######## design 1 ########
[config.mk]
export PLATFORM = sky130hd
export DESIGN_NAME = bird_motion_ctrl
export DESIGN_NICKNAME = d
export VERILOG_FILES = /design/src/rtl/bird_pkg.sv /design/src/rtl/bird_tick_gen.sv /design/src/rtl/bird_motion_ctrl.sv
export SDC_FILE = /design/constraint.sdc
export NUM_CORES = 1
export LEC_CHECK = 0
export ABC_CLOCK_PERIOD_IN_PS = 4400
export CAP_MARGIN = 20
export CORE_UTILIZATION = 59
export DETAILED_ROUTE_END_ITERATION = 6
export PLACE_DENSITY_LB_ADDON = 0.3
export SLEW_MARGIN = 10
export SYNTH_ARGS = -nofsm -noshare
export SYNTH_HDL_FRONTEND = slang
export SYNTH_HIERARCHICAL = 1
export SYNTH_SLANG_ARGS = --single-unit
[constraint.sdc]
create_clock -name clk -period 4.4 [get_ports clk]
set_input_delay 0.66 -clock clk [delete_from_list [all_inputs] [get_ports clk]]
set_output_delay 0.66 -clock clk [all_outputs]
set_load 0.1 [all_outputs]
[src/rtl/bird_pkg.sv]
// bird_pkg: shared state encoding, screen defaults and sub-pixel width helper
package bird_pkg;
  typedef enum logic [1:0] {IDLE = 2'd0, PLAY = 2'd1, DYING = 2'd2, OVER = 2'd3} bird_state_e;
  localparam int SCREEN_H = 480;
  localparam int BIRD_H = 24;
  function automatic int sub_w(input int y_w, input int frac_w);
    return y_w + frac_w + 2;
  endfunction
endpackage

[src/rtl/bird_tick_gen.sv]
// bird_tick_gen: pausable divider producing a registered one-cycle physics tick
module bird_tick_gen #(
  parameter int TICK_DIV = 1048576
) (
  input  logic clk,
  input  logic reset,
  input  logic pause_i,
  output logic tick_o
);
  localparam int CW = $clog2(TICK_DIV);
  logic [CW-1:0] cnt_q, cnt_d;
  logic tick_q, tick_d, wrap;
  assign wrap = cnt_q == CW'(TICK_DIV - 1);
  // counter freezes while paused, so a pending wrap fires only after release
  always_comb begin
    cnt_d = pause_i ? cnt_q : wrap ? '0 : cnt_q + 1'b1;
    tick_d = !pause_i && wrap;
  end
  // counter and tick pulse registers
  always_ff @(posedge clk or posedge reset)
    if (reset) begin
      cnt_q <= '0;
      tick_q <= 1'b0;
    end else begin
      cnt_q <= cnt_d;
      tick_q <= tick_d;
    end
  assign tick_o = tick_q;
endmodule

[src/rtl/bird_motion_ctrl.sv]
// bird_motion_ctrl: sub-pixel bird physics FSM; optional flap cooldown via BIRD_FLAP_COOLDOWN_EN
module bird_motion_ctrl
  import bird_pkg::*;
#(
  parameter int Y_W = 10,
  parameter int FRAC_W = 4,
  parameter int TICK_DIV = 1048576,
  parameter int GRAVITY = 16,
  parameter int FLAP_VEL = -112,
  parameter int MAX_FALL = 64,
  parameter int SCREEN_H = bird_pkg::SCREEN_H,
  parameter int BIRD_H = bird_pkg::BIRD_H,
  parameter int START_Y = 200
`ifdef BIRD_FLAP_COOLDOWN_EN
  ,
  parameter int COOLDOWN_TICKS = 3
`endif
) (
  input  logic                        clk,
  input  logic                        reset,
  input  logic                        flap_btn,
  input  logic                        collision,
  input  logic                        pause,
  output logic [Y_W-1:0]              bird_y,
  output logic signed [Y_W+FRAC_W+1:0] velocity,
  output logic [1:0]                  state,
  output logic                        alive,
  output logic                        game_over,
  output logic                        phys_tick
);
  localparam int PW = Y_W + FRAC_W;
  localparam int VW = sub_w(Y_W, FRAC_W);
  localparam logic signed [VW-1:0] FLOOR = VW'((SCREEN_H - BIRD_H) * (2 ** FRAC_W));
  localparam logic [PW-1:0] POS0 = PW'(START_Y * (2 ** FRAC_W));
  bird_state_e st_q, st_d;
  logic [PW-1:0] pos_q, pos_d;
  logic signed [VW-1:0] vel_q, vel_d, pos_s, np, vg, sat, pos_n;
  logic flap_q, flap_d, col_q, col_d, btn_q, cd_ok, tick;
  bird_tick_gen #(.TICK_DIV(TICK_DIV)) u_tick (
    .clk(clk),
    .reset(reset),
    .pause_i(pause),
    .tick_o(tick)
  );
`ifdef BIRD_FLAP_COOLDOWN_EN
  localparam int CDW = $clog2(COOLDOWN_TICKS + 1);
  logic [CDW-1:0] cd_q, cd_d;
  logic acc;
  assign acc = tick && flap_q && (st_q == IDLE || (st_q == PLAY && !col_q));
  // cooldown reloads on an accepted flap and counts ticks down to zero
  always_comb cd_d = !tick ? cd_q : acc ? CDW'(COOLDOWN_TICKS) : (cd_q != '0) ? cd_q - 1'b1 : cd_q;
  // cooldown register
  always_ff @(posedge clk or posedge reset)
    if (reset) cd_q <= '0;
    else cd_q <= cd_d;
  assign cd_ok = cd_q == '0;
`else
  assign cd_ok = 1'b1;
`endif
  // physics step on each tick plus flap/collision latch maintenance
  always_comb begin
    pos_s = {2'b00, pos_q};
    np = pos_s + vel_q;
    vg = vel_q + VW'(GRAVITY);
    sat = (vg > VW'(MAX_FALL)) ? VW'(MAX_FALL) : vg;
    st_d = st_q;
    pos_n = pos_s;
    vel_d = vel_q;
    if (tick)
      case (st_q)
        IDLE: if (flap_q) begin
          vel_d = VW'(FLAP_VEL);
          pos_n = pos_s + VW'(FLAP_VEL);
          st_d = PLAY;
        end
        PLAY: if (col_q) begin
          vel_d = '0;
          st_d = DYING;
        end else begin
          vel_d = flap_q ? VW'(FLAP_VEL) : sat;
          pos_n = np;
          if (np <= 0) begin
            pos_n = '0;
            vel_d = '0;
            st_d = OVER;
          end else if (np >= FLOOR) begin
            pos_n = FLOOR;
            vel_d = '0;
            st_d = OVER;
          end
        end
        DYING: begin
          vel_d = sat;
          pos_n = np;
          if (np >= FLOOR) begin
            pos_n = FLOOR;
            vel_d = '0;
            st_d = OVER;
          end
        end
        default: ;
      endcase
    pos_d = pos_n[PW-1:0];
    flap_d = (st_q == IDLE || st_q == PLAY) && ((flap_btn && !btn_q && cd_ok) || (flap_q && !tick));
    col_d = st_q == PLAY && (collision || (col_q && !tick));
  end
  // state, motion and latch registers
  always_ff @(posedge clk or posedge reset)
    if (reset) begin
      st_q <= IDLE;
      pos_q <= POS0;
      vel_q <= '0;
      flap_q <= 1'b0;
      col_q <= 1'b0;
      btn_q <= 1'b0;
    end else begin
      st_q <= st_d;
      pos_q <= pos_d;
      vel_q <= vel_d;
      flap_q <= flap_d;
      col_q <= col_d;
      btn_q <= flap_btn;
    end
  assign bird_y = pos_q[PW-1:FRAC_W];
  assign velocity = vel_q;
  assign state = st_q;
  assign alive = st_q == PLAY;
  assign game_over = st_q == OVER;
  assign phys_tick = tick;
endmodule

==> design_1/clock_nets.png <==
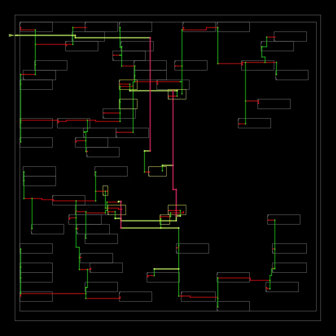
Clk Latency, worst-skew pair: 320 ps
Inserted Clock Buffers: 5
number of sinks driven by the clock tree: 56
clock buf count: 7
FF+latch count: 56

## power by group through the flow
stage	Combinational [mW]	Clock (mW)	Sequential (mW)
floorplan	0.0856	0	0.575
global placement	0.0827	0	0.595
detailed placement	0.0873	0	0.599
CTS	0.0873	0.310	0.589
global route	0.0965	0.325	0.595
finish	0.0861	0.305	0.590
## per-layer routing
| layer | vias to the layer above | routed length, um | global-route usage (%) |
|---|---|---|---|
| met5 | - | 0 | 0 |
| met4 | 0 | 425 | 11.8 |
| met3 | 36 | 624 | 4.95 |
| met2 | 156 | 5040 | 48.6 |
| met1 | 1846 | 4710 | 41.9 |
| li1 | 1865 | - | - |
==> summary.txt <==
State of the implementation.

- Summed over all layers, the routed wires come to 10800 um.
- The highest fanout seen on the critical path is 13, for reference.
- The sequential cell area share is 30.2%, for reference.
- The async set-or-reset flop fraction in the synthesized netlist is 100%, for reference.
- The highest attainable clock frequency is 268 MHz, for reference.
- Summing all placed instances gives a cell area of 4560 um^2.
- The worst clock skew on the final layout is 7.34 ps, for reference.
- The worst reg-to-reg path cell count is 10, for reference.
- For this run, the slowest stage of the critical path takes 650 ps.
- The detailed-placement wirelength estimate is 8060 um, for reference.
- The leakage power is 2.01 nW, for reference.
- The analysis reports a worst IR drop on VDD of 0.192 mV.
- The flow ran to the end, and the final reports show no timing, DRC or antenna violations.
- The iteration count recorded for the first detailed-route pass is 5.
- Looking at the power breakdown, sequential logic takes 60.1% of the total.

######## design 2 ########
**src/rtl/hp_bus_pkg.sv**
```systemverilog
// Shared types and constants for the HP bus fabric.
//   state_t      : word-timing lock state (UNLOCKED / LOCKED)
//   WORD_LEN_DEF : default bit times per word
//   OWNER_W      : width of the registered owner field (winner index + 1)
//   IDX_W        : width of a source index (up to 8 sources)
//   BIT_IDX_W    : width of the bit-time counter
package hp_bus_pkg;

    localparam int unsigned WORD_LEN_DEF = 56;
    localparam int unsigned OWNER_W      = 4;
    localparam int unsigned IDX_W        = 3;
    localparam int unsigned BIT_IDX_W    = 6;

    typedef enum logic {
        UNLOCKED = 1'b0,
        LOCKED   = 1'b1
    } state_t;

endpackage

```
**src/rtl/hp_bus_prio_enc.sv**
```systemverilog
// Highest-index priority encoder.
//   req     : per-source qualified request
//   valid_c : at least one request set
//   multi_c : two or more requests set
//   idx_c   : index of the highest set request (0 when none)
module hp_bus_prio_enc
    import hp_bus_pkg::*;
#(
    parameter int unsigned N = 3
) (
    input  logic [N-1:0]     req,
    output logic             valid_c,
    output logic             multi_c,
    output logic [IDX_W-1:0] idx_c
);

    // Ascending scan: the last hit seen is the highest index.
    always_comb begin
        valid_c = 1'b0;
        multi_c = 1'b0;
        idx_c   = '0;
        for (int i = 0; i < int'(N); i++) begin
            if (req[i]) begin
                if (valid_c) multi_c = 1'b1;
                valid_c = 1'b1;
                idx_c   = IDX_W'(i);
            end
        end
    end

endmodule

```
**src/rtl/hp_bus_fabric.sv**
```systemverilog
// Internal bus fabric: mux-based resolution of N_SRC drivers with a bus
// keeper, contention statistics, and SYNC-locked word bit timing.
//   PHI2 / PWO            : clock / async active-high reset
//   src_active/drive/en   : per-source request, bit value, debug enable
//   ext_in                : external pin value used when nobody drives
//   sync_in, clr_stat     : global SYNC, clear statistics
//   bus_out, bus_oe       : resolved bus bit and pad enable (combinational)
//   owner                 : registered winner index+1 (0 = none)
//   contention(_cnt)      : sticky multi-driver flag and saturating count
//   bit_idx, locked       : bit time within word, lock status
//   word_err              : sticky SYNC misalignment flag
module hp_bus_fabric
    import hp_bus_pkg::*;
#(
    parameter int unsigned N_SRC    = 3,
    parameter int unsigned WORD_LEN = WORD_LEN_DEF,
    parameter int unsigned CNT_W    = 8,
    parameter int unsigned KEEP_CYC = 1
) (
    input  logic                 PHI2,
    input  logic                 PWO,
    input  logic [N_SRC-1:0]     src_active,
    input  logic [N_SRC-1:0]     src_drive,
    input  logic [N_SRC-1:0]     src_en,
    input  logic                 ext_in,
    input  logic                 sync_in,
    input  logic                 clr_stat,
    output logic                 bus_out,
    output logic                 bus_oe,
    output logic [OWNER_W-1:0]   owner,
    output logic                 contention,
    output logic [CNT_W-1:0]     contention_cnt,
    output logic [BIT_IDX_W-1:0] bit_idx,
    output logic                 locked,
    output logic                 word_err
);

    localparam int unsigned KEEP_W = (KEEP_CYC < 2) ? 1 : $clog2(KEEP_CYC + 1);
    localparam logic [BIT_IDX_W-1:0] LAST_BIT = BIT_IDX_W'(WORD_LEN - 1);

    logic [N_SRC-1:0]     q_c;
    logic                 hit_c;
    logic                 multi_c;
    logic [IDX_W-1:0]     win_c;
    logic                 drive_c;
    logic                 sync_q;
    logic                 sync_rise_c;
    logic                 keep_val;
    logic [KEEP_W-1:0]    keep_cnt;
    state_t               state;
    state_t               state_nxt;
    logic [BIT_IDX_W-1:0] bit_idx_nxt;
    logic                 misalign_c;

    assign q_c = src_active & src_en;

    hp_bus_prio_enc #(.N(N_SRC)) u_prio (
        .req     (q_c),
        .valid_c (hit_c),
        .multi_c (multi_c),
        .idx_c   (win_c)
    );

    // Winner's drive value; same priority as the encoder (highest index wins).
    always_comb begin
        drive_c = 1'b0;
        for (int i = 0; i < int'(N_SRC); i++) begin
            if (q_c[i]) drive_c = src_drive[i];
        end
    end

    // Resolution: driver, else keeper while its hold lasts, else the pin.
    assign bus_oe  = hit_c;
    assign bus_out = hit_c ? drive_c : ((keep_cnt != '0) ? keep_val : ext_in);

    assign sync_rise_c = sync_in & ~sync_q;
    assign locked      = (state == LOCKED);

    // Word timing next-state logic.
    always_comb begin
        state_nxt   = state;
        bit_idx_nxt = bit_idx;
        misalign_c  = 1'b0;
        case (state)
            UNLOCKED: begin
                bit_idx_nxt = '0;
                if (sync_rise_c) state_nxt = LOCKED;
            end
            LOCKED: begin
                if (sync_rise_c) begin
                    bit_idx_nxt = '0;
                    misalign_c  = (bit_idx != LAST_BIT);
                end else if (bit_idx == LAST_BIT) begin
                    bit_idx_nxt = '0;
                end else begin
                    bit_idx_nxt = bit_idx + BIT_IDX_W'(1);
                end
            end
            default: begin
                state_nxt   = UNLOCKED;
                bit_idx_nxt = '0;
            end
        endcase
    end

    // State, timing and keeper registers.
    always_ff @(posedge PHI2 or posedge PWO) begin
        if (PWO) begin
            state    <= UNLOCKED;
            bit_idx  <= '0;
            sync_q   <= 1'b0;
            keep_val <= 1'b0;
            keep_cnt <= '0;
            owner    <= '0;
        end else begin
            state   <= state_nxt;
            bit_idx <= bit_idx_nxt;
            sync_q  <= sync_in;
            owner   <= hit_c ? (OWNER_W'(win_c) + OWNER_W'(1)) : '0;
            if (hit_c) begin
                keep_val <= drive_c;
                keep_cnt <= KEEP_W'(KEEP_CYC);
            end else if (keep_cnt != '0) begin
                keep_cnt <= keep_cnt - KEEP_W'(1);
            end
        end
    end

    // Statistics; a new event in the clearing cycle is still recorded.
    always_ff @(posedge PHI2 or posedge PWO) begin
        if (PWO) begin
            contention     <= 1'b0;
            contention_cnt <= '0;
            word_err       <= 1'b0;
        end else if (clr_stat) begin
            contention     <= multi_c;
            contention_cnt <= multi_c ? CNT_W'(1) : '0;
            word_err       <= misalign_c;
        end else begin
            if (multi_c) begin
                contention <= 1'b1;
                if (!(&contention_cnt)) contention_cnt <= contention_cnt + CNT_W'(1);
            end
            if (misalign_c) word_err <= 1'b1;
        end
    end

endmodule

```
**config.mk**
```make
export PLATFORM = sky130hd
export DESIGN_NAME = hp_bus_fabric
export DESIGN_NICKNAME = d
export VERILOG_FILES = /design/src/rtl/hp_bus_pkg.sv /design/src/rtl/hp_bus_prio_enc.sv /design/src/rtl/hp_bus_fabric.sv
export SDC_FILE = /design/constraint.sdc
export NUM_CORES = 1
export LEC_CHECK = 0
export CORE_ASPECT_RATIO = 1.25
export CORE_MARGIN = 4
export CORE_UTILIZATION = 35
export DETAILED_ROUTE_END_ITERATION = 10
export PLACE_DENSITY = 0.6
export RECOVER_POWER = 25
export SKIP_LAST_GASP = 1
export SYNTH_ARGS = -nofsm -noshare
export SYNTH_HDL_FRONTEND = slang
export SYNTH_HIERARCHICAL = 1
export SYNTH_SLANG_ARGS = --single-unit
```
**constraint.sdc**
```tcl
create_clock -name PHI2 -period 1.7 [get_ports PHI2]
set_clock_uncertainty 0.15 [all_clocks]
set_input_delay 0.34 -clock PHI2 [delete_from_list [all_inputs] [get_ports PHI2]]
set_output_delay 0.34 -clock PHI2 [all_outputs]
set_load 0.01 [all_outputs]
```
==> design_2/clock_nets.png <==
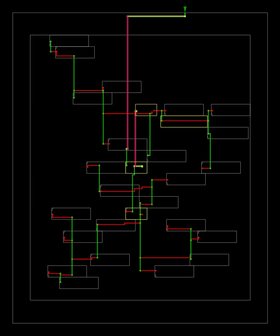
clock buf count: 3
FF+latch count: 24
number of sinks driven by the clock tree: 24
Inserted Clock Buffers: 3

==> summary.txt <==
State of the implementation.

- The flow ran to the end, but the final reports show violations.
- Per the detailed-route log, wirelength across all metal layers totals 2910 um.
- Setup slack on the critical path of the routed design comes to -117 ps.
- Combinational logic is responsible for 25.4% of the overall power.
- The repair_antennas step left the layout with diodes totalling 0.
- The last timing report of the flow puts the setup violation total at 2.
- The amount of wire on met3 after detailed routing is 96 um, for reference.
- The clock latency on the worst-skew pair is 270 ps, for reference.
- For this run, the post-layout net count is 190.
- The share of layout cells above drive strength 1 is 32.6%, for reference.
- The count of tool warnings is 29, for reference.
- The fill cell instance count of the final layout is 306, for reference.
- The area fraction in and, or, nand and nor cells after synthesis is 22.7%, for reference.
- The non-clock inverter count in the final layout is 6, for reference.
- After layout, the buffer instance count without clock buffers stands at 62.
- The peak-usage layer in the global routing report is met2, for reference.
- The portion of total power attributed to sequential cells is 42.3%, for reference.
- The total die area is 4410 um^2, for reference.
- Across all hold checks on the routed design, the worst slack comes to 274 ps.
- The final reports fail on setup timing.
- The area share of buffers outside the clock network is 29.7%, for reference.
- The count of placed standard cells including taps is 193, for reference.
[sequential cells by signal (all words and copies together), names as in the netlist]
name	flops
contention_cnt	8
bit_idx	6
owner	4
contention	1
keep_cnt	1
keep_val	1
locked	1
sync_q	1
word_err	1
[worst paths after layout]
kind                              startpoint                 to  slack, ps  cells past startpoint
max                            src_active[0]            bus_out       -120                      6
min                                      PWO           owner[1]        270                      2
max reg2reg                contention_cnt[0]  contention_cnt[6]        110                      5
min reg2reg                       contention         contention        350                      1
max in group asynchronous                PWO  contention_cnt[3]        390                      3
min in group PHI2                 contention         contention        350                      1

######## design 3 ########
### config.mk
export PLATFORM = sky130hd
export DESIGN_NAME = frame_downtimer
export DESIGN_NICKNAME = d
export VERILOG_FILES = /design/src/rtl/frame_downtimer_pkg.sv /design/src/rtl/frame_downtimer_prescaler.sv /design/src/rtl/frame_downtimer.sv
export SDC_FILE = /design/constraint.sdc
export NUM_CORES = 1
export LEC_CHECK = 0
export ABC_AREA = 1
export CAP_MARGIN = 0
export CORE_ASPECT_RATIO = 0.75
export CORE_MARGIN = 3
export CORE_UTILIZATION = 40
export DETAILED_ROUTE_END_ITERATION = 7
export PLACE_DENSITY = 0.64
export SYNTH_ARGS = -nofsm -noshare
export SYNTH_HDL_FRONTEND = slang
export SYNTH_HIERARCHICAL = 1
export SYNTH_SLANG_ARGS = --single-unit
### constraint.sdc
create_clock -name SC_downTIMER_CLOCK_50 -period 2.9 [get_ports SC_downTIMER_CLOCK_50]
set_clock_uncertainty 0.15 [all_clocks]
set_input_delay 0.87 -clock SC_downTIMER_CLOCK_50 [delete_from_list [all_inputs] [get_ports SC_downTIMER_CLOCK_50]]
set_output_delay 0.87 -clock SC_downTIMER_CLOCK_50 [all_outputs]
set_load 0.03 [all_outputs]
### src/rtl/frame_downtimer_pkg.sv
// Shared definitions for the frame down-timer: FSM state encoding and default prescale.
// Used by frame_downtimer and downtimer_prescaler.
package frame_downtimer_pkg;

  typedef enum logic [1:0] {
    IDLE = 2'd0,
    RUN  = 2'd1,
    HOLD = 2'd2,
    DONE = 2'd3
  } downtimerState_t;

  localparam int DOWNTIMER_PRESCALE_DEFAULT = 50000;

endpackage

### src/rtl/frame_downtimer_prescaler.sv
// Free-running prescaler that counts 0..PRESCALE-1 while enabled.
// Asserts tick combinationally on the terminal count.
module downtimer_prescaler
  import frame_downtimer_pkg::*;
#(
  parameter int PRESCALE = DOWNTIMER_PRESCALE_DEFAULT
) (
  input  logic SC_downTIMER_CLOCK_50,
  input  logic SC_downTIMER_RESET_InHigh,
  input  logic enable,
  input  logic clear,
  output logic tick
);

  localparam int PW = $clog2(PRESCALE);
  localparam logic [PW-1:0] LAST = PW'(PRESCALE - 1);

  logic [PW-1:0] preReg;

  assign tick = enable && (preReg == LAST);

  // A disabled prescaler keeps its value so a paused count resumes mid-step.
  always_ff @(posedge SC_downTIMER_CLOCK_50) begin
    if (SC_downTIMER_RESET_InHigh || clear) begin
      preReg <= '0;
    end else if (tick) begin
      preReg <= '0;
    end else if (enable) begin
      preReg <= preReg + PW'(1);
    end
  end

endmodule

### src/rtl/frame_downtimer.sv
// Loadable, pausable down-timer stepping once every DOWNTIMER_PRESCALE clocks.
// Build option FRAME_DOWNTIMER_AUTORELOAD_EN: reload the start value on expiry instead of stopping.
module frame_downtimer
  import frame_downtimer_pkg::*;
#(
  parameter int DOWNTIMER_DATAWIDTH = 24,
  parameter int DOWNTIMER_PRESCALE  = DOWNTIMER_PRESCALE_DEFAULT
) (
  input  logic                           SC_downTIMER_CLOCK_50,
  input  logic                           SC_downTIMER_RESET_InHigh,
  input  logic                           SC_downTIMER_load_InLow,
  input  logic [DOWNTIMER_DATAWIDTH-1:0] SC_downTIMER_loadValue_InBUS,
  input  logic                           SC_downTIMER_pause_InLow,
  output logic [DOWNTIMER_DATAWIDTH-1:0] SC_downTIMER_data_OutBUS,
  output logic                           SC_downTIMER_expired_OutHigh,
  output logic                           SC_downTIMER_running_OutHigh
);

  localparam int DW = DOWNTIMER_DATAWIDTH;

  downtimerState_t stateReg, stateNext;
  logic [DW-1:0]   countReg, countNext;
  logic            expiredReg, expiredNext;
  logic            loadStrobe, preEnable, preClear, tick;

`ifdef FRAME_DOWNTIMER_AUTORELOAD_EN
  logic [DW-1:0] reloadReg;

  always_ff @(posedge SC_downTIMER_CLOCK_50) begin
    if (SC_downTIMER_RESET_InHigh) begin
      reloadReg <= '0;
    end else if (loadStrobe) begin
      reloadReg <= SC_downTIMER_loadValue_InBUS;
    end
  end
`endif

  assign loadStrobe = !SC_downTIMER_load_InLow;
  // Prescaler only advances in RUN when this edge is not a load or pause.
  assign preEnable  = (stateReg == RUN) && SC_downTIMER_pause_InLow && !loadStrobe;
  assign preClear   = loadStrobe || (stateNext == IDLE) || (stateNext == DONE);

  downtimer_prescaler #(
    .PRESCALE(DOWNTIMER_PRESCALE)
  ) prescaler (
    .SC_downTIMER_CLOCK_50    (SC_downTIMER_CLOCK_50),
    .SC_downTIMER_RESET_InHigh(SC_downTIMER_RESET_InHigh),
    .enable                   (preEnable),
    .clear                    (preClear),
    .tick                     (tick)
  );

  always_comb begin
    stateNext   = stateReg;
    countNext   = countReg;
    expiredNext = 1'b0;
    if (loadStrobe) begin
      countNext = SC_downTIMER_loadValue_InBUS;
      stateNext = (SC_downTIMER_loadValue_InBUS != '0) ? RUN : IDLE;
    end else begin
      case (stateReg)
        RUN: begin
          if (!SC_downTIMER_pause_InLow) begin
            stateNext = HOLD;
          end else if (tick) begin
            if (countReg == DW'(1)) begin
              expiredNext = 1'b1;
`ifdef FRAME_DOWNTIMER_AUTORELOAD_EN
              countNext   = reloadReg;
`else
              countNext   = '0;
              stateNext   = DONE;
`endif
            end else if (countReg != '0) begin
              countNext = countReg - DW'(1);
            end
          end
        end
        HOLD: begin
          if (SC_downTIMER_pause_InLow) begin
            stateNext = RUN;
          end
        end
        default: ;
      endcase
    end
  end

  always_ff @(posedge SC_downTIMER_CLOCK_50) begin
    if (SC_downTIMER_RESET_InHigh) begin
      stateReg   <= IDLE;
      countReg   <= '0;
      expiredReg <= 1'b0;
    end else begin
      stateReg   <= stateNext;
      countReg   <= countNext;
      expiredReg <= expiredNext;
    end
  end

  assign SC_downTIMER_data_OutBUS     = countReg;
  assign SC_downTIMER_expired_OutHigh = expiredReg;
  assign SC_downTIMER_running_OutHigh = (stateReg == RUN);

endmodule

==> design_3/clock_nets.png <==
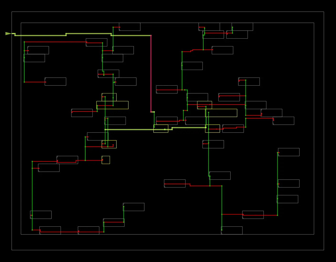
number of sinks driven by the clock tree: 43
Clk Latency, worst-skew pair: 290 ps

==> summary.txt <==
State of the implementation.

- The flow ran to the end, and the final reports show no timing, DRC or antenna violations.
- The chip area in the Yosys report is 3140 um^2, for reference.
- The arrival time of data at the worst endpoint is listed as 2800 ps.
- The number of vias in the routed layout is 3445, for reference.
- The count of clock-net buffers in the final layout is 5, for reference.
- The yosys warning tally is 6, for reference.
- The area fraction in mux cells is 0%, for reference.
- In this build the clock could be raised as far as 367 MHz.
- The critical path's slowest cell is sky130_fd_sc_hd__dlygate4sd2_1, for reference.
- met2 is the most crowded layer.
- In this run the remaining antenna-violating nets after routing total 0.
- The number of detailed-routing iterations run before antenna repair is 5, for reference.
- After Yosys synthesis, and, or, nand and nor cells account for 50.2% of the synthesized area.
- The portion of the layout cell area used by clock cells is 3.35%, for reference.
- The clock network is responsible for 32.9% of the overall power.
- By area the synthesized netlist is led by sky130_fd_sc_hd__dfxtp_1 (27%), sky130_fd_sc_hd__nand2_1 (20%), sky130_fd_sc_hd__nor2_1 (13%), sky130_fd_sc_hd__inv_1 (6.2%), sky130_fd_sc_hd__nand3_1 (4.8%).
- In this run the power density over the cells is 424 nW/um^2.
- The clock-net power is 0.568 mW, for reference.
- The area share of buffers outside the clock network is 17.7%, for reference.
- The worst reg-to-reg path cell count is 18, for reference.
- The internal power contribution is 1.16 mW, for reference.
- The top cell types in the final layout, fill and taps aside, are sky130_fd_sc_hd__nand2_1 (164), sky130_fd_sc_hd__nor2_1 (104), sky130_fd_sc_hd__inv_1 (51), sky130_fd_sc_hd__clkdlybuf4s50_1 (51), sky130_fd_sc_hd__dfxtp_1 (43).
- The routed design shows a wire length per standard cell of 13.1 um.
- The element type at the critical path start is an input pin, for reference.
- The first global-routing pass estimated 15000 um of wire.
- The total grt overflow is 0, for reference.
- The last timing report of the flow puts the setup violation total at 0.
- The cell with the most instances after synthesis is sky130_fd_sc_hd__nand2_1, for reference.
- Per the OpenROAD floorplan log, the height of the die is 82.7 um.
- The row count is 27, for reference.
==> design_3/class_map.png <==
Scale: 2 px per um.
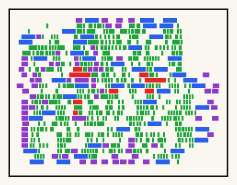
- blue: registers (cells 43)
- purple: remaining buffers and delay cells (cells 75)
- green: remaining logic cells (cells 471)
- red: clock drivers and dummy loads (cells 8)

[through the flow]
step / instance area (um^2) / utilization (%) / setup TNS [ps] / power (mW)
6_report: 4070 / 54.4 / 0 / 1.73
5_1_grt: 4070 / 54.4 / 0 / 1.83
4_1_cts: 4070 / 54.4 / 0 / 1.74
3_5_place_dp: 3830 / 51.3 / -6550 / 1.16
3_3_place_gp: 3830 / 51.3 / -3220 / 1.15
2_1_floorplan: 3150 / - / 0 / 0.990
[state kept, by name, indices dropped and copies added, names as in the netlist]
signal                        flops
SC_downTIMER_expired_OutHigh      1
prescaler/preReg                 16
stateReg                          2
SC_downTIMER_data_OutBUS         24

######## design 4 ########
## config.mk

```make
export PLATFORM = sky130hd
export DESIGN_NAME = data_mem_port
export DESIGN_NICKNAME = d
export VERILOG_FILES = /design/src/rtl/data_mem_port.sv
export SDC_FILE = /design/constraint.sdc
export NUM_CORES = 1
export LEC_CHECK = 0
export ABC_CLOCK_PERIOD_IN_PS = 4170
export CELL_PAD_IN_SITES_DETAIL_PLACEMENT = 1
export CELL_PAD_IN_SITES_GLOBAL_PLACEMENT = 2
export CORE_MARGIN = 2
export CORE_UTILIZATION = 25
export DETAILED_ROUTE_END_ITERATION = 6
export PLACE_DENSITY_LB_ADDON = 0.1
export REMOVE_ABC_BUFFERS = 1
export SYNTH_ARGS = -nofsm -noshare
export SYNTH_HDL_FRONTEND = slang
export SYNTH_SLANG_ARGS = --single-unit
```

## constraint.sdc

```tcl
create_clock -name clk -period 4.17 [get_ports clk]
set_input_delay 1.251 -clock clk [delete_from_list [all_inputs] [get_ports clk]]
set_output_delay 1.251 -clock clk [all_outputs]
set_load 0.01 [all_outputs]
```

## src/rtl/data_mem_port.sv

```systemverilog
// data_mem_port: CPU-side responder between the MEM stage and the 2048x32
// data BRAM. Maps MIPS virtual addresses onto BRAM word indices and performs
// byte, halfword and word loads and stores. Sub-word stores use a
// read-modify-write because the BRAM only writes full words. Bad or
// misaligned addresses answer with resp_err and are latched for the
// exception unit.
//
// Handshake: a request is taken on a rising edge where req_valid and
// req_ready are both high. req_ready is high only in IDLE and out of reset.
// resp_valid is a one-cycle pulse with no back-pressure. resp_err and
// resp_rdata are meaningful only while resp_valid is high.
module data_mem_port #(
    parameter logic [31:0] GLOBAL_BASE = 32'h10010000,
    parameter logic [31:0] STACK_BASE  = 32'h7FFFEFFC
) (
    input  logic        clk,
    input  logic        rst,
    input  logic        req_valid,
    output logic        req_ready,
    input  logic        req_write,
    input  logic [1:0]  req_size,
    input  logic        req_unsigned,
    input  logic [31:0] req_addr,
    input  logic [31:0] req_wdata,
    output logic        resp_valid,
    output logic [31:0] resp_rdata,
    output logic        resp_err,
    output logic        mem_en,
    output logic        mem_we,
    output logic [10:0] mem_addr,
    output logic [31:0] mem_wdata,
    input  logic [31:0] mem_rdata,
    output logic [31:0] bad_vaddr,
    output logic [1:0]  exc_cause,
    input  logic        exc_clear
);

    localparam logic [2:0] S_IDLE = 3'd0;
    localparam logic [2:0] S_RD   = 3'd1;
    localparam logic [2:0] S_RDW  = 3'd2;
    localparam logic [2:0] S_WR   = 3'd3;
    localparam logic [2:0] S_RESP = 3'd4;

    logic [2:0]  state_q, state_d;
    logic [1:0]  lane_q, lane_d;
    logic [1:0]  size_q, size_d;
    logic        uns_q, uns_d;
    logic        write_q, write_d;
    logic        err_q, err_d;
    logic [10:0] idx_q, idx_d;
    logic [31:0] wdata_q, wdata_d;
    logic [31:0] rdata_q, rdata_d;
    logic [31:0] bad_vaddr_q, bad_vaddr_d;
    logic [1:0]  exc_cause_q, exc_cause_d;

    logic [31:0] g_off, s_off;
    logic        in_global, in_stack, misaligned, req_err;
    logic [10:0] req_idx;
    logic [7:0]  byte_v;
    logic [15:0] half_v;
    logic [31:0] load_v, merged_v;
    logic        mem_active;

    // Decode the incoming virtual address into a word index and a fault flag.
    always_comb begin
        g_off     = req_addr - GLOBAL_BASE;
        s_off     = req_addr - STACK_BASE;
        in_global = (g_off < 32'h0000_1000);
        in_stack  = (s_off < 32'h0000_1000);
        req_idx   = in_global ? {1'b0, g_off[11:2]} : {1'b1, s_off[11:2]};
        case (req_size)
            2'b00:   misaligned = 1'b0;
            2'b01:   misaligned = req_addr[0];
            2'b10:   misaligned = |req_addr[1:0];
            default: misaligned = 1'b1;
        endcase
        req_err = !(in_global || in_stack) || misaligned;
    end

    // Lane extraction for loads and lane merge for sub-word stores (little-endian).
    always_comb begin
        byte_v   = mem_rdata[{lane_q, 3'b000} +: 8];
        half_v   = mem_rdata[{lane_q[1], 4'b0000} +: 16];
        merged_v = mem_rdata;
        if (size_q == 2'b00) begin
            merged_v[{lane_q, 3'b000} +: 8] = wdata_q[7:0];
        end else begin
            merged_v[{lane_q[1], 4'b0000} +: 16] = wdata_q[15:0];
        end
        case (size_q)
            2'b00:   load_v = {{24{byte_v[7] & ~uns_q}}, byte_v};
            2'b01:   load_v = {{16{half_v[15] & ~uns_q}}, half_v};
            default: load_v = mem_rdata;
        endcase
    end

    // Next-state logic for the access sequencer and the exception latch.
    always_comb begin
        state_d     = state_q;
        lane_d      = lane_q;
        size_d      = size_q;
        uns_d       = uns_q;
        write_d     = write_q;
        err_d       = err_q;
        idx_d       = idx_q;
        wdata_d     = wdata_q;
        rdata_d     = rdata_q;
        bad_vaddr_d = bad_vaddr_q;
        exc_cause_d = exc_cause_q;
        case (state_q)
            S_IDLE: begin
                if (req_valid) begin
                    lane_d  = req_addr[1:0];
                    size_d  = req_size;
                    uns_d   = req_unsigned;
                    write_d = req_write;
                    err_d   = req_err;
                    idx_d   = req_idx;
                    wdata_d = req_wdata;
                    rdata_d = 32'h0;
                    if (req_err) begin
                        state_d = S_RESP;
                    end else if (req_write && (req_size == 2'b10)) begin
                        state_d = S_WR;
                    end else begin
                        state_d = S_RD;
                    end
                end
            end
            S_RD:   state_d = S_RDW;
            S_RDW: begin
                if (write_q) begin
                    wdata_d = merged_v;
                    state_d = S_WR;
                end else begin
                    rdata_d = load_v;
                    state_d = S_RESP;
                end
            end
            S_WR:   state_d = S_RESP;
            S_RESP: state_d = S_IDLE;
            default: state_d = S_IDLE;
        endcase
        // First fault wins; a fault arriving with exc_clear replaces the old one.
        if ((state_q == S_IDLE) && req_valid && req_err &&
            ((exc_cause_q == 2'b00) || exc_clear)) begin
            exc_cause_d = req_write ? 2'b10 : 2'b01;
            bad_vaddr_d = req_addr;
        end else if (exc_clear) begin
            exc_cause_d = 2'b00;
            bad_vaddr_d = 32'h0;
        end
    end

    // State and datapath registers with synchronous active-low reset.
    always_ff @(posedge clk) begin
        if (!rst) begin
            state_q     <= S_IDLE;
            lane_q      <= 2'b00;
            size_q      <= 2'b00;
            uns_q       <= 1'b0;
            write_q     <= 1'b0;
            err_q       <= 1'b0;
            idx_q       <= 11'h0;
            wdata_q     <= 32'h0;
            rdata_q     <= 32'h0;
            bad_vaddr_q <= 32'h0;
            exc_cause_q <= 2'b00;
        end else begin
            state_q     <= state_d;
            lane_q      <= lane_d;
            size_q      <= size_d;
            uns_q       <= uns_d;
            write_q     <= write_d;
            err_q       <= err_d;
            idx_q       <= idx_d;
            wdata_q     <= wdata_d;
            rdata_q     <= rdata_d;
            bad_vaddr_q <= bad_vaddr_d;
            exc_cause_q <= exc_cause_d;
        end
    end

    // Outputs decode from state; strobes are forced low while reset is held.
    always_comb begin
        mem_active = (state_q == S_RD) || (state_q == S_WR);
        req_ready  = rst && (state_q == S_IDLE);
        resp_valid = rst && (state_q == S_RESP);
        resp_err   = rst && (state_q == S_RESP) && err_q;
        resp_rdata = rdata_q;
        mem_en     = rst && mem_active;
        mem_we     = rst && (state_q == S_WR);
        mem_addr   = mem_active ? idx_q : 11'h0;
        mem_wdata  = (state_q == S_WR) ? wdata_q : 32'h0;
        bad_vaddr  = bad_vaddr_q;
        exc_cause  = exc_cause_q;
    end

endmodule

```

==> design_4/class_map.png <==
Scale: 1.5 px per um.
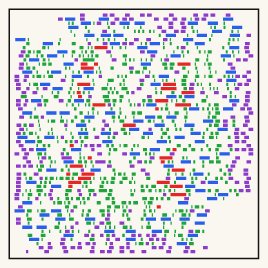
- red: clock drivers and dummy loads (cells 32)
- purple: remaining buffers and delay cells (cells 274)
- blue: registers (cells 119)
- green: remaining logic cells (cells 647)
# rows: 59
Seq/total area: 24.1%

==> summary.txt <==
State of the implementation.

- The total power density per cell area is 339 nW/um^2, for reference.
- The final sequential cell count is 119, for reference.
- Endpoints failing hold in the final report were tallied at 0.
- The detailed router put a total of 13300 um of wire on met1.
- The wire-length estimate of the detail-placed layout is 21400 um.
- The total number of H-tree levels is 4, for reference.
- In the final layout, multi-input gates take up 38.1% of the cell area.
- The area share of buffers outside the clock network is 26.5%, for reference.
- In the Yosys report the total cell count is 836.
- The power in combinational cells is 0.512 mW, for reference.
- The slowest stage of the critical path belongs to the cell sky130_fd_sc_hd__or4_1.
- In this run the post-CTS setup repair buffer count came out at 0.
- Adding up every negative setup slack in the final design gives 0 ps.
- In the post-synthesis netlist, the biggest area contributors are sky130_fd_sc_hd__dfxtp_1 (37%), sky130_fd_sc_hd__nand2_1 (6.1%), sky130_fd_sc_hd__a21oi_1 (5.9%), sky130_fd_sc_hd__mux2i_1 (5.2%), sky130_fd_sc_hd__nor2_1 (4.6%).
- The worst-case IR drop observed on VDD is 0.223 mV.
- The fraction of the yosys area taken by sequential cells is 36.7%, for reference.
- The total number of clock tree sinks is 119, for reference.
- The core utilization of the finished layout is 38.4%, for reference.
- Looking at the max-slew report, the worst-margin pin has a slew of 1140 ps.
- Global routing used 4.22% of the available met3 tracks.
- In the global route stage, met1 resource usage came out at 28.1%.
- In this run, post-CTS repair resized a total of 0 instances.
- The slack of the worst reg-to-reg path is 1500 ps, for reference.
- The total grt overflow is 0, for reference.
- The critical path start-end classification is in -> reg, for reference.
- The complex-gate fraction of the synthesized area is 24.3%, for reference.
- The core region area is 25800 um^2, for reference.
- The portion of the clock cycle consumed by the worst path in the final layout is 94.2%, for reference.
- The design draws 3.35 mW.
- The run finished with clean final reports.
- The portion of the layout cell area used by clock cells is 6.31%, for reference.
- The layout has 18 clock buffers.
- The amount of wire on met3 after detailed routing is 1690 um, for reference.
- In this run the static leakage power is 3.76 nW.
- Per the layout report, the design carries 3075 filler cells.
- The synthesis log from Yosys contains 0 warnings.
- The worst-case hold path end point is resp_rdata[26], for reference.
- The sum of routed wire length over all layers is 28800 um, for reference.
- The switching portion of total power comes to 28.0%.
- The starting density of the core is 25.2%, for reference.
- The heaviest power group is the clock network, for reference.
## worst max-delay path by stage
| stage | start | endpoint | slack, ps | cells after the start |
|---|---|---|---|---|
| final | req_addr[21] | bad_vaddr[28] | 240 | 10 |
| after global routing | req_addr[21] | bad_vaddr[28] | 110 | 10 |
| after detailed placement | req_addr[21] | bad_vaddr[17] | -210 | 10 |
| after CTS | req_addr[21] | bad_vaddr[28] | 230 | 10 |
| after global placement | req_addr[21] | bad_vaddr[27] | -150 | 10 |
| after floorplan | req_addr[21] | bad_vaddr[0] | 170 | 8 |

######## design 5 ########
==> design_5/clock_wires.png <==
Scale: 6 px per um.
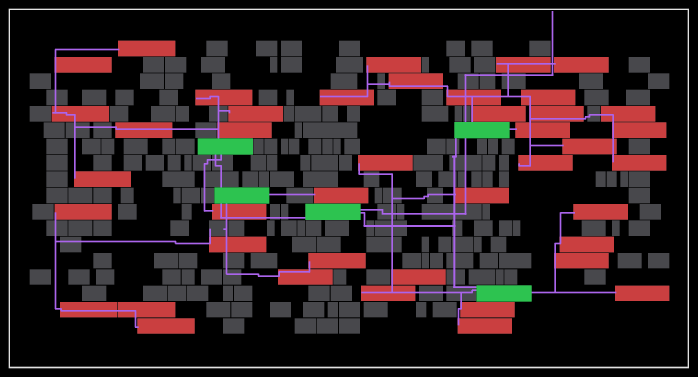
==> design_5/m3.png <==
Scale: 4 px per um.
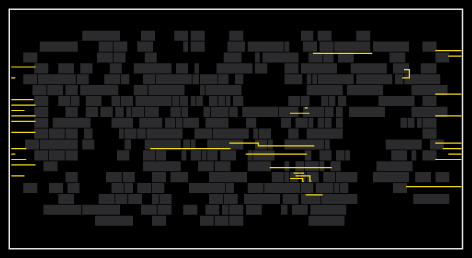
$ cat src/rtl/bullet_hit_detector.sv
// Per-cannon hit detector: latches the bullet's grid cell, walks the snake
// segment store over a 1-cycle-latency read port, and reports one hit per shot.
module bullet_hit_detector #(
   parameter  int GRID_W     = 40,
   parameter  int GRID_H     = 30,
   parameter  int MAX_LEN    = 64,
   parameter  int CELL_SHIFT = 4,
   localparam int IDX_W      = $clog2(MAX_LEN),
   localparam int GX_W       = $clog2(GRID_W),
   localparam int GY_W       = $clog2(GRID_H)
) (
   input  logic             clk,
   input  logic             rst,
   input  logic             game_over,
   input  logic [9:0]       bullet_px,
   input  logic [9:0]       bullet_py,
   input  logic             bullet_active,
   input  logic [IDX_W:0]   snake_len,
   output logic             seg_rd_en,
   output logic [IDX_W-1:0] seg_addr,
   input  logic [GX_W-1:0]  seg_x,
   input  logic [GY_W-1:0]  seg_y,
   output logic             hit_pulse,
   output logic             hit_head,
   output logic [IDX_W-1:0] hit_index,
   output logic             scan_busy
);

   typedef enum logic [1:0] {IDLE, SCAN, DRAIN, HOLD} state_t;

   state_t           state, state_nxt;
   logic [9:0]       gx_full, gy_full;
   logic [GX_W-1:0]  gx, lat_x;
   logic [GY_W-1:0]  gy, lat_y;
   logic             on_grid, armed, trigger;
   logic [IDX_W:0]   len_q;
   logic [IDX_W-1:0] addr_q, cmp_idx;
   logic             cmp_valid, match, last_addr;

   assign gx_full = bullet_px >> CELL_SHIFT;
   assign gy_full = bullet_py >> CELL_SHIFT;
   assign on_grid = (gx_full < 10'(GRID_W)) && (gy_full < 10'(GRID_H));
   assign gx      = gx_full[GX_W-1:0];
   assign gy      = gy_full[GY_W-1:0];

   assign trigger = bullet_active && !game_over && (snake_len != '0) && on_grid &&
                    (!armed || (gx != lat_x) || (gy != lat_y));

   // Only data returned for a read issued while still scanning is compared.
   assign match     = (state == SCAN || state == DRAIN) && cmp_valid &&
                      (seg_x == lat_x) && (seg_y == lat_y);
   assign last_addr = ({1'b0, addr_q} == (len_q - (IDX_W+1)'(1)));
   assign seg_addr  = addr_q;

   always_ff @(posedge clk or posedge rst) begin
      if (rst) state <= IDLE;
      else     state <= state_nxt;
   end

   always_comb begin
      // NOTE: every output gets a default first so no path leaves a latch.
      state_nxt = state;
      seg_rd_en = 1'b0;
      scan_busy = 1'b0;
      case (state)
         IDLE:  if (trigger) state_nxt = SCAN;
         SCAN: begin
            scan_busy = 1'b1;
            seg_rd_en = !game_over;
            if (match)          state_nxt = HOLD;
            else if (last_addr) state_nxt = DRAIN;
         end
         DRAIN: begin
            scan_busy = 1'b1;
            state_nxt = match ? HOLD : IDLE;
         end
         HOLD:  if (!bullet_active) state_nxt = IDLE;
         default: state_nxt = IDLE;
      endcase
      if (game_over) state_nxt = IDLE;
   end

   always_ff @(posedge clk or posedge rst) begin
      if (rst) begin
         lat_x     <= '1;
         lat_y     <= '1;
         armed     <= 1'b0;
         len_q     <= '0;
         addr_q    <= '0;
         cmp_valid <= 1'b0;
         cmp_idx   <= '0;
         hit_pulse <= 1'b0;
         hit_head  <= 1'b0;
         hit_index <= '0;
      end else begin
         hit_pulse <= match && !game_over;
         if (match && !game_over) begin
            hit_index <= cmp_idx;
            hit_head  <= (cmp_idx == '0);
         end
         cmp_valid <= seg_rd_en;
         cmp_idx   <= addr_q;

         if (state == IDLE && trigger) begin
            lat_x  <= gx;
            lat_y  <= gy;
            armed  <= 1'b1;
            len_q  <= snake_len;
            addr_q <= '0;
         end else if (state == SCAN && !last_addr) begin
            addr_q <= addr_q + IDX_W'(1);
         end

         // A released trigger re-arms the detector for the next shot.
         if ((state == IDLE || state == HOLD) && !bullet_active) armed <= 1'b0;
      end
   end

endmodule

$ cat config.mk
export PLATFORM = sky130hd
export DESIGN_NAME = bullet_hit_detector
export DESIGN_NICKNAME = d
export VERILOG_FILES = /design/src/rtl/bullet_hit_detector.sv
export SDC_FILE = /design/constraint.sdc
export NUM_CORES = 1
export LEC_CHECK = 0
export CORE_ASPECT_RATIO = 0.5
export CORE_MARGIN = 3
export CORE_UTILIZATION = 40
export DETAILED_ROUTE_END_ITERATION = 12
export GPL_ROUTABILITY_DRIVEN = 1
export PLACE_DENSITY = 0.63
export SYNTH_ARGS = -nofsm -noshare
export SYNTH_HDL_FRONTEND = slang
export SYNTH_SLANG_ARGS = --single-unit
$ cat constraint.sdc
create_clock -name clk -period 2.35 [get_ports clk]
set_input_delay 0.235 -clock clk [delete_from_list [all_inputs] [get_ports clk]]
set_output_delay 0.235 -clock clk [all_outputs]
set_load 0.03 [all_outputs]
==> summary.txt <==
State of the implementation.

- The kind of end point of the critical path is a flop, for reference.
- Routability-driven placement finished with a final weighted congestion of 0.826.
- The final non-filler cell area is 3130 um^2, for reference.
- Routing resource usage on met3 recorded by global route was 3.77%.
- The main area contributors are sky130_fd_sc_hd__dfrtp_1 (34%), sky130_fd_sc_hd__dfstp_2 (13%), sky130_fd_sc_hd__mux2_2 (12%), sky130_fd_sc_hd__xnor2_1 (8.0%), sky130_fd_sc_hd__ha_1 (3.8%).
- During synthesis, Yosys emitted a total of 0 warnings.
- The commonest cells after synthesis are sky130_fd_sc_hd__dfrtp_1 (31), sky130_fd_sc_hd__mux2_2 (25), sky130_fd_sc_hd__xnor2_1 (21).
- In this run the worst setup path begins at state[1].
- The tightest hold margin is 390 ps, for reference.
- Per the synthesis report, the XOR/XNOR share of the synthesized area is 11.9%.
- The dominant cell type by area after synthesis is sky130_fd_sc_hd__dfrtp_1, for reference.
- The cell sequence reported for the critical path is inv_1 -> ha_4 -> nand2_1 -> or4_4 -> nor3_4 -> buf_4 -> nor2_2 -> o41ai_2.
- The initial antenna violation count is 0, for reference.
- The count of cells in the finished layout, fillers not included, comes to 331.
- The global routing met1 resource utilization is 21.1%, for reference.
- The buffer cell driving the clock tree root is sky130_fd_sc_hd__clkbuf_16, for reference.
- By instance count, the leading cell after synthesis is sky130_fd_sc_hd__dfrtp_1.
- Setup repair after global routing could not meet its margin everywhere.
- In the per-layer breakdown of the detailed-route log, met1 shows 2350 um.
- The total die area is 6720 um^2, for reference.
- The sum of routed wire length over all layers is 4980 um, for reference.
- The capture point of the critical path was reported as state[0].
- The amount of wire on met3 after detailed routing is 219 um, for reference.
- The final-report max-slew violation count is 0, for reference.
- The flow ran to the end, and the final reports show no timing, DRC or antenna violations.
- The synthesized netlist devotes 6.84% of its cell area to compound gates.
- The floorplan step set the die height to 59.5 um.
- The area fraction in mux cells is 13.4%, for reference.
- The count of routing violations after the opening detailed-route iteration is 69, for reference.
- Recorded from the global router log, the overflow total was 0.
- The adder and majority cell fraction of the synthesized area is 3.83%, for reference.
- The portion of the clock cycle consumed by the worst path in the final layout is 99.2%, for reference.
- The total buffers and inverters traversed by the critical path is 2, for reference.
- The worst min-delay path category is in -> async, for reference.
- The horizontal die dimension reported for this design is 113 um.
- The post-place setup slack is -39.6 ps, for reference.
- The total number of clock tree sinks is 42, for reference.
Notes on design_5/clock_wires.png above:
- red: flip-flops (count 42)
- green: clock-net drivers (count 5)
- purple: clock wires (length 568 um)
- routed clock nets: 6
share of power burned in the clock network: 19.2%
Final Skew: 3.41 ps
total clock network power: 0.693 mW
Clk Latency, worst-skew pair: 280 ps

Notes on design_5/m3.png above:
- main direction: horizontal
- longest straight run: 19.8 um

[area by class of cell]
class / instances / area [um^2]
timing repair buffer: 59 / 568
tap: 70 / 87.6
fill: 438 / 2100
clock inverter: 3 / 25.0
inverter: 10 / 37.5
clock buffer: 5 / 125
multi-input combinational: 142 / 1220
sequential: 42 / 1070
[where the power goes]
part,internal [mW],switching [mW],total (mW),leakage [nW]
Combinational,0.786,0.733,1.52,0.727
Sequential,1.07,0.325,1.39,0.512
Clock,0.399,0.294,0.693,0.0704
Total,2.25,1.35,3.60,1.31

######## design 6 ########
==> design_6/port_trees.png <==
Scale: 6 px per um.
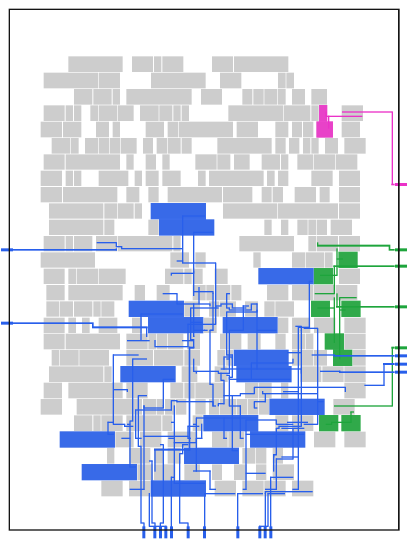
==> design_6/m3.png <==
Scale: 4 px per um.
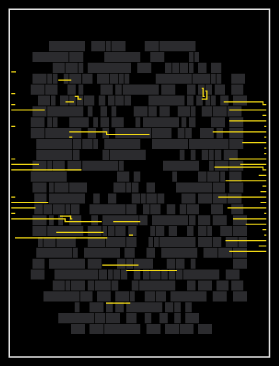
==> design_6/class_map.png <==
Scale: 3 px per um.
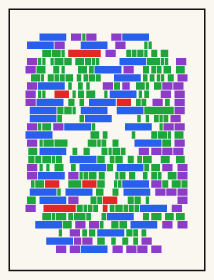
File: config.mk
export PLATFORM = sky130hd
export DESIGN_NAME = pipeline_stall_controller
export DESIGN_NICKNAME = d
export VERILOG_FILES = /design/src/rtl/cpu_pkg.sv /design/src/rtl/perf_counter.sv /design/src/rtl/pipeline_stall_controller.sv
export SDC_FILE = /design/constraint.sdc
export NUM_CORES = 1
export LEC_CHECK = 0
export CORE_ASPECT_RATIO = 1.4
export CORE_MARGIN = 5
export CORE_UTILIZATION = 51
export DETAILED_ROUTE_END_ITERATION = 6
export PLACE_DENSITY = 0.85
export SLEW_MARGIN = 20
export SYNTH_ARGS = -nofsm -noshare
export SYNTH_HDL_FRONTEND = slang
export SYNTH_SLANG_ARGS = --single-unit
File: constraint.sdc
create_clock -name clk -period 8.1 [get_ports clk]
set_input_delay 2.43 -clock clk [delete_from_list [all_inputs] [get_ports clk]]
set_output_delay 2.43 -clock clk [all_outputs]
set_load 0.03 [all_outputs]
File: src/rtl/cpu_pkg.sv
// cpu_pkg: shared register-address width, stall FSM encoding and multi-cycle latency default
package cpu_pkg;
   localparam int REG_ADDR_W = 4;
   localparam int MC_LATENCY_DEF = 4;
   typedef enum logic {RUN = 1'b0, MC_WAIT = 1'b1} state_t;
endpackage

File: src/rtl/perf_counter.sv
// perf_counter: saturating up-counter with synchronous clear and increment enable
module perf_counter #(
   parameter int W = 16
) (
   input  logic         clk,
   input  logic         rst,
   input  logic         clr,
   input  logic         inc,
   output logic [W-1:0] cnt
);
   logic [W-1:0] cnt_q, cnt_d;
   always_comb cnt_d = clr ? '0 : (inc && cnt_q != '1) ? cnt_q + W'(1) : cnt_q;
   always_ff @(posedge clk or posedge rst)
      if (rst) cnt_q <= '0;
      else     cnt_q <= cnt_d;
   assign cnt = cnt_q;
endmodule

File: src/rtl/pipeline_stall_controller.sv
// pipeline_stall_controller: prioritised per-stage enables/clears for mem wait, branch flush, multi-cycle EX and load-use
module pipeline_stall_controller
   import cpu_pkg::*;
#(
   parameter int MC_LATENCY = MC_LATENCY_DEF,
   parameter int PERF_W     = 16
) (
   input  logic                  clk,
   input  logic                  rst,
   input  logic                  idex_memread,
   input  logic [REG_ADDR_W-1:0] idex_rt,
   input  logic [REG_ADDR_W-1:0] ifid_rs,
   input  logic [REG_ADDR_W-1:0] ifid_rt,
   input  logic                  idex_mc,
   input  logic                  branch_taken,
   input  logic                  mem_req,
   input  logic                  mem_ready,
   input  logic                  perf_clr,
   output logic                  pc_write,
   output logic                  ifid_write,
   output logic                  idex_write,
   output logic                  exmem_write,
   output logic                  memwb_write,
   output logic                  ifid_flush,
   output logic                  controls_clear,
   output logic                  exmem_clear,
   output logic                  mc_busy,
   output logic [PERF_W-1:0]     stall_cycles,
   output logic [PERF_W-1:0]     flush_count
);
   localparam logic [3:0] MC_INIT = 4'((MC_LATENCY > 1) ? MC_LATENCY - 2 : 0);
   state_t     state_q, state_d;
   logic [3:0] mc_cnt_q, mc_cnt_d;
   logic       run, freeze, br, mc_entry, mc_hold, load_use;
   assign run      = state_q == RUN;
   assign freeze   = mem_req && !mem_ready;
   assign br       = run && branch_taken;
   assign mc_entry = run && idex_mc && !branch_taken && (MC_LATENCY > 1);
   assign mc_hold  = !run && mc_cnt_q != 4'd0;
   assign load_use = run && idex_memread && (idex_rt == ifid_rs || idex_rt == ifid_rt);
   assign mc_busy  = !run;
   always_comb begin
      pc_write       = !rst;
      ifid_write     = !rst;
      idex_write     = !rst;
      exmem_write    = !rst;
      memwb_write    = !rst;
      ifid_flush     = 1'b0;
      controls_clear = 1'b0;
      exmem_clear    = 1'b0;
      state_d        = state_q;
      mc_cnt_d       = mc_cnt_q;
      if (!rst) begin
         if (freeze) begin
            pc_write    = 1'b0;
            ifid_write  = 1'b0;
            idex_write  = 1'b0;
            exmem_write = 1'b0;
            memwb_write = 1'b0;
         end else if (br) begin
            ifid_flush     = 1'b1;
            controls_clear = 1'b1;
         end else if (mc_entry || mc_hold) begin
            pc_write    = 1'b0;
            ifid_write  = 1'b0;
            idex_write  = 1'b0;
            exmem_clear = 1'b1;
            state_d     = MC_WAIT;
            mc_cnt_d    = mc_entry ? MC_INIT : mc_cnt_q - 4'd1;
         end else if (!run) begin
            state_d = RUN;
         end else if (load_use) begin
            pc_write       = 1'b0;
            ifid_write     = 1'b0;
            controls_clear = 1'b1;
         end
      end
   end
   always_ff @(posedge clk or posedge rst)
      if (rst) begin
         state_q  <= RUN;
         mc_cnt_q <= 4'd0;
      end else begin
         state_q  <= state_d;
         mc_cnt_q <= mc_cnt_d;
      end
   perf_counter #(.W(PERF_W)) u_stall (
      .clk(clk), .rst(rst), .clr(perf_clr), .inc(!pc_write), .cnt(stall_cycles)
   );
   perf_counter #(.W(PERF_W)) u_flush (
      .clk(clk), .rst(rst), .clr(perf_clr), .inc(br && !freeze), .cnt(flush_count)
   );
endmodule

==> summary.txt <==
State of the implementation.

- The run finished with clean final reports.
- The prevailing post-synth register cell is sky130_fd_sc_hd__dfrtp_1, for reference.
- OpenSTA lists the critical path startpoint as mem_req.
- The total number of H-tree levels is 2, for reference.
- The synthesized design contains 0 enable-type register cells.
- The clock net in this run drives a total of 37 sinks.
- The die is 86.5 um tall.
- The count of routing violations after the opening detailed-route iteration is 76, for reference.
- Before placement the cells fill 53.5% of the core.
- The skew report gives the latency at the later pin of the worst-skew pair as 290 ps.
- In this run the register-to-register setup slack is 5370 ps.
- The initial antenna violation count is 0.
- Among all cell types in the netlist, the one instantiated most often is sky130_fd_sc_hd__dfrtp_1.
- The complex-gate fraction of the synthesized area is 11.5%, for reference.
- The standard cell area after detailed placement is 2750 um^2, for reference.
- Summing over every cut layer, the via total after detailed routing is 1986.
- In the setup report, the worst path falls into the class in -> out.
- The fraction of power consumed by the clock network is 32.7%, for reference.
- The origin of the worst min-delay path is mc_cnt_q[2], for reference.
- The total cells reported by yosys after synthesis is 236, for reference.
- Setup repair after global routing left no endpoint under its margin.
- The tightest hold margin is 515 ps, for reference.
- The time the worst path needs with I/O delays and setup is 7040 ps, for reference.
- The flow reports that sequential cells draw 38.3% of the design power.
- The number of nets still failing antenna checks after routing is 0, for reference.
- The number of hold buffers added after CTS was 0.
- The count of unique library cells instantiated by Yosys is 41, for reference.
- The heaviest power group is sequential cells, for reference.
- Of all cell types, the one taking the most synthesized area is sky130_fd_sc_hd__dfrtp_1.
- The final-report max-slew violation count is 0, for reference.
- The number of nets produced by synthesis is 259, for reference.
- The horizontal die size is 64.7 um, for reference.
- The reg-to-reg critical path endpoint is u_stall.cnt[10], for reference.
- The most common logic cell in the final layout is sky130_fd_sc_hd__clkdlybuf4s50_1.
- The total power density per cell area is 203 nW/um^2, for reference.
- The area fraction in and, or, nand and nor cells after synthesis is 27.5%, for reference.
- The finished cells cover 2880 um^2.
- The mean cell area of the mapped netlist is 9.04 um^2, for reference.
- Looking at the reg2reg group, the worst path starts from mc_cnt_q[0].
Notes on design_6/port_trees.png above:
- magenta: idex_mc (bits 1; direction input; edge east; end cells 2; wire 29.3 um)
- green: idex_rt (bits 4; direction input; edge east; end cells 8; wire 102 um)
- blue: stall_cycles (bits 16; direction output; edge 11 south, 3 east, 2 west; end cells 16; wire 890 um)
Boundary Pins: 61
Buffers on Ports: 60

Notes on design_6/m3.png above:
- share of all routed wire: 6.0%
- wire length on this layer: 328 um
- main direction: horizontal
- nets with wire on the layer: 51
- longest straight run: 22.8 um

Notes on design_6/class_map.png above:
- red: clock drivers and dummy loads (cells 8)
- purple: remaining buffers and delay cells (cells 62)
- blue: registers (cells 37)
- green: remaining logic cells (cells 189)
# rows: 27
fraction of the core area covered by cells at the end of the flow: 72.2%
core area: 3990 um^2

-- layout make-up --
cell class | instances | area [um^2]
well taps | 43 | 53.8
repair buffers | 62 | 616
clock inverters | 3 | 65.1
inverters | 10 | 37.5
clock buffers | 5 | 68.8
multi-input cells | 179 | 1110
fillers | 316 | 1110
flip-flops and latches | 37 | 926
-- metal layers --
metal / GRT usage (%) / wire [um] / part of all wire [%] / vias to the layer above
met4: 8.08 / 97 / 1.8 / 0
met1: 23.4 / 2210 / 40 / 952
met2: 37.9 / 2870 / 52 / 66
met3: 6.23 / 328 / 6.0 / 8
met5: 0 / 0 / 0 / -
li1: - / - / - / 960

######## design 7 ########
### src/rtl/cache_mem_arbiter_if.sv
// ---------------------------------------------------------------------------
// cache_mem_arbiter_if : I-cache / D-cache / memory-port bundle for the arbiter
// Rev 1.0
// ---------------------------------------------------------------------------
`default_nettype none

interface cache_mem_arbiter_if #(
  parameter int ADDR_WIDTH = 64
);
  logic                  i_icache_start_read;
  logic [ADDR_WIDTH-1:0] i_icache_addr;
  logic                  o_icache_r_last;
  logic                  i_dcache_start_read;
  logic                  i_dcache_start_write;
  logic [ADDR_WIDTH-1:0] i_dcache_addr;
  logic                  o_dcache_r_last;
  logic                  o_dcache_b_resp;
  logic                  o_mem_start_read;
  logic                  o_mem_start_write;
  logic [ADDR_WIDTH-1:0] o_mem_addr;
  logic                  i_mem_r_last;
  logic                  i_mem_b_resp;
  logic [1:0]            o_owner;
  logic                  o_timeout;

  modport slave (
    input  i_icache_start_read, i_icache_addr,
    input  i_dcache_start_read, i_dcache_start_write, i_dcache_addr,
    input  i_mem_r_last, i_mem_b_resp,
    output o_icache_r_last, o_dcache_r_last, o_dcache_b_resp,
    output o_mem_start_read, o_mem_start_write, o_mem_addr,
    output o_owner, o_timeout
  );

  modport master (
    output i_icache_start_read, i_icache_addr,
    output i_dcache_start_read, i_dcache_start_write, i_dcache_addr,
    output i_mem_r_last, i_mem_b_resp,
    input  o_icache_r_last, o_dcache_r_last, o_dcache_b_resp,
    input  o_mem_start_read, o_mem_start_write, o_mem_addr,
    input  o_owner, o_timeout
  );
endinterface

`default_nettype wire

### src/rtl/cache_mem_arbiter.sv
// ---------------------------------------------------------------------------
// cache_mem_arbiter : shares one memory port between I-cache and D-cache miss
// FSMs, with watchdog. Optional macro CACHE_ARB_ROUND_ROBIN_EN.
// Rev 1.0
// ---------------------------------------------------------------------------
`default_nettype none

module cache_mem_arbiter #(
  parameter int ADDR_WIDTH     = 64,
  parameter int TIMEOUT_CYCLES = 256
) (
  input  wire logic           clk,
  input  wire logic           arst,
  cache_mem_arbiter_if.slave  bus
);

  typedef enum logic [1:0] {
    IDLE     = 2'd0,
    GNT_I_RD = 2'd1,
    GNT_D_RD = 2'd2,
    GNT_D_WR = 2'd3
  } state_t;

  localparam int c_TW = (TIMEOUT_CYCLES > 0) ? $clog2(TIMEOUT_CYCLES + 1) : 1;

  state_t          r_state;
  state_t          w_next;
  logic [c_TW-1:0] r_timer;
  logic            w_req_held;
  logic            w_done;
  logic            w_expire;
  logic            w_pick_d;

  always_ff @(posedge clk or posedge arst) begin
    if (arst) r_state <= IDLE;
    else      r_state <= w_next;
  end

  always_comb begin
    w_req_held = 1'b0;
    w_done     = 1'b0;
    case (r_state)
      GNT_I_RD: begin w_req_held = bus.i_icache_start_read;  w_done = bus.i_mem_r_last; end
      GNT_D_RD: begin w_req_held = bus.i_dcache_start_read;  w_done = bus.i_mem_r_last; end
      GNT_D_WR: begin w_req_held = bus.i_dcache_start_write; w_done = bus.i_mem_b_resp; end
      default:  ;
    endcase
  end

  // Timer is zero throughout IDLE, so every grant starts counting from 0.
  always_ff @(posedge clk or posedge arst) begin
    if (arst)                      r_timer <= '0;
    else if (r_state == IDLE)      r_timer <= '0;
    else if (r_timer != {c_TW{1'b1}}) r_timer <= r_timer + 1'b1;
  end

  generate
    if (TIMEOUT_CYCLES > 0) begin : g_wdog
      assign w_expire = (r_state != IDLE) && w_req_held && !w_done &&
                        (r_timer >= c_TW'(TIMEOUT_CYCLES - 1));
    end else begin : g_no_wdog
      assign w_expire = 1'b0;
    end
  endgenerate

`ifdef CACHE_ARB_ROUND_ROBIN_EN
  logic r_rr_d;
  always_ff @(posedge clk or posedge arst) begin
    if (arst)                                              r_rr_d <= 1'b1;
    else if (r_state == GNT_D_RD && bus.i_mem_r_last)      r_rr_d <= 1'b0;
    else if (r_state == GNT_I_RD && bus.i_mem_r_last)      r_rr_d <= 1'b1;
  end
  assign w_pick_d = r_rr_d;
`else
  assign w_pick_d = 1'b1;
`endif

  always_comb begin
    w_next = r_state;
    if (r_state == IDLE) begin
      if (bus.i_dcache_start_write)
        w_next = GNT_D_WR;
      else if (bus.i_dcache_start_read && bus.i_icache_start_read)
        w_next = w_pick_d ? GNT_D_RD : GNT_I_RD;
      else if (bus.i_dcache_start_read)
        w_next = GNT_D_RD;
      else if (bus.i_icache_start_read)
        w_next = GNT_I_RD;
    end else if (!w_req_held || w_done || w_expire) begin
      w_next = IDLE;
    end
  end

  always_comb begin
    bus.o_mem_addr = '0;
    case (r_state)
      GNT_I_RD:           bus.o_mem_addr = bus.i_icache_addr;
      GNT_D_RD, GNT_D_WR: bus.o_mem_addr = bus.i_dcache_addr;
      default:            ;
    endcase
  end

  assign bus.o_mem_start_read  = ((r_state == GNT_I_RD) && bus.i_icache_start_read) ||
                                 ((r_state == GNT_D_RD) && bus.i_dcache_start_read);
  assign bus.o_mem_start_write = (r_state == GNT_D_WR) && bus.i_dcache_start_write;
  assign bus.o_icache_r_last   = (r_state == GNT_I_RD) && bus.i_mem_r_last && !w_expire;
  assign bus.o_dcache_r_last   = (r_state == GNT_D_RD) && bus.i_mem_r_last && !w_expire;
  assign bus.o_dcache_b_resp   = (r_state == GNT_D_WR) && bus.i_mem_b_resp && !w_expire;
  assign bus.o_owner           = r_state;
  assign bus.o_timeout         = w_expire;

endmodule

`default_nettype wire

### src/flat_wrapper.sv
// flat-port wrapper written by rule: the top's interface ports become plain ports
module cache_mem_arbiter_flat 
#(
  parameter int ADDR_WIDTH     = 64,
  parameter int TIMEOUT_CYCLES = 256
)
  (clk, arst, bus_i_icache_start_read, bus_i_icache_addr, bus_i_dcache_start_read, bus_i_dcache_start_write, bus_i_dcache_addr, bus_i_mem_r_last, bus_i_mem_b_resp, bus_o_icache_r_last, bus_o_dcache_r_last, bus_o_dcache_b_resp, bus_o_mem_start_read, bus_o_mem_start_write, bus_o_mem_addr, bus_o_owner, bus_o_timeout);
  cache_mem_arbiter_if #(.ADDR_WIDTH(ADDR_WIDTH)) bus_i ();
  input  wire logic clk;
  input  wire logic arst;
  input wire logic [$bits(bus_i.i_icache_start_read)-1:0] bus_i_icache_start_read;
  input wire logic [$bits(bus_i.i_icache_addr)-1:0] bus_i_icache_addr;
  input wire logic [$bits(bus_i.i_dcache_start_read)-1:0] bus_i_dcache_start_read;
  input wire logic [$bits(bus_i.i_dcache_start_write)-1:0] bus_i_dcache_start_write;
  input wire logic [$bits(bus_i.i_dcache_addr)-1:0] bus_i_dcache_addr;
  input wire logic [$bits(bus_i.i_mem_r_last)-1:0] bus_i_mem_r_last;
  input wire logic [$bits(bus_i.i_mem_b_resp)-1:0] bus_i_mem_b_resp;
  output wire logic [$bits(bus_i.o_icache_r_last)-1:0] bus_o_icache_r_last;
  output wire logic [$bits(bus_i.o_dcache_r_last)-1:0] bus_o_dcache_r_last;
  output wire logic [$bits(bus_i.o_dcache_b_resp)-1:0] bus_o_dcache_b_resp;
  output wire logic [$bits(bus_i.o_mem_start_read)-1:0] bus_o_mem_start_read;
  output wire logic [$bits(bus_i.o_mem_start_write)-1:0] bus_o_mem_start_write;
  output wire logic [$bits(bus_i.o_mem_addr)-1:0] bus_o_mem_addr;
  output wire logic [$bits(bus_i.o_owner)-1:0] bus_o_owner;
  output wire logic [$bits(bus_i.o_timeout)-1:0] bus_o_timeout;
  assign bus_i.i_icache_start_read = bus_i_icache_start_read;
  assign bus_i.i_icache_addr = bus_i_icache_addr;
  assign bus_i.i_dcache_start_read = bus_i_dcache_start_read;
  assign bus_i.i_dcache_start_write = bus_i_dcache_start_write;
  assign bus_i.i_dcache_addr = bus_i_dcache_addr;
  assign bus_i.i_mem_r_last = bus_i_mem_r_last;
  assign bus_i.i_mem_b_resp = bus_i_mem_b_resp;
  assign bus_o_icache_r_last = bus_i.o_icache_r_last;
  assign bus_o_dcache_r_last = bus_i.o_dcache_r_last;
  assign bus_o_dcache_b_resp = bus_i.o_dcache_b_resp;
  assign bus_o_mem_start_read = bus_i.o_mem_start_read;
  assign bus_o_mem_start_write = bus_i.o_mem_start_write;
  assign bus_o_mem_addr = bus_i.o_mem_addr;
  assign bus_o_owner = bus_i.o_owner;
  assign bus_o_timeout = bus_i.o_timeout;
  cache_mem_arbiter #(.ADDR_WIDTH(ADDR_WIDTH), .TIMEOUT_CYCLES(TIMEOUT_CYCLES)) u_core (.clk(clk), .arst(arst), .bus(bus_i));
endmodule
### config.mk
export PLATFORM = sky130hd
export DESIGN_NAME = cache_mem_arbiter_flat
export DESIGN_NICKNAME = d
export VERILOG_FILES = /design/src/rtl/cache_mem_arbiter_if.sv /design/src/rtl/cache_mem_arbiter.sv /design/src/flat_wrapper.sv
export SDC_FILE = /design/constraint.sdc
export NUM_CORES = 1
export LEC_CHECK = 0
export CAP_MARGIN = 10
export CORE_ASPECT_RATIO = 1.25
export CORE_MARGIN = 2
export CORE_UTILIZATION = 25
export DETAILED_ROUTE_END_ITERATION = 10
export PLACE_DENSITY = 0.89
export REMOVE_ABC_BUFFERS = 1
export SLEW_MARGIN = 20
export SYNTH_ARGS = -nofsm -noshare
export SYNTH_HDL_FRONTEND = slang
export SYNTH_SLANG_ARGS = --single-unit
### constraint.sdc
create_clock -name clk -period 2.6 [get_ports clk]
set_clock_uncertainty 0.1 [all_clocks]
set_input_delay 0.26 -clock clk [delete_from_list [all_inputs] [get_ports clk]]
set_output_delay 0.26 -clock clk [all_outputs]
set_load 0.01 [all_outputs]
==> design_7/port_trees.png <==
Scale: 4 px per um.
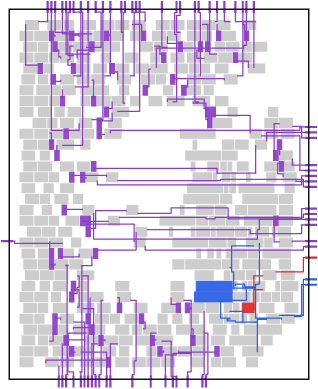
- blue: bus_o_owner (bits 2; direction output; edge east; end cells 2; wire 124 um)
- red: bus_o_mem_start_read (bits 1; direction output; edge east; end cells 1; wire 24.3 um)
- purple: bus_o_mem_addr (bits 64; direction output; edge 29 north, 20 south, 14 east, 1 west; end cells 64; wire 1670 um)
Boundary Pins: 207
Buffers on Ports: 206

==> summary.txt <==
State of the implementation.

- The startpoint of the worst setup timing path is u_core.bus.o_owner[0], for reference.
- The async set-or-reset flop fraction in the synthesized netlist is 100%, for reference.
- Looking at the post-CTS report, the setup buffer insertion count equals 1.
- The amount of wire on met3 after detailed routing is 606 um, for reference.
- The largest stage delay on the critical path is 570 ps, for reference.
- The number of instances in the synthesized netlist is 223, for reference.
- The number of detailed-routing iterations run before antenna repair is 4, for reference.
- By count the netlist is led by sky130_fd_sc_hd__nor2_1 (75), sky130_fd_sc_hd__a22oi_1 (65), sky130_fd_sc_hd__dfrtp_1 (11).
- The final report lists the setup-violating endpoint count as 0.
- The area share of buffers outside the clock network is 57.5%, for reference.
- Per the layout report, the design carries 523 filler cells.
- The detail route stage leaves a number of antenna-violating nets equal to 0.
- The power in combinational cells is 2.75 mW, for reference.
- The portion of the layout cell area used by clock cells is 1.18%, for reference.
- Per the OpenROAD timing report, the critical path contains 7 cells.
- The global routing met1 resource utilization is 26.3%, for reference.
- The clock tree has to reach 11 sinks.
- Per the synthesis report, the simple-gate share of the synthesized area is 26.7%.
- The row count is 32, for reference.
- Per the breakdown, switching nets consume 46.4% of all power.
- Wires add up to 7580 um.
- For flop-to-flop paths, the worst setup slack is 620 ps.
- The final-report max-slew violation count is 0, for reference.
- The total power density per cell area is 834 nW/um^2, for reference.
- In the power breakdown, the internal column shows 1.70 mW.
- The run finished with clean final reports.
- The register area is 277 um^2, for reference.
- The portion of total power attributed to sequential cells is 8.0%, for reference.
- The portion of the clock cycle consumed by the worst path in the final layout is 96.0%, for reference.
- Summed over all routing layers, the global router reports a total usage of 21.1%.
- The critical path's slowest cell is sky130_fd_sc_hd__clkdlybuf4s50_1, for reference.
- On the worst setup and hold paths after CTS, the clock-pin slew comes to 50 ps.
- The total grt overflow is 0, for reference.
- According to the timing report, the data required time at the worst endpoint equals 2240 ps.
- The share of layout cells above drive strength 1 is 5.50%, for reference.
- The count of inserted tapcells is 85, for reference.
- The via count of the first global-routing pass is 2415, for reference.
- The total buffers and inverters traversed by the critical path is 3, for reference.
- The die height is 92.1 um, for reference.
- The DRC violations left is 0, for reference.
- The global-route wire length before repair is 11600 um, for reference.
- The endpoint arrival time on the critical path is 2140 ps, for reference.
- The most common logic cell in the routed design is sky130_fd_sc_hd__clkdlybuf4s50_1, for reference.
==> design_7/clock_nets.png <==
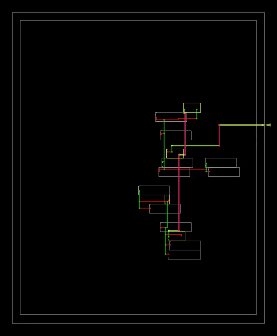
Inserted Clock Buffers: 3
clock buf count: 4
total clock network power: 0.172 mW

[per-stage QoR]
| step | util [%] | cell area, um^2 | instances | TNS (ps) |
|---|---|---|---|---|
| after global routing | 62.6 | 3810 | 503 | -0.102 |
| after global placement | 61.1 | 3720 | 497 | 0 |
| after floorplan | - | 1450 | 200 | -7350 |
| final | 62.6 | 3810 | 503 | 0 |
| after CTS | 61.8 | 3760 | 502 | 0 |
| after detailed placement | 61.1 | 3720 | 497 | 0 |
[state kept, by name, indices dropped and copies added (netlist names)]
| register | cells |
|---|---|
| u_core.r_timer | 9 |
| u_core.bus.o_owner | 2 |

######## design 8 ########
File: src/rtl/data_demux_1x2_if.sv
// Handshake bundle for the 1-to-2 demultiplexer: one input stream and two
// independent output streams, each with valid/ready flow control.
interface data_demux_1x2_if #(
    parameter int WIDTH = 32
);
    logic [WIDTH-1:0] in_data;
    logic             in_valid;
    logic             in_sel;
    logic             in_ready;

    logic [WIDTH-1:0] out0_data;
    logic             out0_valid;
    logic             out0_ready;

    logic [WIDTH-1:0] out1_data;
    logic             out1_valid;
    logic             out1_ready;

    // Producer / consumer side (drives the input stream, takes the outputs)
    modport master (
        output in_data, in_valid, in_sel, out0_ready, out1_ready,
        input  in_ready, out0_data, out0_valid, out1_data, out1_valid
    );

    // Demultiplexer side
    modport slave (
        input  in_data, in_valid, in_sel, out0_ready, out1_ready,
        output in_ready, out0_data, out0_valid, out1_data, out1_valid
    );
endinterface

File: src/rtl/data_demux_1x2.sv
// 1-to-2 data demultiplexer. Each output port owns a 2-entry FIFO so a stalled
// consumer on one port never blocks traffic steered to the other port.
// Per-port 16-bit counters tally accepted words and can be cleared together.
module data_demux_1x2 #(
    parameter int WIDTH = 32
) (
    input  logic               clk,
    input  logic               rst_n,
    data_demux_1x2_if.slave    bus,
    input  logic               cnt_clr,
    output logic [15:0]        cnt0,
    output logic [15:0]        cnt1
);

    logic [1:0]       out_ready;
    logic [1:0]       push;
    logic [1:0]       pop;
    logic [1:0]       valid;
    logic [1:0]       full;
    logic [WIDTH-1:0] head    [2];
    logic [15:0]      cnt_all [2];
    logic             in_ready_int;
    logic             xfer;

    assign out_ready = {bus.out1_ready, bus.out0_ready};

    // in_ready depends only on registered occupancy, never on downstream ready,
    // so there is no combinational path from out*_ready to in_ready.
    assign in_ready_int = bus.in_sel ? ~full[1] : ~full[0];
    assign xfer         = bus.in_valid & in_ready_int;

    genvar gi;
    generate
        for (gi = 0; gi < 2; gi++) begin : g_port
            logic [WIDTH-1:0] mem_q [2];
            logic [WIDTH-1:0] mem_d [2];
            logic             rd_q, rd_d;
            logic             wr_q, wr_d;
            logic [1:0]       occ_q, occ_d;
            logic [15:0]      cnt_q, cnt_d;

            assign push[gi]    = xfer & (bus.in_sel == (gi == 1));
            assign pop[gi]     = valid[gi] & out_ready[gi];
            assign valid[gi]   = (occ_q != 2'd0);
            assign full[gi]    = (occ_q == 2'd2);
            assign head[gi]    = mem_q[rd_q];
            assign cnt_all[gi] = cnt_q;

            // FIFO next state: write at wr pointer, advance head on pop.
            // Push at occupancy 0 cannot coincide with a pop, and push at
            // occupancy 2 is blocked by in_ready, so occupancy stays in 0..2.
            always_comb begin
                mem_d = mem_q;
                rd_d  = rd_q;
                wr_d  = wr_q;
                occ_d = occ_q;
                if (push[gi]) begin
                    mem_d[wr_q] = bus.in_data;
                    wr_d        = ~wr_q;
                end
                if (pop[gi]) begin
                    rd_d = ~rd_q;
                end
                occ_d = occ_q + {1'b0, push[gi]} - {1'b0, pop[gi]};
            end

            // Transfer counter: clear wins over a coincident increment.
            always_comb begin
                cnt_d = cnt_q;
                if (cnt_clr) begin
                    cnt_d = 16'd0;
                end else if (push[gi]) begin
                    cnt_d = cnt_q + 16'd1;
                end
            end

            // FIFO and counter registers; reset empties the queue and zeroes
            // storage so the data outputs read 0 while reset is held.
            always_ff @(posedge clk or negedge rst_n) begin
                if (!rst_n) begin
                    mem_q[0] <= '0;
                    mem_q[1] <= '0;
                    rd_q     <= 1'b0;
                    wr_q     <= 1'b0;
                    occ_q    <= 2'd0;
                    cnt_q    <= 16'd0;
                end else begin
                    mem_q[0] <= mem_d[0];
                    mem_q[1] <= mem_d[1];
                    rd_q     <= rd_d;
                    wr_q     <= wr_d;
                    occ_q    <= occ_d;
                    cnt_q    <= cnt_d;
                end
            end
        end
    endgenerate

    assign bus.in_ready   = in_ready_int;
    assign bus.out0_data  = head[0];
    assign bus.out0_valid = valid[0];
    assign bus.out1_data  = head[1];
    assign bus.out1_valid = valid[1];
    assign cnt0           = cnt_all[0];
    assign cnt1           = cnt_all[1];

endmodule

File: src/flat_wrapper.sv
// flat-port wrapper written by rule: the top's interface ports become plain ports
module data_demux_1x2_flat 
#(
    parameter int WIDTH = 32
)
  (clk, rst_n, cnt_clr, cnt0, cnt1, bus_in_data, bus_in_valid, bus_in_sel, bus_out0_ready, bus_out1_ready, bus_in_ready, bus_out0_data, bus_out0_valid, bus_out1_data, bus_out1_valid);
  data_demux_1x2_if #(.WIDTH(WIDTH)) bus_i ();
  input  logic clk;
  input  logic rst_n;
  input  logic cnt_clr;
  output logic [15:0] cnt0;
  output logic [15:0] cnt1;
  input wire logic [$bits(bus_i.in_data)-1:0] bus_in_data;
  input wire logic [$bits(bus_i.in_valid)-1:0] bus_in_valid;
  input wire logic [$bits(bus_i.in_sel)-1:0] bus_in_sel;
  input wire logic [$bits(bus_i.out0_ready)-1:0] bus_out0_ready;
  input wire logic [$bits(bus_i.out1_ready)-1:0] bus_out1_ready;
  output wire logic [$bits(bus_i.in_ready)-1:0] bus_in_ready;
  output wire logic [$bits(bus_i.out0_data)-1:0] bus_out0_data;
  output wire logic [$bits(bus_i.out0_valid)-1:0] bus_out0_valid;
  output wire logic [$bits(bus_i.out1_data)-1:0] bus_out1_data;
  output wire logic [$bits(bus_i.out1_valid)-1:0] bus_out1_valid;
  assign bus_i.in_data = bus_in_data;
  assign bus_i.in_valid = bus_in_valid;
  assign bus_i.in_sel = bus_in_sel;
  assign bus_i.out0_ready = bus_out0_ready;
  assign bus_i.out1_ready = bus_out1_ready;
  assign bus_in_ready = bus_i.in_ready;
  assign bus_out0_data = bus_i.out0_data;
  assign bus_out0_valid = bus_i.out0_valid;
  assign bus_out1_data = bus_i.out1_data;
  assign bus_out1_valid = bus_i.out1_valid;
  data_demux_1x2 #(.WIDTH(WIDTH)) u_core (.clk(clk), .rst_n(rst_n), .bus(bus_i), .cnt_clr(cnt_clr), .cnt0(cnt0), .cnt1(cnt1));
endmodule
File: config.mk
export PLATFORM = sky130hd
export DESIGN_NAME = data_demux_1x2_flat
export DESIGN_NICKNAME = d
export VERILOG_FILES = /design/src/rtl/data_demux_1x2_if.sv /design/src/rtl/data_demux_1x2.sv /design/src/flat_wrapper.sv
export SDC_FILE = /design/constraint.sdc
export NUM_CORES = 1
export LEC_CHECK = 0
export CORE_MARGIN = 2
export CORE_UTILIZATION = 45
export DETAILED_ROUTE_END_ITERATION = 6
export GPL_ROUTABILITY_DRIVEN = 0
export PLACE_DENSITY = 0.7
export SLEW_MARGIN = 20
export SYNTH_ARGS = -nofsm -noshare
export SYNTH_HDL_FRONTEND = slang
export SYNTH_SLANG_ARGS = --single-unit
File: constraint.sdc
create_clock -name clk -period 2.5 [get_ports clk]
set_input_delay 0.625 -clock clk [delete_from_list [all_inputs] [get_ports clk]]
set_output_delay 0.625 -clock clk [all_outputs]
set_load 0.005 [all_outputs]
==> design_8/port_trees.png <==
Scale: 4 px per um.
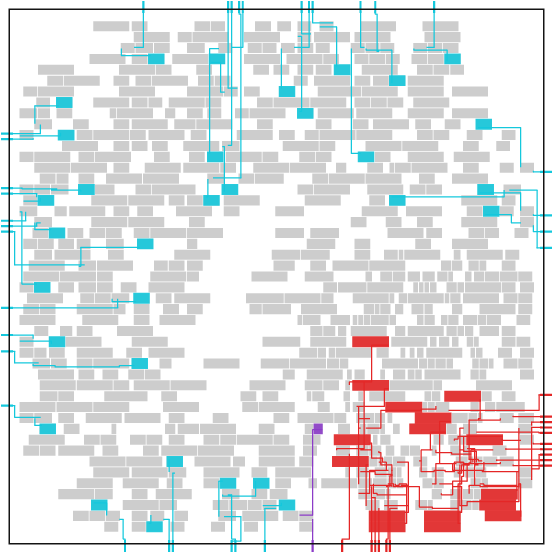
- purple: bus_out1_valid (bits 1; direction output; edge south; end cells 1; wire 32.6 um)
- red: cnt1 (bits 16; direction output; edge 10 east, 6 south; end cells 16; wire 747 um)
- cyan: bus_out0_data (bits 32; direction output; edge 11 west, 11 north, 6 south, 4 east; end cells 32; wire 820 um)

==> design_8/class_map.png <==
Scale: 2 px per um.
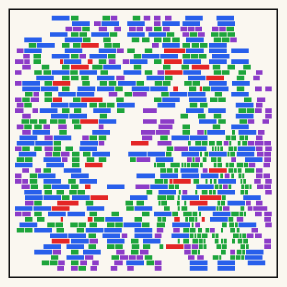
- green: remaining logic cells (cells 351)
- blue: registers (cells 168)
- purple: remaining buffers and delay cells (cells 164)
- red: clock drivers and dummy loads (cells 32)
Post-Layout Inst Area: 10100 um^2
core area: 16500 um^2
fraction of the core area covered by cells at the end of the flow: 61.3%
# rows: 47

==> design_8/clock_nets.png <==
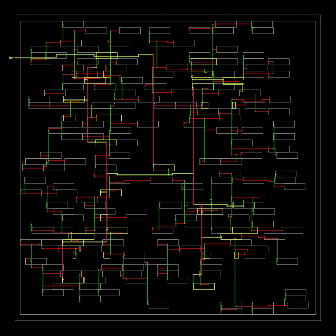
Inserted Clock Buffers: 17
number of sinks driven by the clock tree: 168
clock buf count: 20

==> summary.txt <==
State of the implementation.

- The flow ran to the end, and the final reports show no timing, DRC or antenna violations.
- The multi-input logic portion of the cell area is 31.5%, for reference.
- The peak supply drop is 0.589 mV, for reference.
- The kind of end point of the critical path is an output pin, for reference.
- The overall power of the completed layout is 12.1 mW, for reference.
- The sequential cell area share is 41.7%, for reference.
- The initial antenna violation count was 0.
- The area fraction in and, or, nand and nor cells after synthesis is 6.77%, for reference.
- The most common logic cell in the routed design is sky130_fd_sc_hd__mux2_2, for reference.
- After layout, the buffer instance count without clock buffers stands at 164.
- Detailed-route iteration 0 reported a violation count of 191.
- The worst reg-to-reg path cell count is 4, for reference.
- The area fraction in mux cells is 28.9%, for reference.
- The post-route report lists met1 wire length as 7580 um.
- The highest fanout seen on the critical path is 11, for reference.
- Leaving out fill and tap cells, the most frequent cells in the layout are sky130_fd_sc_hd__mux2_2 (184), sky130_fd_sc_hd__dfrtp_1 (166), sky130_fd_sc_hd__clkdlybuf4s50_1 (102).
- Compared with the post-synthesis result, the final layout area differs by 34.2%.
- Per the detailed-route log, wirelength across all metal layers totals 16900 um.
- The fraction of power consumed by the clock network is 22.6%, for reference.
- The number of vias in the routed layout is 4943, for reference.
- The tree is rooted in a sky130_fd_sc_hd__clkbuf_16.
- The worst min-delay path category is in -> async, for reference.
- The number of buffers added for setup after CTS is 0, for reference.
- The highest layer touched by signal routing is met4.
- The transition at the pin with the smallest max-transition slack is 476 ps, for reference.
- Setup slack closes at 51.7 ps.
- The final sum of negative setup slack is 0 ps, for reference.
- The number of warnings reported in the stage logs is 26.
- The via count of the first global-routing pass is 5234, for reference.
- After layout, the inverter instance count without clock inverters stands at 7.
- The run reported a max-capacitance violation count of 0.
- The slowest stage of the critical path is the sky130_fd_sc_hd__clkdlybuf4s50_1 cell.
- The repair_antennas step left the layout with diodes totalling 0.
- The cell-mix breakdown from Yosys lists the compound-gate area share as 2.66%.
- The number of cells in the finished layout apart from fillers is 935, for reference.
- After detailed routing, the average wire length per cell comes to 18.1 um.
- In this run the tool buffered the top-level ports with 137 buffer cells.
- The clock-pin slew of the registers on the worst-case setup and hold paths is 60 ps, for reference.
- The final tally of hold violations is 0, for reference.
- Sorting the Yosys area breakdown by cell type puts at the top sky130_fd_sc_hd__dfrtp_1.
- Across every metal layer, demand over resource in global routing totals 19.8%.
- The flow reports power dissipated in sequential cells as 4.46 mW.
cell usage after synthesis (all sizes together):
master and count:
ha 6, inv 7, mux2 193, clkbuf 13, or4 11, and2 3, nor4 3, nand4 5
xnor2 15, nor2b 3, or2 3, a21oi 19, nand2 13, nor2 18, or3 8, xor2 6
nand2b 2, and3 1, nand4b 1, dfrtp 168, o21ai 6, o31ai 10, buf 18, and2b 1
nor3b 2, nor3 1, nor4b 2, nand3 11, and4 1
routing by layer:
layer	vias to the layer above	GRT usage (%)
met1	2520	25.8
li1	2280	-
met2	123	32.6
met4	0	6.26
met3	20	4.98
met5	-	0

######## design 9 ########
==> design_9/clock_nets.png <==
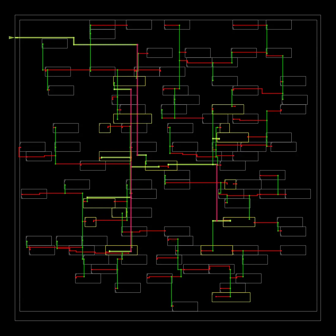
==> design_9/port_trees.png <==
Scale: 6 px per um.
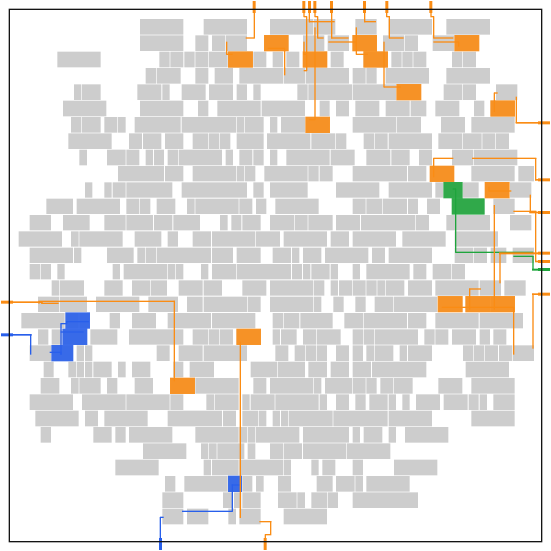
File: src/rtl/beam_trig_pkg.sv
// beam_trig_pkg: readout state type and default constants shared by the beam trigger scaler
package beam_trig_pkg;
  typedef enum logic {IDLE = 1'b0, DUMP = 1'b1} rd_state_e;
  localparam int DEF_NBEAMS = 2;
  localparam int DEF_SCAL_BITS = 16;
  localparam int DEF_HOLDOFF = 4;
  function automatic int idx_bits(input int n);
    return n > 1 ? $clog2(n) : 1;
  endfunction
endpackage

File: src/rtl/beam_trigger_scaler_if.sv
// beam_trigger_scaler_if: scaler readout valid/ready word bus
interface beam_trigger_scaler_if
  import beam_trig_pkg::*;
#(
  parameter int SCAL_BITS = DEF_SCAL_BITS,
  parameter int IW = idx_bits(DEF_NBEAMS)
);
  logic scal_valid_o;
  logic scal_ready_i;
  logic [SCAL_BITS-1:0] scal_data_o;
  logic [IW-1:0] scal_idx_o;
  modport master(output scal_valid_o, scal_data_o, scal_idx_o, input scal_ready_i);
  modport slave(input scal_valid_o, scal_data_o, scal_idx_o, output scal_ready_i);
endinterface

File: src/rtl/beam_holdoff_counter.sv
// beam_holdoff_counter: per-beam trigger acceptance with holdoff dead time and saturating scaler
module beam_holdoff_counter
  import beam_trig_pkg::*;
#(
  parameter int SCAL_BITS = DEF_SCAL_BITS,
  parameter int HOLDOFF = DEF_HOLDOFF
) (
  input  logic                 clk_i,
  input  logic                 rst_i,
  input  logic                 trigger_i,
  input  logic                 clear_i,
  output logic                 trig_o,
  output logic [SCAL_BITS-1:0] count_o
);
  logic [7:0] hold_q, hold_d;
  logic [SCAL_BITS-1:0] cnt_q, cnt_d;
  logic trig_q, trig_d, accept;
  always_comb begin
    accept = trigger_i && hold_q == 8'd0;
    trig_d = accept;
    hold_d = accept ? 8'(HOLDOFF) : hold_q - {7'd0, hold_q != 8'd0};
    cnt_d = clear_i ? SCAL_BITS'(accept) : cnt_q + SCAL_BITS'(accept && cnt_q != '1);
  end
  always_ff @(posedge clk_i) begin
    if (rst_i) begin
      hold_q <= '0;
      cnt_q <= '0;
      trig_q <= 1'b0;
    end else begin
      hold_q <= hold_d;
      cnt_q <= cnt_d;
      trig_q <= trig_d;
    end
  end
  assign trig_o = trig_q;
  assign count_o = cnt_q;
endmodule

File: src/rtl/beam_trigger_scaler.sv
// beam_trigger_scaler: per-beam trigger holdoff, scalers, and period-based shadow readout
module beam_trigger_scaler
  import beam_trig_pkg::*;
#(
  parameter int NBEAMS = DEF_NBEAMS,
  parameter int SCAL_BITS = DEF_SCAL_BITS,
  parameter int HOLDOFF = DEF_HOLDOFF
) (
  input  logic              clk_i,
  input  logic              rst_i,
  input  logic [NBEAMS-1:0] trigger_i,
  input  logic              period_i,
  output logic [NBEAMS-1:0] trig_o,
  output logic              overrun_o,
  beam_trigger_scaler_if.master rd
);
  localparam int IW = idx_bits(NBEAMS);
  logic [SCAL_BITS-1:0] live [NBEAMS];
  logic [SCAL_BITS-1:0] shadow_q [NBEAMS];
  logic [SCAL_BITS-1:0] shadow_d [NBEAMS];
  rd_state_e state_q, state_d;
  logic [IW-1:0] idx_q, idx_d;
  logic overrun_q, overrun_d, dump, xfer, last;
  for (genvar g = 0; g < NBEAMS; g++) begin : g_beam
    beam_holdoff_counter #(.SCAL_BITS(SCAL_BITS), .HOLDOFF(HOLDOFF)) u_cnt (
      .clk_i(clk_i),
      .rst_i(rst_i),
      .trigger_i(trigger_i[g]),
      .clear_i(period_i),
      .trig_o(trig_o[g]),
      .count_o(live[g])
    );
  end
  always_comb begin
    dump = state_q == DUMP;
    xfer = dump && rd.scal_ready_i;
    last = idx_q == IW'(NBEAMS - 1);
    overrun_d = overrun_q | (period_i & dump);
    shadow_d = (!dump && period_i) ? live : shadow_q;
    state_d = dump ? ((xfer && last) ? IDLE : DUMP) : (period_i ? DUMP : IDLE);
    idx_d = xfer ? (last ? '0 : IW'(idx_q + 1'b1)) : (dump ? idx_q : '0);
  end
  always_ff @(posedge clk_i) begin
    if (rst_i) begin
      state_q <= IDLE;
      idx_q <= '0;
      overrun_q <= 1'b0;
      shadow_q <= '{default: '0};
    end else begin
      state_q <= state_d;
      idx_q <= idx_d;
      overrun_q <= overrun_d;
      shadow_q <= shadow_d;
    end
  end
  assign rd.scal_valid_o = state_q == DUMP;
  assign rd.scal_data_o = shadow_q[idx_q];
  assign rd.scal_idx_o = idx_q;
  assign overrun_o = overrun_q;
endmodule

File: src/flat_wrapper.sv
// flat-port wrapper written by rule: the top's interface ports become plain ports
module beam_trigger_scaler_flat import beam_trig_pkg::*;
#(
  parameter int NBEAMS = DEF_NBEAMS,
  parameter int SCAL_BITS = DEF_SCAL_BITS,
  parameter int HOLDOFF = DEF_HOLDOFF
)
  (clk_i, rst_i, trigger_i, period_i, trig_o, overrun_o, rd_scal_valid_o, rd_scal_data_o, rd_scal_idx_o, rd_scal_ready_i);
  beam_trigger_scaler_if #(.SCAL_BITS(SCAL_BITS), .IW(1)) rd_i ();
  input  logic clk_i;
  input  logic rst_i;
  input  logic [NBEAMS-1:0] trigger_i;
  input  logic period_i;
  output logic [NBEAMS-1:0] trig_o;
  output logic overrun_o;
  output wire logic [$bits(rd_i.scal_valid_o)-1:0] rd_scal_valid_o;
  output wire logic [$bits(rd_i.scal_data_o)-1:0] rd_scal_data_o;
  output wire logic [$bits(rd_i.scal_idx_o)-1:0] rd_scal_idx_o;
  input wire logic [$bits(rd_i.scal_ready_i)-1:0] rd_scal_ready_i;
  assign rd_scal_valid_o = rd_i.scal_valid_o;
  assign rd_scal_data_o = rd_i.scal_data_o;
  assign rd_scal_idx_o = rd_i.scal_idx_o;
  assign rd_i.scal_ready_i = rd_scal_ready_i;
  beam_trigger_scaler #(.NBEAMS(NBEAMS), .SCAL_BITS(SCAL_BITS), .HOLDOFF(HOLDOFF)) u_core (.clk_i(clk_i), .rst_i(rst_i), .trigger_i(trigger_i), .period_i(period_i), .trig_o(trig_o), .overrun_o(overrun_o), .rd(rd_i));
endmodule
File: config.mk
export PLATFORM = sky130hd
export DESIGN_NAME = beam_trigger_scaler_flat
export DESIGN_NICKNAME = d
export VERILOG_FILES = /design/src/rtl/beam_trig_pkg.sv /design/src/rtl/beam_trigger_scaler_if.sv /design/src/rtl/beam_holdoff_counter.sv /design/src/rtl/beam_trigger_scaler.sv /design/src/flat_wrapper.sv
export SDC_FILE = /design/constraint.sdc
export NUM_CORES = 1
export LEC_CHECK = 0
export ABC_CLOCK_PERIOD_IN_PS = 2860
export CAP_MARGIN = 20
export CORE_MARGIN = 1
export CORE_UTILIZATION = 56
export CTS_BUF_LIST = sky130_fd_sc_hd__clkbuf_16
export CTS_CLUSTER_DIAMETER = 80
export DETAILED_ROUTE_END_ITERATION = 16
export GPL_ROUTABILITY_DRIVEN = 0
export PLACE_DENSITY = 0.81
export SYNTH_ARGS = -nofsm -noshare
export SYNTH_HDL_FRONTEND = slang
export SYNTH_HIERARCHICAL = 1
export SYNTH_SLANG_ARGS = --single-unit
export TNS_END_PERCENT = 5
File: constraint.sdc
create_clock -name clk_i -period 2.86 [get_ports clk_i]
set_clock_uncertainty 0.1 [all_clocks]
set_input_delay 0.572 -clock clk_i [delete_from_list [all_inputs] [get_ports clk_i]]
set_output_delay 0.572 -clock clk_i [all_outputs]
set_load 0.005 [all_outputs]
==> summary.txt <==
State of the implementation.

- For reference, the clock transition at the flip-flops on the worst setup and hold paths is 60 ps.
- Per the synthesis report, the single largest cell type by area occupies 40.6% of cell area.
- The initial antenna violation count was 0.
- The area of the mapped netlist is 4190 um^2, for reference.
- Setup slack on the worst reg-to-reg path comes out at 300 ps.
- The area fraction in mux cells is 4.81%, for reference.
- Per the run summary, max-cap violations total 0.
- The required time at the worst endpoint is listed as 2970 ps.
- The layout buffer count excluding clock buffers is 35, for reference.
- Non-clock buffers make up 6.98% of the layout cell area.
- Yosys printed 6 warnings.
- The peak supply drop is 0.581 mV, for reference.
- The run finished with clean final reports.
- The worst path uses 89.5% of the clock period.
- The origin of the worst min-delay path is u_core/shadow_q[18], for reference.
- The total CTS buffers is 9, for reference.
- The number of detailed-routing iterations run before antenna repair is 4, for reference.
- At the placement stage, the worst setup path has a slack of 218 ps.
- The count of library flops with an enable pin is 0, for reference.
- The power in combinational cells is 0.755 mW, for reference.
- The highest fanout seen on the critical path is 5, for reference.
- The area overhead of the layout relative to synthesis is 14.6%, for reference.
- For this run, the number of standard cells in the final layout without fillers is 552.
- In the power breakdown, the internal column shows 2.45 mW.
- Once routing completed, OpenROAD measured the worst setup slack at 299 ps.
- The largest stage delay on the critical path is 500 ps, for reference.
- TritonCTS built the clock tree.
- The clock-net power is 1.28 mW, for reference.
- In this run, synthesis produced a sequential element count of 85.
- In this run the cell area measured after placement is 4470 um^2.
- The complex-gate fraction of the synthesized area is 7.97%, for reference.
## Picture notes: design_9/clock_nets.png
FF+latch count: 85
clock buf count: 9

## Picture notes: design_9/port_trees.png
- green: rd_scal_ready_i (bits 1; direction input; edge east; end cells 2; wire 30.0 um)
- orange: rd_scal_data_o (bits 16; direction output; edge 8 north, 6 east, 1 west, 1 south; end cells 16; wire 303 um)
- blue: trigger_i (bits 2; direction input; edge 1 south, 1 west; end cells 5; wire 40.2 um)
Buffers on Ports: 26
Boundary Pins: 27

## flip-flops by register name (all words and copies together), names as in the netlist
register and count:
u_core/rd.scal_idx_o 1, u_core/g_beam.u_cnt/count_o 32, u_core/overrun_o 1, u_core/shadow_q 32, u_core/rd.scal_valid_o 1, u_core/g_beam.u_cnt/trig_o 2
u_core/g_beam.u_cnt/hold_q 16
## critical path, delay by kind of cell (launching register included)
kind | cells | cell delay [ps]
xor gates and xnor gates | 1 | 170
adders and majority gates | 2 | 470
buffers and inverters | 1 | 90
DFF | 1 | 360
and+or+nand+nor | 5 | 1250

######## design 10 ########
==> design_10/m3.png <==
Scale: 3 px per um.
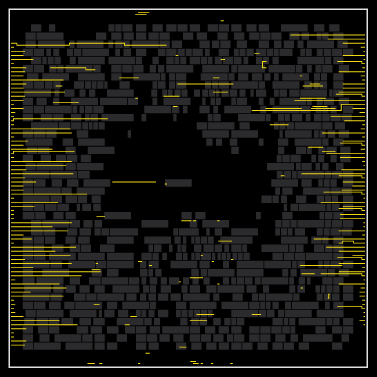
==> design_10/port_trees.png <==
Scale: 4 px per um.
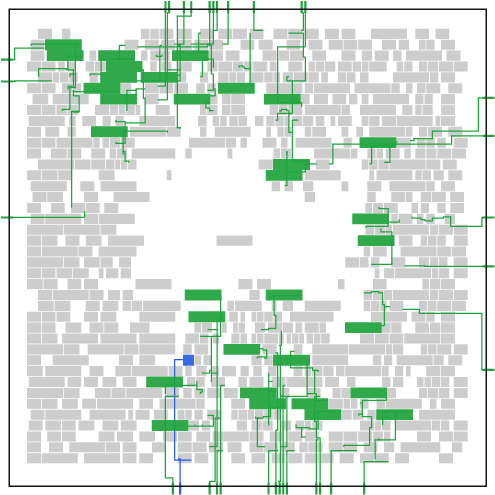
===== config.mk =====
export PLATFORM = sky130hd
export DESIGN_NAME = m_mem_arbiter
export DESIGN_NICKNAME = d
export VERILOG_FILES = /design/src/rtl/m_mem_arbiter.sv
export SDC_FILE = /design/constraint.sdc
export NUM_CORES = 1
export LEC_CHECK = 0
export CAP_MARGIN = 20
export CORE_MARGIN = 4
export CORE_UTILIZATION = 39
export DETAILED_ROUTE_END_ITERATION = 12
export GPL_TIMING_DRIVEN = 0
export PLACE_DENSITY = 0.88
export SYNTH_ARGS = -nofsm -noshare
export SYNTH_HDL_FRONTEND = slang
export SYNTH_SLANG_ARGS = --single-unit

===== constraint.sdc =====
create_clock -name CLK -period 1.9 [get_ports CLK]
set_clock_uncertainty 0.2 [all_clocks]
set_input_delay 0.19 -clock CLK [delete_from_list [all_inputs] [get_ports CLK]]
set_output_delay 0.19 -clock CLK [all_outputs]
set_load 0.01 [all_outputs]

===== src/rtl/m_mem_arbiter.sv =====
// Two-master memory arbiter: merges MMU walk traffic and cache traffic onto one port.
// Define ARB_RR_EN for round-robin on ties; otherwise fixed priority with ptw first.
module m_mem_arbiter #(
  parameter int W_ADDR = 32,
  parameter int W_DATA = 32
) (
  input  logic              CLK,
  input  logic              RST_X,
  input  logic              w_ptw_req,
  input  logic [W_ADDR-1:0] w_ptw_addr,
  input  logic              w_ptw_we,
  input  logic [W_DATA-1:0] w_ptw_wdata,
  output logic              w_ptw_resp,
  input  logic              w_cpu_req,
  input  logic [W_ADDR-1:0] w_cpu_addr,
  input  logic              w_cpu_we,
  input  logic [W_DATA-1:0] w_cpu_wdata,
  output logic              w_cpu_resp,
  output logic [W_DATA-1:0] w_rdata,
  output logic              w_mem_req,
  output logic [W_ADDR-1:0] w_mem_addr,
  output logic              w_mem_we,
  output logic [W_DATA-1:0] w_mem_wdata,
  input  logic              w_mem_resp,
  input  logic [W_DATA-1:0] w_mem_rdata
);

  typedef enum logic [1:0] {
    IDLE  = 2'd0,
    ISSUE = 2'd1,
    RESP  = 2'd2
  } state_e;

  state_e            state_q, state_d;
  logic              gnt_q, gnt_d;
  logic [W_ADDR-1:0] addr_q, addr_d;
  logic              we_q, we_d;
  logic [W_DATA-1:0] wdata_q, wdata_d;
  logic [W_DATA-1:0] rdata_q, rdata_d;
  logic              any_req;
  logic              pick;

  assign any_req = w_ptw_req | w_cpu_req;

  // pick: 0 selects ptw, 1 selects cpu
`ifdef ARB_RR_EN
  logic last_q, last_d;

  always_comb begin
    pick = 1'b0;
    unique case (1'b1)
      w_ptw_req & w_cpu_req: pick = ~last_q;
      w_cpu_req:             pick = 1'b1;
      default:               pick = 1'b0;
    endcase
  end

  always_comb begin
    last_d = last_q;
    if (state_q == IDLE && any_req)
      last_d = pick;
  end

  always_ff @(posedge CLK or negedge RST_X) begin
    if (!RST_X) last_q <= 1'b0;
    else        last_q <= last_d;
  end
`else
  always_comb begin
    pick = ~w_ptw_req & w_cpu_req;
  end
`endif

  always_comb begin
    state_d = state_q;
    gnt_d   = gnt_q;
    addr_d  = addr_q;
    we_d    = we_q;
    wdata_d = wdata_q;
    rdata_d = rdata_q;
    unique case (state_q)
      IDLE: begin
        if (any_req) begin
          gnt_d   = pick;
          addr_d  = pick ? w_cpu_addr  : w_ptw_addr;
          we_d    = pick ? w_cpu_we    : w_ptw_we;
          wdata_d = pick ? w_cpu_wdata : w_ptw_wdata;
          state_d = ISSUE;
        end
      end
      ISSUE: begin
        if (w_mem_resp) begin
          rdata_d = w_mem_rdata;
          state_d = RESP;
        end
      end
      RESP:    state_d = IDLE;
      default: state_d = IDLE;
    endcase
  end

  always_ff @(posedge CLK or negedge RST_X) begin
    if (!RST_X) begin
      state_q <= IDLE;
      gnt_q   <= 1'b0;
      addr_q  <= '0;
      we_q    <= 1'b0;
      wdata_q <= '0;
      rdata_q <= '0;
    end else begin
      state_q <= state_d;
      gnt_q   <= gnt_d;
      addr_q  <= addr_d;
      we_q    <= we_d;
      wdata_q <= wdata_d;
      rdata_q <= rdata_d;
    end
  end

  assign w_mem_req   = (state_q == ISSUE);
  assign w_mem_addr  = addr_q;
  assign w_mem_we    = we_q;
  assign w_mem_wdata = wdata_q;
  assign w_rdata     = rdata_q;
  assign w_ptw_resp  = (state_q == RESP) & ~gnt_q;
  assign w_cpu_resp  = (state_q == RESP) &  gnt_q;

endmodule


==> summary.txt <==
State of the implementation.

- The sequential cell area share is 31.3%, for reference.
- The total number of H-tree levels is 3, for reference.
- The cell sitting at the root of the clock tree is a sky130_fd_sc_hd__clkbuf_16.
- The critical path is of the reg -> reg type.
- The register bit total from synthesis is 100, for reference.
- Headroom to the max-slew limit came out at 61.7%.
- The synthesized design spends more area on one cell type than any other, namely sky130_fd_sc_hd__dfrtp_1.
- The worst reg-to-reg path cell count is 5, for reference.
- The power share of the combinational group is 48.6%, for reference.
- The horizontal die size is 119 um, for reference.
- The tightest hold margin is 167 ps, for reference.
- Counting every net in the synthesized netlist gives 616.
- The clock passes through at most 2 buffers.
- The DRC violations left is 0, for reference.
- Non-clock buffering takes up 36.5% of total cell area after layout.
- Ranked by power, first place goes to combinational logic.
- The clock latency on the worst-skew pair is 330 ps, for reference.
- Counting every instance in the synthesized netlist gives 449.
- The finished cells cover 8000 um^2.
- In this run the core area contains 40 standard-cell rows.
- The flow ran to the end, and the final reports show no timing, DRC or antenna violations.
- Total power normalized to cell area comes to 1440 nW/um^2.
- Per the placement report, the placed cell count is 862.
- In the per-layer breakdown of the detailed-route log, met1 shows 6680 um.
- The number of nets still failing antenna checks after routing is 0, for reference.
- For this run, the top clock speed supported by timing is 565 MHz.
- The endpoint arrival time on the critical path is 1760 ps, for reference.
- The clock tree from TritonCTS is yes, for reference.
- The multi-input logic portion of the cell area is 25.9%, for reference.
- Per the layout area report, the register area comes to 2500 um^2.
About design_10/m3.png:
- wire length on this layer: 1430 um
- longest straight run: 31.3 um
- main direction: horizontal
- share of all routed wire: 8.3%
- nets with wire on the layer: 188

About design_10/port_trees.png:
- blue: w_ptw_we (bits 1; direction input; edge south; end cells 1; wire 38.4 um)
- green: w_mem_addr (bits 32; direction output; edge 13 south, 11 north, 5 east, 3 west; end cells 32; wire 1370 um)
Buffers on Ports: 265
Boundary Pins: 267

cells by family after synthesis:
kind of cell / after synthesis / synth area share, %
AOI/OAI and AO/OA: 197 / 25.7
DFF: 100 / 52.2
and+or+nand+nor: 74 / 9.77
buffers and inverters: 46 / 4.78
muxes: 32 / 7.52
state kept, by name (all words and copies together), names as in the netlist:
| register | count |
|---|---|
| gnt_q | 1 |
| state_q | 2 |
| w_rdata | 32 |
| w_mem_wdata | 32 |
| w_mem_addr | 32 |
| w_mem_we | 1 |

######## design 11 ########
File: src/rtl/mem_pkg.sv
// Shared definitions for the CPU-side memory request controller.
package mem_pkg;

   localparam int ADDR_W_DEF  = 8;
   localparam int DATA_W_DEF  = 8;
   localparam int TIMEOUT_DEF = 16;
   localparam int CNT_W_DEF   = 5;

   typedef enum logic [1:0] {
      IDLE     = 2'd0,
      SETUP    = 2'd1,
      WAIT_MFC = 2'd2,
      RELEASE  = 2'd3
   } state_e;

endpackage

File: src/rtl/mem_timeout_ctr.sv
// Saturating cycle counter that flags when a wait on an MFC edge has run too long.
module mem_timeout_ctr
   import mem_pkg::*;
#(
   parameter int TIMEOUT = TIMEOUT_DEF,
   parameter int CNT_W   = CNT_W_DEF
) (
   input  logic clk,
   input  logic rst,
   input  logic clear,
   input  logic count_en,
   output logic expired
);

   localparam logic [CNT_W-1:0] LAST = CNT_W'(TIMEOUT - 1);

   logic [CNT_W-1:0] count_q;
   logic [CNT_W-1:0] count_d;

   // Stops at the last value so a long stall can never wrap back to zero.
   always_comb begin
      count_d = count_q;
      if (clear) begin
         count_d = '0;
      end else if (count_en && (count_q != LAST)) begin
         count_d = count_q + CNT_W'(1);
      end
   end

   always_ff @(posedge clk) begin
      if (rst) begin
         count_q <= '0;
      end else begin
         count_q <= count_d;
      end
   end

   assign expired = (count_q == LAST);

endmodule

File: src/rtl/mem_req_ctrl.sv
// Sequences one RAM handshake (MAR/enable/rnw/bus -> MBR/MFC) per control-unit request,
// reporting done/err and aborting on a missing or stuck MFC edge.
module mem_req_ctrl
   import mem_pkg::*;
#(
   parameter int ADDR_W  = ADDR_W_DEF,
   parameter int DATA_W  = DATA_W_DEF,
   parameter int TIMEOUT = TIMEOUT_DEF,
   parameter int CNT_W   = CNT_W_DEF
) (
   input  logic              CLK,
   input  logic              RST,
   input  logic              req,
   input  logic              req_rnw,
   input  logic [ADDR_W-1:0] req_addr,
   input  logic [DATA_W-1:0] req_wdata,
   output logic              busy,
   output logic              done,
   output logic              err,
   output logic [DATA_W-1:0] rdata,
   output logic [ADDR_W-1:0] MAR,
   output logic              enable,
   output logic              rnw,
   output logic [DATA_W-1:0] bus,
   output logic              bus_oe,
   input  logic [DATA_W-1:0] MBR,
   input  logic              MFC
);

   state_e            state_q, state_d;
   logic              busy_q, busy_d;
   logic              done_q, done_d;
   logic              err_q, err_d;
   logic              err_flag_q, err_flag_d;
   logic [DATA_W-1:0] rdata_q, rdata_d;
   logic [ADDR_W-1:0] mar_q, mar_d;
   logic              enable_q, enable_d;
   logic              rnw_q, rnw_d;
   logic [DATA_W-1:0] bus_q, bus_d;
   logic              bus_oe_q, bus_oe_d;

   logic ctr_clear;
   logic ctr_en;
   logic ctr_expired;

   mem_timeout_ctr #(
      .TIMEOUT (TIMEOUT),
      .CNT_W   (CNT_W)
   ) u_timeout (
      .clk      (CLK),
      .rst      (RST),
      .clear    (ctr_clear),
      .count_en (ctr_en),
      .expired  (ctr_expired)
   );

   always_comb begin
      state_d    = state_q;
      busy_d     = busy_q;
      done_d     = 1'b0;
      err_d      = 1'b0;
      err_flag_d = err_flag_q;
      rdata_d    = rdata_q;
      mar_d      = mar_q;
      enable_d   = enable_q;
      rnw_d      = rnw_q;
      bus_d      = bus_q;
      bus_oe_d   = bus_oe_q;
      ctr_clear  = 1'b0;
      ctr_en     = 1'b0;

      case (state_q)
         IDLE: begin
            if (req) begin
               mar_d      = req_addr;
               rnw_d      = req_rnw;
               bus_d      = req_wdata;
               busy_d     = 1'b1;
               bus_oe_d   = ~req_rnw;
               err_flag_d = 1'b0;
               ctr_clear  = 1'b1;
               state_d    = SETUP;
            end
         end

         // Enable is held back while a previous access left MFC high.
         SETUP: begin
            if (MFC) begin
               if (ctr_expired) begin
                  done_d   = 1'b1;
                  err_d    = 1'b1;
                  busy_d   = 1'b0;
                  bus_oe_d = 1'b0;
                  state_d  = IDLE;
               end else begin
                  ctr_en = 1'b1;
               end
            end else begin
               enable_d  = 1'b1;
               ctr_clear = 1'b1;
               state_d   = WAIT_MFC;
            end
         end

         WAIT_MFC: begin
            if (MFC) begin
               if (rnw_q) begin
                  rdata_d = MBR;
               end
               enable_d  = 1'b0;
               ctr_clear = 1'b1;
               state_d   = RELEASE;
            end else if (ctr_expired) begin
               enable_d   = 1'b0;
               err_flag_d = 1'b1;
               ctr_clear  = 1'b1;
               state_d    = RELEASE;
            end else begin
               ctr_en = 1'b1;
            end
         end

         RELEASE: begin
            if (!MFC) begin
               done_d   = 1'b1;
               err_d    = err_flag_q;
               busy_d   = 1'b0;
               bus_oe_d = 1'b0;
               state_d  = IDLE;
            end else if (ctr_expired) begin
               done_d   = 1'b1;
               err_d    = 1'b1;
               busy_d   = 1'b0;
               bus_oe_d = 1'b0;
               state_d  = IDLE;
            end else begin
               ctr_en = 1'b1;
            end
         end

         default: begin
            state_d = IDLE;
         end
      endcase
   end

   always_ff @(posedge CLK) begin
      if (RST) begin
         state_q    <= IDLE;
         busy_q     <= 1'b0;
         done_q     <= 1'b0;
         err_q      <= 1'b0;
         err_flag_q <= 1'b0;
         rdata_q    <= '0;
         mar_q      <= '0;
         enable_q   <= 1'b0;
         rnw_q      <= 1'b0;
         bus_q      <= '0;
         bus_oe_q   <= 1'b0;
      end else begin
         state_q    <= state_d;
         busy_q     <= busy_d;
         done_q     <= done_d;
         err_q      <= err_d;
         err_flag_q <= err_flag_d;
         rdata_q    <= rdata_d;
         mar_q      <= mar_d;
         enable_q   <= enable_d;
         rnw_q      <= rnw_d;
         bus_q      <= bus_d;
         bus_oe_q   <= bus_oe_d;
      end
   end

   assign busy   = busy_q;
   assign done   = done_q;
   assign err    = err_q;
   assign rdata  = rdata_q;
   assign MAR    = mar_q;
   assign enable = enable_q;
   assign rnw    = rnw_q;
   assign bus    = bus_q;
   assign bus_oe = bus_oe_q;

endmodule
File: config.mk
export PLATFORM = sky130hd
export DESIGN_NAME = mem_req_ctrl
export DESIGN_NICKNAME = d
export VERILOG_FILES = /design/src/rtl/mem_pkg.sv /design/src/rtl/mem_timeout_ctr.sv /design/src/rtl/mem_req_ctrl.sv
export SDC_FILE = /design/constraint.sdc
export NUM_CORES = 1
export LEC_CHECK = 0
export CORE_MARGIN = 1.5
export CORE_UTILIZATION = 45
export DETAILED_ROUTE_END_ITERATION = 16
export GPL_TIMING_DRIVEN = 0
export PLACE_DENSITY_LB_ADDON = 0.05
export SETUP_SLACK_MARGIN = 0.1
export SYNTH_ARGS = -nofsm -noshare
export SYNTH_HDL_FRONTEND = slang
export SYNTH_HIERARCHICAL = 1
export SYNTH_SLANG_ARGS = --single-unit
File: constraint.sdc
create_clock -name CLK -period 5.4 [get_ports CLK]
set_clock_uncertainty 0.15 [all_clocks]
set_input_delay 0.54 -clock CLK [delete_from_list [all_inputs] [get_ports CLK]]
set_output_delay 0.54 -clock CLK [all_outputs]
set_load 0.05 [all_outputs]
==> design_11/m3.png <==
Scale: 6 px per um.
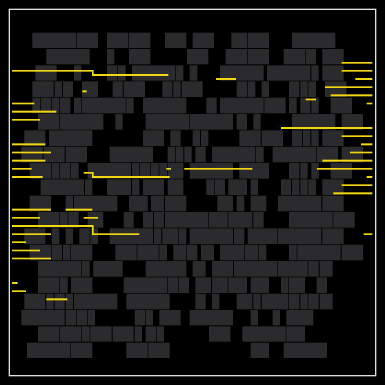
- longest straight run: 14.9 um
- share of all routed wire: 6.7%
- main direction: horizontal
- wire length on this layer: 242 um

==> design_11/class_map.png <==
Scale: 4 px per um.
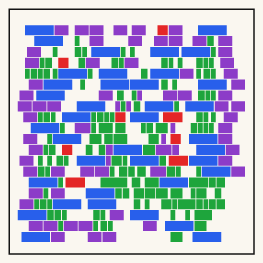
- purple: remaining buffers and delay cells (cells 69)
- red: clock drivers and dummy loads (cells 8)
- blue: registers (cells 38)
- green: remaining logic cells (cells 130)

==> design_11/port_trees.png <==
Scale: 8 px per um.
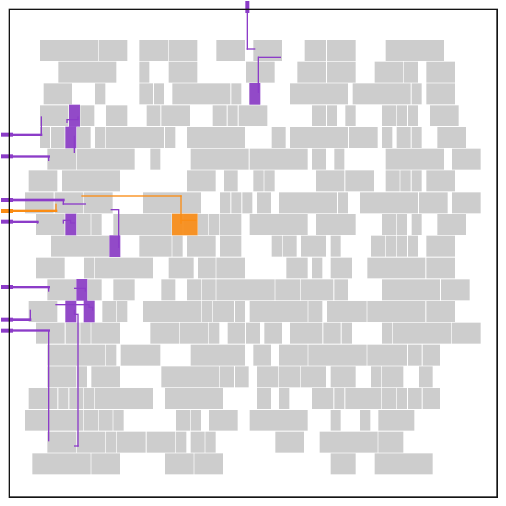
- purple: req_addr (bits 8; direction input; edge 7 west, 1 north; end cells 8; wire 98.9 um)
- orange: req_rnw (bits 1; direction input; edge west; end cells 2; wire 24.1 um)
Buffers on Ports: 58
Boundary Pins: 59

==> summary.txt <==
State of the implementation.

- The run finished with clean final reports.
- Setup repair after global routing left no endpoint under its margin.
- For this run the top cell type by instance count after synthesis was sky130_fd_sc_hd__nand2_1.
- The netlist uses 33 different library cells.
- Entering global routing, the biggest net connects 12 pins.
- The cell type that accounts for the most area after synthesis is sky130_fd_sc_hd__dfxtp_1.
- Looking at the clock tree report, the H-tree level count equals 2.
- By instance count after routing, the leading logic cell types are sky130_fd_sc_hd__clkdlybuf4s50_1 (58), sky130_fd_sc_hd__nand2_1 (53), sky130_fd_sc_hd__dfxtp_1 (38).
- The synthesis stat section lists a flop and latch total of 38.
- The number of nets in the final layout is 275, for reference.
- The peak supply drop is 0.154 mV, for reference.
- In the final timing run, aggregate negative setup slack is 0 ps.
- The number of buffers and inverters on the critical path is 1.
- The mean cell area of the mapped netlist is 8.40 um^2, for reference.
- The worst min-delay path category is reg -> reg, for reference.
- The core utilization of the finished layout is 71.5%, for reference.
- The detailed router reports a met3 wire length of 242 um.
## final timing paths
kind	startpoint	end	slack (ps)	depth (start not counted)
max	rnw	rnw	3100	1
min	bus[0]	bus[0]	310	2
max reg2reg	u_timeout/count_q[0]	u_timeout/count_q[4]	3280	7
min reg2reg	bus[0]	bus[0]	310	2
## where the power goes
part | internal (mW) | switching [mW]
Sequential | 0.294 | 0.00826
Clock | 0.0890 | 0.0879
Combinational | 0.0587 | 0.0826

######## design 12 ########
### config.mk
export PLATFORM = sky130hd
export DESIGN_NAME = xfer_seq
export DESIGN_NICKNAME = d
export VERILOG_FILES = /design/src/rtl/xfer_seq.sv
export SDC_FILE = /design/constraint.sdc
export NUM_CORES = 1
export LEC_CHECK = 0
export CAP_MARGIN = 10
export CORE_MARGIN = 1
export CORE_UTILIZATION = 47
export CTS_BUF_LIST = sky130_fd_sc_hd__clkbuf_4
export DETAILED_ROUTE_END_ITERATION = 7
export GPL_TIMING_DRIVEN = 0
export PLACE_DENSITY_LB_ADDON = 0.12
export SYNTH_ARGS = -nofsm -noshare
export SYNTH_HDL_FRONTEND = slang
export SYNTH_SLANG_ARGS = --single-unit
### constraint.sdc
create_clock -name PHI2 -period 1.72 [get_ports PHI2]
set_input_delay 0.344 -clock PHI2 [delete_from_list [all_inputs] [get_ports PHI2]]
set_output_delay 0.344 -clock PHI2 [all_outputs]
set_load 0.02 [all_outputs]
### src/rtl/xfer_seq.sv
// xfer_seq -- REU DMA transfer sequencer.
// Steps one byte at a time through the stash / fetch / swap / verify access
// pattern, one state per PHI2 cycle, updating on the falling PHI2 edge.
// Address and length bookkeeping live in the register block; this block only
// emits the access strobes and the per-byte advance / end / error pulses.
//
// Ports:
//   PHI2        in   system clock (falling edge active)
//   Reset       in   asynchronous active-high reset
//   Execute     in   command register execute bit (level)
//   FF00Decode  in   defer start until CPU write to $FF00
//   FF00Hit     in   CPU write to $FF00 this cycle
//   XferType    in   00 stash, 01 fetch, 10 swap, 11 verify
//   Length1     in   transfer length register equals 1
//   BA          in   bus available (0 = stall)
//   CD, RD      in   C64 / REU RAM read data
//   DMA         out  request C64 bus
//   C64RD, C64WR, RAMRD, RAMWR  out  access strobes
//   WD          out  write data for C64WR / RAMWR
//   NextCA, NextREUA, XferEnd, VerifyErr  out  one-cycle pulses
//   Busy        out  sequencer not idle
module xfer_seq (
   input  logic       PHI2,
   input  logic       Reset,
   input  logic       Execute,
   input  logic       FF00Decode,
   input  logic       FF00Hit,
   input  logic [1:0] XferType,
   input  logic       Length1,
   input  logic       BA,
   input  logic [7:0] CD,
   input  logic [7:0] RD,
   output logic       DMA,
   output logic       C64RD,
   output logic       C64WR,
   output logic       RAMRD,
   output logic       RAMWR,
   output logic [7:0] WD,
   output logic       NextCA,
   output logic       NextREUA,
   output logic       XferEnd,
   output logic       VerifyErr,
   output logic       Busy
);

   typedef enum logic [2:0] {
      S_IDLE, S_ARM, S_RDC, S_RDR, S_WRC, S_WRR, S_ADV, S_VERR
   } state_t;

   state_t     state_q, state_d;
   state_t     first_s;
   logic [7:0] latch_a_q, latch_a_d;
   logic [7:0] latch_b_q, latch_b_d;

   // Only fetch begins on the REU side; every other type reads the C64 first.
   assign first_s = (XferType == 2'b01) ? S_RDR : S_RDC;

   always_comb begin
      state_d   = state_q;
      latch_a_d = latch_a_q;
      latch_b_d = latch_b_q;
      case (state_q)
         S_IDLE: begin
            if (Execute) state_d = FF00Decode ? S_ARM : first_s;
         end
         S_ARM: begin
            if (FF00Hit)       state_d = first_s;
            else if (!Execute) state_d = S_IDLE;
         end
         S_RDC: begin
            if (BA) begin
               latch_a_d = CD;
               state_d   = (XferType == 2'b00) ? S_WRR : S_RDR;
            end
         end
         S_RDR: begin
            if (BA) begin
               latch_b_d = RD;
               case (XferType)
                  // compare against the live RD: LatchB only takes it on this edge
                  2'b11:   state_d = (latch_a_q == RD) ? S_ADV : S_VERR;
                  2'b00:   state_d = S_WRR;
                  default: state_d = S_WRC;
               endcase
            end
         end
         S_WRC: begin
            if (BA) state_d = (XferType == 2'b10) ? S_WRR : S_ADV;
         end
         S_WRR: begin
            if (BA) state_d = S_ADV;
         end
         S_ADV:   state_d = Length1 ? S_IDLE : first_s;
         S_VERR:  state_d = S_IDLE;
         default: state_d = S_IDLE;
      endcase
   end

   always_ff @(negedge PHI2 or posedge Reset) begin
      if (Reset) begin
         state_q   <= S_IDLE;
         latch_a_q <= '0;
         latch_b_q <= '0;
      end else begin
         state_q   <= state_d;
         latch_a_q <= latch_a_d;
         latch_b_q <= latch_b_d;
      end
   end

   // Moore decodes of the registered state; strobes gated by BA so a stalled
   // cycle issues no access.
   always_comb begin
      DMA       = (state_q != S_IDLE) && (state_q != S_ARM);
      Busy      = (state_q != S_IDLE);
      C64RD     = (state_q == S_RDC) && BA;
      RAMRD     = (state_q == S_RDR) && BA;
      C64WR     = (state_q == S_WRC) && BA;
      RAMWR     = (state_q == S_WRR) && BA;
      NextCA    = (state_q == S_ADV);
      NextREUA  = (state_q == S_ADV);
      XferEnd   = (state_q == S_ADV) && Length1;
      VerifyErr = (state_q == S_VERR);
      WD        = '0;
      if (state_q == S_WRC)      WD = latch_b_q;
      else if (state_q == S_WRR) WD = latch_a_q;
   end

endmodule

==> design_12/clock_nets.png <==
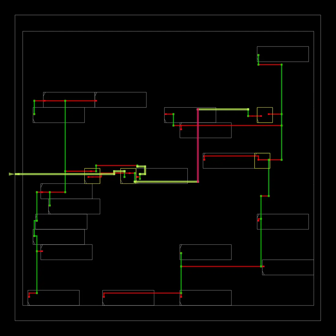
number of sinks driven by the clock tree: 19
Inserted Clock Buffers: 3
clock buf count: 4
Final Skew: 13.9 ps
FF+latch count: 19

==> design_12/m3.png <==
Scale: 6 px per um.
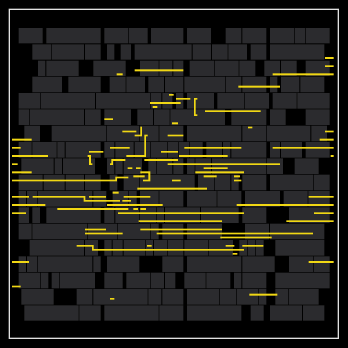
- wire length on this layer: 416 um
- nets with wire on the layer: 61
- share of all routed wire: 8.0%
- main direction: horizontal
- longest straight run: 25.8 um
post-detailed-routing wire length: 5210 um
M3 GR Usage: 5.28%
vias after detailed routing: 1445

==> summary.txt <==
State of the implementation.

- The flow ran to the end, but the final reports show violations.
- The area share of buffers outside the clock network is 31.3%, for reference.
- Of the total synthesized cell area, the portion taken by AND, OR, NAND and NOR gates is 23.4%.
- The share of the Yosys chip area taken by registers is 36.6%.
- The final tally of setup violations is 28, for reference.
- The completed layout was analyzed and its total power is 3.73 mW.
- Post-CTS timing repair inserted 21 buffers for setup.
- The final reports fail on setup timing.
- The cell with the most instances after synthesis is sky130_fd_sc_hd__nand2_1, for reference.
- The multi-input logic portion of the cell area is 43.3%, for reference.
- The worst setup path is launched from a flop.
- In this run the tools logged warnings totalling 32.
- The global-route wire length before repair is 6530 um, for reference.
- The biggest slice of the total power is consumed by combinational logic.
- The number of hold buffers added after cts is 0, for reference.
- Per report_power, the Sequential row totals 0.933 mW.
- The worst path setup slack after routing is -1090 ps, for reference.
- The total cells reported by yosys after synthesis is 138, for reference.
- The logic depth of the worst path, buffers included is 4, for reference.
- From synthesis to final layout, the design area changed by 77.7%.
- In the log, the iteration count for the first detailed-route pass is 4.
- Looking at the setup timing report, the critical path kind is reg -> out.
==> sequential cells by signal, indices dropped and copies added (netlist names) <==
register,flops
latch_a_q,8
latch_b_q,8
state_q,3
==> stage by stage <==
stage | instance area (um^2) | setup TNS [ps] | utilization, %
6_report | 2310 | -19850 | 90.8
5_1_grt | 2310 | -20650 | 90.8
4_1_cts | 2190 | -19030 | 86.1
3_3_place_gp | 1900 | -42220 | 74.8
2_1_floorplan | 1450 | -12590 | -
3_5_place_dp | 1900 | -44100 | 74.8

######## design 13 ########
`src/rtl/shot_resolver_pkg.sv`:
```
// Shared battleship definitions: board geometry, hit-count limits, resolver
// FSM encoding, shooter encoding and small index/counter helpers.
package shot_resolver_pkg;

    localparam int GRID       = 8;
    localparam int COORD_W    = 3;
    localparam int SHIP_CELLS = 17;
    localparam int HIT_W      = 5;
    localparam int CELLS      = GRID * GRID;
    localparam int IDX_W      = 2 * COORD_W;

    typedef enum logic [1:0] {
        ST_IDLE     = 2'd0,
        ST_LOOKUP   = 2'd1,
        ST_REPORT   = 2'd2,
        ST_GAMEOVER = 2'd3
    } state_e;

    typedef enum logic {
        SHOOTER_P1 = 1'b0,
        SHOOTER_P2 = 1'b1
    } shooter_e;

    function automatic logic [IDX_W-1:0] cell_idx(input logic [COORD_W-1:0] row,
                                                  input logic [COORD_W-1:0] col);
        return IDX_W'(row) * IDX_W'(GRID) + IDX_W'(col);
    endfunction

    function automatic logic coord_ok(input logic [COORD_W-1:0] coord);
        return ({1'b0, coord} < (COORD_W + 1)'(GRID));
    endfunction

    function automatic logic [HIT_W-1:0] sat_inc(input logic [HIT_W-1:0] value);
        return (value == {HIT_W{1'b1}}) ? value : value + HIT_W'(1);
    endfunction

endpackage

```
`src/rtl/shot_resolver_shot_map.sv`:
```
// Per-player shot history: one bit per board cell, set once fired upon,
// cleared synchronously, with a combinational test port.
module shot_map
    import shot_resolver_pkg::*;
(
    input  logic             clk,
    input  logic             clear,
    input  logic [IDX_W-1:0] test_idx,
    output logic             test_bit,
    input  logic [IDX_W-1:0] set_idx,
    input  logic             set_en
);

    logic [CELLS-1:0] bits_r;

    // History register: clear wins over set.
    always_ff @(posedge clk) begin
        if (clear) begin
            bits_r <= {CELLS{1'b0}};
        end else if (set_en) begin
            bits_r[set_idx] <= 1'b1;
        end
    end

    assign test_bit = bits_r[test_idx];

endmodule

```
`src/rtl/shot_resolver.sv`:
```
// Resolves a permitted shot against the opponent's ship map: tracks shot
// history and hit counts, reports hit/miss/repeat and latches the winner.
module shot_resolver
    import shot_resolver_pkg::*;
(
    input  logic                 clk,
    input  logic                 reset,
    input  logic                 p1fire,
    input  logic                 p2fire,
    input  logic                 fire_valid,
    input  logic [COORD_W-1:0]   target_row,
    input  logic [COORD_W-1:0]   target_col,
    input  logic [CELLS-1:0]     p1_ships,
    input  logic [CELLS-1:0]     p2_ships,
    output logic                 busy,
    output logic                 result_valid,
    output logic                 hit,
    output logic                 repeat_shot,
    output logic                 shooter,
    output logic                 turn_done,
    output logic                 protocol_err,
    output logic [HIT_W-1:0]     p1_hits,
    output logic [HIT_W-1:0]     p2_hits,
    output logic                 game_over,
    output logic                 winner
);

    state_e            state_r, state_next_s;
    shooter_e          shooter_r;
    logic [IDX_W-1:0]  idx_r;
    logic [HIT_W-1:0]  p1_hits_r, p2_hits_r;
    logic              busy_r, result_valid_r, hit_r, repeat_r, shooter_out_r;
    logic              turn_done_r, protocol_err_r, game_over_r, winner_r;

    logic              req_ok_s, accept_s, reject_s, lookup_s, win_s;
    logic              p1_seen_s, p2_seen_s, own_seen_s, opp_ship_s, new_hit_s;
    logic              p1_set_s, p2_set_s;
    logic [HIT_W-1:0]  shooter_hits_s;

    shot_map u_p1_map (
        .clk      (clk),
        .clear    (reset),
        .test_idx (idx_r),
        .test_bit (p1_seen_s),
        .set_idx  (idx_r),
        .set_en   (p1_set_s)
    );

    shot_map u_p2_map (
        .clk      (clk),
        .clear    (reset),
        .test_idx (idx_r),
        .test_bit (p2_seen_s),
        .set_idx  (idx_r),
        .set_en   (p2_set_s)
    );

    // Lookup datapath: history of the latched shooter, opponent's ship bit.
    always_comb begin
        req_ok_s       = fire_valid & (p1fire ^ p2fire) & coord_ok(target_row) & coord_ok(target_col);
        lookup_s       = (state_r == ST_LOOKUP);
        own_seen_s     = 1'b0;
        opp_ship_s     = 1'b0;
        shooter_hits_s = {HIT_W{1'b0}};
        if (shooter_r == SHOOTER_P2) begin
            own_seen_s     = p2_seen_s;
            opp_ship_s     = p1_ships[idx_r];
            shooter_hits_s = p2_hits_r;
        end else begin
            own_seen_s     = p1_seen_s;
            opp_ship_s     = p2_ships[idx_r];
            shooter_hits_s = p1_hits_r;
        end
        new_hit_s = ~own_seen_s & opp_ship_s;
        p1_set_s  = lookup_s & ~own_seen_s & (shooter_r == SHOOTER_P1);
        p2_set_s  = lookup_s & ~own_seen_s & (shooter_r == SHOOTER_P2);
    end

    // Next-state logic; fire_valid outside IDLE/GAMEOVER is dropped silently.
    always_comb begin
        state_next_s = state_r;
        accept_s     = 1'b0;
        reject_s     = 1'b0;
        win_s        = 1'b0;
        case (state_r)
            ST_IDLE: begin
                if (req_ok_s) begin
                    accept_s     = 1'b1;
                    state_next_s = ST_LOOKUP;
                end else begin
                    reject_s     = fire_valid;
                    state_next_s = ST_IDLE;
                end
            end
            ST_LOOKUP: begin
                state_next_s = ST_REPORT;
            end
            ST_REPORT: begin
                if (shooter_hits_s == HIT_W'(SHIP_CELLS)) begin
                    win_s        = 1'b1;
                    state_next_s = ST_GAMEOVER;
                end else begin
                    state_next_s = ST_IDLE;
                end
            end
            ST_GAMEOVER: begin
                reject_s     = fire_valid;
                state_next_s = ST_GAMEOVER;
            end
            default: begin
                state_next_s = ST_IDLE;
            end
        endcase
    end

    // State, latched request, counters and registered outputs.
    always_ff @(posedge clk) begin
        if (reset) begin
            state_r        <= ST_IDLE;
            shooter_r      <= SHOOTER_P1;
            idx_r          <= {IDX_W{1'b0}};
            p1_hits_r      <= {HIT_W{1'b0}};
            p2_hits_r      <= {HIT_W{1'b0}};
            busy_r         <= 1'b0;
            result_valid_r <= 1'b0;
            hit_r          <= 1'b0;
            repeat_r       <= 1'b0;
            shooter_out_r  <= 1'b0;
            turn_done_r    <= 1'b0;
            protocol_err_r <= 1'b0;
            game_over_r    <= 1'b0;
            winner_r       <= 1'b0;
        end else begin
            state_r        <= state_next_s;
            busy_r         <= (state_next_s != ST_IDLE);
            protocol_err_r <= reject_s;
            result_valid_r <= lookup_s;
            turn_done_r    <= lookup_s & ~own_seen_s;
            if (accept_s) begin
                shooter_r <= p2fire ? SHOOTER_P2 : SHOOTER_P1;
                idx_r     <= cell_idx(target_row, target_col);
            end
            if (lookup_s) begin
                hit_r         <= new_hit_s;
                repeat_r      <= own_seen_s;
                shooter_out_r <= shooter_r;
            end
            if (lookup_s && new_hit_s && shooter_r == SHOOTER_P1) begin
                p1_hits_r <= sat_inc(p1_hits_r);
            end
            if (lookup_s && new_hit_s && shooter_r == SHOOTER_P2) begin
                p2_hits_r <= sat_inc(p2_hits_r);
            end
            if (win_s) begin
                game_over_r <= 1'b1;
                winner_r    <= shooter_r;
            end
        end
    end

    assign busy         = busy_r;
    assign result_valid = result_valid_r;
    assign hit          = hit_r;
    assign repeat_shot  = repeat_r;
    assign shooter      = shooter_out_r;
    assign turn_done    = turn_done_r;
    assign protocol_err = protocol_err_r;
    assign p1_hits      = p1_hits_r;
    assign p2_hits      = p2_hits_r;
    assign game_over    = game_over_r;
    assign winner       = winner_r;

endmodule

```
`config.mk`:
```
export PLATFORM = sky130hd
export DESIGN_NAME = shot_resolver
export DESIGN_NICKNAME = d
export VERILOG_FILES = /design/src/rtl/shot_resolver_pkg.sv /design/src/rtl/shot_resolver_shot_map.sv /design/src/rtl/shot_resolver.sv
export SDC_FILE = /design/constraint.sdc
export NUM_CORES = 1
export LEC_CHECK = 0
export ABC_AREA = 1
export CAP_MARGIN = 10
export CORE_ASPECT_RATIO = 2
export CORE_MARGIN = 2
export CORE_UTILIZATION = 50
export CTS_CLUSTER_DIAMETER = 30
export DETAILED_ROUTE_END_ITERATION = 8
export PLACE_DENSITY = 0.77
export SETUP_SLACK_MARGIN = 0.02
export SYNTH_ARGS = -nofsm -noshare
export SYNTH_HDL_FRONTEND = slang
export SYNTH_SLANG_ARGS = --single-unit
```
`constraint.sdc`:
```
create_clock -name clk -period 2.9 [get_ports clk]
set_clock_uncertainty 0.2 [all_clocks]
set_input_delay 0.58 -clock clk [delete_from_list [all_inputs] [get_ports clk]]
set_output_delay 0.58 -clock clk [all_outputs]
set_load 0.005 [all_outputs]
```
==> design_13/class_map.png <==
Scale: 2 px per um.
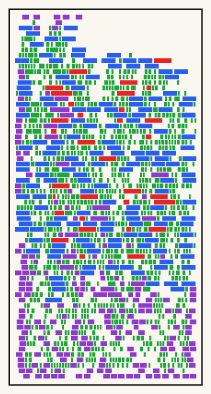
- green: remaining logic cells (cells 1064)
- red: clock drivers and dummy loads (cells 32)
- purple: remaining buffers and delay cells (cells 210)
- blue: registers (cells 156)
core area: 16600 um^2
Post-Layout Inst Area: 11100 um^2
fraction of the core area covered by cells at the end of the flow: 66.7%
# rows: 67
Seq/total area: 28.3%

==> design_13/clock_wires.png <==
Scale: 3 px per um.
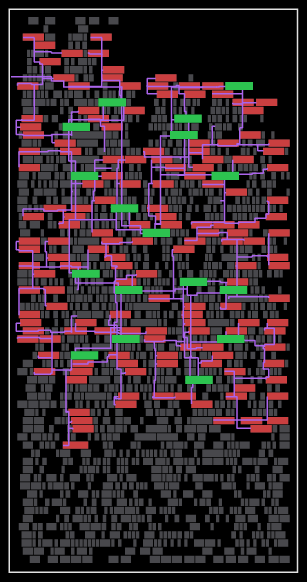
- red: flip-flops (count 156)
- purple: clock wires (length 1840 um)
- green: clock-net drivers (count 17)
- routed clock nets: 18
share of power burned in the clock network: 41.1%
Clk Latency, worst-skew pair: 440 ps
total clock network power: 2.27 mW

==> design_13/clock_nets.png <==
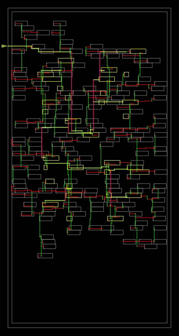
number of sinks driven by the clock tree: 156
FF+latch count: 156
clock buf count: 18
Inserted Clock Buffers: 17

==> summary.txt <==
State of the implementation.

- The run finished with clean final reports.
- The share of total power dissipated in sequential elements is 39.5%.
- The time the worst path needs with I/O delays and setup is 2850 ps, for reference.
- The last weighted congestion value of the routability-driven placer is 0.909, for reference.
- The maximum number of pins on one net before global-route repair is 123, for reference.
- In this run, the synthesized area fraction spent on xor and xnor cells is recorded as 0.522%.
- In the global route stage, overall resource usage came out at 31.0%.
- The fraction of the yosys area taken by sequential cells is 37.2%, for reference.
- For this run, the leading register cell type out of synthesis is sky130_fd_sc_hd__dfxtp_1.
- The worst reg2reg path startpoint is idx_r[1], for reference.
- The chip area in the Yosys report is 8390 um^2, for reference.
- The tightest hold margin is 256 ps, for reference.
- The worst-case hold path end point is u_p2_map.bits_r[33], for reference.
- The global routing met1 resource utilization is 39.0%, for reference.
- The share of the synthesized area in the top cell type is 37.2%, for reference.
- Once the clock tree was built, the resizer swapped 9 gates to a different size.
- The number of placed instances, taps included, is 1628.
- The async set-or-reset flop fraction in the synthesized netlist is 0%, for reference.
[flip-flops by register name, summed over array words and instances (netlist names), 2 cells and up]
| register | flops |
|---|---|
| state_r | 2 |
| idx_r | 6 |
| p2_hits | 5 |
| u_p1_map.bits_r | 64 |
| u_p2_map.bits_r | 64 |
| p1_hits | 5 |
[area by class of cell]
cell class	instances	area (um^2)	share of cell area (%)
Clock buffer	18	439	3.96
Clock inverter	14	159	1.43
Inverter	113	438	3.95
Multi-Input combinational cell	951	4440	40.1
Sequential cell	156	3130	28.3
Tap cell	207	259	2.34
Timing Repair Buffer	210	2210	20.0

######## design 14 ########
[src/rtl/axi4_lite_master_arbiter.sv]
// Round-robin arbiter and sequencer: several simple requesters share one AXI4-Lite manager port,
// with at most one transaction in flight at a time.
module axi4_lite_master_arbiter #(
    parameter int unsigned MASTERS    = 2,
    parameter int unsigned ADDR_WIDTH = 32,
    parameter int unsigned DATA_WIDTH = 32,
    localparam int unsigned STRB      = DATA_WIDTH / 8,
    localparam int unsigned CW        = 1 + 3 + ADDR_WIDTH + DATA_WIDTH + STRB
) (
    input  logic                    aclk,
    input  logic                    areset_n,
    input  logic [MASTERS-1:0]      req_valid,
    output logic [MASTERS-1:0]      req_ready,
    input  logic [MASTERS*CW-1:0]   req_cmd,
    output logic [MASTERS-1:0]      rsp_valid,
    output logic [DATA_WIDTH-1:0]   rsp_rdata,
    output logic [1:0]              rsp_resp,
    output logic                    m_awvalid,
    input  logic                    m_awready,
    output logic [ADDR_WIDTH-1:0]   m_awaddr,
    output logic [2:0]              m_awprot,
    output logic                    m_wvalid,
    input  logic                    m_wready,
    output logic [DATA_WIDTH-1:0]   m_wdata,
    output logic [STRB-1:0]         m_wstrb,
    input  logic                    m_bvalid,
    output logic                    m_bready,
    input  logic [1:0]              m_bresp,
    output logic                    m_arvalid,
    input  logic                    m_arready,
    output logic [ADDR_WIDTH-1:0]   m_araddr,
    output logic [2:0]              m_arprot,
    input  logic                    m_rvalid,
    output logic                    m_rready,
    input  logic [DATA_WIDTH-1:0]   m_rdata,
    input  logic [1:0]              m_rresp
);

    localparam int unsigned IDXW = (MASTERS > 1) ? $clog2(MASTERS) : 1;

    // Field offsets inside one command word {write, prot, addr, wdata, wstrb}
    localparam int unsigned WdataLsb = STRB;
    localparam int unsigned AddrLsb  = STRB + DATA_WIDTH;
    localparam int unsigned ProtLsb  = STRB + DATA_WIDTH + ADDR_WIDTH;

    typedef enum logic [2:0] {
        StIdle,
        StWrAwW,
        StWrB,
        StRdAr,
        StRdR,
        StResp
    } state_e;

    state_e                  state_q, state_d;
    logic [IDXW-1:0]         ptr_q, ptr_d;
    logic [IDXW-1:0]         gnt_q, gnt_d;
    logic [CW-1:0]           cmd_q, cmd_d;
    logic                    aw_done_q, aw_done_d;
    logic                    w_done_q, w_done_d;
    logic [DATA_WIDTH-1:0]   rdata_q, rdata_d;
    logic [1:0]              resp_q, resp_d;

    logic [CW-1:0]           cmd_arr [MASTERS];
    logic [IDXW-1:0]         pick;
    logic                    pick_found;
    int unsigned             cand;

    for (genvar i = 0; i < MASTERS; i++) begin : g_unpack
        assign cmd_arr[i] = req_cmd[i*CW +: CW];
    end

    // First pending requester at or above the pointer, wrapping to 0.
    always_comb begin
        pick       = '0;
        pick_found = 1'b0;
        cand       = 0;
        for (int unsigned i = 0; i < MASTERS; i++) begin
            cand = 32'(ptr_q) + i;
            if (cand >= MASTERS) begin
                cand = cand - MASTERS;
            end
            if (!pick_found && req_valid[IDXW'(cand)]) begin
                pick       = IDXW'(cand);
                pick_found = 1'b1;
            end
        end
    end

    always_comb begin
        state_d   = state_q;
        ptr_d     = ptr_q;
        gnt_d     = gnt_q;
        cmd_d     = cmd_q;
        aw_done_d = aw_done_q;
        w_done_d  = w_done_q;
        rdata_d   = rdata_q;
        resp_d    = resp_q;
        req_ready = '0;
        rsp_valid = '0;

        unique case (state_q)
            StIdle: begin
                if (pick_found) begin
                    req_ready[pick] = 1'b1;
                    gnt_d           = pick;
                    cmd_d           = cmd_arr[pick];
                    ptr_d           = (pick == IDXW'(MASTERS - 1)) ? '0 : pick + 1'b1;
                    aw_done_d       = 1'b0;
                    w_done_d        = 1'b0;
                    rdata_d         = '0;
                    resp_d          = '0;
                    state_d         = cmd_arr[pick][CW-1] ? StWrAwW : StRdAr;
                end
            end
            StWrAwW: begin
                // AW and W complete independently; move on once both have handshaked.
                if (m_awready) begin
                    aw_done_d = 1'b1;
                end
                if (m_wready) begin
                    w_done_d = 1'b1;
                end
                if (aw_done_d && w_done_d) begin
                    state_d = StWrB;
                end
            end
            StWrB: begin
                if (m_bvalid) begin
                    resp_d  = m_bresp;
                    state_d = StResp;
                end
            end
            StRdAr: begin
                if (m_arready) begin
                    state_d = StRdR;
                end
            end
            StRdR: begin
                if (m_rvalid) begin
                    rdata_d = m_rdata;
                    resp_d  = m_rresp;
                    state_d = StResp;
                end
            end
            StResp: begin
                rsp_valid[gnt_q] = 1'b1;
                state_d          = StIdle;
            end
            default: begin
                state_d = StIdle;
            end
        endcase
    end

    always_ff @(posedge aclk or negedge areset_n) begin
        if (!areset_n) begin
            state_q   <= StIdle;
            ptr_q     <= '0;
            gnt_q     <= '0;
            cmd_q     <= '0;
            aw_done_q <= 1'b0;
            w_done_q  <= 1'b0;
            rdata_q   <= '0;
            resp_q    <= '0;
        end else begin
            state_q   <= state_d;
            ptr_q     <= ptr_d;
            gnt_q     <= gnt_d;
            cmd_q     <= cmd_d;
            aw_done_q <= aw_done_d;
            w_done_q  <= w_done_d;
            rdata_q   <= rdata_d;
            resp_q    <= resp_d;
        end
    end

    // Payloads come straight from the captured command, so they are stable while valid.
    always_comb begin
        m_awvalid = (state_q == StWrAwW) && !aw_done_q;
        m_wvalid  = (state_q == StWrAwW) && !w_done_q;
        m_bready  = (state_q == StWrB);
        m_arvalid = (state_q == StRdAr);
        m_rready  = (state_q == StRdR);
        m_awaddr  = cmd_q[AddrLsb +: ADDR_WIDTH];
        m_araddr  = cmd_q[AddrLsb +: ADDR_WIDTH];
        m_awprot  = cmd_q[ProtLsb +: 3];
        m_arprot  = cmd_q[ProtLsb +: 3];
        m_wdata   = cmd_q[WdataLsb +: DATA_WIDTH];
        m_wstrb   = cmd_q[STRB-1:0];
        rsp_rdata = rdata_q;
        rsp_resp  = resp_q;
    end

endmodule
[config.mk]
export PLATFORM = sky130hd
export DESIGN_NAME = axi4_lite_master_arbiter
export DESIGN_NICKNAME = d
export VERILOG_FILES = /design/src/rtl/axi4_lite_master_arbiter.sv
export SDC_FILE = /design/constraint.sdc
export NUM_CORES = 1
export LEC_CHECK = 0
export CORE_MARGIN = 2
export CORE_UTILIZATION = 35
export CTS_CLUSTER_SIZE = 25
export DETAILED_ROUTE_END_ITERATION = 10
export PLACE_DENSITY = 0.78
export SYNTH_ARGS = -nofsm -noshare
export SYNTH_HDL_FRONTEND = slang
export SYNTH_SLANG_ARGS = --single-unit
[constraint.sdc]
create_clock -name aclk -period 2.01 [get_ports aclk]
set_input_delay 0.603 -clock aclk [delete_from_list [all_inputs] [get_ports aclk]]
set_output_delay 0.603 -clock aclk [all_outputs]
set_load 0.03 [all_outputs]
==> summary.txt <==
State of the implementation.

- From the final report, the count of setup violators was given as 3.
- Detailed placement finished with a half-perimeter wire length of 15700 um.
- Non-clock inverters in the final layout number 36.
- The area taken by multi-input combinational cells is reported as 2430 um^2.
- The worst path setup slack after routing is -146 ps, for reference.
- The power report puts the leakage power at 4.43 nW.
- The die covers 17900 um^2.
- The stat command in Yosys gives a chip area of 5900 um^2.
- The element type at the critical path start is a flop, for reference.
- The cell area that synthesis handed to floorplanning was 5900 um^2.
- Tracing the worst setup path back leads to its startpoint at state_q[0].
- The flow ran to the end, but the final reports show violations.
- The horizontal die size is 134 um, for reference.
- Per the detail_route report, vias per standard cell equal 5.62.
- Measured along the y axis, the die boundary spans 134 um.
- Dividing the final minimum period by the clock period gives 107%.
- After the first detailed-routing iteration, the DRC count stood at 403.
- The post-CTS hold buffer count recorded in the log is 0.
- The multi-input logic portion of the cell area is 24.9%, for reference.
- The most common logic cell in the routed design is sky130_fd_sc_hd__clkdlybuf4s50_1, for reference.
- Setup repair after global routing could not meet its margin everywhere.
- The report lists the power per cell area as 1540 nW/um^2.
- The prevailing post-synth register cell is sky130_fd_sc_hd__dfrtp_1, for reference.
- The final tally of hold violations is 0, for reference.
- In this run the worst setup path terminates at req_ready[0].
- The post-synth count of flops with an enable pin is 0.
- By count the netlist is led by sky130_fd_sc_hd__dfrtp_1 (112), sky130_fd_sc_hd__o21ai_0 (73), sky130_fd_sc_hd__a21oi_1 (45).
- The total grt overflow is 0, for reference.
- After Yosys synthesis, full adders, half adders and majority gates account for 0% of the synthesized area.
- Cells with a size suffix above 1 make up 11.0% of the layout.
- The number of top-level pins is 338, for reference.
- The antenna cell count is 1, for reference.
- By area the synthesized netlist is led by sky130_fd_sc_hd__dfrtp_1 (48%), sky130_fd_sc_hd__o21ai_0 (6.2%), sky130_fd_sc_hd__o2111a_1 (5.5%), sky130_fd_sc_hd__o211ai_1 (5.3%), sky130_fd_sc_hd__a221o_1 (4.9%).
- met1 track demand over resource after global routing is 30.9%.
- Post-CTS repair changed the size of 112 cells.
- The maximum count of clock buffers along a single path is 2, for reference.
- Among all stages on the critical path, the maximum delay recorded is 430 ps.
- After synthesis, the netlist uses 44 different library cells.
- In this run, the synthesized area fraction spent on and/or/nand/nor cells is recorded as 6.43%.
- The signal on the critical path passes through nor3_4 -> and2_4 -> o21a_4 -> buf_6.
- The final reports fail on setup timing.
## metrics by stage
step	cell area, um^2	hold WS, ps	power [mW]	setup slack [ps]	std cells
final	9780	241	15.1	-146	1109
after global routing	9780	259	15.9	-221	1109
after CTS	9590	253	15.0	-161	1099
after detailed placement	9380	518	13.7	-332	1083
after global placement	9380	502	13.6	-321	1083
after floorplan	5930	307	9.85	-126	597
## power by group through the flow
stage,sequential [mW],combinational (mW),clock [mW]
after global placement,4.12,9.47,0
after detailed placement,4.16,9.59,0
after floorplan,5.94,3.91,0
final,4.09,9.15,1.85
after global routing,4.22,9.67,1.99
after CTS,4.10,9.00,1.89
==> design_14/clock_nets.png <==
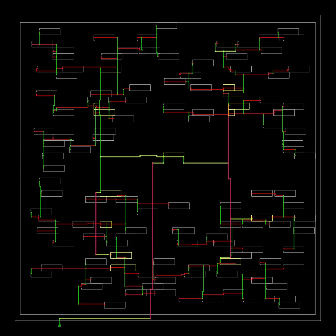
clock buf count: 11
Clk Latency, worst-skew pair: 350 ps
Final Skew: 8.53 ps
number of sinks driven by the clock tree: 112
FF+latch count: 112

==> design_14/class_map.png <==
Scale: 2 px per um.
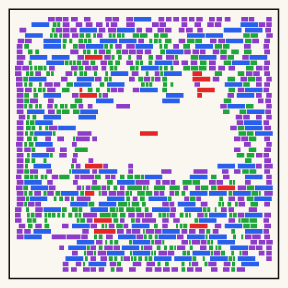
- green: remaining logic cells (cells 376)
- purple: remaining buffers and delay cells (cells 386)
- red: clock drivers and dummy loads (cells 14)
- blue: registers (cells 112)
# rows: 47
Seq/total area: 28.7%
Post-Layout Inst Area: 9780 um^2
fraction of the core area covered by cells at the end of the flow: 59.2%

==> design_14/port_trees.png <==
Scale: 4 px per um.
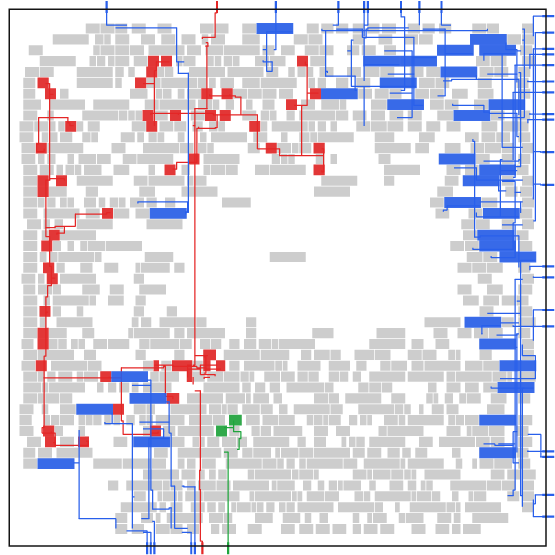
- red: req_valid (bits 2; direction input; edge 1 south, 1 north; end cells 49; wire 566 um)
- blue: m_araddr (bits 32; direction output; edge 19 east, 8 north, 5 south; end cells 32; wire 1510 um)
- green: m_wready (bits 1; direction input; edge south; end cells 2; wire 36.1 um)


######## design 15 ########
==> design_15/m3.png <==
Scale: 4 px per um.
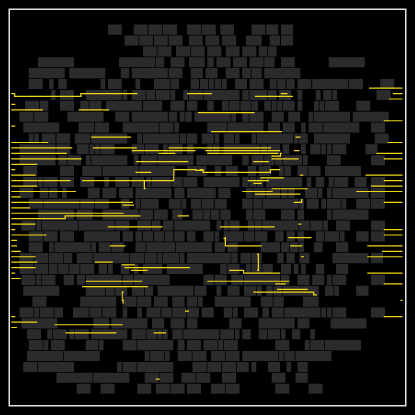
==> design_15/port_trees.png <==
Scale: 4 px per um.
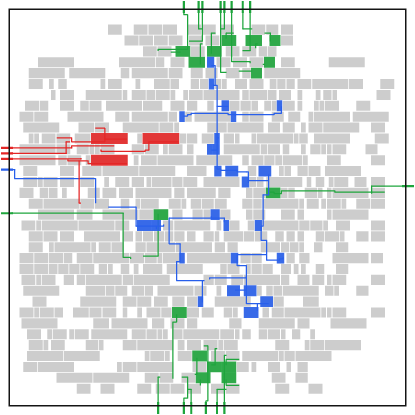
==> design_15/clock_wires.png <==
Scale: 4 px per um.
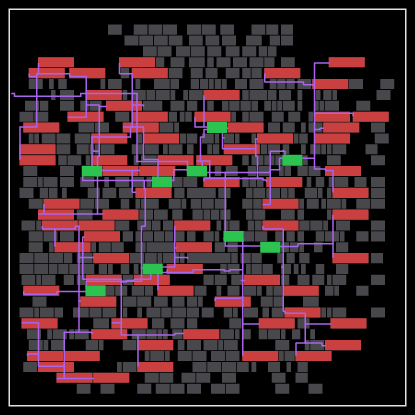
==> config.mk <==
export PLATFORM = sky130hd
export DESIGN_NAME = fetch_stage
export DESIGN_NICKNAME = d
export VERILOG_FILES = /design/src/rtl/fetch_stage_pkg.sv /design/src/rtl/fd_buffer.sv /design/src/rtl/fetch_stage.sv
export SDC_FILE = /design/constraint.sdc
export NUM_CORES = 1
export LEC_CHECK = 0
export CAP_MARGIN = 10
export CORE_MARGIN = 2
export CORE_UTILIZATION = 49
export CTS_CLUSTER_DIAMETER = 80
export CTS_CLUSTER_SIZE = 10
export DETAILED_ROUTE_END_ITERATION = 8
export PLACE_DENSITY = 0.85
export SLEW_MARGIN = 15
export SYNTH_ARGS = -nofsm -noshare
export SYNTH_HDL_FRONTEND = slang
export SYNTH_HIERARCHICAL = 1
export SYNTH_SLANG_ARGS = --single-unit
export TNS_END_PERCENT = 1
==> constraint.sdc <==
create_clock -name clk -period 2.2 [get_ports clk]
set_input_delay 0.44 -clock clk [delete_from_list [all_inputs] [get_ports clk]]
set_output_delay 0.44 -clock clk [all_outputs]
set_load 0.02 [all_outputs]
==> src/rtl/fetch_stage_pkg.sv <==
// fetch_stage_pkg: shared encodings, FSM states and F/D buffer layout for the fetch stage
package fetch_stage_pkg;
  localparam int AW = 16;
  localparam logic [1:0] JS_SEQ = 2'b00;
  localparam logic [1:0] JS_BRANCH = 2'b01;
  localparam logic [1:0] JS_MEM = 2'b10;
  localparam logic [1:0] JS_SEQ_ALT = 2'b11;
  localparam logic [2:0] TWO_WORD_CLASS = 3'b110;
  typedef enum logic [1:0] {S_VEC, S_FETCH, S_IMM} state_e;
  typedef struct packed {
    logic [5:0]    opcode;
    logic [2:0]    src;
    logic [2:0]    dst;
    logic [15:0]   imm;
    logic [AW-1:0] pc_next;
    logic          valid;
    logic          int_out;
  } fd_t;
  localparam fd_t BUBBLE = '0;
  function automatic logic is_two_word(input logic [15:0] w);
    return w[15:13] == TWO_WORD_CLASS;
  endfunction
endpackage

==> src/rtl/fd_buffer.sv <==
// fd_buffer: fetch/decode pipeline register with load enable and synchronous clear
module fd_buffer #(
  parameter int W = 8
) (
  input  logic         clk,
  input  logic         rst,
  input  logic         en,
  input  logic         clr,
  input  logic [W-1:0] d,
  output logic [W-1:0] q
);
  logic [W-1:0] data_q, data_d;
  always_comb data_d = clr ? '0 : en ? d : data_q;
  always_ff @(posedge clk or posedge rst)
    if (rst) data_q <= '0;
    else data_q <= data_d;
  assign q = data_q;
endmodule

==> src/rtl/fetch_stage.sv <==
// fetch_stage: PC, reset vector, two-word assembly and interrupt latch feeding the F/D buffer
module fetch_stage
  import fetch_stage_pkg::*;
(
  input  logic          clk,
  input  logic          rst,
  output logic [AW-1:0] imem_addr,
  input  logic [15:0]   imem_data,
  input  logic          pc_enable,
  input  logic          f_d_buffer_enable,
  input  logic          flush,
  input  logic [1:0]    jump_sel,
  input  logic [AW-1:0] branch_target,
  input  logic [AW-1:0] mem_target,
  input  logic          interrupt,
  output logic [5:0]    opcode,
  output logic [2:0]    src,
  output logic [2:0]    dst,
  output logic [15:0]   imm,
  output logic [AW-1:0] pc_next,
  output logic          valid,
  output logic          int_out
);
  state_e state_q, state_d;
  logic [AW-1:0] pc_q, pc_d, pc_inc, target;
  logic [15:0] hold_q, hold_d;
  logic pending_q, pending_d, redirect, consume;
  fd_t fd_d, fd_q;
  always_comb begin
    pc_inc = pc_q + 1'b1;
    imem_addr = state_q == S_VEC ? '0 : pc_q;
    redirect = pc_enable && state_q != S_VEC && (jump_sel == JS_BRANCH || jump_sel == JS_MEM);
    target = jump_sel == JS_BRANCH ? branch_target : mem_target;
    state_d = state_q;
    pc_d = pc_q;
    hold_d = hold_q;
    fd_d = BUBBLE;
    if (redirect) begin
      pc_d = target;
      state_d = S_FETCH;
    end else if (pc_enable) begin
      case (state_q)
        S_VEC: begin
          pc_d = imem_data;
          state_d = S_FETCH;
        end
        S_FETCH: begin
          pc_d = pc_inc;
          if (is_two_word(imem_data)) begin
            hold_d = imem_data;
            state_d = S_IMM;
          end else fd_d = '{imem_data[15:10], imem_data[9:7], imem_data[6:4], 16'h0, pc_inc, 1'b1, 1'b0};
        end
        default: begin
          pc_d = pc_inc;
          state_d = S_FETCH;
          fd_d = '{hold_q[15:10], hold_q[9:7], hold_q[6:4], imem_data, pc_inc, 1'b1, 1'b0};
        end
      endcase
    end
    // interrupts ride only on completed instructions, so never between two words
    consume = fd_d.valid && f_d_buffer_enable && !flush;
    fd_d.int_out = consume && pending_q;
    pending_d = interrupt || (pending_q && !consume);
  end
  always_ff @(posedge clk or posedge rst)
    if (rst) begin
      state_q <= S_VEC;
      pc_q <= '0;
      hold_q <= '0;
      pending_q <= 1'b0;
    end else begin
      state_q <= state_d;
      pc_q <= pc_d;
      hold_q <= hold_d;
      pending_q <= pending_d;
    end
  fd_buffer #(.W($bits(fd_t))) u_fd_buffer (
    .clk(clk),
    .rst(rst),
    .en(f_d_buffer_enable),
    .clr(flush),
    .d(fd_d),
    .q(fd_q)
  );
  assign opcode = fd_q.opcode;
  assign src = fd_q.src;
  assign dst = fd_q.dst;
  assign imm = fd_q.imm;
  assign pc_next = fd_q.pc_next;
  assign valid = fd_q.valid;
  assign int_out = fd_q.int_out;
endmodule

==> summary.txt <==
State of the implementation.

- The number of buffers and inverters on the critical path is 3.
- The horizontal die dimension reported for this design is 98.8 um.
- The peak-usage layer in the global routing report is met2, for reference.
- The main area contributors are sky130_fd_sc_hd__dfrtp_1 (44%), sky130_fd_sc_hd__mux2i_1 (13%), sky130_fd_sc_hd__nor2_1 (6.6%), sky130_fd_sc_hd__and2_1 (4.1%), sky130_fd_sc_hd__mux2_2 (2.8%).
- The worst reg2reg path startpoint is pc_q[0], for reference.
- TritonCTS built the clock tree.
- The flow ran to the end, and the final reports show no timing, DRC or antenna violations.
- The standard cell area after detailed placement is 5700 um^2, for reference.
- The final report gives the standard cell area, fillers excluded, as 5890 um^2.
- The highest attainable clock frequency is 474 MHz, for reference.
- The core region area is 8720 um^2, for reference.
- The H-tree was split into 3 levels.
- The count of unique library cells instantiated by Yosys is 54, for reference.
- For this run, global-route usage on met2 was measured as 42.3%.
- The switching part of the total is 32.6%, for reference.
- For this run, design rule violations remaining after detail routing come to 0.
- The most common logic cell in the routed design is sky130_fd_sc_hd__clkdlybuf4s50_1, for reference.
- The congestion estimate from routability-driven global placement came to 0.845.
- Detailed routing placed a total of 6180 um of wire on met2.
- The required time of the worst setup path is 2410 ps, for reference.
- Between the synthesized netlist and the finished layout, the area growth was recorded as 34.0%.
- The fraction of power consumed by the clock network is 27.8%, for reference.
- The transition at the pin with the smallest max-transition slack is 623 ps, for reference.
- The flip-flop count of the largest register, all copies and words added is 46, for reference.
- The logic depth of the worst path, buffers included is 9, for reference.
- The worst slew slack as a fraction of its limit is 58.5%, for reference.
- The switching component of the power is 1.29 mW, for reference.
About design_15/m3.png:
- wire length on this layer: 905 um
- main direction: horizontal
- nets with wire on the layer: 97
- share of all routed wire: 7.4%
- longest straight run: 30.1 um
M3 GR Usage: 7.09%
post-detailed-routing wire length: 12200 um
vias after detailed routing: 3835

About design_15/port_trees.png:
- red: dst (bits 3; direction output; edge west; end cells 3; wire 134 um)
- blue: pc_enable (bits 1; direction input; edge west; end cells 26; wire 243 um)
- green: branch_target (bits 16; direction input; edge 8 north, 6 south, 1 west, 1 east; end cells 16; wire 305 um)
Buffers on Ports: 117
Boundary Pins: 118

About design_15/clock_wires.png:
- purple: clock wires (length 934 um)
- red: flip-flops (count 77)
- green: clock-net drivers (count 9)
- routed clock nets: 10

[cells by family after synthesis]
| kind of cell | Yosys count |
|---|---|
| buffers and inverters | 42 |
| multiplexers | 70 |
| AND/OR/NAND/NOR | 171 |
| adder cells (fa/ha/maj) | 2 |
| XOR/XNOR | 13 |
| flip-flops | 77 |
| AND-OR/OR-AND | 65 |
[area by class of cell]
cell class | count | share of cell area, %
clock buffer | 11 | 2.40
inverter | 9 | 0.573
multi-input combinational | 321 | 37.2
timing repair buffer | 148 | 23.8
clock inverter | 5 | 0.998
sequential | 77 | 32.7
tap | 108 | 2.29

######## design 16 ########
--- src/rtl/video_timing_pkg.sv ---
// Shared types, 640x480@60 defaults and total-size helpers for the video word scheduler.
package video_timing_pkg;

    typedef enum logic {IDLE, RUN} state_t;

    localparam int unsigned DEF_H_ACTIVE = 640;
    localparam int unsigned DEF_H_FP     = 16;
    localparam int unsigned DEF_H_SYNC   = 96;
    localparam int unsigned DEF_H_BP     = 48;
    localparam int unsigned DEF_V_ACTIVE = 480;
    localparam int unsigned DEF_V_FP     = 10;
    localparam int unsigned DEF_V_SYNC   = 2;
    localparam int unsigned DEF_V_BP     = 33;

    localparam int unsigned PHASES    = 5;
    localparam int unsigned MAX_TOTAL = 1024;

    function automatic int unsigned h_total(input int unsigned active, input int unsigned fp,
                                            input int unsigned sync, input int unsigned bp);
        return active + fp + sync + bp;
    endfunction

    function automatic int unsigned v_total(input int unsigned active, input int unsigned fp,
                                            input int unsigned sync, input int unsigned bp);
        return active + fp + sync + bp;
    endfunction

endpackage

--- src/rtl/mod_counter.sv ---
// Modulo-N counter with synchronous clear and enable; exposes its next value and terminal count.
module mod_counter #(
    parameter int unsigned WIDTH   = 10,
    parameter int unsigned MODULUS = 8
) (
    input  logic             clk_i,
    input  logic             rst_i,
    input  logic             clr_i,
    input  logic             en_i,
    output logic [WIDTH-1:0] value_o,
    output logic [WIDTH-1:0] next_o,
    output logic             wrap_o
);

    localparam logic [WIDTH-1:0] LAST = WIDTH'(MODULUS - 1);

    logic [WIDTH-1:0] cnt_q, cnt_d;

    assign wrap_o = (cnt_q == LAST);

    always_comb begin
        cnt_d = cnt_q;
        if (clr_i) begin
            cnt_d = '0;
        end else if (en_i) begin
            cnt_d = wrap_o ? '0 : cnt_q + 1'b1;
        end
    end

    always_ff @(posedge clk_i or posedge rst_i) begin
        if (rst_i) begin
            cnt_q <= '0;
        end else begin
            cnt_q <= cnt_d;
        end
    end

    assign value_o = cnt_q;
    assign next_o  = cnt_d;

endmodule

--- src/rtl/video_word_sched.sv ---
// Word-slot scheduler: 5-phase serializer load counter plus video timing held for a full slot.
module video_word_sched
    import video_timing_pkg::*;
#(
    parameter int unsigned H_ACTIVE = DEF_H_ACTIVE,
    parameter int unsigned H_FP     = DEF_H_FP,
    parameter int unsigned H_SYNC   = DEF_H_SYNC,
    parameter int unsigned H_BP     = DEF_H_BP,
    parameter int unsigned V_ACTIVE = DEF_V_ACTIVE,
    parameter int unsigned V_FP     = DEF_V_FP,
    parameter int unsigned V_SYNC   = DEF_V_SYNC,
    parameter int unsigned V_BP     = DEF_V_BP,
    parameter logic        SYNC_POL = 1'b0
) (
    input  logic       clk_i,
    input  logic       rst_i,
    input  logic       en_i,
    output logic       word_stb_o,
    output logic       frame_start_o,
    output logic       de_o,
    output logic       hsync_o,
    output logic       vsync_o,
    output logic [9:0] x_o,
    output logic [9:0] y_o
);

    localparam int unsigned H_TOTAL = h_total(H_ACTIVE, H_FP, H_SYNC, H_BP);
    localparam int unsigned V_TOTAL = v_total(V_ACTIVE, V_FP, V_SYNC, V_BP);

    if (H_TOTAL > MAX_TOTAL || V_TOTAL > MAX_TOTAL) begin : g_total_check
        $fatal(1, "video_word_sched: H_TOTAL/V_TOTAL must not exceed 1024");
    end

    localparam logic [2:0] PH_LAST = 3'(PHASES - 1);

    // 11-bit bounds so a full 1024-slot line still compares correctly.
    localparam logic [10:0] H_ACT_END = 11'(H_ACTIVE);
    localparam logic [10:0] HS_START  = 11'(H_ACTIVE + H_FP);
    localparam logic [10:0] HS_END    = 11'(H_ACTIVE + H_FP + H_SYNC);
    localparam logic [10:0] V_ACT_END = 11'(V_ACTIVE);
    localparam logic [10:0] VS_START  = 11'(V_ACTIVE + V_FP);
    localparam logic [10:0] VS_END    = 11'(V_ACTIVE + V_FP + V_SYNC);

    state_t     state_q;
    logic       word_stb_q, frame_start_q, de_q, hsync_q, vsync_q;

    logic [2:0] unused_phase;
    logic [2:0] phase_nxt;
    logic       ph_last;

    logic [9:0] x_nxt, y_nxt;
    logic       x_wrap, y_wrap;
    logic       advance, slot_clr;
    logic [10:0] x_ext, y_ext;
    logic       frame_start_d, de_d, hs_act, vs_act;

    mod_counter #(
        .WIDTH   (3),
        .MODULUS (PHASES)
    ) u_phase (
        .clk_i   (clk_i),
        .rst_i   (rst_i),
        .clr_i   (1'b0),
        .en_i    (1'b1),
        .value_o (unused_phase),
        .next_o  (phase_nxt),
        .wrap_o  (ph_last)
    );

    // Counters move only at the phase-4 word boundary; any exit from or entry to RUN
    // restarts the raster at (0,0).
    assign advance  = ph_last && en_i && (state_q == RUN);
    assign slot_clr = ph_last && !advance;

    mod_counter #(
        .WIDTH   (10),
        .MODULUS (H_TOTAL)
    ) u_x (
        .clk_i   (clk_i),
        .rst_i   (rst_i),
        .clr_i   (slot_clr),
        .en_i    (advance),
        .value_o (x_o),
        .next_o  (x_nxt),
        .wrap_o  (x_wrap)
    );

    mod_counter #(
        .WIDTH   (10),
        .MODULUS (V_TOTAL)
    ) u_y (
        .clk_i   (clk_i),
        .rst_i   (rst_i),
        .clr_i   (slot_clr),
        .en_i    (advance && x_wrap),
        .value_o (y_o),
        .next_o  (y_nxt),
        .wrap_o  (y_wrap)
    );

    assign x_ext = {1'b0, x_nxt};
    assign y_ext = {1'b0, y_nxt};

    always_comb begin
        frame_start_d = en_i && ((state_q == IDLE) || (x_wrap && y_wrap));
        de_d          = en_i && (x_ext < H_ACT_END) && (y_ext < V_ACT_END);
        hs_act        = en_i && (x_ext >= HS_START) && (x_ext < HS_END);
        vs_act        = en_i && (y_ext >= VS_START) && (y_ext < VS_END);
    end

    always_ff @(posedge clk_i or posedge rst_i) begin
        if (rst_i) begin
            state_q       <= IDLE;
            word_stb_q    <= 1'b0;
            frame_start_q <= 1'b0;
            de_q          <= 1'b0;
            hsync_q       <= ~SYNC_POL;
            vsync_q       <= ~SYNC_POL;
        end else begin
            word_stb_q    <= (phase_nxt == PH_LAST);
            frame_start_q <= 1'b0;
            if (ph_last) begin
                state_q       <= en_i ? RUN : IDLE;
                frame_start_q <= frame_start_d;
                de_q          <= de_d;
                hsync_q       <= hs_act ? SYNC_POL : ~SYNC_POL;
                vsync_q       <= vs_act ? SYNC_POL : ~SYNC_POL;
            end
        end
    end

    assign word_stb_o    = word_stb_q;
    assign frame_start_o = frame_start_q;
    assign de_o          = de_q;
    assign hsync_o       = hsync_q;
    assign vsync_o       = vsync_q;

endmodule

--- config.mk ---
export PLATFORM = sky130hd
export DESIGN_NAME = video_word_sched
export DESIGN_NICKNAME = d
export VERILOG_FILES = /design/src/rtl/video_timing_pkg.sv /design/src/rtl/mod_counter.sv /design/src/rtl/video_word_sched.sv
export SDC_FILE = /design/constraint.sdc
export NUM_CORES = 1
export LEC_CHECK = 0
export CAP_MARGIN = 40
export CORE_MARGIN = 5
export CORE_UTILIZATION = 50
export DETAILED_ROUTE_END_ITERATION = 12
export GPL_ROUTABILITY_DRIVEN = 0
export PLACE_DENSITY = 0.76
export SYNTH_ARGS = -nofsm -noshare
export SYNTH_HDL_FRONTEND = slang
export SYNTH_SLANG_ARGS = --single-unit
--- constraint.sdc ---
create_clock -name clk_i -period 3.2 [get_ports clk_i]
set_input_delay 0.32 -clock clk_i [delete_from_list [all_inputs] [get_ports clk_i]]
set_output_delay 0.32 -clock clk_i [all_outputs]
set_load 0.1 [all_outputs]
==> design_16/clock_nets.png <==
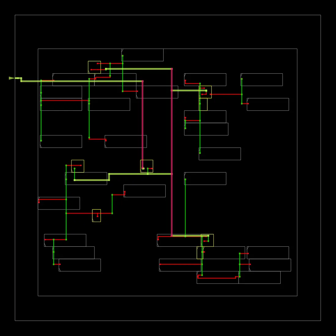
Inserted Clock Buffers: 5
Final Skew: 7.33 ps
clock buf count: 6
FF+latch count: 29

==> summary.txt <==
State of the implementation.

- The slack of the worst reg-to-reg path is 510 ps, for reference.
- The core utilization of the finished layout is 75.4%, for reference.
- TritonCTS built the clock tree.
- Yosys mapped the design onto 49 distinct sky130hd cell types.
- The highest layer touched by signal routing is met4.
- The buffer cell driving the clock tree root is sky130_fd_sc_hd__clkbuf_4, for reference.
- The fraction of power consumed by the clock network is 33.8%, for reference.
- The cell area that synthesis handed to floorplanning was 1640 um^2.
- In the synthesized netlist, the number of instances is 169.
- The chip area in the Yosys report is 1640 um^2, for reference.
- The worst min-delay path category is in -> async, for reference.
- The timing report shows that the slowest cell on the worst path is sky130_fd_sc_hd__nor2b_1.
- The share of the core area taken by cells at floorplan is 52.9%.
- For reference, the final report shows the max-slew violation count at 0.
- After synthesis, the largest area contributor takes up 41.2% of total cell area.
- The via count of the first global-routing pass was 1501.
- The number of top-level pins is 28, for reference.
- The library cells used most frequently in the layout, excluding fill and tap cells, are sky130_fd_sc_hd__dfrtp_1 (27), sky130_fd_sc_hd__clkdlybuf4s50_1 (24), sky130_fd_sc_hd__buf_8 (22).
- The number of buffers added on ports is 27, for reference.
- The count of library flops with an enable pin is 0, for reference.
- The worst path setup slack after routing is 511 ps, for reference.
- The run finished with clean final reports.
- The number of hold buffers added after cts is 0, for reference.
- The worst reg-to-reg path cell count is 8, for reference.
- The OpenROAD report gives the critical path a data arrival time of 2950 ps.
- After detailed placement, the total cell area comes to 2290 um^2.
- The count of routing violations after the opening detailed-route iteration is 81, for reference.
- The row count is 20, for reference.
- After synthesis the netlist holds a flip-flop and latch count of 29.
- The net switching power in the latest report is 0.163 mW.
- Looking at the group totals, the largest power group turns out to be sequential cells.
## area by class of cell
| class | count | area share, % |
|---|---|---|
| clock inverter | 2 | 0.428 |
| timing repair buffer | 51 | 26.8 |
| clock buffer | 6 | 1.76 |
| sequential | 29 | 31.1 |
| multi-input combinational | 127 | 36.1 |
| inverter | 9 | 1.44 |
| tap | 44 | 2.35 |
## logic make-up after synthesis
family	Yosys count	share of synthesized area, %
compound gates	33	14.5
xor+xnor	12	6.41
fa+ha+maj	5	3.81
buf+inv	13	4.12
flops	29	44.4
mux	1	0.686
simple gates	76	26.1

######## design 17 ########
==> design_17/class_map.png <==
Scale: 4 px per um.
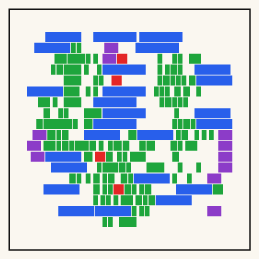
==> design_17/clock_wires.png <==
Scale: 8 px per um.
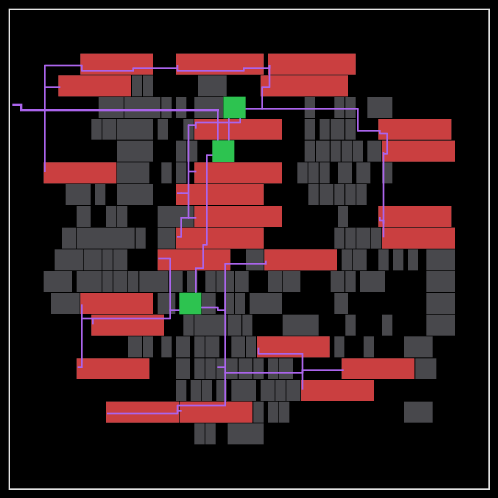
--- src/rtl/switch_pulse_pkg.sv ---
// Shared types and decode for the switch pulse generator: FSM states, code type,
// code constants and the 2-bit code to one-hot switch line mapping.
package switch_pulse_pkg;

    typedef enum logic [1:0] {
        IDLE = 2'd0,
        HOLD = 2'd1,
        GAP  = 2'd2
    } state_t;

    // Code is {x,y} where x = SW3|SW2 and y = SW3|SW1
    typedef logic [1:0] code_t;

    localparam code_t CODE_SW0 = 2'b00;
    localparam code_t CODE_SW1 = 2'b01;
    localparam code_t CODE_SW2 = 2'b10;
    localparam code_t CODE_SW3 = 2'b11;

    function automatic logic [3:0] code_to_onehot(input code_t c);
        logic [3:0] oh;
        oh = 4'b0000;
        case (c)
            CODE_SW0: oh = 4'b0001;
            CODE_SW1: oh = 4'b0010;
            CODE_SW2: oh = 4'b0100;
            CODE_SW3: oh = 4'b1000;
            default:  oh = 4'b0000;
        endcase
        return oh;
    endfunction

endpackage

--- src/rtl/code_fifo.sv ---
// Generic synchronous FIFO, DEPTH x WIDTH, power-of-2 depth, show-ahead read.
// Latency: a push is visible on dout/empty the cycle after the write edge.
// Backpressure: push ignored while full, pop ignored while empty; full is not relieved by a same-cycle pop.
module code_fifo #(
    parameter int DEPTH = 4,
    parameter int WIDTH = 2
) (
    input  logic             clk,
    input  logic             rst_n,
    input  logic             push,
    input  logic             pop,
    input  logic [WIDTH-1:0] din,
    output logic [WIDTH-1:0] dout,
    output logic             full,
    output logic             empty
);

    localparam int AW = (DEPTH > 1) ? $clog2(DEPTH) : 1;

    logic [WIDTH-1:0] mem [DEPTH];
    logic [AW-1:0]    wr_ptr;
    logic [AW-1:0]    rd_ptr;
    logic [AW:0]      count;
    logic             do_push;
    logic             do_pop;

    assign do_push = push && !full;
    assign do_pop  = pop && !empty;
    assign full    = (count == (AW+1)'(DEPTH));
    assign empty   = (count == '0);
    assign dout    = mem[rd_ptr];

    // Storage needs no reset: empty gates every read of it
    always_ff @(posedge clk) begin
        if (do_push) begin
            mem[wr_ptr] <= din;
        end
    end

    // Pointers wrap naturally because DEPTH is a power of two
    always_ff @(posedge clk or negedge rst_n) begin
        if (!rst_n) begin
            wr_ptr <= '0;
            rd_ptr <= '0;
            count  <= '0;
        end else begin
            if (do_push) begin
                wr_ptr <= wr_ptr + 1'b1;
            end
            if (do_pop) begin
                rd_ptr <= rd_ptr + 1'b1;
            end
            case ({do_push, do_pop})
                2'b10:   count <= count + 1'b1;
                2'b01:   count <= count - 1'b1;
                default: count <= count;
            endcase
        end
    end

endmodule

--- src/rtl/switch_pulse_generator.sv ---
// Turns queued 2-bit codes into one-hot switch pulses: HOLD_CYCLES high, then GAP_CYCLES all-low.
// Latency: code accepted at edge t drives LINES from edge t+1 when idle; back-to-back period HOLD+GAP.
// Backpressure: code_ready drops while the FIFO_DEPTH-entry code queue is full; codes are never dropped.
module switch_pulse_generator
    import switch_pulse_pkg::*;
#(
    parameter int HOLD_CYCLES = 16,
    parameter int GAP_CYCLES  = 16,
    parameter int FIFO_DEPTH  = 4
) (
    input  logic       CLOCK_50,
    input  logic       RST_N,
    input  logic       code_valid,
    input  logic [1:0] code,
    output logic       code_ready,
    output logic [3:0] LINES,
    output logic       pulse,
    output logic       busy
);

    localparam int CNT_MAX = (HOLD_CYCLES > GAP_CYCLES) ? HOLD_CYCLES : GAP_CYCLES;
    localparam int CW      = (CNT_MAX > 1) ? $clog2(CNT_MAX) : 1;

    localparam logic [CW-1:0] HOLD_LOAD = CW'(HOLD_CYCLES - 1);
    localparam logic [CW-1:0] GAP_LOAD  = CW'(GAP_CYCLES - 1);

    state_t        state, state_n;
    logic [CW-1:0] cnt, cnt_n;
    logic [3:0]    lines_n;
    logic          fifo_pop;
    logic          fifo_full;
    logic          fifo_empty;
    code_t         fifo_dout;

    code_fifo #(
        .DEPTH (FIFO_DEPTH),
        .WIDTH (2)
    ) u_code_fifo (
        .clk   (CLOCK_50),
        .rst_n (RST_N),
        .push  (code_valid),
        .pop   (fifo_pop),
        .din   (code),
        .dout  (fifo_dout),
        .full  (fifo_full),
        .empty (fifo_empty)
    );

    assign code_ready = !fifo_full;
    assign pulse      = |LINES;
    assign busy       = !fifo_empty || (state != IDLE);

    always_ff @(posedge CLOCK_50 or negedge RST_N) begin
        if (!RST_N) begin
            state <= IDLE;
            cnt   <= '0;
            LINES <= 4'b0000;
        end else begin
            state <= state_n;
            cnt   <= cnt_n;
            LINES <= lines_n;
        end
    end

    // GAP goes straight to HOLD when work is queued so back-to-back pulses skip IDLE
    always_comb begin
        state_n  = state;
        cnt_n    = cnt;
        lines_n  = LINES;
        fifo_pop = 1'b0;
        case (state)
            IDLE: begin
                if (!fifo_empty) begin
                    fifo_pop = 1'b1;
                    lines_n  = code_to_onehot(fifo_dout);
                    cnt_n    = HOLD_LOAD;
                    state_n  = HOLD;
                end
            end
            HOLD: begin
                if (cnt == '0) begin
                    lines_n = 4'b0000;
                    cnt_n   = GAP_LOAD;
                    state_n = GAP;
                end else begin
                    cnt_n = cnt - 1'b1;
                end
            end
            GAP: begin
                if (cnt == '0) begin
                    if (!fifo_empty) begin
                        fifo_pop = 1'b1;
                        lines_n  = code_to_onehot(fifo_dout);
                        cnt_n    = HOLD_LOAD;
                        state_n  = HOLD;
                    end else begin
                        state_n = IDLE;
                    end
                end else begin
                    cnt_n = cnt - 1'b1;
                end
            end
            default: begin
                state_n = IDLE;
                cnt_n   = '0;
                lines_n = 4'b0000;
            end
        endcase
    end

endmodule

--- config.mk ---
export PLATFORM = sky130hd
export DESIGN_NAME = switch_pulse_generator
export DESIGN_NICKNAME = d
export VERILOG_FILES = /design/src/rtl/switch_pulse_pkg.sv /design/src/rtl/code_fifo.sv /design/src/rtl/switch_pulse_generator.sv
export SDC_FILE = /design/constraint.sdc
export NUM_CORES = 1
export LEC_CHECK = 0
export ABC_AREA = 1
export CAP_MARGIN = 10
export CORE_MARGIN = 4
export CORE_UTILIZATION = 50
export CTS_BUF_LIST = sky130_fd_sc_hd__clkbuf_4 sky130_fd_sc_hd__clkbuf_8 sky130_fd_sc_hd__clkbuf_16
export DETAILED_ROUTE_END_ITERATION = 12
export GPL_TIMING_DRIVEN = 0
export PLACE_DENSITY = 0.72
export RECOVER_POWER = 25
export SKIP_CTS_REPAIR_TIMING = 1
export SLEW_MARGIN = 10
export SYNTH_ARGS = -nofsm -noshare
export SYNTH_HDL_FRONTEND = slang
export SYNTH_SLANG_ARGS = --single-unit
--- constraint.sdc ---
create_clock -name CLOCK_50 -period 3.7 [get_ports CLOCK_50]
set_clock_uncertainty 0.2 [all_clocks]
set_input_delay 1.11 -clock CLOCK_50 [delete_from_list [all_inputs] [get_ports CLOCK_50]]
set_output_delay 1.11 -clock CLOCK_50 [all_outputs]
set_load 0.005 [all_outputs]
==> summary.txt <==
State of the implementation.

- The flow ran to the end, and the final reports show no timing, DRC or antenna violations.
- The power report attributes to the sequential group a share of 39.0%.
- STA on the placed design reports a worst setup slack of 589 ps.
- Detailed routing placed a total of 1070 um of wire on met2.
- For reference, XOR and XNOR gates occupy 3.26% of the area reported after synthesis.
- met2 track demand over resource after global routing is 24.4%.
- The die height is 59.8 um, for reference.
- The smallest clock period supported by the final layout is computed as 3020 ps.
- The worst-case hold path end point is LINES[3], for reference.
- The number of vias in the routed layout is 996, for reference.
- The cell type taking the most area is sequential cells, for reference.
- The cell with the most instances after synthesis is sky130_fd_sc_hd__nand2_1, for reference.
- The number of antenna diodes in the final layout is 0.
- The total number of clock tree sinks is 25, for reference.
- The routed wirelength on the met1 layer is recorded as 1040 um.
- Per the layout report, the design carries 3 clock buffers.
- The launch point of the worst min-delay path is recorded as LINES[3].
- The maximum count of clock buffers along a single path is 2, for reference.
- The portion of the clock cycle consumed by the worst path in the final layout is 81.5%, for reference.
- The area of the mapped netlist is 1340 um^2, for reference.
- The total power density per cell area is 826 nW/um^2, for reference.
- The main logic family after synthesis is simple AND/OR/NAND/NOR gates, for reference.
- Multiplexer cells account for 0% of the synthesized area.
- The reg-to-reg critical path endpoint is u_code_fifo.count[2], for reference.
## Picture notes: design_17/class_map.png
- green: remaining logic cells (cells 127)
- red: clock drivers and dummy loads (cells 4)
- blue: registers (cells 25)
- purple: remaining buffers and delay cells (cells 11)
Seq/total area: 44.0%
core area: 2520 um^2
fraction of the core area covered by cells at the end of the flow: 59.9%
# rows: 18

## Picture notes: design_17/clock_wires.png
- green: clock-net drivers (count 3)
- purple: clock wires (length 275 um)
- red: flip-flops (count 25)
- flops lie: widely spread
share of power burned in the clock network: 10.1%
Clk Latency, worst-skew pair: 320 ps

-- per-stage QoR --
step	utilization, %	cell area, um^2	hold WS (ps)	power [mW]
after CTS	60.2	1520	332	1.27
final	59.9	1510	321	1.25
after global routing	59.9	1510	353	1.38
after detailed placement	59.0	1490	298	1.14
after floorplan	-	1340	283	0.948
after global placement	59.0	1490	284	1.11
-- critical path, stage by stage (launching register included) --
cell                              delay [ps]
sky130_fd_sc_hd__dfrtp_1                 420
sky130_fd_sc_hd__or4_1                   520
sky130_fd_sc_hd__clkdlybuf4s50_1         460

######## design 18 ########
==> design_18/m3.png <==
Scale: 6 px per um.
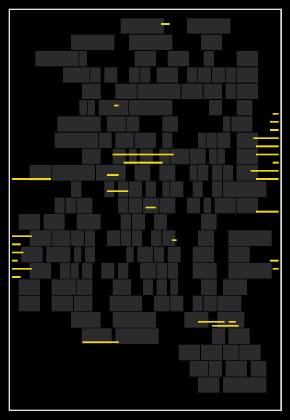
==> design_18/class_map.png <==
Scale: 4 px per um.
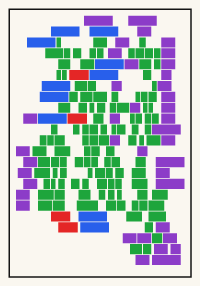
[src/rtl/mips_pkg.sv]
// Shared types for the multicycle MIPS controller: ALU operations, FSM states,
// opcode/funct constants and datapath mux selects.
package mips_pkg;

  typedef enum logic [2:0] {
    ALU_AND = 3'b000,
    ALU_OR  = 3'b001,
    ALU_ADD = 3'b010,
    ALU_SUB = 3'b110,
    ALU_SLT = 3'b111
  } alu_op_e;

  typedef enum logic [3:0] {
    FETCH,
    DECODE,
    MEMADR,
    MEMRD,
    MEMWB,
    MEMWR,
    EXECUTE,
    ALUWB,
    BRANCH,
    ADDIEX,
    ADDIWB,
    JUMP,
    HALT
  } mc_state_e;

  typedef enum logic [5:0] {
    OP_RTYPE = 6'h00,
    OP_J     = 6'h02,
    OP_BEQ   = 6'h04,
    OP_BNE   = 6'h05,
    OP_ADDI  = 6'h08,
    OP_LW    = 6'h23,
    OP_SW    = 6'h2B
  } opcode_e;

  typedef enum logic [5:0] {
    FN_ADD = 6'h20,
    FN_SUB = 6'h22,
    FN_AND = 6'h24,
    FN_OR  = 6'h25,
    FN_SLT = 6'h2A
  } funct_e;

  typedef enum logic [1:0] {
    SRCB_REG     = 2'b00,
    SRCB_FOUR    = 2'b01,
    SRCB_IMM     = 2'b10,
    SRCB_IMM_SH2 = 2'b11
  } alu_src_b_e;

  typedef enum logic [1:0] {
    PCSRC_ALU    = 2'b00,
    PCSRC_ALUOUT = 2'b01,
    PCSRC_JUMP   = 2'b10
  } pc_src_e;

  // States that hold a memory request open and are subject to the wait counter.
  function automatic logic is_mem_state(mc_state_e s);
    return (s == FETCH) || (s == MEMRD) || (s == MEMWR);
  endfunction

endpackage

[src/rtl/mips_alu_decoder.sv]
// Combinational ALU control: selects the ALU operation from the controller
// state and, in EXECUTE, from the R-type funct field.
module mips_alu_decoder
  import mips_pkg::*;
(
  input  mc_state_e   state_i,
  input  logic [5:0]  funct_i,
  output alu_op_e     alu_op_o,
  output logic        funct_valid_o
);

  alu_op_e funct_op;

  // NOTE: every variable written here gets a default first, so no path leaves it unassigned and no latch is inferred.
  always_comb begin
    funct_op      = ALU_ADD;
    funct_valid_o = 1'b1;
    case (funct_i)
      FN_ADD:  funct_op = ALU_ADD;
      FN_SUB:  funct_op = ALU_SUB;
      FN_AND:  funct_op = ALU_AND;
      FN_OR:   funct_op = ALU_OR;
      FN_SLT:  funct_op = ALU_SLT;
      default: funct_valid_o = 1'b0;
    endcase
  end

  always_comb begin
    alu_op_o = ALU_ADD;
    case (state_i)
      EXECUTE: alu_op_o = funct_op;
      BRANCH:  alu_op_o = ALU_SUB;
      default: alu_op_o = ALU_ADD;
    endcase
  end

endmodule

[src/rtl/mips_mc_controller.sv]
// Multicycle MIPS control FSM with req/ready memory stalls and a wait timeout.
// Define MIPS_MC_BNE_EN to decode opcode 0x05 (bne); otherwise it halts as illegal.
module mips_mc_controller
  import mips_pkg::*;
#(
  parameter int unsigned MEM_TIMEOUT = 16
) (
  input  logic        clk_i,
  input  logic        rst_i,
  input  logic [5:0]  opcode_i,
  input  logic [5:0]  funct_i,
  input  logic        alu_zero_i,
  input  logic        mem_ready_i,
  output logic        mem_req_o,
  output logic        mem_write_o,
  output logic        iord_o,
  output logic        ir_write_o,
  output logic        pc_write_o,
  output logic [1:0]  pc_src_o,
  output logic        alu_src_a_o,
  output logic [1:0]  alu_src_b_o,
  output alu_op_e     alu_op_o,
  output logic        reg_write_o,
  output logic        reg_dst_o,
  output logic        mem_to_reg_o,
  output logic        halted_o,
  output logic        illegal_o,
  output logic        timeout_o
);

  localparam int unsigned CNT_W = (MEM_TIMEOUT > 2) ? $clog2(MEM_TIMEOUT) : 1;
  localparam logic [CNT_W-1:0] LAST_WAIT =
    (MEM_TIMEOUT == 0) ? '0 : CNT_W'(MEM_TIMEOUT - 1);

  mc_state_e        state_q, state_d;
  logic [CNT_W-1:0] wait_q, wait_d;
  logic             illegal_q, illegal_d;
  logic             timeout_q, timeout_d;
  logic             funct_valid;
  logic             wait_expired;

  mips_alu_decoder u_alu_decoder (
    .state_i       (state_q),
    .funct_i       (funct_i),
    .alu_op_o      (alu_op_o),
    .funct_valid_o (funct_valid)
  );

  assign wait_expired = (MEM_TIMEOUT != 0) && (wait_q == LAST_WAIT);

  // NOTE: state registers use non-blocking assignments so every flop samples pre-edge values.
  always_ff @(posedge clk_i) begin
    if (rst_i) begin
      state_q   <= FETCH;
      wait_q    <= '0;
      illegal_q <= 1'b0;
      timeout_q <= 1'b0;
    end else begin
      state_q   <= state_d;
      wait_q    <= wait_d;
      illegal_q <= illegal_d;
      timeout_q <= timeout_d;
    end
  end

  always_comb begin
    state_d   = state_q;
    wait_d    = '0;
    illegal_d = illegal_q;
    timeout_d = timeout_q;

    case (state_q)
      FETCH:   if (mem_ready_i) state_d = DECODE;
      DECODE: begin
        case (opcode_i)
          OP_LW, OP_SW: state_d = MEMADR;
          OP_RTYPE:     state_d = EXECUTE;
`ifdef MIPS_MC_BNE_EN
          OP_BEQ, OP_BNE: state_d = BRANCH;
`else
          OP_BEQ:       state_d = BRANCH;
`endif
          OP_ADDI:      state_d = ADDIEX;
          OP_J:         state_d = JUMP;
          default: begin
            state_d   = HALT;
            illegal_d = 1'b1;
          end
        endcase
      end
      MEMADR:  state_d = (opcode_i == OP_LW) ? MEMRD : MEMWR;
      MEMRD:   if (mem_ready_i) state_d = MEMWB;
      MEMWB:   state_d = FETCH;
      MEMWR:   if (mem_ready_i) state_d = FETCH;
      EXECUTE: begin
        if (funct_valid) begin
          state_d = ALUWB;
        end else begin
          state_d   = HALT;
          illegal_d = 1'b1;
        end
      end
      ALUWB:   state_d = FETCH;
      BRANCH:  state_d = FETCH;
      ADDIEX:  state_d = ADDIWB;
      ADDIWB:  state_d = FETCH;
      JUMP:    state_d = FETCH;
      HALT:    state_d = HALT;
      default: state_d = HALT;
    endcase

    // Stalled access: count the wait, or give up once the budget is spent.
    // A ready on the last allowed cycle is handled above and wins.
    if (is_mem_state(state_q) && !mem_ready_i) begin
      if (wait_expired) begin
        state_d   = HALT;
        timeout_d = 1'b1;
      end else begin
        wait_d = wait_q + CNT_W'(1);
      end
    end
  end

  always_comb begin
    mem_req_o    = 1'b0;
    mem_write_o  = 1'b0;
    iord_o       = 1'b0;
    ir_write_o   = 1'b0;
    pc_write_o   = 1'b0;
    pc_src_o     = PCSRC_ALU;
    alu_src_a_o  = 1'b0;
    alu_src_b_o  = SRCB_REG;
    reg_write_o  = 1'b0;
    reg_dst_o    = 1'b0;
    mem_to_reg_o = 1'b0;

    case (state_q)
      FETCH: begin
        mem_req_o   = 1'b1;
        alu_src_b_o = SRCB_FOUR;
        ir_write_o  = mem_ready_i;
        pc_write_o  = mem_ready_i;
      end
      DECODE:  alu_src_b_o = SRCB_IMM_SH2;
      MEMADR: begin
        alu_src_a_o = 1'b1;
        alu_src_b_o = SRCB_IMM;
      end
      MEMRD: begin
        mem_req_o = 1'b1;
        iord_o    = 1'b1;
      end
      MEMWB: begin
        reg_write_o  = 1'b1;
        mem_to_reg_o = 1'b1;
      end
      MEMWR: begin
        mem_req_o   = 1'b1;
        mem_write_o = 1'b1;
        iord_o      = 1'b1;
      end
      EXECUTE: alu_src_a_o = 1'b1;
      ALUWB: begin
        reg_write_o = 1'b1;
        reg_dst_o   = 1'b1;
      end
      BRANCH: begin
        alu_src_a_o = 1'b1;
        pc_src_o    = PCSRC_ALUOUT;
        // alu_zero_i is high on a nonzero difference, so beq takes on low.
`ifdef MIPS_MC_BNE_EN
        pc_write_o  = (opcode_i == OP_BNE) ? alu_zero_i : ~alu_zero_i;
`else
        pc_write_o  = ~alu_zero_i;
`endif
      end
      ADDIEX: begin
        alu_src_a_o = 1'b1;
        alu_src_b_o = SRCB_IMM;
      end
      ADDIWB:  reg_write_o = 1'b1;
      JUMP: begin
        pc_src_o   = PCSRC_JUMP;
        pc_write_o = 1'b1;
      end
      default: ;
    endcase

    if (rst_i) begin
      mem_req_o   = 1'b0;
      mem_write_o = 1'b0;
      ir_write_o  = 1'b0;
      pc_write_o  = 1'b0;
      reg_write_o = 1'b0;
    end
  end

  assign halted_o  = (state_q == HALT);
  assign illegal_o = illegal_q;
  assign timeout_o = timeout_q;

endmodule

[config.mk]
export PLATFORM = sky130hd
export DESIGN_NAME = mips_mc_controller
export DESIGN_NICKNAME = d
export VERILOG_FILES = /design/src/rtl/mips_pkg.sv /design/src/rtl/mips_alu_decoder.sv /design/src/rtl/mips_mc_controller.sv
export SDC_FILE = /design/constraint.sdc
export NUM_CORES = 1
export LEC_CHECK = 0
export CAP_MARGIN = 25
export CORE_ASPECT_RATIO = 1.5
export CORE_UTILIZATION = 35
export CTS_BUF_LIST = sky130_fd_sc_hd__clkbuf_8
export CTS_CLUSTER_DIAMETER = 200
export DETAILED_ROUTE_END_ITERATION = 8
export HOLD_SLACK_MARGIN = 0.03
export PLACE_DENSITY = 0.72
export SLEW_MARGIN = 30
export SYNTH_ARGS = -nofsm -noshare
export SYNTH_HDL_FRONTEND = slang
export SYNTH_HIERARCHICAL = 1
export SYNTH_SLANG_ARGS = --single-unit
[constraint.sdc]
create_clock -name clk_i -period 2.9 [get_ports clk_i]
set_input_delay 0.58 -clock clk_i [delete_from_list [all_inputs] [get_ports clk_i]]
set_output_delay 0.58 -clock clk_i [all_outputs]
set_load 0.05 [all_outputs]
==> summary.txt <==
State of the implementation.

- The clock-net power is 0.178 mW, for reference.
- The fill cell instance count of the final layout is 272, for reference.
- The peak-usage layer in the global routing report is met2, for reference.
- The area fraction in mux cells is 2.19%, for reference.
- The slack of the worst reg-to-reg path is 1080 ps, for reference.
- The report lists the cells along the critical path as xor2_1 -> and3_1 -> clkdlybuf4s50_1.
- The synthesized-area fraction occupied by xor and xnor cells is 3.60%, for reference.
- Clock skew on the completed layout was measured at 1.02 ps.
- The total power density per cell area is 397 nW/um^2, for reference.
- The total grt overflow is 0, for reference.
- The final non-filler cell area is 1480 um^2, for reference.
- At the later pin of the worst-skew pair, clock insertion delay measures 240 ps.
- The area of the mapped netlist is 973 um^2, for reference.
- The final tally of setup violations is 0, for reference.
- After clock tree synthesis, the flow added hold-fix buffers numbering 0.
- The prevailing post-synth register cell is sky130_fd_sc_hd__dfxtp_1, for reference.
- The clock-pin slew of the registers on the worst-case setup and hold paths is 50 ps, for reference.
- According to the floorplan report, the die width is 45.1 um.
- The instance count along the most critical hold path is 1, for reference.
- The global-route wire length before repair is 4470 um, for reference.
- The required time at the worst endpoint is listed as 2320 ps.
- The starting density of the core is 36.8%, for reference.
- The congestion estimate from routability-driven global placement came to 0.805.
- The cell family contributing the most delay on the critical path is buffers and inverters.
- The die covers 3000 um^2.
- The final tally of hold violations is 0, for reference.
- The total cells reported by yosys after synthesis is 131, for reference.
- The stage logs contain a warning count of 26.
- The maximum number of pins on one net before global-route repair is 20, for reference.
- After technology mapping, the gate count stands at 131.
- STA lists the endpoint of the worst register-to-register path as state_q[0].
- Per the cell usage report, the commonest logic cell in the layout is sky130_fd_sc_hd__clkdlybuf4s50_1.
- Routing resource usage on met2 recorded by global route was 36.2%.
- The highest attainable clock frequency is 373 MHz, for reference.
- The portion of total power attributed to sequential cells is 27.7%, for reference.
- In this run the maximum-capacitance check reported violations numbering 0.
- The area overhead of the layout relative to synthesis is 51.8%, for reference.
- The switching portion of total power comes to 36.6%.
- The standard cell area after detailed placement is 1420 um^2, for reference.
- The run finished with clean final reports.
- Of all the cell area in the finished design, non-clock buffers hold 29.3%.
- The main logic family after synthesis is simple AND/OR/NAND/NOR gates, for reference.
- The final timing report derives a shortest allowable period of 2680 ps.
- STA classifies the critical path startpoint as a flop.
About design_18/m3.png:
- main direction: horizontal
- nets with wire on the layer: 27

About design_18/class_map.png:
- blue: registers (cells 10)
- green: remaining logic cells (cells 113)
- purple: remaining buffers and delay cells (cells 39)
- red: clock drivers and dummy loads (cells 4)

Yosys cell counts (all sizes together), types with 3 or more instances:
master	instances	share of area, %
a21oi	12	6.2
nor3	12	6.2
dfxtp	10	21
nor2	9	3.5
o21ai	9	4.6
nand2b	8	5.1
clkbuf	5	1.9
nand3	5	3.1
a31oi	4	2.6
nand2	4	1.5
nor2b	4	2.6
or4	4	3.6
a2111oi	3	3.3
a21o	3	2.3
and3	3	1.9
buf	3	1.4
inv	3	1.2

######## design 19 ########
==> design_19/clock_nets.png <==
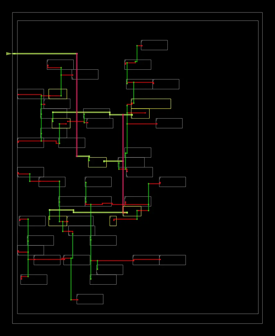
==> design_19/m3.png <==
Scale: 4 px per um.
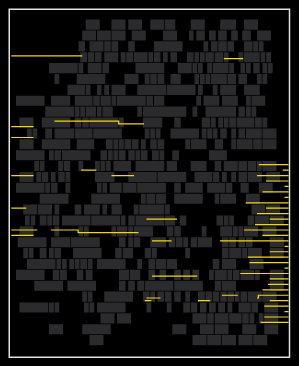
`config.mk`:
```
export PLATFORM = sky130hd
export DESIGN_NAME = spi_master_arbiter
export DESIGN_NICKNAME = d
export VERILOG_FILES = /design/src/rtl/spi_master_arbiter.sv
export SDC_FILE = /design/constraint.sdc
export NUM_CORES = 1
export LEC_CHECK = 0
export ABC_AREA = 1
export CAP_MARGIN = 30
export CORE_ASPECT_RATIO = 1.25
export CORE_UTILIZATION = 45
export CTS_BUF_LIST = sky130_fd_sc_hd__clkbuf_8
export DETAILED_ROUTE_END_ITERATION = 10
export GPL_ROUTABILITY_DRIVEN = 0
export PLACE_DENSITY_LB_ADDON = 0.2
export SLEW_MARGIN = 15
export SYNTH_ARGS = -nofsm -noshare
export SYNTH_HDL_FRONTEND = slang
export SYNTH_SLANG_ARGS = --single-unit
export TNS_END_PERCENT = 20
```
`constraint.sdc`:
```
create_clock -name clk -period 5.5 [get_ports clk]
set_input_delay 1.65 -clock clk [delete_from_list [all_inputs] [get_ports clk]]
set_output_delay 1.65 -clock clk [all_outputs]
set_load 0.01 [all_outputs]
```
`src/rtl/spi_master_arbiter.sv`:
```
// Round-robin arbiter sharing one SPI bus among NREQ requesters; runs one
// full-duplex MSB-first transfer per grant in the requester's own CPOL/CPHA mode.
module spi_master_arbiter #(
  parameter int DWIDTH   = 8,
  parameter int NREQ     = 4,
  parameter int HALF_DIV = 2
) (
  input  logic                     clk,
  input  logic                     reset,
  input  logic [NREQ-1:0]          req,
  input  logic [NREQ-1:0]          req_cpol,
  input  logic [NREQ-1:0]          req_cpha,
  input  logic [NREQ*DWIDTH-1:0]   req_wdata,
  output logic [NREQ-1:0]          gnt,
  output logic [NREQ-1:0]          done,
  output logic [DWIDTH-1:0]        rdata,
  output logic                     busy,
  output logic                     sclk,
  output logic                     mosi,
  input  logic                     miso,
  output logic [NREQ-1:0]          cs
);
  localparam int IW = $clog2(NREQ);
  localparam int EW = $clog2(2*DWIDTH);
  localparam int CW = (HALF_DIV > 1) ? $clog2(HALF_DIV) : 1;
  localparam logic [CW-1:0]   DIV_LAST  = CW'(HALF_DIV-1);
  localparam logic [EW-1:0]   EDGE_LAST = EW'(2*DWIDTH-1);
  localparam logic [IW-1:0]   IDX_LAST  = IW'(NREQ-1);
  localparam logic [NREQ-1:0] ONE       = NREQ'(1);

  typedef enum logic [1:0] {IDLE, SETUP, SHIFT, HOLD} state_t;

  state_t            state_q, state_d;
  logic [IW-1:0]     ptr_q, ptr_d, idx_q, idx_d, pick, cand;
  logic              found;
  logic              cpol_q, cpol_d, cpha_q, cpha_d;
  logic [DWIDTH-1:0] tx_q, tx_d, rx_q, rx_d, rdata_q, rdata_d, wsel;
  logic [CW-1:0]     div_q, div_d;
  logic [EW-1:0]     edge_q, edge_d;
  logic              sclk_q, sclk_d, mosi_q, mosi_d, done_q, done_d;
  logic              div_end, fire, sample, drive;

  // First requester at or above the pointer, wrapping around.
  always_comb begin
    found = 1'b0;
    pick  = ptr_q;
    cand  = '0;
    wsel  = '0;
    for (int i = 0; i < NREQ; i++) begin
      cand = IW'((int'(ptr_q) + i) % NREQ);
      if (!found && req[cand]) begin
        found = 1'b1;
        pick  = cand;
      end
    end
    for (int k = 0; k < NREQ; k++)
      if (pick == IW'(k)) wsel = req_wdata[k*DWIDTH +: DWIDTH];
  end

  assign div_end = (div_q == DIV_LAST);
  assign fire    = div_end && (state_q == SETUP || state_q == SHIFT);
  // Even edges lead; CPHA picks whether leading or trailing edges sample.
  assign sample  = fire && (edge_q[0] == cpha_q);
  assign drive   = fire && (edge_q[0] != cpha_q) && (edge_q != EDGE_LAST);

  always_comb begin
    state_d = state_q;
    ptr_d   = ptr_q;
    idx_d   = idx_q;
    cpol_d  = cpol_q;
    cpha_d  = cpha_q;
    tx_d    = tx_q;
    rx_d    = rx_q;
    rdata_d = rdata_q;
    sclk_d  = sclk_q;
    mosi_d  = mosi_q;
    edge_d  = edge_q;
    done_d  = 1'b0;
    div_d   = div_end ? '0 : div_q + 1'b1;
    case (state_q)
      IDLE: begin
        div_d = '0;
        if (found) begin
          state_d = SETUP;
          idx_d   = pick;
          ptr_d   = (pick == IDX_LAST) ? '0 : pick + 1'b1;
          cpol_d  = req_cpol[pick];
          cpha_d  = req_cpha[pick];
          sclk_d  = req_cpol[pick];
          edge_d  = '0;
          rx_d    = '0;
          // CPHA=0 presents the MSB before the first edge.
          if (req_cpha[pick]) begin
            tx_d = wsel;
          end else begin
            tx_d   = wsel << 1;
            mosi_d = wsel[DWIDTH-1];
          end
        end
      end
      SETUP: if (fire) state_d = SHIFT;
      SHIFT: if (fire && edge_q == EDGE_LAST) state_d = HOLD;
      HOLD: begin
        if (div_end) begin
          state_d = IDLE;
          done_d  = 1'b1;
          rdata_d = rx_q;
        end
      end
      default: state_d = IDLE;
    endcase
    if (fire) begin
      sclk_d = ~sclk_q;
      edge_d = edge_q + 1'b1;
    end
    if (sample) rx_d = {rx_q[DWIDTH-2:0], miso};
    if (drive) begin
      mosi_d = tx_q[DWIDTH-1];
      tx_d   = tx_q << 1;
    end
  end

  always_ff @(posedge clk) begin
    if (reset) begin
      state_q <= IDLE;
      ptr_q   <= '0;
      idx_q   <= '0;
      cpol_q  <= 1'b0;
      cpha_q  <= 1'b0;
      tx_q    <= '0;
      rx_q    <= '0;
      rdata_q <= '0;
      div_q   <= '0;
      edge_q  <= '0;
      sclk_q  <= 1'b0;
      mosi_q  <= 1'b0;
      done_q  <= 1'b0;
    end else begin
      state_q <= state_d;
      ptr_q   <= ptr_d;
      idx_q   <= idx_d;
      cpol_q  <= cpol_d;
      cpha_q  <= cpha_d;
      tx_q    <= tx_d;
      rx_q    <= rx_d;
      rdata_q <= rdata_d;
      div_q   <= div_d;
      edge_q  <= edge_d;
      sclk_q  <= sclk_d;
      mosi_q  <= mosi_d;
      done_q  <= done_d;
    end
  end

  assign busy  = (state_q != IDLE);
  assign cs    = busy ? (ONE << idx_q) : '0;
  assign gnt   = cs;
  assign done  = done_q ? (ONE << idx_q) : '0;
  assign rdata = rdata_q;
  assign sclk  = sclk_q;
  assign mosi  = mosi_q;
endmodule

```
==> summary.txt <==
State of the implementation.

- The flow ran to the end, and the final reports show no timing, DRC or antenna violations.
- The number of buffers added on ports is 69, for reference.
- The worst-case hold path end point is rx_q[7], for reference.
- The cell type taking the most area is multi-input combinational cells, for reference.
- The number of detailed-routing iterations run before antenna repair is 4, for reference.
- Of the combinational cells, the family taking the most area is simple AND/OR/NAND/NOR gates.
- Yosys attributes the largest share of cell area to sky130_fd_sc_hd__dfxtp_1 (30%), sky130_fd_sc_hd__nand2_1 (11%), sky130_fd_sc_hd__a21oi_1 (7.4%), sky130_fd_sc_hd__nand3_1 (5.8%), sky130_fd_sc_hd__o21ai_0 (5.4%).
- The post-detailed-route wirelength per cell is 12.4 um, for reference.
- In the routed design, unresolved DRC markers number 0.
- The complex-gate fraction of the synthesized area is 18.6%, for reference.
- The antenna cell count is 0, for reference.
- The adder and majority cell fraction of the synthesized area is 4.37%, for reference.
- The cell type with the highest occurrence count on the critical path is sky130_fd_sc_hd__nand2_4, for reference.
- Yosys reports that the most numerous cell types are sky130_fd_sc_hd__nand2_1 (73), sky130_fd_sc_hd__dfxtp_1 (39), sky130_fd_sc_hd__a21oi_1 (38).
- The critical path crosses 18 cells after its start point.
- Clock latency on the worst-skew pair, taken at its later pin, is 290 ps.
- In this run the vertical extent of the chip is 86.6 um.
- The post-place setup slack is 979 ps, for reference.
- The clock tree from TritonCTS is yes, for reference.
- The total grt overflow is 0, for reference.
- The count of tool warnings is 32, for reference.
- On the worst setup and hold paths after CTS, the clock-pin slew comes to 80 ps.
- The horizontal die size is 69.7 um, for reference.
- The final tally of setup violations is 0, for reference.
Notes on design_19/clock_nets.png above:
total clock network power: 0.244 mW
FF+latch count: 39
Final Skew: 5.69 ps

Notes on design_19/m3.png above:
- main direction: horizontal
- nets with wire on the layer: 45
- longest straight run: 17.5 um
- wire length on this layer: 323 um
M3 GR Usage: 4.53%
post-detailed-routing wire length: 6110 um
vias after detailed routing: 2597

-- power breakdown --
part           total, mW  leakage [nW]  switching, mW  internal, mW
logic               1.32          1.03          0.832         0.493
registers          0.390         0.318         0.0522         0.338
clock network      0.244        0.0612         0.0973         0.147
-- layer usage --
| metal | part of all wire, % | up-vias |
|---|---|---|
| met5 | 0 | - |
| met4 | 0.90 | 0 |
| met3 | 5.3 | 5 |
| met2 | 48 | 60 |
| met1 | 46 | 1177 |
| li1 | - | 1355 |

######## design 20 ########
<file path="config.mk">
export PLATFORM = sky130hd
export DESIGN_NAME = spi_controller
export DESIGN_NICKNAME = d
export VERILOG_FILES = /design/src/rtl/spi_pkg.sv /design/src/rtl/spi_controller_timer.sv /design/src/rtl/spi_controller.sv
export SDC_FILE = /design/constraint.sdc
export NUM_CORES = 1
export LEC_CHECK = 0
export ABC_AREA = 1
export CORE_MARGIN = 2
export CORE_UTILIZATION = 25
export CTS_CLUSTER_DIAMETER = 200
export CTS_CLUSTER_SIZE = 25
export DETAILED_ROUTE_END_ITERATION = 6
export GPL_TIMING_DRIVEN = 0
export PLACE_DENSITY = 0.42
export SLEW_MARGIN = 30
export SYNTH_ARGS = -nofsm -noshare
export SYNTH_HDL_FRONTEND = slang
export SYNTH_HIERARCHICAL = 1
export SYNTH_SLANG_ARGS = --single-unit
export TNS_END_PERCENT = 20
</file>
<file path="constraint.sdc">
create_clock -name clock_in -period 1.9 [get_ports clock_in]
set_clock_uncertainty 0.15 [all_clocks]
set_input_delay 0.475 -clock clock_in [delete_from_list [all_inputs] [get_ports clock_in]]
set_output_delay 0.475 -clock clock_in [all_outputs]
set_load 0.02 [all_outputs]
</file>
<file path="src/rtl/spi_pkg.sv">
// Shared definitions for the SPI initiator: state encoding and protocol constants.
package spi_pkg;

  localparam int unsigned SPI_BYTE_BITS   = 8;
  localparam int unsigned SPI_MIN_DIVIDER = 2;

  typedef enum logic [2:0] {
    ST_IDLE  = 3'd0,
    ST_SETUP = 3'd1,
    ST_SHIFT = 3'd2,
    ST_HOLD  = 3'd3,
    ST_GAP   = 3'd4
  } spi_controller_state_t;

endpackage

</file>
<file path="src/rtl/spi_controller_timer.sv">
// Half-period counter for the SPI initiator; owns the SCK level and its strobes.
module spi_controller_timer #(
  parameter int unsigned DIVIDER = 4
) (
  input  logic clock_in,
  input  logic reset_n_in,
  input  logic run,
  input  logic shift,
  input  logic stall,
  output logic phase_end,
  output logic sck_rise,
  output logic sck
);

  localparam int unsigned CW = (DIVIDER > 2) ? $clog2(DIVIDER) : 1;
  localparam logic [CW-1:0] LAST = CW'(DIVIDER - 1);

  logic [CW-1:0] count;

  assign phase_end = run && !stall && (count == LAST);
  assign sck_rise  = phase_end && shift && !sck;

  // A stall parks the counter at the start of a low phase so shifting resumes cleanly.
  always_ff @(posedge clock_in or negedge reset_n_in) begin
    if (!reset_n_in) begin
      count <= '0;
      sck   <= 1'b0;
    end else begin
      if (!run || stall || phase_end) begin
        count <= '0;
      end else begin
        count <= count + 1'b1;
      end
      if (!shift || stall) begin
        sck <= 1'b0;
      end else if (phase_end) begin
        sck <= ~sck;
      end
    end
  end

endmodule

</file>
<file path="src/rtl/spi_controller.sv">
// Mode-0 MSB-first SPI initiator: opcode, operand bytes, then response bytes per transaction.
module spi_controller
  import spi_pkg::*;
#(
  parameter int unsigned DIVIDER = 4
) (
  input  logic       clock_in,
  input  logic       reset_n_in,
  input  logic       start_in,
  input  logic [7:0] opcode_in,
  input  logic [7:0] tx_count_in,
  input  logic [7:0] rx_count_in,
  input  logic [7:0] operand_in,
  input  logic       operand_valid_in,
  output logic       operand_ready_out,
  output logic [7:0] response_out,
  output logic       response_valid_out,
  output logic       busy_out,
  output logic       done_out,
  output logic       spi_select_out,
  output logic       spi_clock_out,
  output logic       spi_data_out,
  input  logic       spi_data_in
);

  localparam int unsigned DIV = (DIVIDER < SPI_MIN_DIVIDER) ? SPI_MIN_DIVIDER : DIVIDER;
  localparam logic [2:0] LAST_BIT = 3'(SPI_BYTE_BITS - 1);

  spi_controller_state_t state;

  logic [6:0] tx_shift;
  logic [2:0] bit_cnt;
  logic [7:0] ops_left;
  logic [7:0] rx_left;
  logic [7:0] rx_shift;
  logic [7:0] operand_q;
  logic [7:0] next_operand;
  logic       rx_byte;
  logic       operand_full;
  logic       stall;
  logic       resp_pending;
  logic       phase_end;
  logic       sck_rise;
  logic       sck;
  logic       take;
  logic       bit_end;
  logic       can_load;
  logic       timer_run;
  logic       timer_shift;

  assign take         = operand_valid_in && operand_ready_out;
  assign next_operand = operand_full ? operand_q : operand_in;
  assign can_load     = operand_full || take;
  assign bit_end      = (state == ST_SHIFT) && phase_end && sck;
  assign timer_run    = (state != ST_IDLE);
  assign timer_shift  = (state == ST_SHIFT);
  assign spi_clock_out = sck;

  spi_controller_timer #(
    .DIVIDER(DIV)
  ) u_timer (
    .clock_in  (clock_in),
    .reset_n_in(reset_n_in),
    .run       (timer_run),
    .shift     (timer_shift),
    .stall     (stall),
    .phase_end (phase_end),
    .sck_rise  (sck_rise),
    .sck       (sck)
  );

  always_ff @(posedge clock_in or negedge reset_n_in) begin
    if (!reset_n_in) begin
      state              <= ST_IDLE;
      tx_shift           <= '0;
      bit_cnt            <= '0;
      ops_left           <= '0;
      rx_left            <= '0;
      rx_shift           <= '0;
      operand_q          <= '0;
      rx_byte            <= 1'b0;
      operand_full       <= 1'b0;
      stall              <= 1'b0;
      resp_pending       <= 1'b0;
      operand_ready_out  <= 1'b0;
      response_out       <= '0;
      response_valid_out <= 1'b0;
      busy_out           <= 1'b0;
      done_out           <= 1'b0;
      spi_select_out     <= 1'b1;
      spi_data_out       <= 1'b0;
    end else begin
      // The completed byte is presented one cycle after its last bit was sampled.
      response_valid_out <= resp_pending;
      resp_pending       <= 1'b0;
      if (resp_pending) begin
        response_out <= rx_shift;
      end
      done_out <= 1'b0;

      case (state)
        ST_IDLE: begin
          if (start_in) begin
            tx_shift       <= opcode_in[6:0];
            spi_data_out   <= opcode_in[7];
            bit_cnt        <= LAST_BIT;
            ops_left       <= tx_count_in;
            rx_left        <= rx_count_in;
            rx_byte        <= 1'b0;
            operand_full   <= 1'b0;
            stall          <= 1'b0;
            spi_select_out <= 1'b0;
            busy_out       <= 1'b1;
            state          <= ST_SETUP;
          end
        end

        ST_SETUP: begin
          if (phase_end) begin
            state <= ST_SHIFT;
          end
        end

        ST_SHIFT: begin
          if (sck_rise) begin
            rx_shift <= {rx_shift[6:0], spi_data_in};
            if (bit_cnt == '0 && rx_byte) begin
              resp_pending <= 1'b1;
            end
          end
          if (take) begin
            operand_ready_out <= 1'b0;
          end
          // While stalled, the byte that was waiting for an operand starts on the transfer.
          if (stall) begin
            if (take) begin
              tx_shift     <= operand_in[6:0];
              spi_data_out <= operand_in[7];
              bit_cnt      <= LAST_BIT;
              ops_left     <= ops_left - 8'd1;
              stall        <= 1'b0;
            end
          end else if (bit_end) begin
            if (bit_cnt != '0) begin
              bit_cnt      <= bit_cnt - 1'b1;
              spi_data_out <= tx_shift[6];
              tx_shift     <= {tx_shift[5:0], 1'b0};
              if (bit_cnt == 3'd1 && ops_left != '0) begin
                operand_ready_out <= 1'b1;
              end
            end else if (ops_left != '0) begin
              if (can_load) begin
                tx_shift     <= next_operand[6:0];
                spi_data_out <= next_operand[7];
                bit_cnt      <= LAST_BIT;
                ops_left     <= ops_left - 8'd1;
                operand_full <= 1'b0;
              end else begin
                stall <= 1'b1;
              end
            end else if (rx_left != '0) begin
              rx_left      <= rx_left - 8'd1;
              rx_byte      <= 1'b1;
              tx_shift     <= '0;
              spi_data_out <= 1'b0;
              bit_cnt      <= LAST_BIT;
            end else begin
              state <= ST_HOLD;
            end
          end else if (take) begin
            operand_q    <= operand_in;
            operand_full <= 1'b1;
          end
        end

        ST_HOLD: begin
          if (phase_end) begin
            spi_select_out <= 1'b1;
            spi_data_out   <= 1'b0;
            state          <= ST_GAP;
          end
        end

        ST_GAP: begin
          // The done cycle is still part of GAP, so a start seen there is ignored.
          if (done_out) begin
            state <= ST_IDLE;
          end else if (phase_end) begin
            done_out <= 1'b1;
            busy_out <= 1'b0;
          end
        end

        default: state <= ST_IDLE;
      endcase
    end
  end

endmodule
</file>
==> design_20/clock_wires.png <==
Scale: 4 px per um.
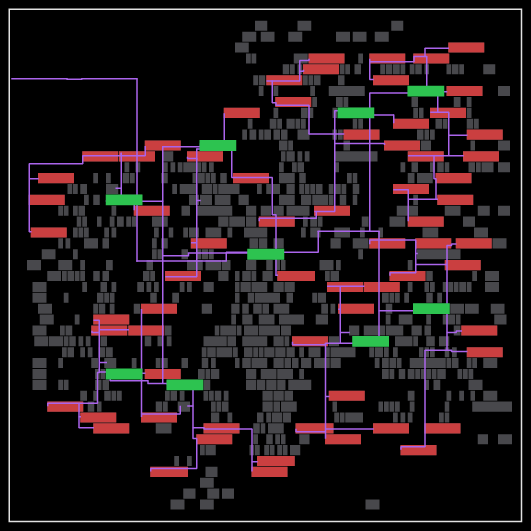
- red: flip-flops (count 66)
- green: clock-net drivers (count 9)
- purple: clock wires (length 1140 um)
- flops lie: widely spread
- routed clock nets: 10

==> design_20/m3.png <==
Scale: 3 px per um.
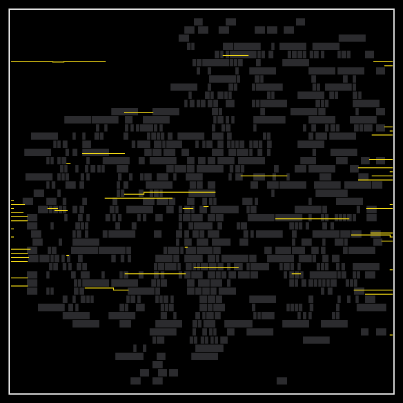
- wire length on this layer: 391 um
- main direction: horizontal
- nets with wire on the layer: 45
- longest straight run: 24.4 um
vias after detailed routing: 3710
M3 GR Usage: 3.46%
post-detailed-routing wire length: 11100 um

==> summary.txt <==
State of the implementation.

- For this design the top-level I/O count stands at 52.
- Once placement completed, the tool counted placed cells totaling 763.
- The detailed-placement wirelength estimate is 7710 um, for reference.
- The count of tool warnings is 32, for reference.
- All stages included, the depth of the critical timing path comes to 1.
- The highest layer touched by signal routing is met4.
- The flow ran to the end, and the final reports show no timing, DRC or antenna violations.
- The total cells reported by yosys after synthesis is 523, for reference.
- The register bit total from synthesis is 66, for reference.
- The worst setup path is launched from a flop.
- According to the cell report, the number of logic gates is 381.
- The number of buffers added for setup after CTS is 7, for reference.
- The last weighted congestion value of the routability-driven placer is 0.796, for reference.
- The total CTS buffers is 9, for reference.
- The area of the mapped netlist is 3830 um^2, for reference.
- The clock-net power is 1.84 mW, for reference.
- After synthesis, the largest family of logic cells by area is simple AND/OR/NAND/NOR gates.
- The horizontal die size is 128 um, for reference.
- The number of hold buffers added after cts is 1, for reference.
- The async set-or-reset flop fraction in the synthesized netlist is 100%, for reference.
- Per the layout area report, the register area comes to 1660 um^2.
- The share of layout cells above drive strength 1 is 22.9%, for reference.
- The most common logic cells in the final layout are sky130_fd_sc_hd__nand2_1 (159), sky130_fd_sc_hd__dfrtp_1 (62), sky130_fd_sc_hd__nand3_1 (44).
- The layout stage reports a final design area of 5490 um^2.
- For reference, the top cells by area after synthesis are sky130_fd_sc_hd__dfrtp_1 (43%), sky130_fd_sc_hd__nand2_1 (17%), sky130_fd_sc_hd__nand3_1 (6.1%), sky130_fd_sc_hd__inv_1 (5.4%), sky130_fd_sc_hd__o21ai_0 (4.6%).
- Detailed placement reports a standard cell area of 4610 um^2.
- The cell type that accounts for the most area after synthesis is sky130_fd_sc_hd__dfrtp_1.
- The worst-case hold path end point is u_timer/count[0], for reference.
- The DRC violation total left in the routed layout is recorded as 0.
- Per the hold report, the tightest min-delay path originates at u_timer/count[0].
- Entering global routing, the biggest net connects 46 pins.
- In this run, post-CTS repair resized a total of 42 instances.
- The worst reg-to-reg path cell count is 9, for reference.
- Port buffering added 51 buffers.
- Ranked by total area, the top cell class in this layout is multi-input combinational cells.
- The total number of clock tree sinks is 66, for reference.
- The largest stage delay on the critical path is 510 ps, for reference.
- The share of the synthesized area in the top cell type is 42.5%, for reference.
## registers in the layout, summed over array words and instances (netlist names)
register and cells:
stall 1, operand_full 1, tx_shift 7, u_timer/count 2, bit_cnt 3, ops_left 8
rx_byte 1, done_out 1, response_valid_out 1, u_timer/sck 1, state 3, busy_out 1
spi_data_out 1, response_out 8, rx_left 8, resp_pending 1, rx_shift 8, operand_q 8
spi_select_out 1, operand_ready_out 1
## routing by layer
layer	vias up	track usage (%)
met5	-	0
met4	0	5.56
met3	10	3.46
met2	62	24.1
met1	1758	17.1
li1	1880	-

######## design 21 ########
==> design_21/m3.png <==
Scale: 3 px per um.
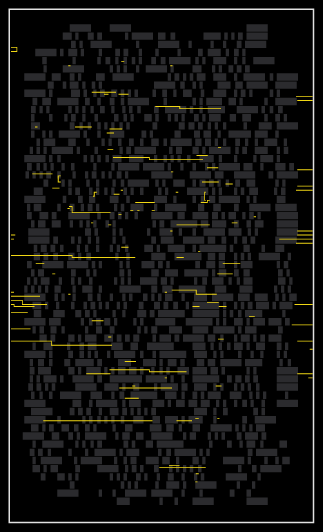
==> design_21/clock_wires.png <==
Scale: 4 px per um.
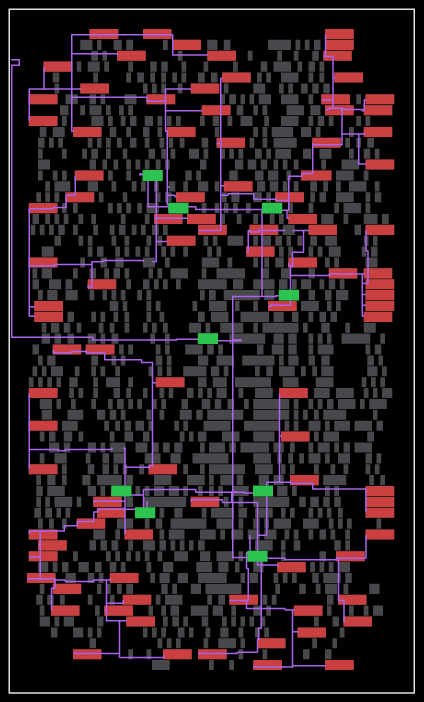
==> design_21/clock_nets.png <==
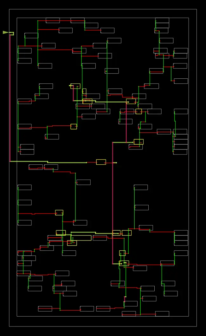
`src/rtl/score_display_ctrl.sv`:
```
// score_display_ctrl: BCD score/best keeper and three-digit HEX display sequencer.
// Ports: clk, reset (sync, active-high); start/point/gameover event inputs;
// hex0..hex2 active-low {g,f,e,d,c,b,a} digits; score/best binary; phase = FSM state.
module score_display_ctrl #(
  parameter int unsigned SHOW_CYCLES = 25_000_000,
  parameter int unsigned MAX_SCORE   = 999
) (
  input  logic       clk,
  input  logic       reset,
  input  logic       start,
  input  logic       point,
  input  logic       gameover,
  output logic [6:0] hex0,
  output logic [6:0] hex1,
  output logic [6:0] hex2,
  output logic [9:0] score,
  output logic [9:0] best,
  output logic [1:0] phase
);
  typedef enum logic [1:0] {IDLE = 2'b00, PLAY = 2'b01, SHOW_SCORE = 2'b10, SHOW_BEST = 2'b11} state_t;
  localparam logic [6:0] DASH = 7'b0111111;
  state_t state;
  logic [3:0] s0, s1, s2, b0, b1, b2, i0, i1, i2, n0, n1, n2;
  logic [31:0] timer;
  logic [9:0] nbin;
  logic sel_best;
  function automatic logic [6:0] seg(input logic [3:0] d);
    case (d)
      4'd0: seg = 7'b1000000;
      4'd1: seg = 7'b1111001;
      4'd2: seg = 7'b0100100;
      4'd3: seg = 7'b0110000;
      4'd4: seg = 7'b0011001;
      4'd5: seg = 7'b0010010;
      4'd6: seg = 7'b0000010;
      4'd7: seg = 7'b1111000;
      4'd8: seg = 7'b0000000;
      4'd9: seg = 7'b0010000;
      default: seg = DASH;
    endcase
  endfunction
  function automatic logic [9:0] bin(input logic [3:0] h, input logic [3:0] t, input logic [3:0] o);
    bin = 10'(h) * 10'd100 + 10'(t) * 10'd10 + 10'(o);
  endfunction
  // ripple-carry BCD increment, then gated by point and saturation
  always_comb begin
    i0 = s0 == 4'd9 ? 4'd0 : s0 + 4'd1;
    i1 = s0 != 4'd9 ? s1 : (s1 == 4'd9 ? 4'd0 : s1 + 4'd1);
    i2 = (s0 == 4'd9 && s1 == 4'd9) ? s2 + 4'd1 : s2;
    {n2, n1, n0} = (point && score < 10'(MAX_SCORE)) ? {i2, i1, i0} : {s2, s1, s0};
    nbin = bin(n2, n1, n0);
    sel_best = state == SHOW_BEST;
  end
  assign phase = state;
  always_ff @(posedge clk) begin
    if (reset) begin
      state <= IDLE;
      {s2, s1, s0} <= '0;
      {b2, b1, b0} <= '0;
      timer <= '0;
      score <= '0;
      best <= '0;
      {hex2, hex1, hex0} <= {DASH, DASH, DASH};
    end else begin
      hex0 <= state == IDLE ? DASH : seg(sel_best ? b0 : s0);
      hex1 <= state == IDLE ? DASH : seg(sel_best ? b1 : s1);
      hex2 <= state == IDLE ? DASH : seg(sel_best ? b2 : s2);
      case (state)
        IDLE: if (start) begin
          state <= PLAY;
          {s2, s1, s0} <= '0;
          score <= '0;
        end
        PLAY: begin
          {s2, s1, s0} <= {n2, n1, n0};
          score <= nbin;
          if (gameover) begin
            state <= SHOW_SCORE;
            timer <= SHOW_CYCLES - 1;
            if (nbin > best) begin
              {b2, b1, b0} <= {n2, n1, n0};
              best <= nbin;
            end
          end
        end
        default: if (start) begin
          state <= PLAY;
          {s2, s1, s0} <= '0;
          score <= '0;
          timer <= '0;
        end else if (timer == '0) begin
          state <= state == SHOW_SCORE ? SHOW_BEST : SHOW_SCORE;
          timer <= SHOW_CYCLES - 1;
        end else begin
          timer <= timer - 32'd1;
        end
      endcase
    end
  end
endmodule

```
`config.mk`:
```
export PLATFORM = sky130hd
export DESIGN_NAME = score_display_ctrl
export DESIGN_NICKNAME = d
export VERILOG_FILES = /design/src/rtl/score_display_ctrl.sv
export SDC_FILE = /design/constraint.sdc
export NUM_CORES = 1
export LEC_CHECK = 0
export ABC_AREA = 1
export CELL_PAD_IN_SITES_DETAIL_PLACEMENT = 1
export CELL_PAD_IN_SITES_GLOBAL_PLACEMENT = 1
export CORE_ASPECT_RATIO = 1.75
export CORE_MARGIN = 4
export CORE_UTILIZATION = 43
export CTS_BUF_LIST = sky130_fd_sc_hd__clkbuf_8
export DETAILED_ROUTE_END_ITERATION = 12
export DONT_BUFFER_PORTS = 1
export MAX_ROUTING_LAYER = met4
export PLACE_DENSITY = 0.74
export SETUP_SLACK_MARGIN = 0.4
export SKIP_CTS_REPAIR_TIMING = 1
export SLEW_MARGIN = 5
export SYNTH_ARGS = -nofsm -noshare
export SYNTH_HDL_FRONTEND = slang
export SYNTH_SLANG_ARGS = --single-unit
```
`constraint.sdc`:
```
create_clock -name clk -period 5.5 [get_ports clk]
set_input_delay 1.65 -clock clk [delete_from_list [all_inputs] [get_ports clk]]
set_output_delay 1.65 -clock clk [all_outputs]
set_load 0.05 [all_outputs]
```
==> summary.txt <==
State of the implementation.

- The data arrival time reported for the critical path is 5390 ps.
- In the per-layer summary, the met1 wirelength comes to 7160 um.
- The die height is 171 um, for reference.
- The largest stage delay on the critical path is 350 ps, for reference.
- The highest fanout seen on the critical path is 12, for reference.
- The buffer cell driving the clock tree root is sky130_fd_sc_hd__clkbuf_8, for reference.
- The switching part of the total is 54.5%, for reference.
- The prevailing post-synth register cell is sky130_fd_sc_hd__dfxtp_1, for reference.
- The dominant cell type by area after synthesis is sky130_fd_sc_hd__dfxtp_1, for reference.
- Hold timing on the final database bottoms out at a slack of 505 ps.
- The starting density of the core is 43.8%, for reference.
- Power attributed to sequential cells is 1.34 mW.
- The synth_stat.txt file lists the number of cells as 963.
- The via-per-instance ratio is 5.36, for reference.
- The final sequential cell count is 97, for reference.
- Across the whole layout, storage elements make up 26.2% of the cell area.
- The initial antenna violation count is 0.
- The number of instances in the synthesized netlist is 963, for reference.
- The final non-filler cell area is 7420 um^2, for reference.
- Adding up every negative setup slack in the final design gives 0 ps.
- For this run, design rule violations remaining after detail routing come to 0.
- The flow reports an fmax of 196 MHz.
- Routed signal wires occupy layers up through met4.
- The peak supply drop is 0.328 mV, for reference.
- Each instance of the synthesized netlist takes up on average 6.74 um^2.
- The fraction of the yosys area taken by sequential cells is 29.9%, for reference.
- For this run, the script counts the antenna cells in the layout as 0.
- Summed over all nets, wire length on met2 after detailed routing comes to 12900 um.
- The critical path starts at point.
- The number of nets in the final layout is 1050, for reference.
- Yosys reported that registers with async set or reset make up 0%.
- The detailed-placement wirelength estimate is 16800 um, for reference.
- The global routing met1 resource utilization is 22.4%, for reference.
- The biggest slice of the area belongs to multi-input combinational cells.
- Looking at the reg2reg group, the worst path ends at b2[1].
- The run finished with clean final reports.
- The cell type with the highest occurrence count on the critical path is sky130_fd_sc_hd__ha_4, for reference.
- Setup slack closes at 391 ps.
- The endpoint of the worst setup timing path is b2[1], for reference.
- In this run the power spent charging and discharging nets is 2.25 mW.
- The first global-routing pass estimated 33100 um of wire.
- The via count of the first global-routing pass is 6623, for reference.
- In the final layout, excluding clock inverters the inverter count is 121.
- The finished layout reports a core utilization of 50.0%.
- From synthesis to final layout, the design area changed by 14.3%.
About design_21/m3.png:
- nets with wire on the layer: 60
- share of all routed wire: 2.4%

About design_21/clock_wires.png:
- red: flip-flops (count 97)
- green: clock-net drivers (count 9)
- purple: clock wires (length 1430 um)
- flops lie: widely spread
- routed clock nets: 10

About design_21/clock_nets.png:
total clock network power: 0.514 mW
Inserted Clock Buffers: 9
clock buf count: 9
number of sinks driven by the clock tree: 97

==> kinds of logic after synthesis <==
| logic type | after synthesis | synth area share (%) |
|---|---|---|
| AOI/OAI and AO/OA | 135 | 12.3 |
| adders and majority gates | 58 | 11.8 |
| DFF | 97 | 29.9 |
| buffers and inverters | 145 | 9.44 |
| and+or+nand+nor | 498 | 32.4 |
| xor gates and xnor gates | 30 | 4.28 |
==> registers in the layout (all words and copies together) (netlist names) <==
name   count
b0         3
b1         4
b2         4
best      10
hex0       7
hex1       7
hex2       7
phase      2
s0         3
s1         4
s2         4
score     10
timer     32

######## design 22 ########
### src/rtl/pwm_controller_pkg.sv
// Shared constants and the duty compare used by the 16-pin PWM controller.
// Duty 0xFF is forced fully on; otherwise a 256-step counter can never reach 100 %.
package pwm_controller_pkg;

   localparam int unsigned              PWM_CNT_BITS        = 8;
   localparam int unsigned              PWM_CLK_DIV_DEFAULT = 13;
   localparam logic [7:0]               DUTY_FULL           = 8'hFF;

   function automatic logic pwm_level(input int unsigned step, input logic [7:0] duty);
      if (duty == DUTY_FULL) begin
         return 1'b1;
      end
      return (step < 32'(duty));
   endfunction

endpackage

### src/rtl/pwm_tick_gen.sv
// Prescaler producing a one-clk tick every CLK_DIV clocks.
// The tick is decoded from the counter, so it is high during the counter's last state.
module pwm_tick_gen
   import pwm_controller_pkg::*;
#(
   parameter int unsigned CLK_DIV = PWM_CLK_DIV_DEFAULT
) (
   input  logic clk,
   input  logic rst_n,
   output logic o_tick
);

   localparam int unsigned W    = (CLK_DIV > 1) ? $clog2(CLK_DIV) : 1;
   localparam logic [W-1:0] LAST = W'(CLK_DIV - 1);

   logic [W-1:0] r_presc;

   always_ff @(posedge clk or negedge rst_n) begin
      if (!rst_n) begin
         r_presc <= '0;
      end else if (r_presc == LAST) begin
         r_presc <= '0;
      end else begin
         r_presc <= r_presc + 1'b1;
      end
   end

   assign o_tick = (r_presc == LAST);

endmodule

### src/rtl/pwm_controller.sv
// Drives 16 pins from SPI control registers with one shared PWM waveform.
// Duty is shadowed and only updated on the period wrap, so a period never glitches.
module pwm_controller
   import pwm_controller_pkg::*;
#(
   parameter int unsigned CLK_DIV  = PWM_CLK_DIV_DEFAULT,
   parameter int unsigned CNT_BITS = PWM_CNT_BITS
) (
   input  logic       clk,
   input  logic       rst_n,
   input  logic [7:0] en_reg_out_7_0,
   input  logic [7:0] en_reg_out_15_8,
   input  logic [7:0] en_reg_pwm_7_0,
   input  logic [7:0] en_reg_pwm_15_8,
   input  logic [7:0] pwm_duty_cycle,
   output logic [7:0] out_7_0,
   output logic [7:0] out_15_8,
   output logic       period_start
);

   logic                w_tick;
   logic                w_wrap;
   logic                w_level;
   logic [15:0]         w_en_out;
   logic [15:0]         w_en_pwm;
   logic [15:0]         w_nxt;
   logic [CNT_BITS-1:0] r_step_cnt;
   logic [7:0]          r_duty_sh;
   logic [15:0]         r_out;
   logic                r_period_start;

   pwm_tick_gen #(
      .CLK_DIV (CLK_DIV)
   ) u_tick_gen (
      .clk    (clk),
      .rst_n  (rst_n),
      .o_tick (w_tick)
   );

   assign w_wrap   = w_tick && (r_step_cnt == '1);
   assign w_en_out = {en_reg_out_15_8, en_reg_out_7_0};
   assign w_en_pwm = {en_reg_pwm_15_8, en_reg_pwm_7_0};

   // PWM-mode pins follow the shared level, static pins are held high; en_out gates both.
   always_comb begin
      w_level = pwm_level(32'(r_step_cnt), r_duty_sh);
      w_nxt   = w_en_out & ((w_en_pwm & {16{w_level}}) | ~w_en_pwm);
   end

   always_ff @(posedge clk or negedge rst_n) begin
      if (!rst_n) begin
         r_step_cnt     <= '0;
         r_duty_sh      <= '0;
         r_out          <= '0;
         r_period_start <= 1'b0;
      end else begin
         if (w_tick) begin
            r_step_cnt <= r_step_cnt + 1'b1;
         end
         if (w_wrap) begin
            r_duty_sh <= pwm_duty_cycle;
         end
         r_period_start <= w_wrap;
         r_out          <= w_nxt;
      end
   end

   assign out_7_0      = r_out[7:0];
   assign out_15_8     = r_out[15:8];
   assign period_start = r_period_start;

endmodule

### config.mk
export PLATFORM = sky130hd
export DESIGN_NAME = pwm_controller
export DESIGN_NICKNAME = d
export VERILOG_FILES = /design/src/rtl/pwm_controller_pkg.sv /design/src/rtl/pwm_tick_gen.sv /design/src/rtl/pwm_controller.sv
export SDC_FILE = /design/constraint.sdc
export NUM_CORES = 1
export LEC_CHECK = 0
export CORE_AREA = 2 2 63 65
export DETAILED_ROUTE_END_ITERATION = 16
export DIE_AREA = 0 0 65 67
export GPL_ROUTABILITY_DRIVEN = 0
export PLACE_DENSITY = 0.78
export SLEW_MARGIN = 40
export SYNTH_ARGS = -nofsm -noshare
export SYNTH_HDL_FRONTEND = slang
export SYNTH_HIERARCHICAL = 1
export SYNTH_SLANG_ARGS = --single-unit
### constraint.sdc
create_clock -name clk -period 3.7 [get_ports clk]
set_input_delay 0.555 -clock clk [delete_from_list [all_inputs] [get_ports clk]]
set_output_delay 0.555 -clock clk [all_outputs]
set_load 0.03 [all_outputs]
==> summary.txt <==
State of the implementation.

- The flow ran to the end, and the final reports show no timing, DRC or antenna violations.
- The global-route wire length before repair is 5660 um, for reference.
- After layout, the clock buffer instance count stands at 6.
- In this run the worst setup path terminates at r_duty_sh[1].
- The tightest hold margin is 212 ps, for reference.
- The power report attributes to the sequential group a share of 52.2%.
- The synthesized-area fraction occupied by xor and xnor cells is 3.67%, for reference.
- The synthesis report lists the Yosys warning total as 6.
- The via-per-instance ratio is 4.97, for reference.
- The sequential cell area share is 38.8%, for reference.
- For this run, asynchronously set or reset flops after synthesis account for 100%.
- The overall power of the completed layout is 0.796 mW, for reference.
- After routing, the total negative slack on setup checks comes to 0 ps.
- The worst reg2reg path startpoint is u_tick_gen/r_presc[0], for reference.
- The final report gives the standard cell area, fillers excluded, as 2390 um^2.
- The most common logic cell in the routed design is sky130_fd_sc_hd__clkdlybuf4s50_1, for reference.
- The portion of the layout cell area used by clock cells is 3.77%, for reference.
- The power share of the combinational group is 12.1%, for reference.
- The final-report max-slew violation count is 0, for reference.
- The report lists the number of cells resized after CTS as 0.
- Nets still carrying antenna violations after routing amount to 0.
- Of the total power, the share spent switching nets is 22.3%.
- The peak supply drop is 0.258 mV, for reference.
==> sequential cells by signal, summed over array words and instances, names as in the netlist <==
signal	flops
r_out	16
r_duty_sh	8
r_step_cnt	8
u_tick_gen/r_presc	4
period_start	1
==> worst max-delay path, delay by kind of cell (launching register included) <==
kind / cells / cell delay, ps
and+or+nand+nor: 4 / 1020
adders and majority gates: 1 / 190
buffers and inverters: 1 / 90
muxes: 1 / 390
DFF: 1 / 430
==> per-layer routing <==
layer,vias up,global-route usage (%)
met5,-,0
met4,0,6.65
met3,6,8.61
met2,53,30.2
met1,558,19.3
li1,562,-
==> design_22/m3.png <==
Scale: 6 px per um.
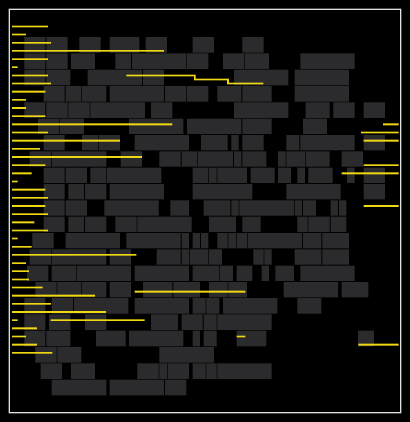
- longest straight run: 26.4 um
- wire length on this layer: 375 um
- main direction: horizontal
M3 GR Usage: 8.61%
post-detailed-routing wire length: 3260 um
vias after detailed routing: 1179


######## design 23 ########
==> design_23/class_map.png <==
Scale: 3 px per um.
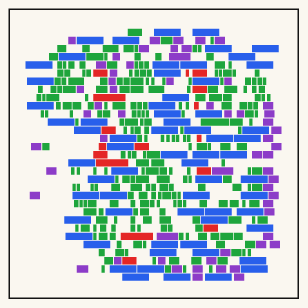
==> design_23/clock_wires.png <==
Scale: 4 px per um.
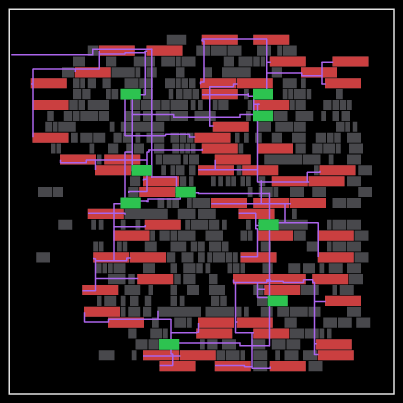
==> src/rtl/fifo_bist_pkg.sv <==
// Shared definitions for the FIFO BIST write-side generator and read-side checker.
package fifo_bist_pkg;

  typedef enum logic [1:0] {
    IDLE  = 2'd0,
    RUN   = 2'd1,
    DRAIN = 2'd2,
    DONE  = 2'd3
  } bist_state_t;

  localparam logic [1:0] PAT_INC   = 2'b00;
  localparam logic [1:0] PAT_CHK   = 2'b01;
  localparam logic [1:0] PAT_WALK  = 2'b10;
  localparam logic [1:0] PAT_ONOFF = 2'b11;

endpackage

==> src/rtl/bist_pattern_gen.sv <==
// BIST pattern sequencer: LOAD restarts the sequence at word 0, ADV steps to the next word.
// PATTERN always shows the word at the current index for the pattern captured on LOAD.
module bist_pattern_gen
  import fifo_bist_pkg::*;
#(
  parameter int DATA_WIDTH = 8,
  parameter int SEED       = 1
) (
  input  logic                  clk,
  input  logic                  rst,
  input  logic                  load,
  input  logic                  adv,
  input  logic [1:0]            pat_sel,
  output logic [DATA_WIDTH-1:0] pattern
);

  localparam int POS_W = (DATA_WIDTH > 1) ? $clog2(DATA_WIDTH) : 1;
  localparam logic [DATA_WIDTH-1:0] SEED_V   = DATA_WIDTH'(SEED);
  localparam logic [DATA_WIDTH-1:0] ONE_D    = DATA_WIDTH'(1);
  localparam logic [POS_W-1:0]      POS_SEED = POS_W'(SEED % DATA_WIDTH);
  localparam logic [POS_W-1:0]      POS_LAST = POS_W'(DATA_WIDTH - 1);
  localparam logic [POS_W-1:0]      ONE_P    = POS_W'(1);

  logic [1:0]            sel_r;
  logic [DATA_WIDTH-1:0] inc_r;
  logic [POS_W-1:0]      pos_r;
  logic                  odd_r;

  // Sequence state: pattern select, incrementing value, walking-one position, word parity
  always_ff @(posedge clk or posedge rst) begin
    if (rst) begin
      sel_r <= 2'b00;
      inc_r <= '0;
      pos_r <= '0;
      odd_r <= 1'b0;
    end else if (load) begin
      sel_r <= pat_sel;
      inc_r <= SEED_V;
      pos_r <= POS_SEED;
      odd_r <= 1'b0;
    end else if (adv) begin
      inc_r <= inc_r + ONE_D;
      pos_r <= (pos_r == POS_LAST) ? '0 : pos_r + ONE_P;
      odd_r <= ~odd_r;
    end
  end

  // Word decode for the selected pattern
  always_comb begin
    pattern = '0;
    case (sel_r)
      PAT_INC:   pattern = inc_r;
      PAT_CHK:   pattern = odd_r ? {(DATA_WIDTH/2){2'b10}} : {(DATA_WIDTH/2){2'b01}};
      PAT_WALK:  pattern = ONE_D << pos_r;
      PAT_ONOFF: pattern = odd_r ? '1 : '0;
      default:   pattern = '0;
    endcase
  end

endmodule

==> src/rtl/fifo_bist_reader.sv <==
// Read-side FIFO BIST consumer: pops NUM_WORDS words, checks them against the regenerated
// pattern and reports pass/fail, error count, first mismatch and stall timeout.
module fifo_bist_reader
  import fifo_bist_pkg::*;
#(
  parameter int DATA_WIDTH = 8,
  parameter int NUM_WORDS  = 16,
  parameter int SEED       = 1,
  parameter int TIMEOUT    = 64,
  localparam int IDX_W     = $clog2(NUM_WORDS + 1),
  localparam int TO_W      = $clog2(TIMEOUT + 1)
) (
  input  logic                  clk,
  input  logic                  rst,
  input  logic                  start,
  input  logic [1:0]            pat_sel,
  input  logic                  empty,
  input  logic [DATA_WIDTH-1:0] r_data,
  output logic                  r_en,
  output logic                  busy,
  output logic                  done,
  output logic                  pass,
  output logic                  timeout_err,
  output logic [IDX_W-1:0]      err_cnt,
  output logic [IDX_W-1:0]      first_err_idx,
  output logic [DATA_WIDTH-1:0] first_err_data
);

  localparam logic [IDX_W-1:0] NUM_V   = IDX_W'(NUM_WORDS);
  localparam logic [IDX_W-1:0] LAST_V  = IDX_W'(NUM_WORDS - 1);
  localparam logic [IDX_W-1:0] ONE_IDX = IDX_W'(1);
  localparam logic [TO_W-1:0]  TO_LAST = TO_W'(TIMEOUT - 1);
  localparam logic [TO_W-1:0]  ONE_TO  = TO_W'(1);

  bist_state_t           state_r;
  logic [IDX_W-1:0]      issued_r;
  logic [TO_W-1:0]       stall_r;
  logic                  cmp_vld_r;
  logic [IDX_W-1:0]      cmp_idx_r;
  logic [DATA_WIDTH-1:0] exp_r;
  logic                  busy_r;
  logic                  done_r;
  logic                  pass_r;
  logic                  timeout_err_r;
  logic [IDX_W-1:0]      err_cnt_r;
  logic [IDX_W-1:0]      first_err_idx_r;
  logic [DATA_WIDTH-1:0] first_err_data_r;

  logic                  start_ok_s;
  logic                  r_en_s;
  logic                  mismatch_s;
  logic [IDX_W-1:0]      err_next_s;
  logic [DATA_WIDTH-1:0] pattern_s;

  bist_pattern_gen #(
    .DATA_WIDTH (DATA_WIDTH),
    .SEED       (SEED)
  ) u_pattern_gen (
    .clk     (clk),
    .rst     (rst),
    .load    (start_ok_s),
    .adv     (r_en_s),
    .pat_sel (pat_sel),
    .pattern (pattern_s)
  );

  // Read issue, start acceptance and compare result for the word returned this cycle
  always_comb begin
    start_ok_s = start && ((state_r == IDLE) || (state_r == DONE));
    r_en_s     = (state_r == RUN) && !empty && (issued_r < NUM_V);
    mismatch_s = cmp_vld_r && (r_data != exp_r);
    err_next_s = mismatch_s ? (err_cnt_r + ONE_IDX) : err_cnt_r;
  end

  // Run control FSM with compare pipeline and result registers
  always_ff @(posedge clk or posedge rst) begin
    if (rst) begin
      state_r          <= IDLE;
      issued_r         <= '0;
      stall_r          <= '0;
      cmp_vld_r        <= 1'b0;
      cmp_idx_r        <= '0;
      exp_r            <= '0;
      busy_r           <= 1'b0;
      done_r           <= 1'b0;
      pass_r           <= 1'b0;
      timeout_err_r    <= 1'b0;
      err_cnt_r        <= '0;
      first_err_idx_r  <= '0;
      first_err_data_r <= '0;
    end else begin
      cmp_vld_r <= r_en_s;
      if (r_en_s) begin
        exp_r     <= pattern_s;
        cmp_idx_r <= issued_r;
      end
      // The compare runs regardless of state so a compare pending at timeout still lands
      if (mismatch_s) begin
        err_cnt_r <= err_next_s;
        if (err_cnt_r == '0) begin
          first_err_idx_r  <= cmp_idx_r;
          first_err_data_r <= r_data;
        end
      end
      case (state_r)
        IDLE, DONE: begin
          if (start_ok_s) begin
            state_r          <= RUN;
            busy_r           <= 1'b1;
            done_r           <= 1'b0;
            pass_r           <= 1'b0;
            timeout_err_r    <= 1'b0;
            err_cnt_r        <= '0;
            first_err_idx_r  <= '0;
            first_err_data_r <= '0;
            issued_r         <= '0;
            stall_r          <= '0;
          end
        end
        RUN: begin
          if (r_en_s) begin
            issued_r <= issued_r + ONE_IDX;
            stall_r  <= '0;
            if (issued_r == LAST_V) begin
              state_r <= DRAIN;
            end
          end else if (empty) begin
            if (stall_r == TO_LAST) begin
              state_r       <= DONE;
              busy_r        <= 1'b0;
              done_r        <= 1'b1;
              pass_r        <= 1'b0;
              timeout_err_r <= 1'b1;
            end else begin
              stall_r <= stall_r + ONE_TO;
            end
          end
        end
        DRAIN: begin
          state_r <= DONE;
          busy_r  <= 1'b0;
          done_r  <= 1'b1;
          pass_r  <= (err_next_s == '0);
        end
        default: begin
          state_r <= IDLE;
        end
      endcase
    end
  end

  assign r_en           = r_en_s;
  assign busy           = busy_r;
  assign done           = done_r;
  assign pass           = pass_r;
  assign timeout_err    = timeout_err_r;
  assign err_cnt        = err_cnt_r;
  assign first_err_idx  = first_err_idx_r;
  assign first_err_data = first_err_data_r;

endmodule

==> config.mk <==
export PLATFORM = sky130hd
export DESIGN_NAME = fifo_bist_reader
export DESIGN_NICKNAME = d
export VERILOG_FILES = /design/src/rtl/fifo_bist_pkg.sv /design/src/rtl/bist_pattern_gen.sv /design/src/rtl/fifo_bist_reader.sv
export SDC_FILE = /design/constraint.sdc
export NUM_CORES = 1
export LEC_CHECK = 0
export CAP_MARGIN = 30
export CORE_MARGIN = 5
export CORE_UTILIZATION = 45
export CTS_CLUSTER_DIAMETER = 60
export DETAILED_ROUTE_END_ITERATION = 7
export PLACE_DENSITY_LB_ADDON = 0.25
export SLEW_MARGIN = 0
export SYNTH_ARGS = -nofsm -noshare
export SYNTH_HDL_FRONTEND = slang
export SYNTH_SLANG_ARGS = --single-unit
==> constraint.sdc <==
create_clock -name clk -period 2.45 [get_ports clk]
set_clock_uncertainty 0.15 [all_clocks]
set_input_delay 0.735 -clock clk [delete_from_list [all_inputs] [get_ports clk]]
set_output_delay 0.735 -clock clk [all_outputs]
set_load 0.005 [all_outputs]
==> summary.txt <==
State of the implementation.

- The run finished with clean final reports.
- The via count of the first global-routing pass is 2462, for reference.
- The synthesized design contains 0 enable-type register cells.
- In the final layout, the fill cell count is 632.
- The slowest stage of the critical path is the sky130_fd_sc_hd__or3b_4 cell.
- The first global-routing pass estimated 11600 um of wire.
- Per the post-synthesis report, the number of cells in the design is 328.
- The via-per-instance ratio is 5.12, for reference.
- The multi-input logic portion of the cell area is 38.3%, for reference.
- The number of buffers added on ports is 36, for reference.
- The origin of the worst min-delay path is cmp_idx_r[3], for reference.
- The area share of buffers outside the clock network is 13.5%, for reference.
- STA classifies the critical path startpoint as an input pin.
- The overall power of the completed layout is 4.64 mW, for reference.
- STA lists the endpoint of the worst register-to-register path as stall_r[5].
About design_23/class_map.png:
- blue: registers (cells 64)
- purple: remaining buffers and delay cells (cells 58)
- red: clock drivers and dummy loads (cells 16)
- green: remaining logic cells (cells 252)
Post-Layout Inst Area: 4180 um^2
# rows: 31
fraction of the core area covered by cells at the end of the flow: 57.9%

About design_23/clock_wires.png:
- green: clock-net drivers (count 9)
- purple: clock wires (length 881 um)
- red: flip-flops (count 64)
- flops lie: widely spread
- routed clock nets: 10

## per-layer routing
| layer | wire length [um] | share of wire (%) |
|---|---|---|
| met1 | 3170 | 47 |
| met2 | 3200 | 48 |
| met3 | 283 | 4.2 |
| met4 | 70 | 1.0 |
| met5 | 0 | 0 |
## worst max path at each step
stage	from	endpoint	slack [ps]	cells past startpoint
after floorplan	empty	r_en	180	3
after global placement	empty	r_en	-630	4
after detailed placement	empty	r_en	-610	4
after CTS	state_r[1]	r_en	30	5
after global routing	state_r[1]	r_en	-30	5
final	empty	r_en	40	4

######## design 24 ########
==> design_24/m3.png <==
Scale: 3 px per um.
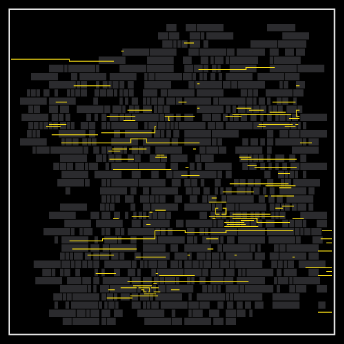
==> src/rtl/mole_game_ctrl.sv <==
// Whack-a-mole game core: countdown, LFSR-placed moles, edge-detected hits, saturating score.
// All outputs registered (1-cycle latency from inputs); no backpressure, start ignored while playing.
module mole_game_ctrl #(
    parameter int         CLK_HZ          = 100_000_000,
    parameter int         GAME_SECONDS    = 30,
    parameter int         MOLE_UP_CYCLES  = 75_000_000,
    parameter int         MOLE_GAP_CYCLES = 25_000_000,
    parameter logic [7:0] LFSR_SEED       = 8'hA5
) (
    input  logic       clk,
    input  logic       reset,
    input  logic       start,
    input  logic [3:0] btn,
    output logic [5:0] timer,
    output logic [5:0] score,
    output logic [3:0] mole,
    output logic       game_over
);
    localparam int SEC_W = $clog2(CLK_HZ + 1);
    localparam int UP_W  = $clog2(MOLE_UP_CYCLES + 1);
    localparam int GAP_W = $clog2(MOLE_GAP_CYCLES + 1);
    localparam logic [5:0] TIMER_INIT = 6'(GAME_SECONDS);

    typedef enum logic [1:0] {IDLE, PLAY, OVER} state_t;
    typedef enum logic {GAP, UP} phase_t;

    state_t           state;
    phase_t           phase;
    logic [SEC_W-1:0] sec_cnt;
    logic [UP_W-1:0]  up_cnt;
    logic [GAP_W-1:0] gap_cnt;
    logic [3:0]       btn_prev;
    logic [7:0]       lfsr;
    logic [1:0]       prev_idx;

    logic       lfsr_fb;
    logic       hit;
    logic       sec_tick;
    logic       game_end;
    logic [1:0] idx_new;
    logic [5:0] score_inc;

    always_comb begin
        lfsr_fb   = lfsr[7] ^ lfsr[5] ^ lfsr[4] ^ lfsr[3];
        hit       = (state == PLAY) && (phase == UP) && |(btn & ~btn_prev & mole);
        sec_tick  = (sec_cnt == SEC_W'(CLK_HZ - 1));
        game_end  = sec_tick && (timer == 6'd1);
        idx_new   = (lfsr[1:0] == prev_idx) ? lfsr[1:0] + 2'd1 : lfsr[1:0];
        score_inc = (score == 6'd63) ? 6'd63 : score + 6'd1;
    end

    always_ff @(posedge clk or negedge reset) begin
        if (!reset) begin
            state     <= IDLE;
            phase     <= GAP;
            sec_cnt   <= '0;
            up_cnt    <= '0;
            gap_cnt   <= '0;
            btn_prev  <= '0;
            lfsr      <= LFSR_SEED;
            prev_idx  <= '0;
            timer     <= TIMER_INIT;
            score     <= '0;
            mole      <= '0;
            game_over <= 1'b0;
        end else begin
            lfsr     <= {lfsr[6:0], lfsr_fb};
            btn_prev <= btn;
            case (state)
                IDLE, OVER: begin
                    if (start) begin
                        state     <= PLAY;
                        phase     <= GAP;
                        sec_cnt   <= '0;
                        up_cnt    <= '0;
                        gap_cnt   <= '0;
                        timer     <= TIMER_INIT;
                        score     <= '0;
                        mole      <= '0;
                        game_over <= 1'b0;
                    end
                end
                PLAY: begin
                    if (hit)
                        score <= score_inc;
                    if (sec_tick) begin
                        sec_cnt <= '0;
                        timer   <= timer - 6'd1;
                    end else begin
                        sec_cnt <= sec_cnt + SEC_W'(1);
                    end
                    // The final tick wins over any mole transition on the same edge.
                    if (game_end) begin
                        state     <= OVER;
                        phase     <= GAP;
                        mole      <= '0;
                        game_over <= 1'b1;
                    end else if (phase == GAP) begin
                        if (gap_cnt == GAP_W'(MOLE_GAP_CYCLES - 1)) begin
                            phase    <= UP;
                            up_cnt   <= '0;
                            mole     <= 4'b0001 << idx_new;
                            prev_idx <= idx_new;
                        end else begin
                            gap_cnt <= gap_cnt + GAP_W'(1);
                        end
                    end else begin
                        if (hit || (up_cnt == UP_W'(MOLE_UP_CYCLES - 1))) begin
                            phase   <= GAP;
                            gap_cnt <= '0;
                            mole    <= '0;
                        end else begin
                            up_cnt <= up_cnt + UP_W'(1);
                        end
                    end
                end
                default: state <= IDLE;
            endcase
        end
    end
endmodule

==> config.mk <==
export PLATFORM = sky130hd
export DESIGN_NAME = mole_game_ctrl
export DESIGN_NICKNAME = d
export VERILOG_FILES = /design/src/rtl/mole_game_ctrl.sv
export SDC_FILE = /design/constraint.sdc
export NUM_CORES = 1
export LEC_CHECK = 0
export CAP_MARGIN = 30
export CORE_MARGIN = 2
export CORE_UTILIZATION = 55
export DETAILED_ROUTE_END_ITERATION = 10
export PLACE_DENSITY = 0.83
export SLEW_MARGIN = 20
export SYNTH_ARGS = -nofsm -noshare
export SYNTH_HDL_FRONTEND = slang
export SYNTH_SLANG_ARGS = --single-unit
==> constraint.sdc <==
create_clock -name clk -period 3.86 [get_ports clk]
set_input_delay 1.158 -clock clk [delete_from_list [all_inputs] [get_ports clk]]
set_output_delay 1.158 -clock clk [all_outputs]
set_load 0.01 [all_outputs]
==> summary.txt <==
State of the implementation.

- The number of cells in the finished layout apart from fillers is 816, for reference.
- STA lists the maximum fanout along the critical path as 11.
- The clock-pin slew of the registers on the worst-case setup and hold paths is 60 ps, for reference.
- The final tally of hold violations is 0, for reference.
- The cell type taking the most area is multi-input combinational cells, for reference.
- The required time of the worst setup path is 4280 ps, for reference.
- The horizontal die size is 108 um, for reference.
- Per the slew report, the remaining headroom to the max-slew limit stands at 38.4%.
- The worst clock skew on the final layout is 8.88 ps, for reference.
- In this run the full chip footprint comes out at 11600 um^2.
- The DRC violation total left in the routed layout is recorded as 0.
- The run finished with clean final reports.
- The final sequential cell count is 113, for reference.
- Detailed routing placed a total of 813 um of wire on met3.
- The adder and majority cell fraction of the synthesized area is 1.26%, for reference.
- In the post-synthesis netlist, the biggest area contributors are sky130_fd_sc_hd__dfrtp_1 (44%), sky130_fd_sc_hd__nand2_1 (5.2%), sky130_fd_sc_hd__a31oi_1 (5.0%), sky130_fd_sc_hd__dfstp_2 (3.5%), sky130_fd_sc_hd__nor2_1 (3.4%).
- Sequential elements use 47.8% of the synthesized area.
- The cell with the most instances after synthesis is sky130_fd_sc_hd__dfrtp_1, for reference.
- The most common logic cell in the routed design is sky130_fd_sc_hd__dfrtp_1, for reference.
- In this run the number of cells on the critical path is 7.
- In this run the critical register-to-register path is captured at up_cnt[10].
- The number of buffers added on ports is 23, for reference.
- Total global-route track usage over all layers is 26.5%.
- The number of vias in the routed layout is 5201, for reference.
- The buffer cell driving the clock tree root is sky130_fd_sc_hd__clkbuf_8, for reference.
- For this block, the routed nets add up to 13900 um of wire.
- The logic area is 2910 um^2, for reference.
- Per the post-synthesis report, the nets total 655.
- The endpoint arrival time on the critical path is 3390 ps, for reference.
- The count of routing violations after the opening detailed-route iteration is 519, for reference.
Notes on design_24/m3.png above:
- main direction: horizontal
- longest straight run: 40.0 um
- share of all routed wire: 5.9%
- nets with wire on the layer: 76
- wire length on this layer: 814 um

-- layer usage --
| layer | vias to the layer above | GRT usage [%] |
|---|---|---|
| met3 | 37 | 7.57 |
| met2 | 194 | 44.1 |
| li1 | 2443 | - |
| met4 | 0 | 10.5 |
| met1 | 2527 | 32.4 |
| met5 | - | 0 |
-- power groups by stage --
stage,sequential (mW),clock [mW],combinational (mW)
final,1.52,1.52,0.462
after global routing,1.55,1.59,0.535
after CTS,1.52,1.52,0.463
after detailed placement,1.53,0,0.458
after global placement,1.52,0,0.431
after floorplan,1.47,0,0.378

######## design 25 ########
==> config.mk <==
export PLATFORM = sky130hd
export DESIGN_NAME = mul_seq_param
export DESIGN_NICKNAME = d
export VERILOG_FILES = /design/src/rtl/mul_pkg.sv /design/src/rtl/mul_seq_ctrl.sv /design/src/rtl/mul_seq_param.sv
export SDC_FILE = /design/constraint.sdc
export NUM_CORES = 1
export LEC_CHECK = 0
export CELL_PAD_IN_SITES_DETAIL_PLACEMENT = 1
export CELL_PAD_IN_SITES_GLOBAL_PLACEMENT = 1
export CORE_MARGIN = 2
export CORE_UTILIZATION = 30
export CTS_BUF_LIST = sky130_fd_sc_hd__clkbuf_16
export DETAILED_ROUTE_END_ITERATION = 10
export MAX_ROUTING_LAYER = met4
export PLACE_DENSITY_LB_ADDON = 0.1
export SYNTH_ARGS = -nofsm -noshare
export SYNTH_HDL_FRONTEND = slang
export SYNTH_SLANG_ARGS = --single-unit
==> constraint.sdc <==
create_clock -name clk -period 4.25 [get_ports clk]
set_input_delay 1.275 -clock clk [delete_from_list [all_inputs] [get_ports clk]]
set_output_delay 1.275 -clock clk [all_outputs]
set_load 0.1 [all_outputs]
==> src/rtl/mul_pkg.sv <==
// mul_pkg: shared state encoding, default width and operand magnitude helper for mul_seq_param
package mul_pkg;

    localparam int DEF_WIDTH = 16;

    typedef enum logic [1:0] {
        IDLE = 2'd0,
        RUN  = 2'd1,
        DONE = 2'd2
    } state_t;

    function automatic logic [31:0] abs_op(input logic [31:0] x, input logic neg);
        return neg ? -x : x;
    endfunction

endpackage

==> src/rtl/mul_seq_ctrl.sv <==
// mul_seq_ctrl: handshake FSM and iteration counter driving the mul_seq_param datapath
module mul_seq_ctrl
    import mul_pkg::*;
#(
    parameter int WIDTH = DEF_WIDTH,
    parameter int CNT_W = $clog2(WIDTH + 1)
) (
    input  logic clk,
    input  logic rst,
    input  logic i_start,
    input  logic i_early,
    output logic o_ready,
    output logic o_busy,
    output logic o_done,
    output logic o_load,
    output logic o_step,
    output logic o_finish
);

    state_t           r_state;
    state_t           w_next;
    logic [CNT_W-1:0] r_cnt;

    always_ff @(posedge clk or posedge rst) begin
        if (rst) r_state <= IDLE;
        else     r_state <= w_next;
    end

    always_comb begin
        w_next = (r_state == IDLE) ? (i_start ? RUN : IDLE) :
                 (r_state == RUN)  ? (o_finish ? DONE : RUN) : IDLE;
    end

    always_comb begin
        o_ready  = r_state == IDLE;
        o_busy   = r_state != IDLE;
        o_done   = r_state == DONE;
        o_load   = o_ready & i_start;
        o_step   = r_state == RUN;
        o_finish = o_step & ((r_cnt == CNT_W'(WIDTH - 1)) | i_early);
    end

    always_ff @(posedge clk or posedge rst) begin
        if (rst)         r_cnt <= '0;
        else if (o_load) r_cnt <= '0;
        else if (o_step) r_cnt <= r_cnt + 1'b1;
    end

endmodule

==> src/rtl/mul_seq_param.sv <==
// mul_seq_param: sequential shift-add multiplier, signed/unsigned, start/ready/done; MUL_EARLY_TERM_EN ends RUN once the multiplier is exhausted
module mul_seq_param
    import mul_pkg::*;
#(
    parameter int WIDTH = DEF_WIDTH,
    parameter int CNT_W = $clog2(WIDTH + 1)
) (
    input  logic               clk,
    input  logic               rst,
    input  logic               start,
    input  logic               signed_mode,
    input  logic [WIDTH-1:0]   a,
    input  logic [WIDTH-1:0]   b,
    output logic               ready,
    output logic               busy,
    output logic               done,
    output logic [2*WIDTH-1:0] product
);

    logic [2*WIDTH-1:0] r_mcand;
    logic [WIDTH-1:0]   r_mplier;
    logic [2*WIDTH-1:0] r_acc;
    logic               r_sign;
    logic [2*WIDTH-1:0] r_product;
    logic [WIDTH-1:0]   w_abs_a;
    logic [WIDTH-1:0]   w_abs_b;
    logic [2*WIDTH-1:0] w_acc_nxt;
    logic               w_early;
    logic               w_load;
    logic               w_step;
    logic               w_finish;

    assign w_abs_a   = WIDTH'(abs_op(32'(a), signed_mode & a[WIDTH-1]));
    assign w_abs_b   = WIDTH'(abs_op(32'(b), signed_mode & b[WIDTH-1]));
    assign w_acc_nxt = r_acc + (r_mplier[0] ? r_mcand : '0);
`ifdef MUL_EARLY_TERM_EN
    assign w_early   = (r_mplier >> 1) == '0;
`else
    assign w_early   = 1'b0;
`endif
    assign product   = r_product;

    mul_seq_ctrl #(.WIDTH(WIDTH), .CNT_W(CNT_W)) u_ctrl (
        .clk      (clk),
        .rst      (rst),
        .i_start  (start),
        .i_early  (w_early),
        .o_ready  (ready),
        .o_busy   (busy),
        .o_done   (done),
        .o_load   (w_load),
        .o_step   (w_step),
        .o_finish (w_finish)
    );

    always_ff @(posedge clk or posedge rst) begin
        if (rst) begin
            r_mcand  <= '0;
            r_mplier <= '0;
            r_acc    <= '0;
            r_sign   <= 1'b0;
        end else if (w_load) begin
            r_mcand  <= {{WIDTH{1'b0}}, w_abs_a};
            r_mplier <= w_abs_b;
            r_acc    <= '0;
            r_sign   <= signed_mode & (a[WIDTH-1] ^ b[WIDTH-1]);
        end else if (w_step) begin
            r_acc    <= w_acc_nxt;
            r_mcand  <= r_mcand << 1;
            r_mplier <= r_mplier >> 1;
        end
    end

    always_ff @(posedge clk or posedge rst) begin
        if (rst)           r_product <= '0;
        else if (w_finish) r_product <= r_sign ? -w_acc_nxt : w_acc_nxt;
    end

endmodule
==> design_25/m3.png <==
Scale: 2 px per um.
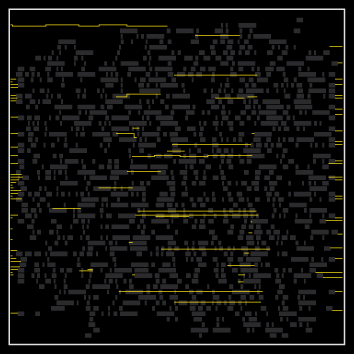
- main direction: horizontal
- longest straight run: 71.8 um
- wire length on this layer: 919 um
- share of all routed wire: 3.9%

==> summary.txt <==
State of the implementation.

- 71 I/O pins were placed.
- The final sum of negative setup slack is 0 ps, for reference.
- The fraction of the yosys area taken by sequential cells is 37.7%, for reference.
- The buffer cell driving the clock tree root is sky130_fd_sc_hd__clkbuf_16, for reference.
- The worst setup path is of the reg -> reg kind.
- The final timing report derives a shortest allowable period of 3990 ps.
- The min-delay analysis places its worst path in the category reg -> reg.
- The largest stage delay on the critical path is 580 ps, for reference.
- The total CTS buffers is 17, for reference.
- Logged for this run, the post-placement worst setup slack is 135 ps.
- Once the clock tree was built, the resizer swapped 0 gates to a different size.
- Per the gpl log, the routability congestion estimate is 0.831.
- Per the OpenROAD timing report, the critical path contains 13 cells.
- The die height is 167 um, for reference.
- For this design, the CTS-stage hold fixing added 0 buffers.
- The total buffers and inverters traversed by the critical path is 0, for reference.
- The DRC violations left is 0, for reference.
- The final report gives the standard cell area, fillers excluded, as 10000 um^2.
- The detailed placer reported the number of placed instances as 1378.
- Per the run report, area growth between synthesis and finish was 25.9%.
- The final tally of hold violations is 0, for reference.
- The endpoint arrival time on the critical path is 4290 ps, for reference.
- STA classifies the critical path endpoint as a flop.
- The number of nets still failing antenna checks after routing is 0, for reference.
- The flow ran to the end, and the final reports show no timing, DRC or antenna violations.
- The antenna cell count is 0, for reference.
- By area, multi-input combinational cells come first.
==> design_25/port_trees.png <==
Scale: 3 px per um.
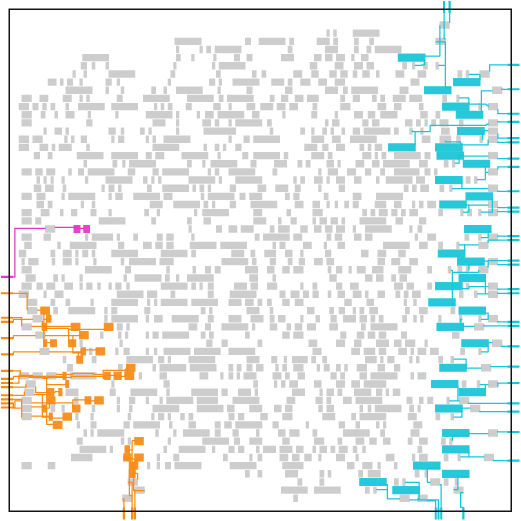
- magenta: start (bits 1; direction input; edge west; end cells 2; wire 37.4 um)
- orange: a (bits 16; direction input; edge 13 west, 3 south; end cells 34; wire 450 um)
- cyan: product (bits 32; direction output; edge 26 east, 4 south, 2 north; end cells 32; wire 547 um)

## how the worst min path moves through the flow
stage	from	endpoint	slack (ps)	cells after the start
after floorplan	r_mplier[15]	r_mplier[15]	450	2
after global placement	product[20]	product[20]	460	2
after detailed placement	product[11]	product[11]	460	2
after CTS	product[11]	product[11]	470	2
after global routing	product[3]	product[3]	520	2
final	product[11]	product[11]	470	2
## per-layer routing
metal / wire, um / vias up / track usage, %
li1: - / 3605 / -
met1: 12900 / 3376 / 27.3
met2: 9680 / 116 / 25.3
met3: 919 / 12 / 2.35
met4: 182 / 0 / 4.39
met5: 0 / - / -


==> notes/layouts.md <==
Pictures saved along the way, in no particular order.

Placement by cell class.
panel A
Scale: 3 px per um.
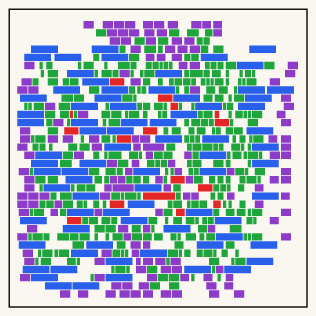
panel B
Scale: 4 px per um.
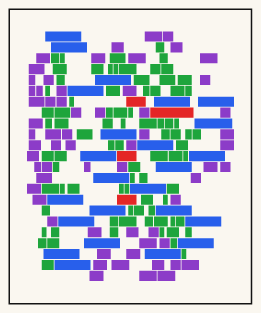
panel C
Scale: 3 px per um.
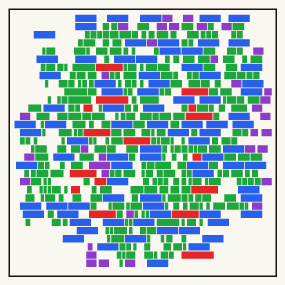
panel D
Scale: 4 px per um.
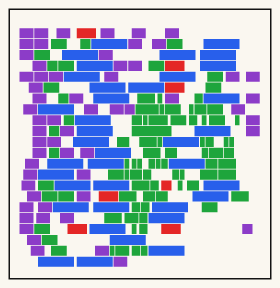
panel E
Scale: 3 px per um.
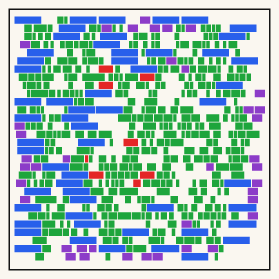
panel F
Scale: 3 px per um.
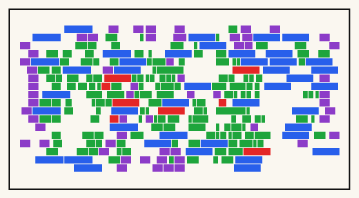
design 15: panel A
design 9: panel C
design 5: panel F
design 22: panel D
design 1: panel E
design 2: panel B

Key to panel E:
- blue: registers (cells 56)
- red: clock drivers and dummy loads (cells 8)
- green: remaining logic cells (cells 415)
- purple: remaining buffers and delay cells (cells 39)


==> notes/layouts.md <==
Pictures saved along the way, in no particular order.

The clock network.
(a)
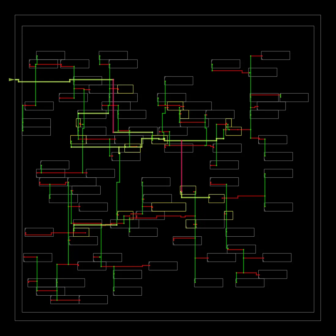
(b)
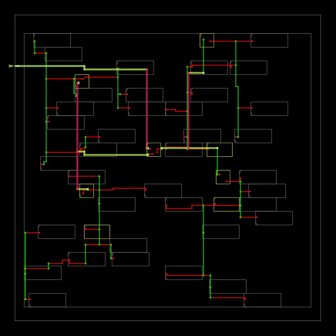
(c)
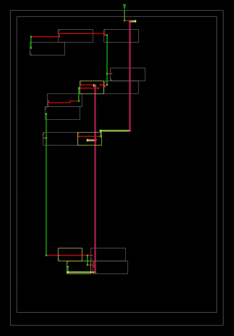
(d)
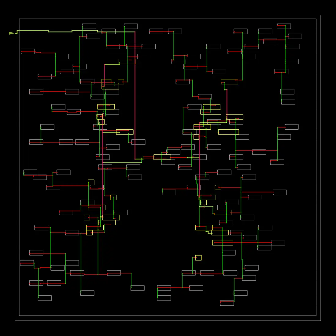
(e)
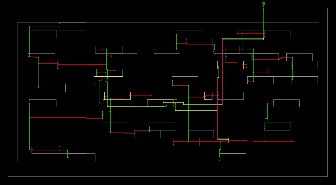
(f)
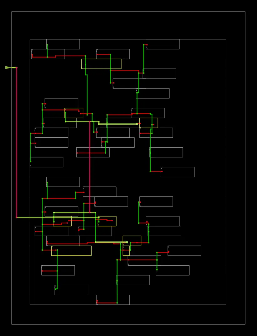
| from | picture |
|---|---|
| design 6 | (f) |
| design 15 | (a) |
| design 4 | (d) |
| design 11 | (b) |
| design 5 | (e) |
| design 18 | (c) |

Power is estimated from default activity; no workload was simulated.
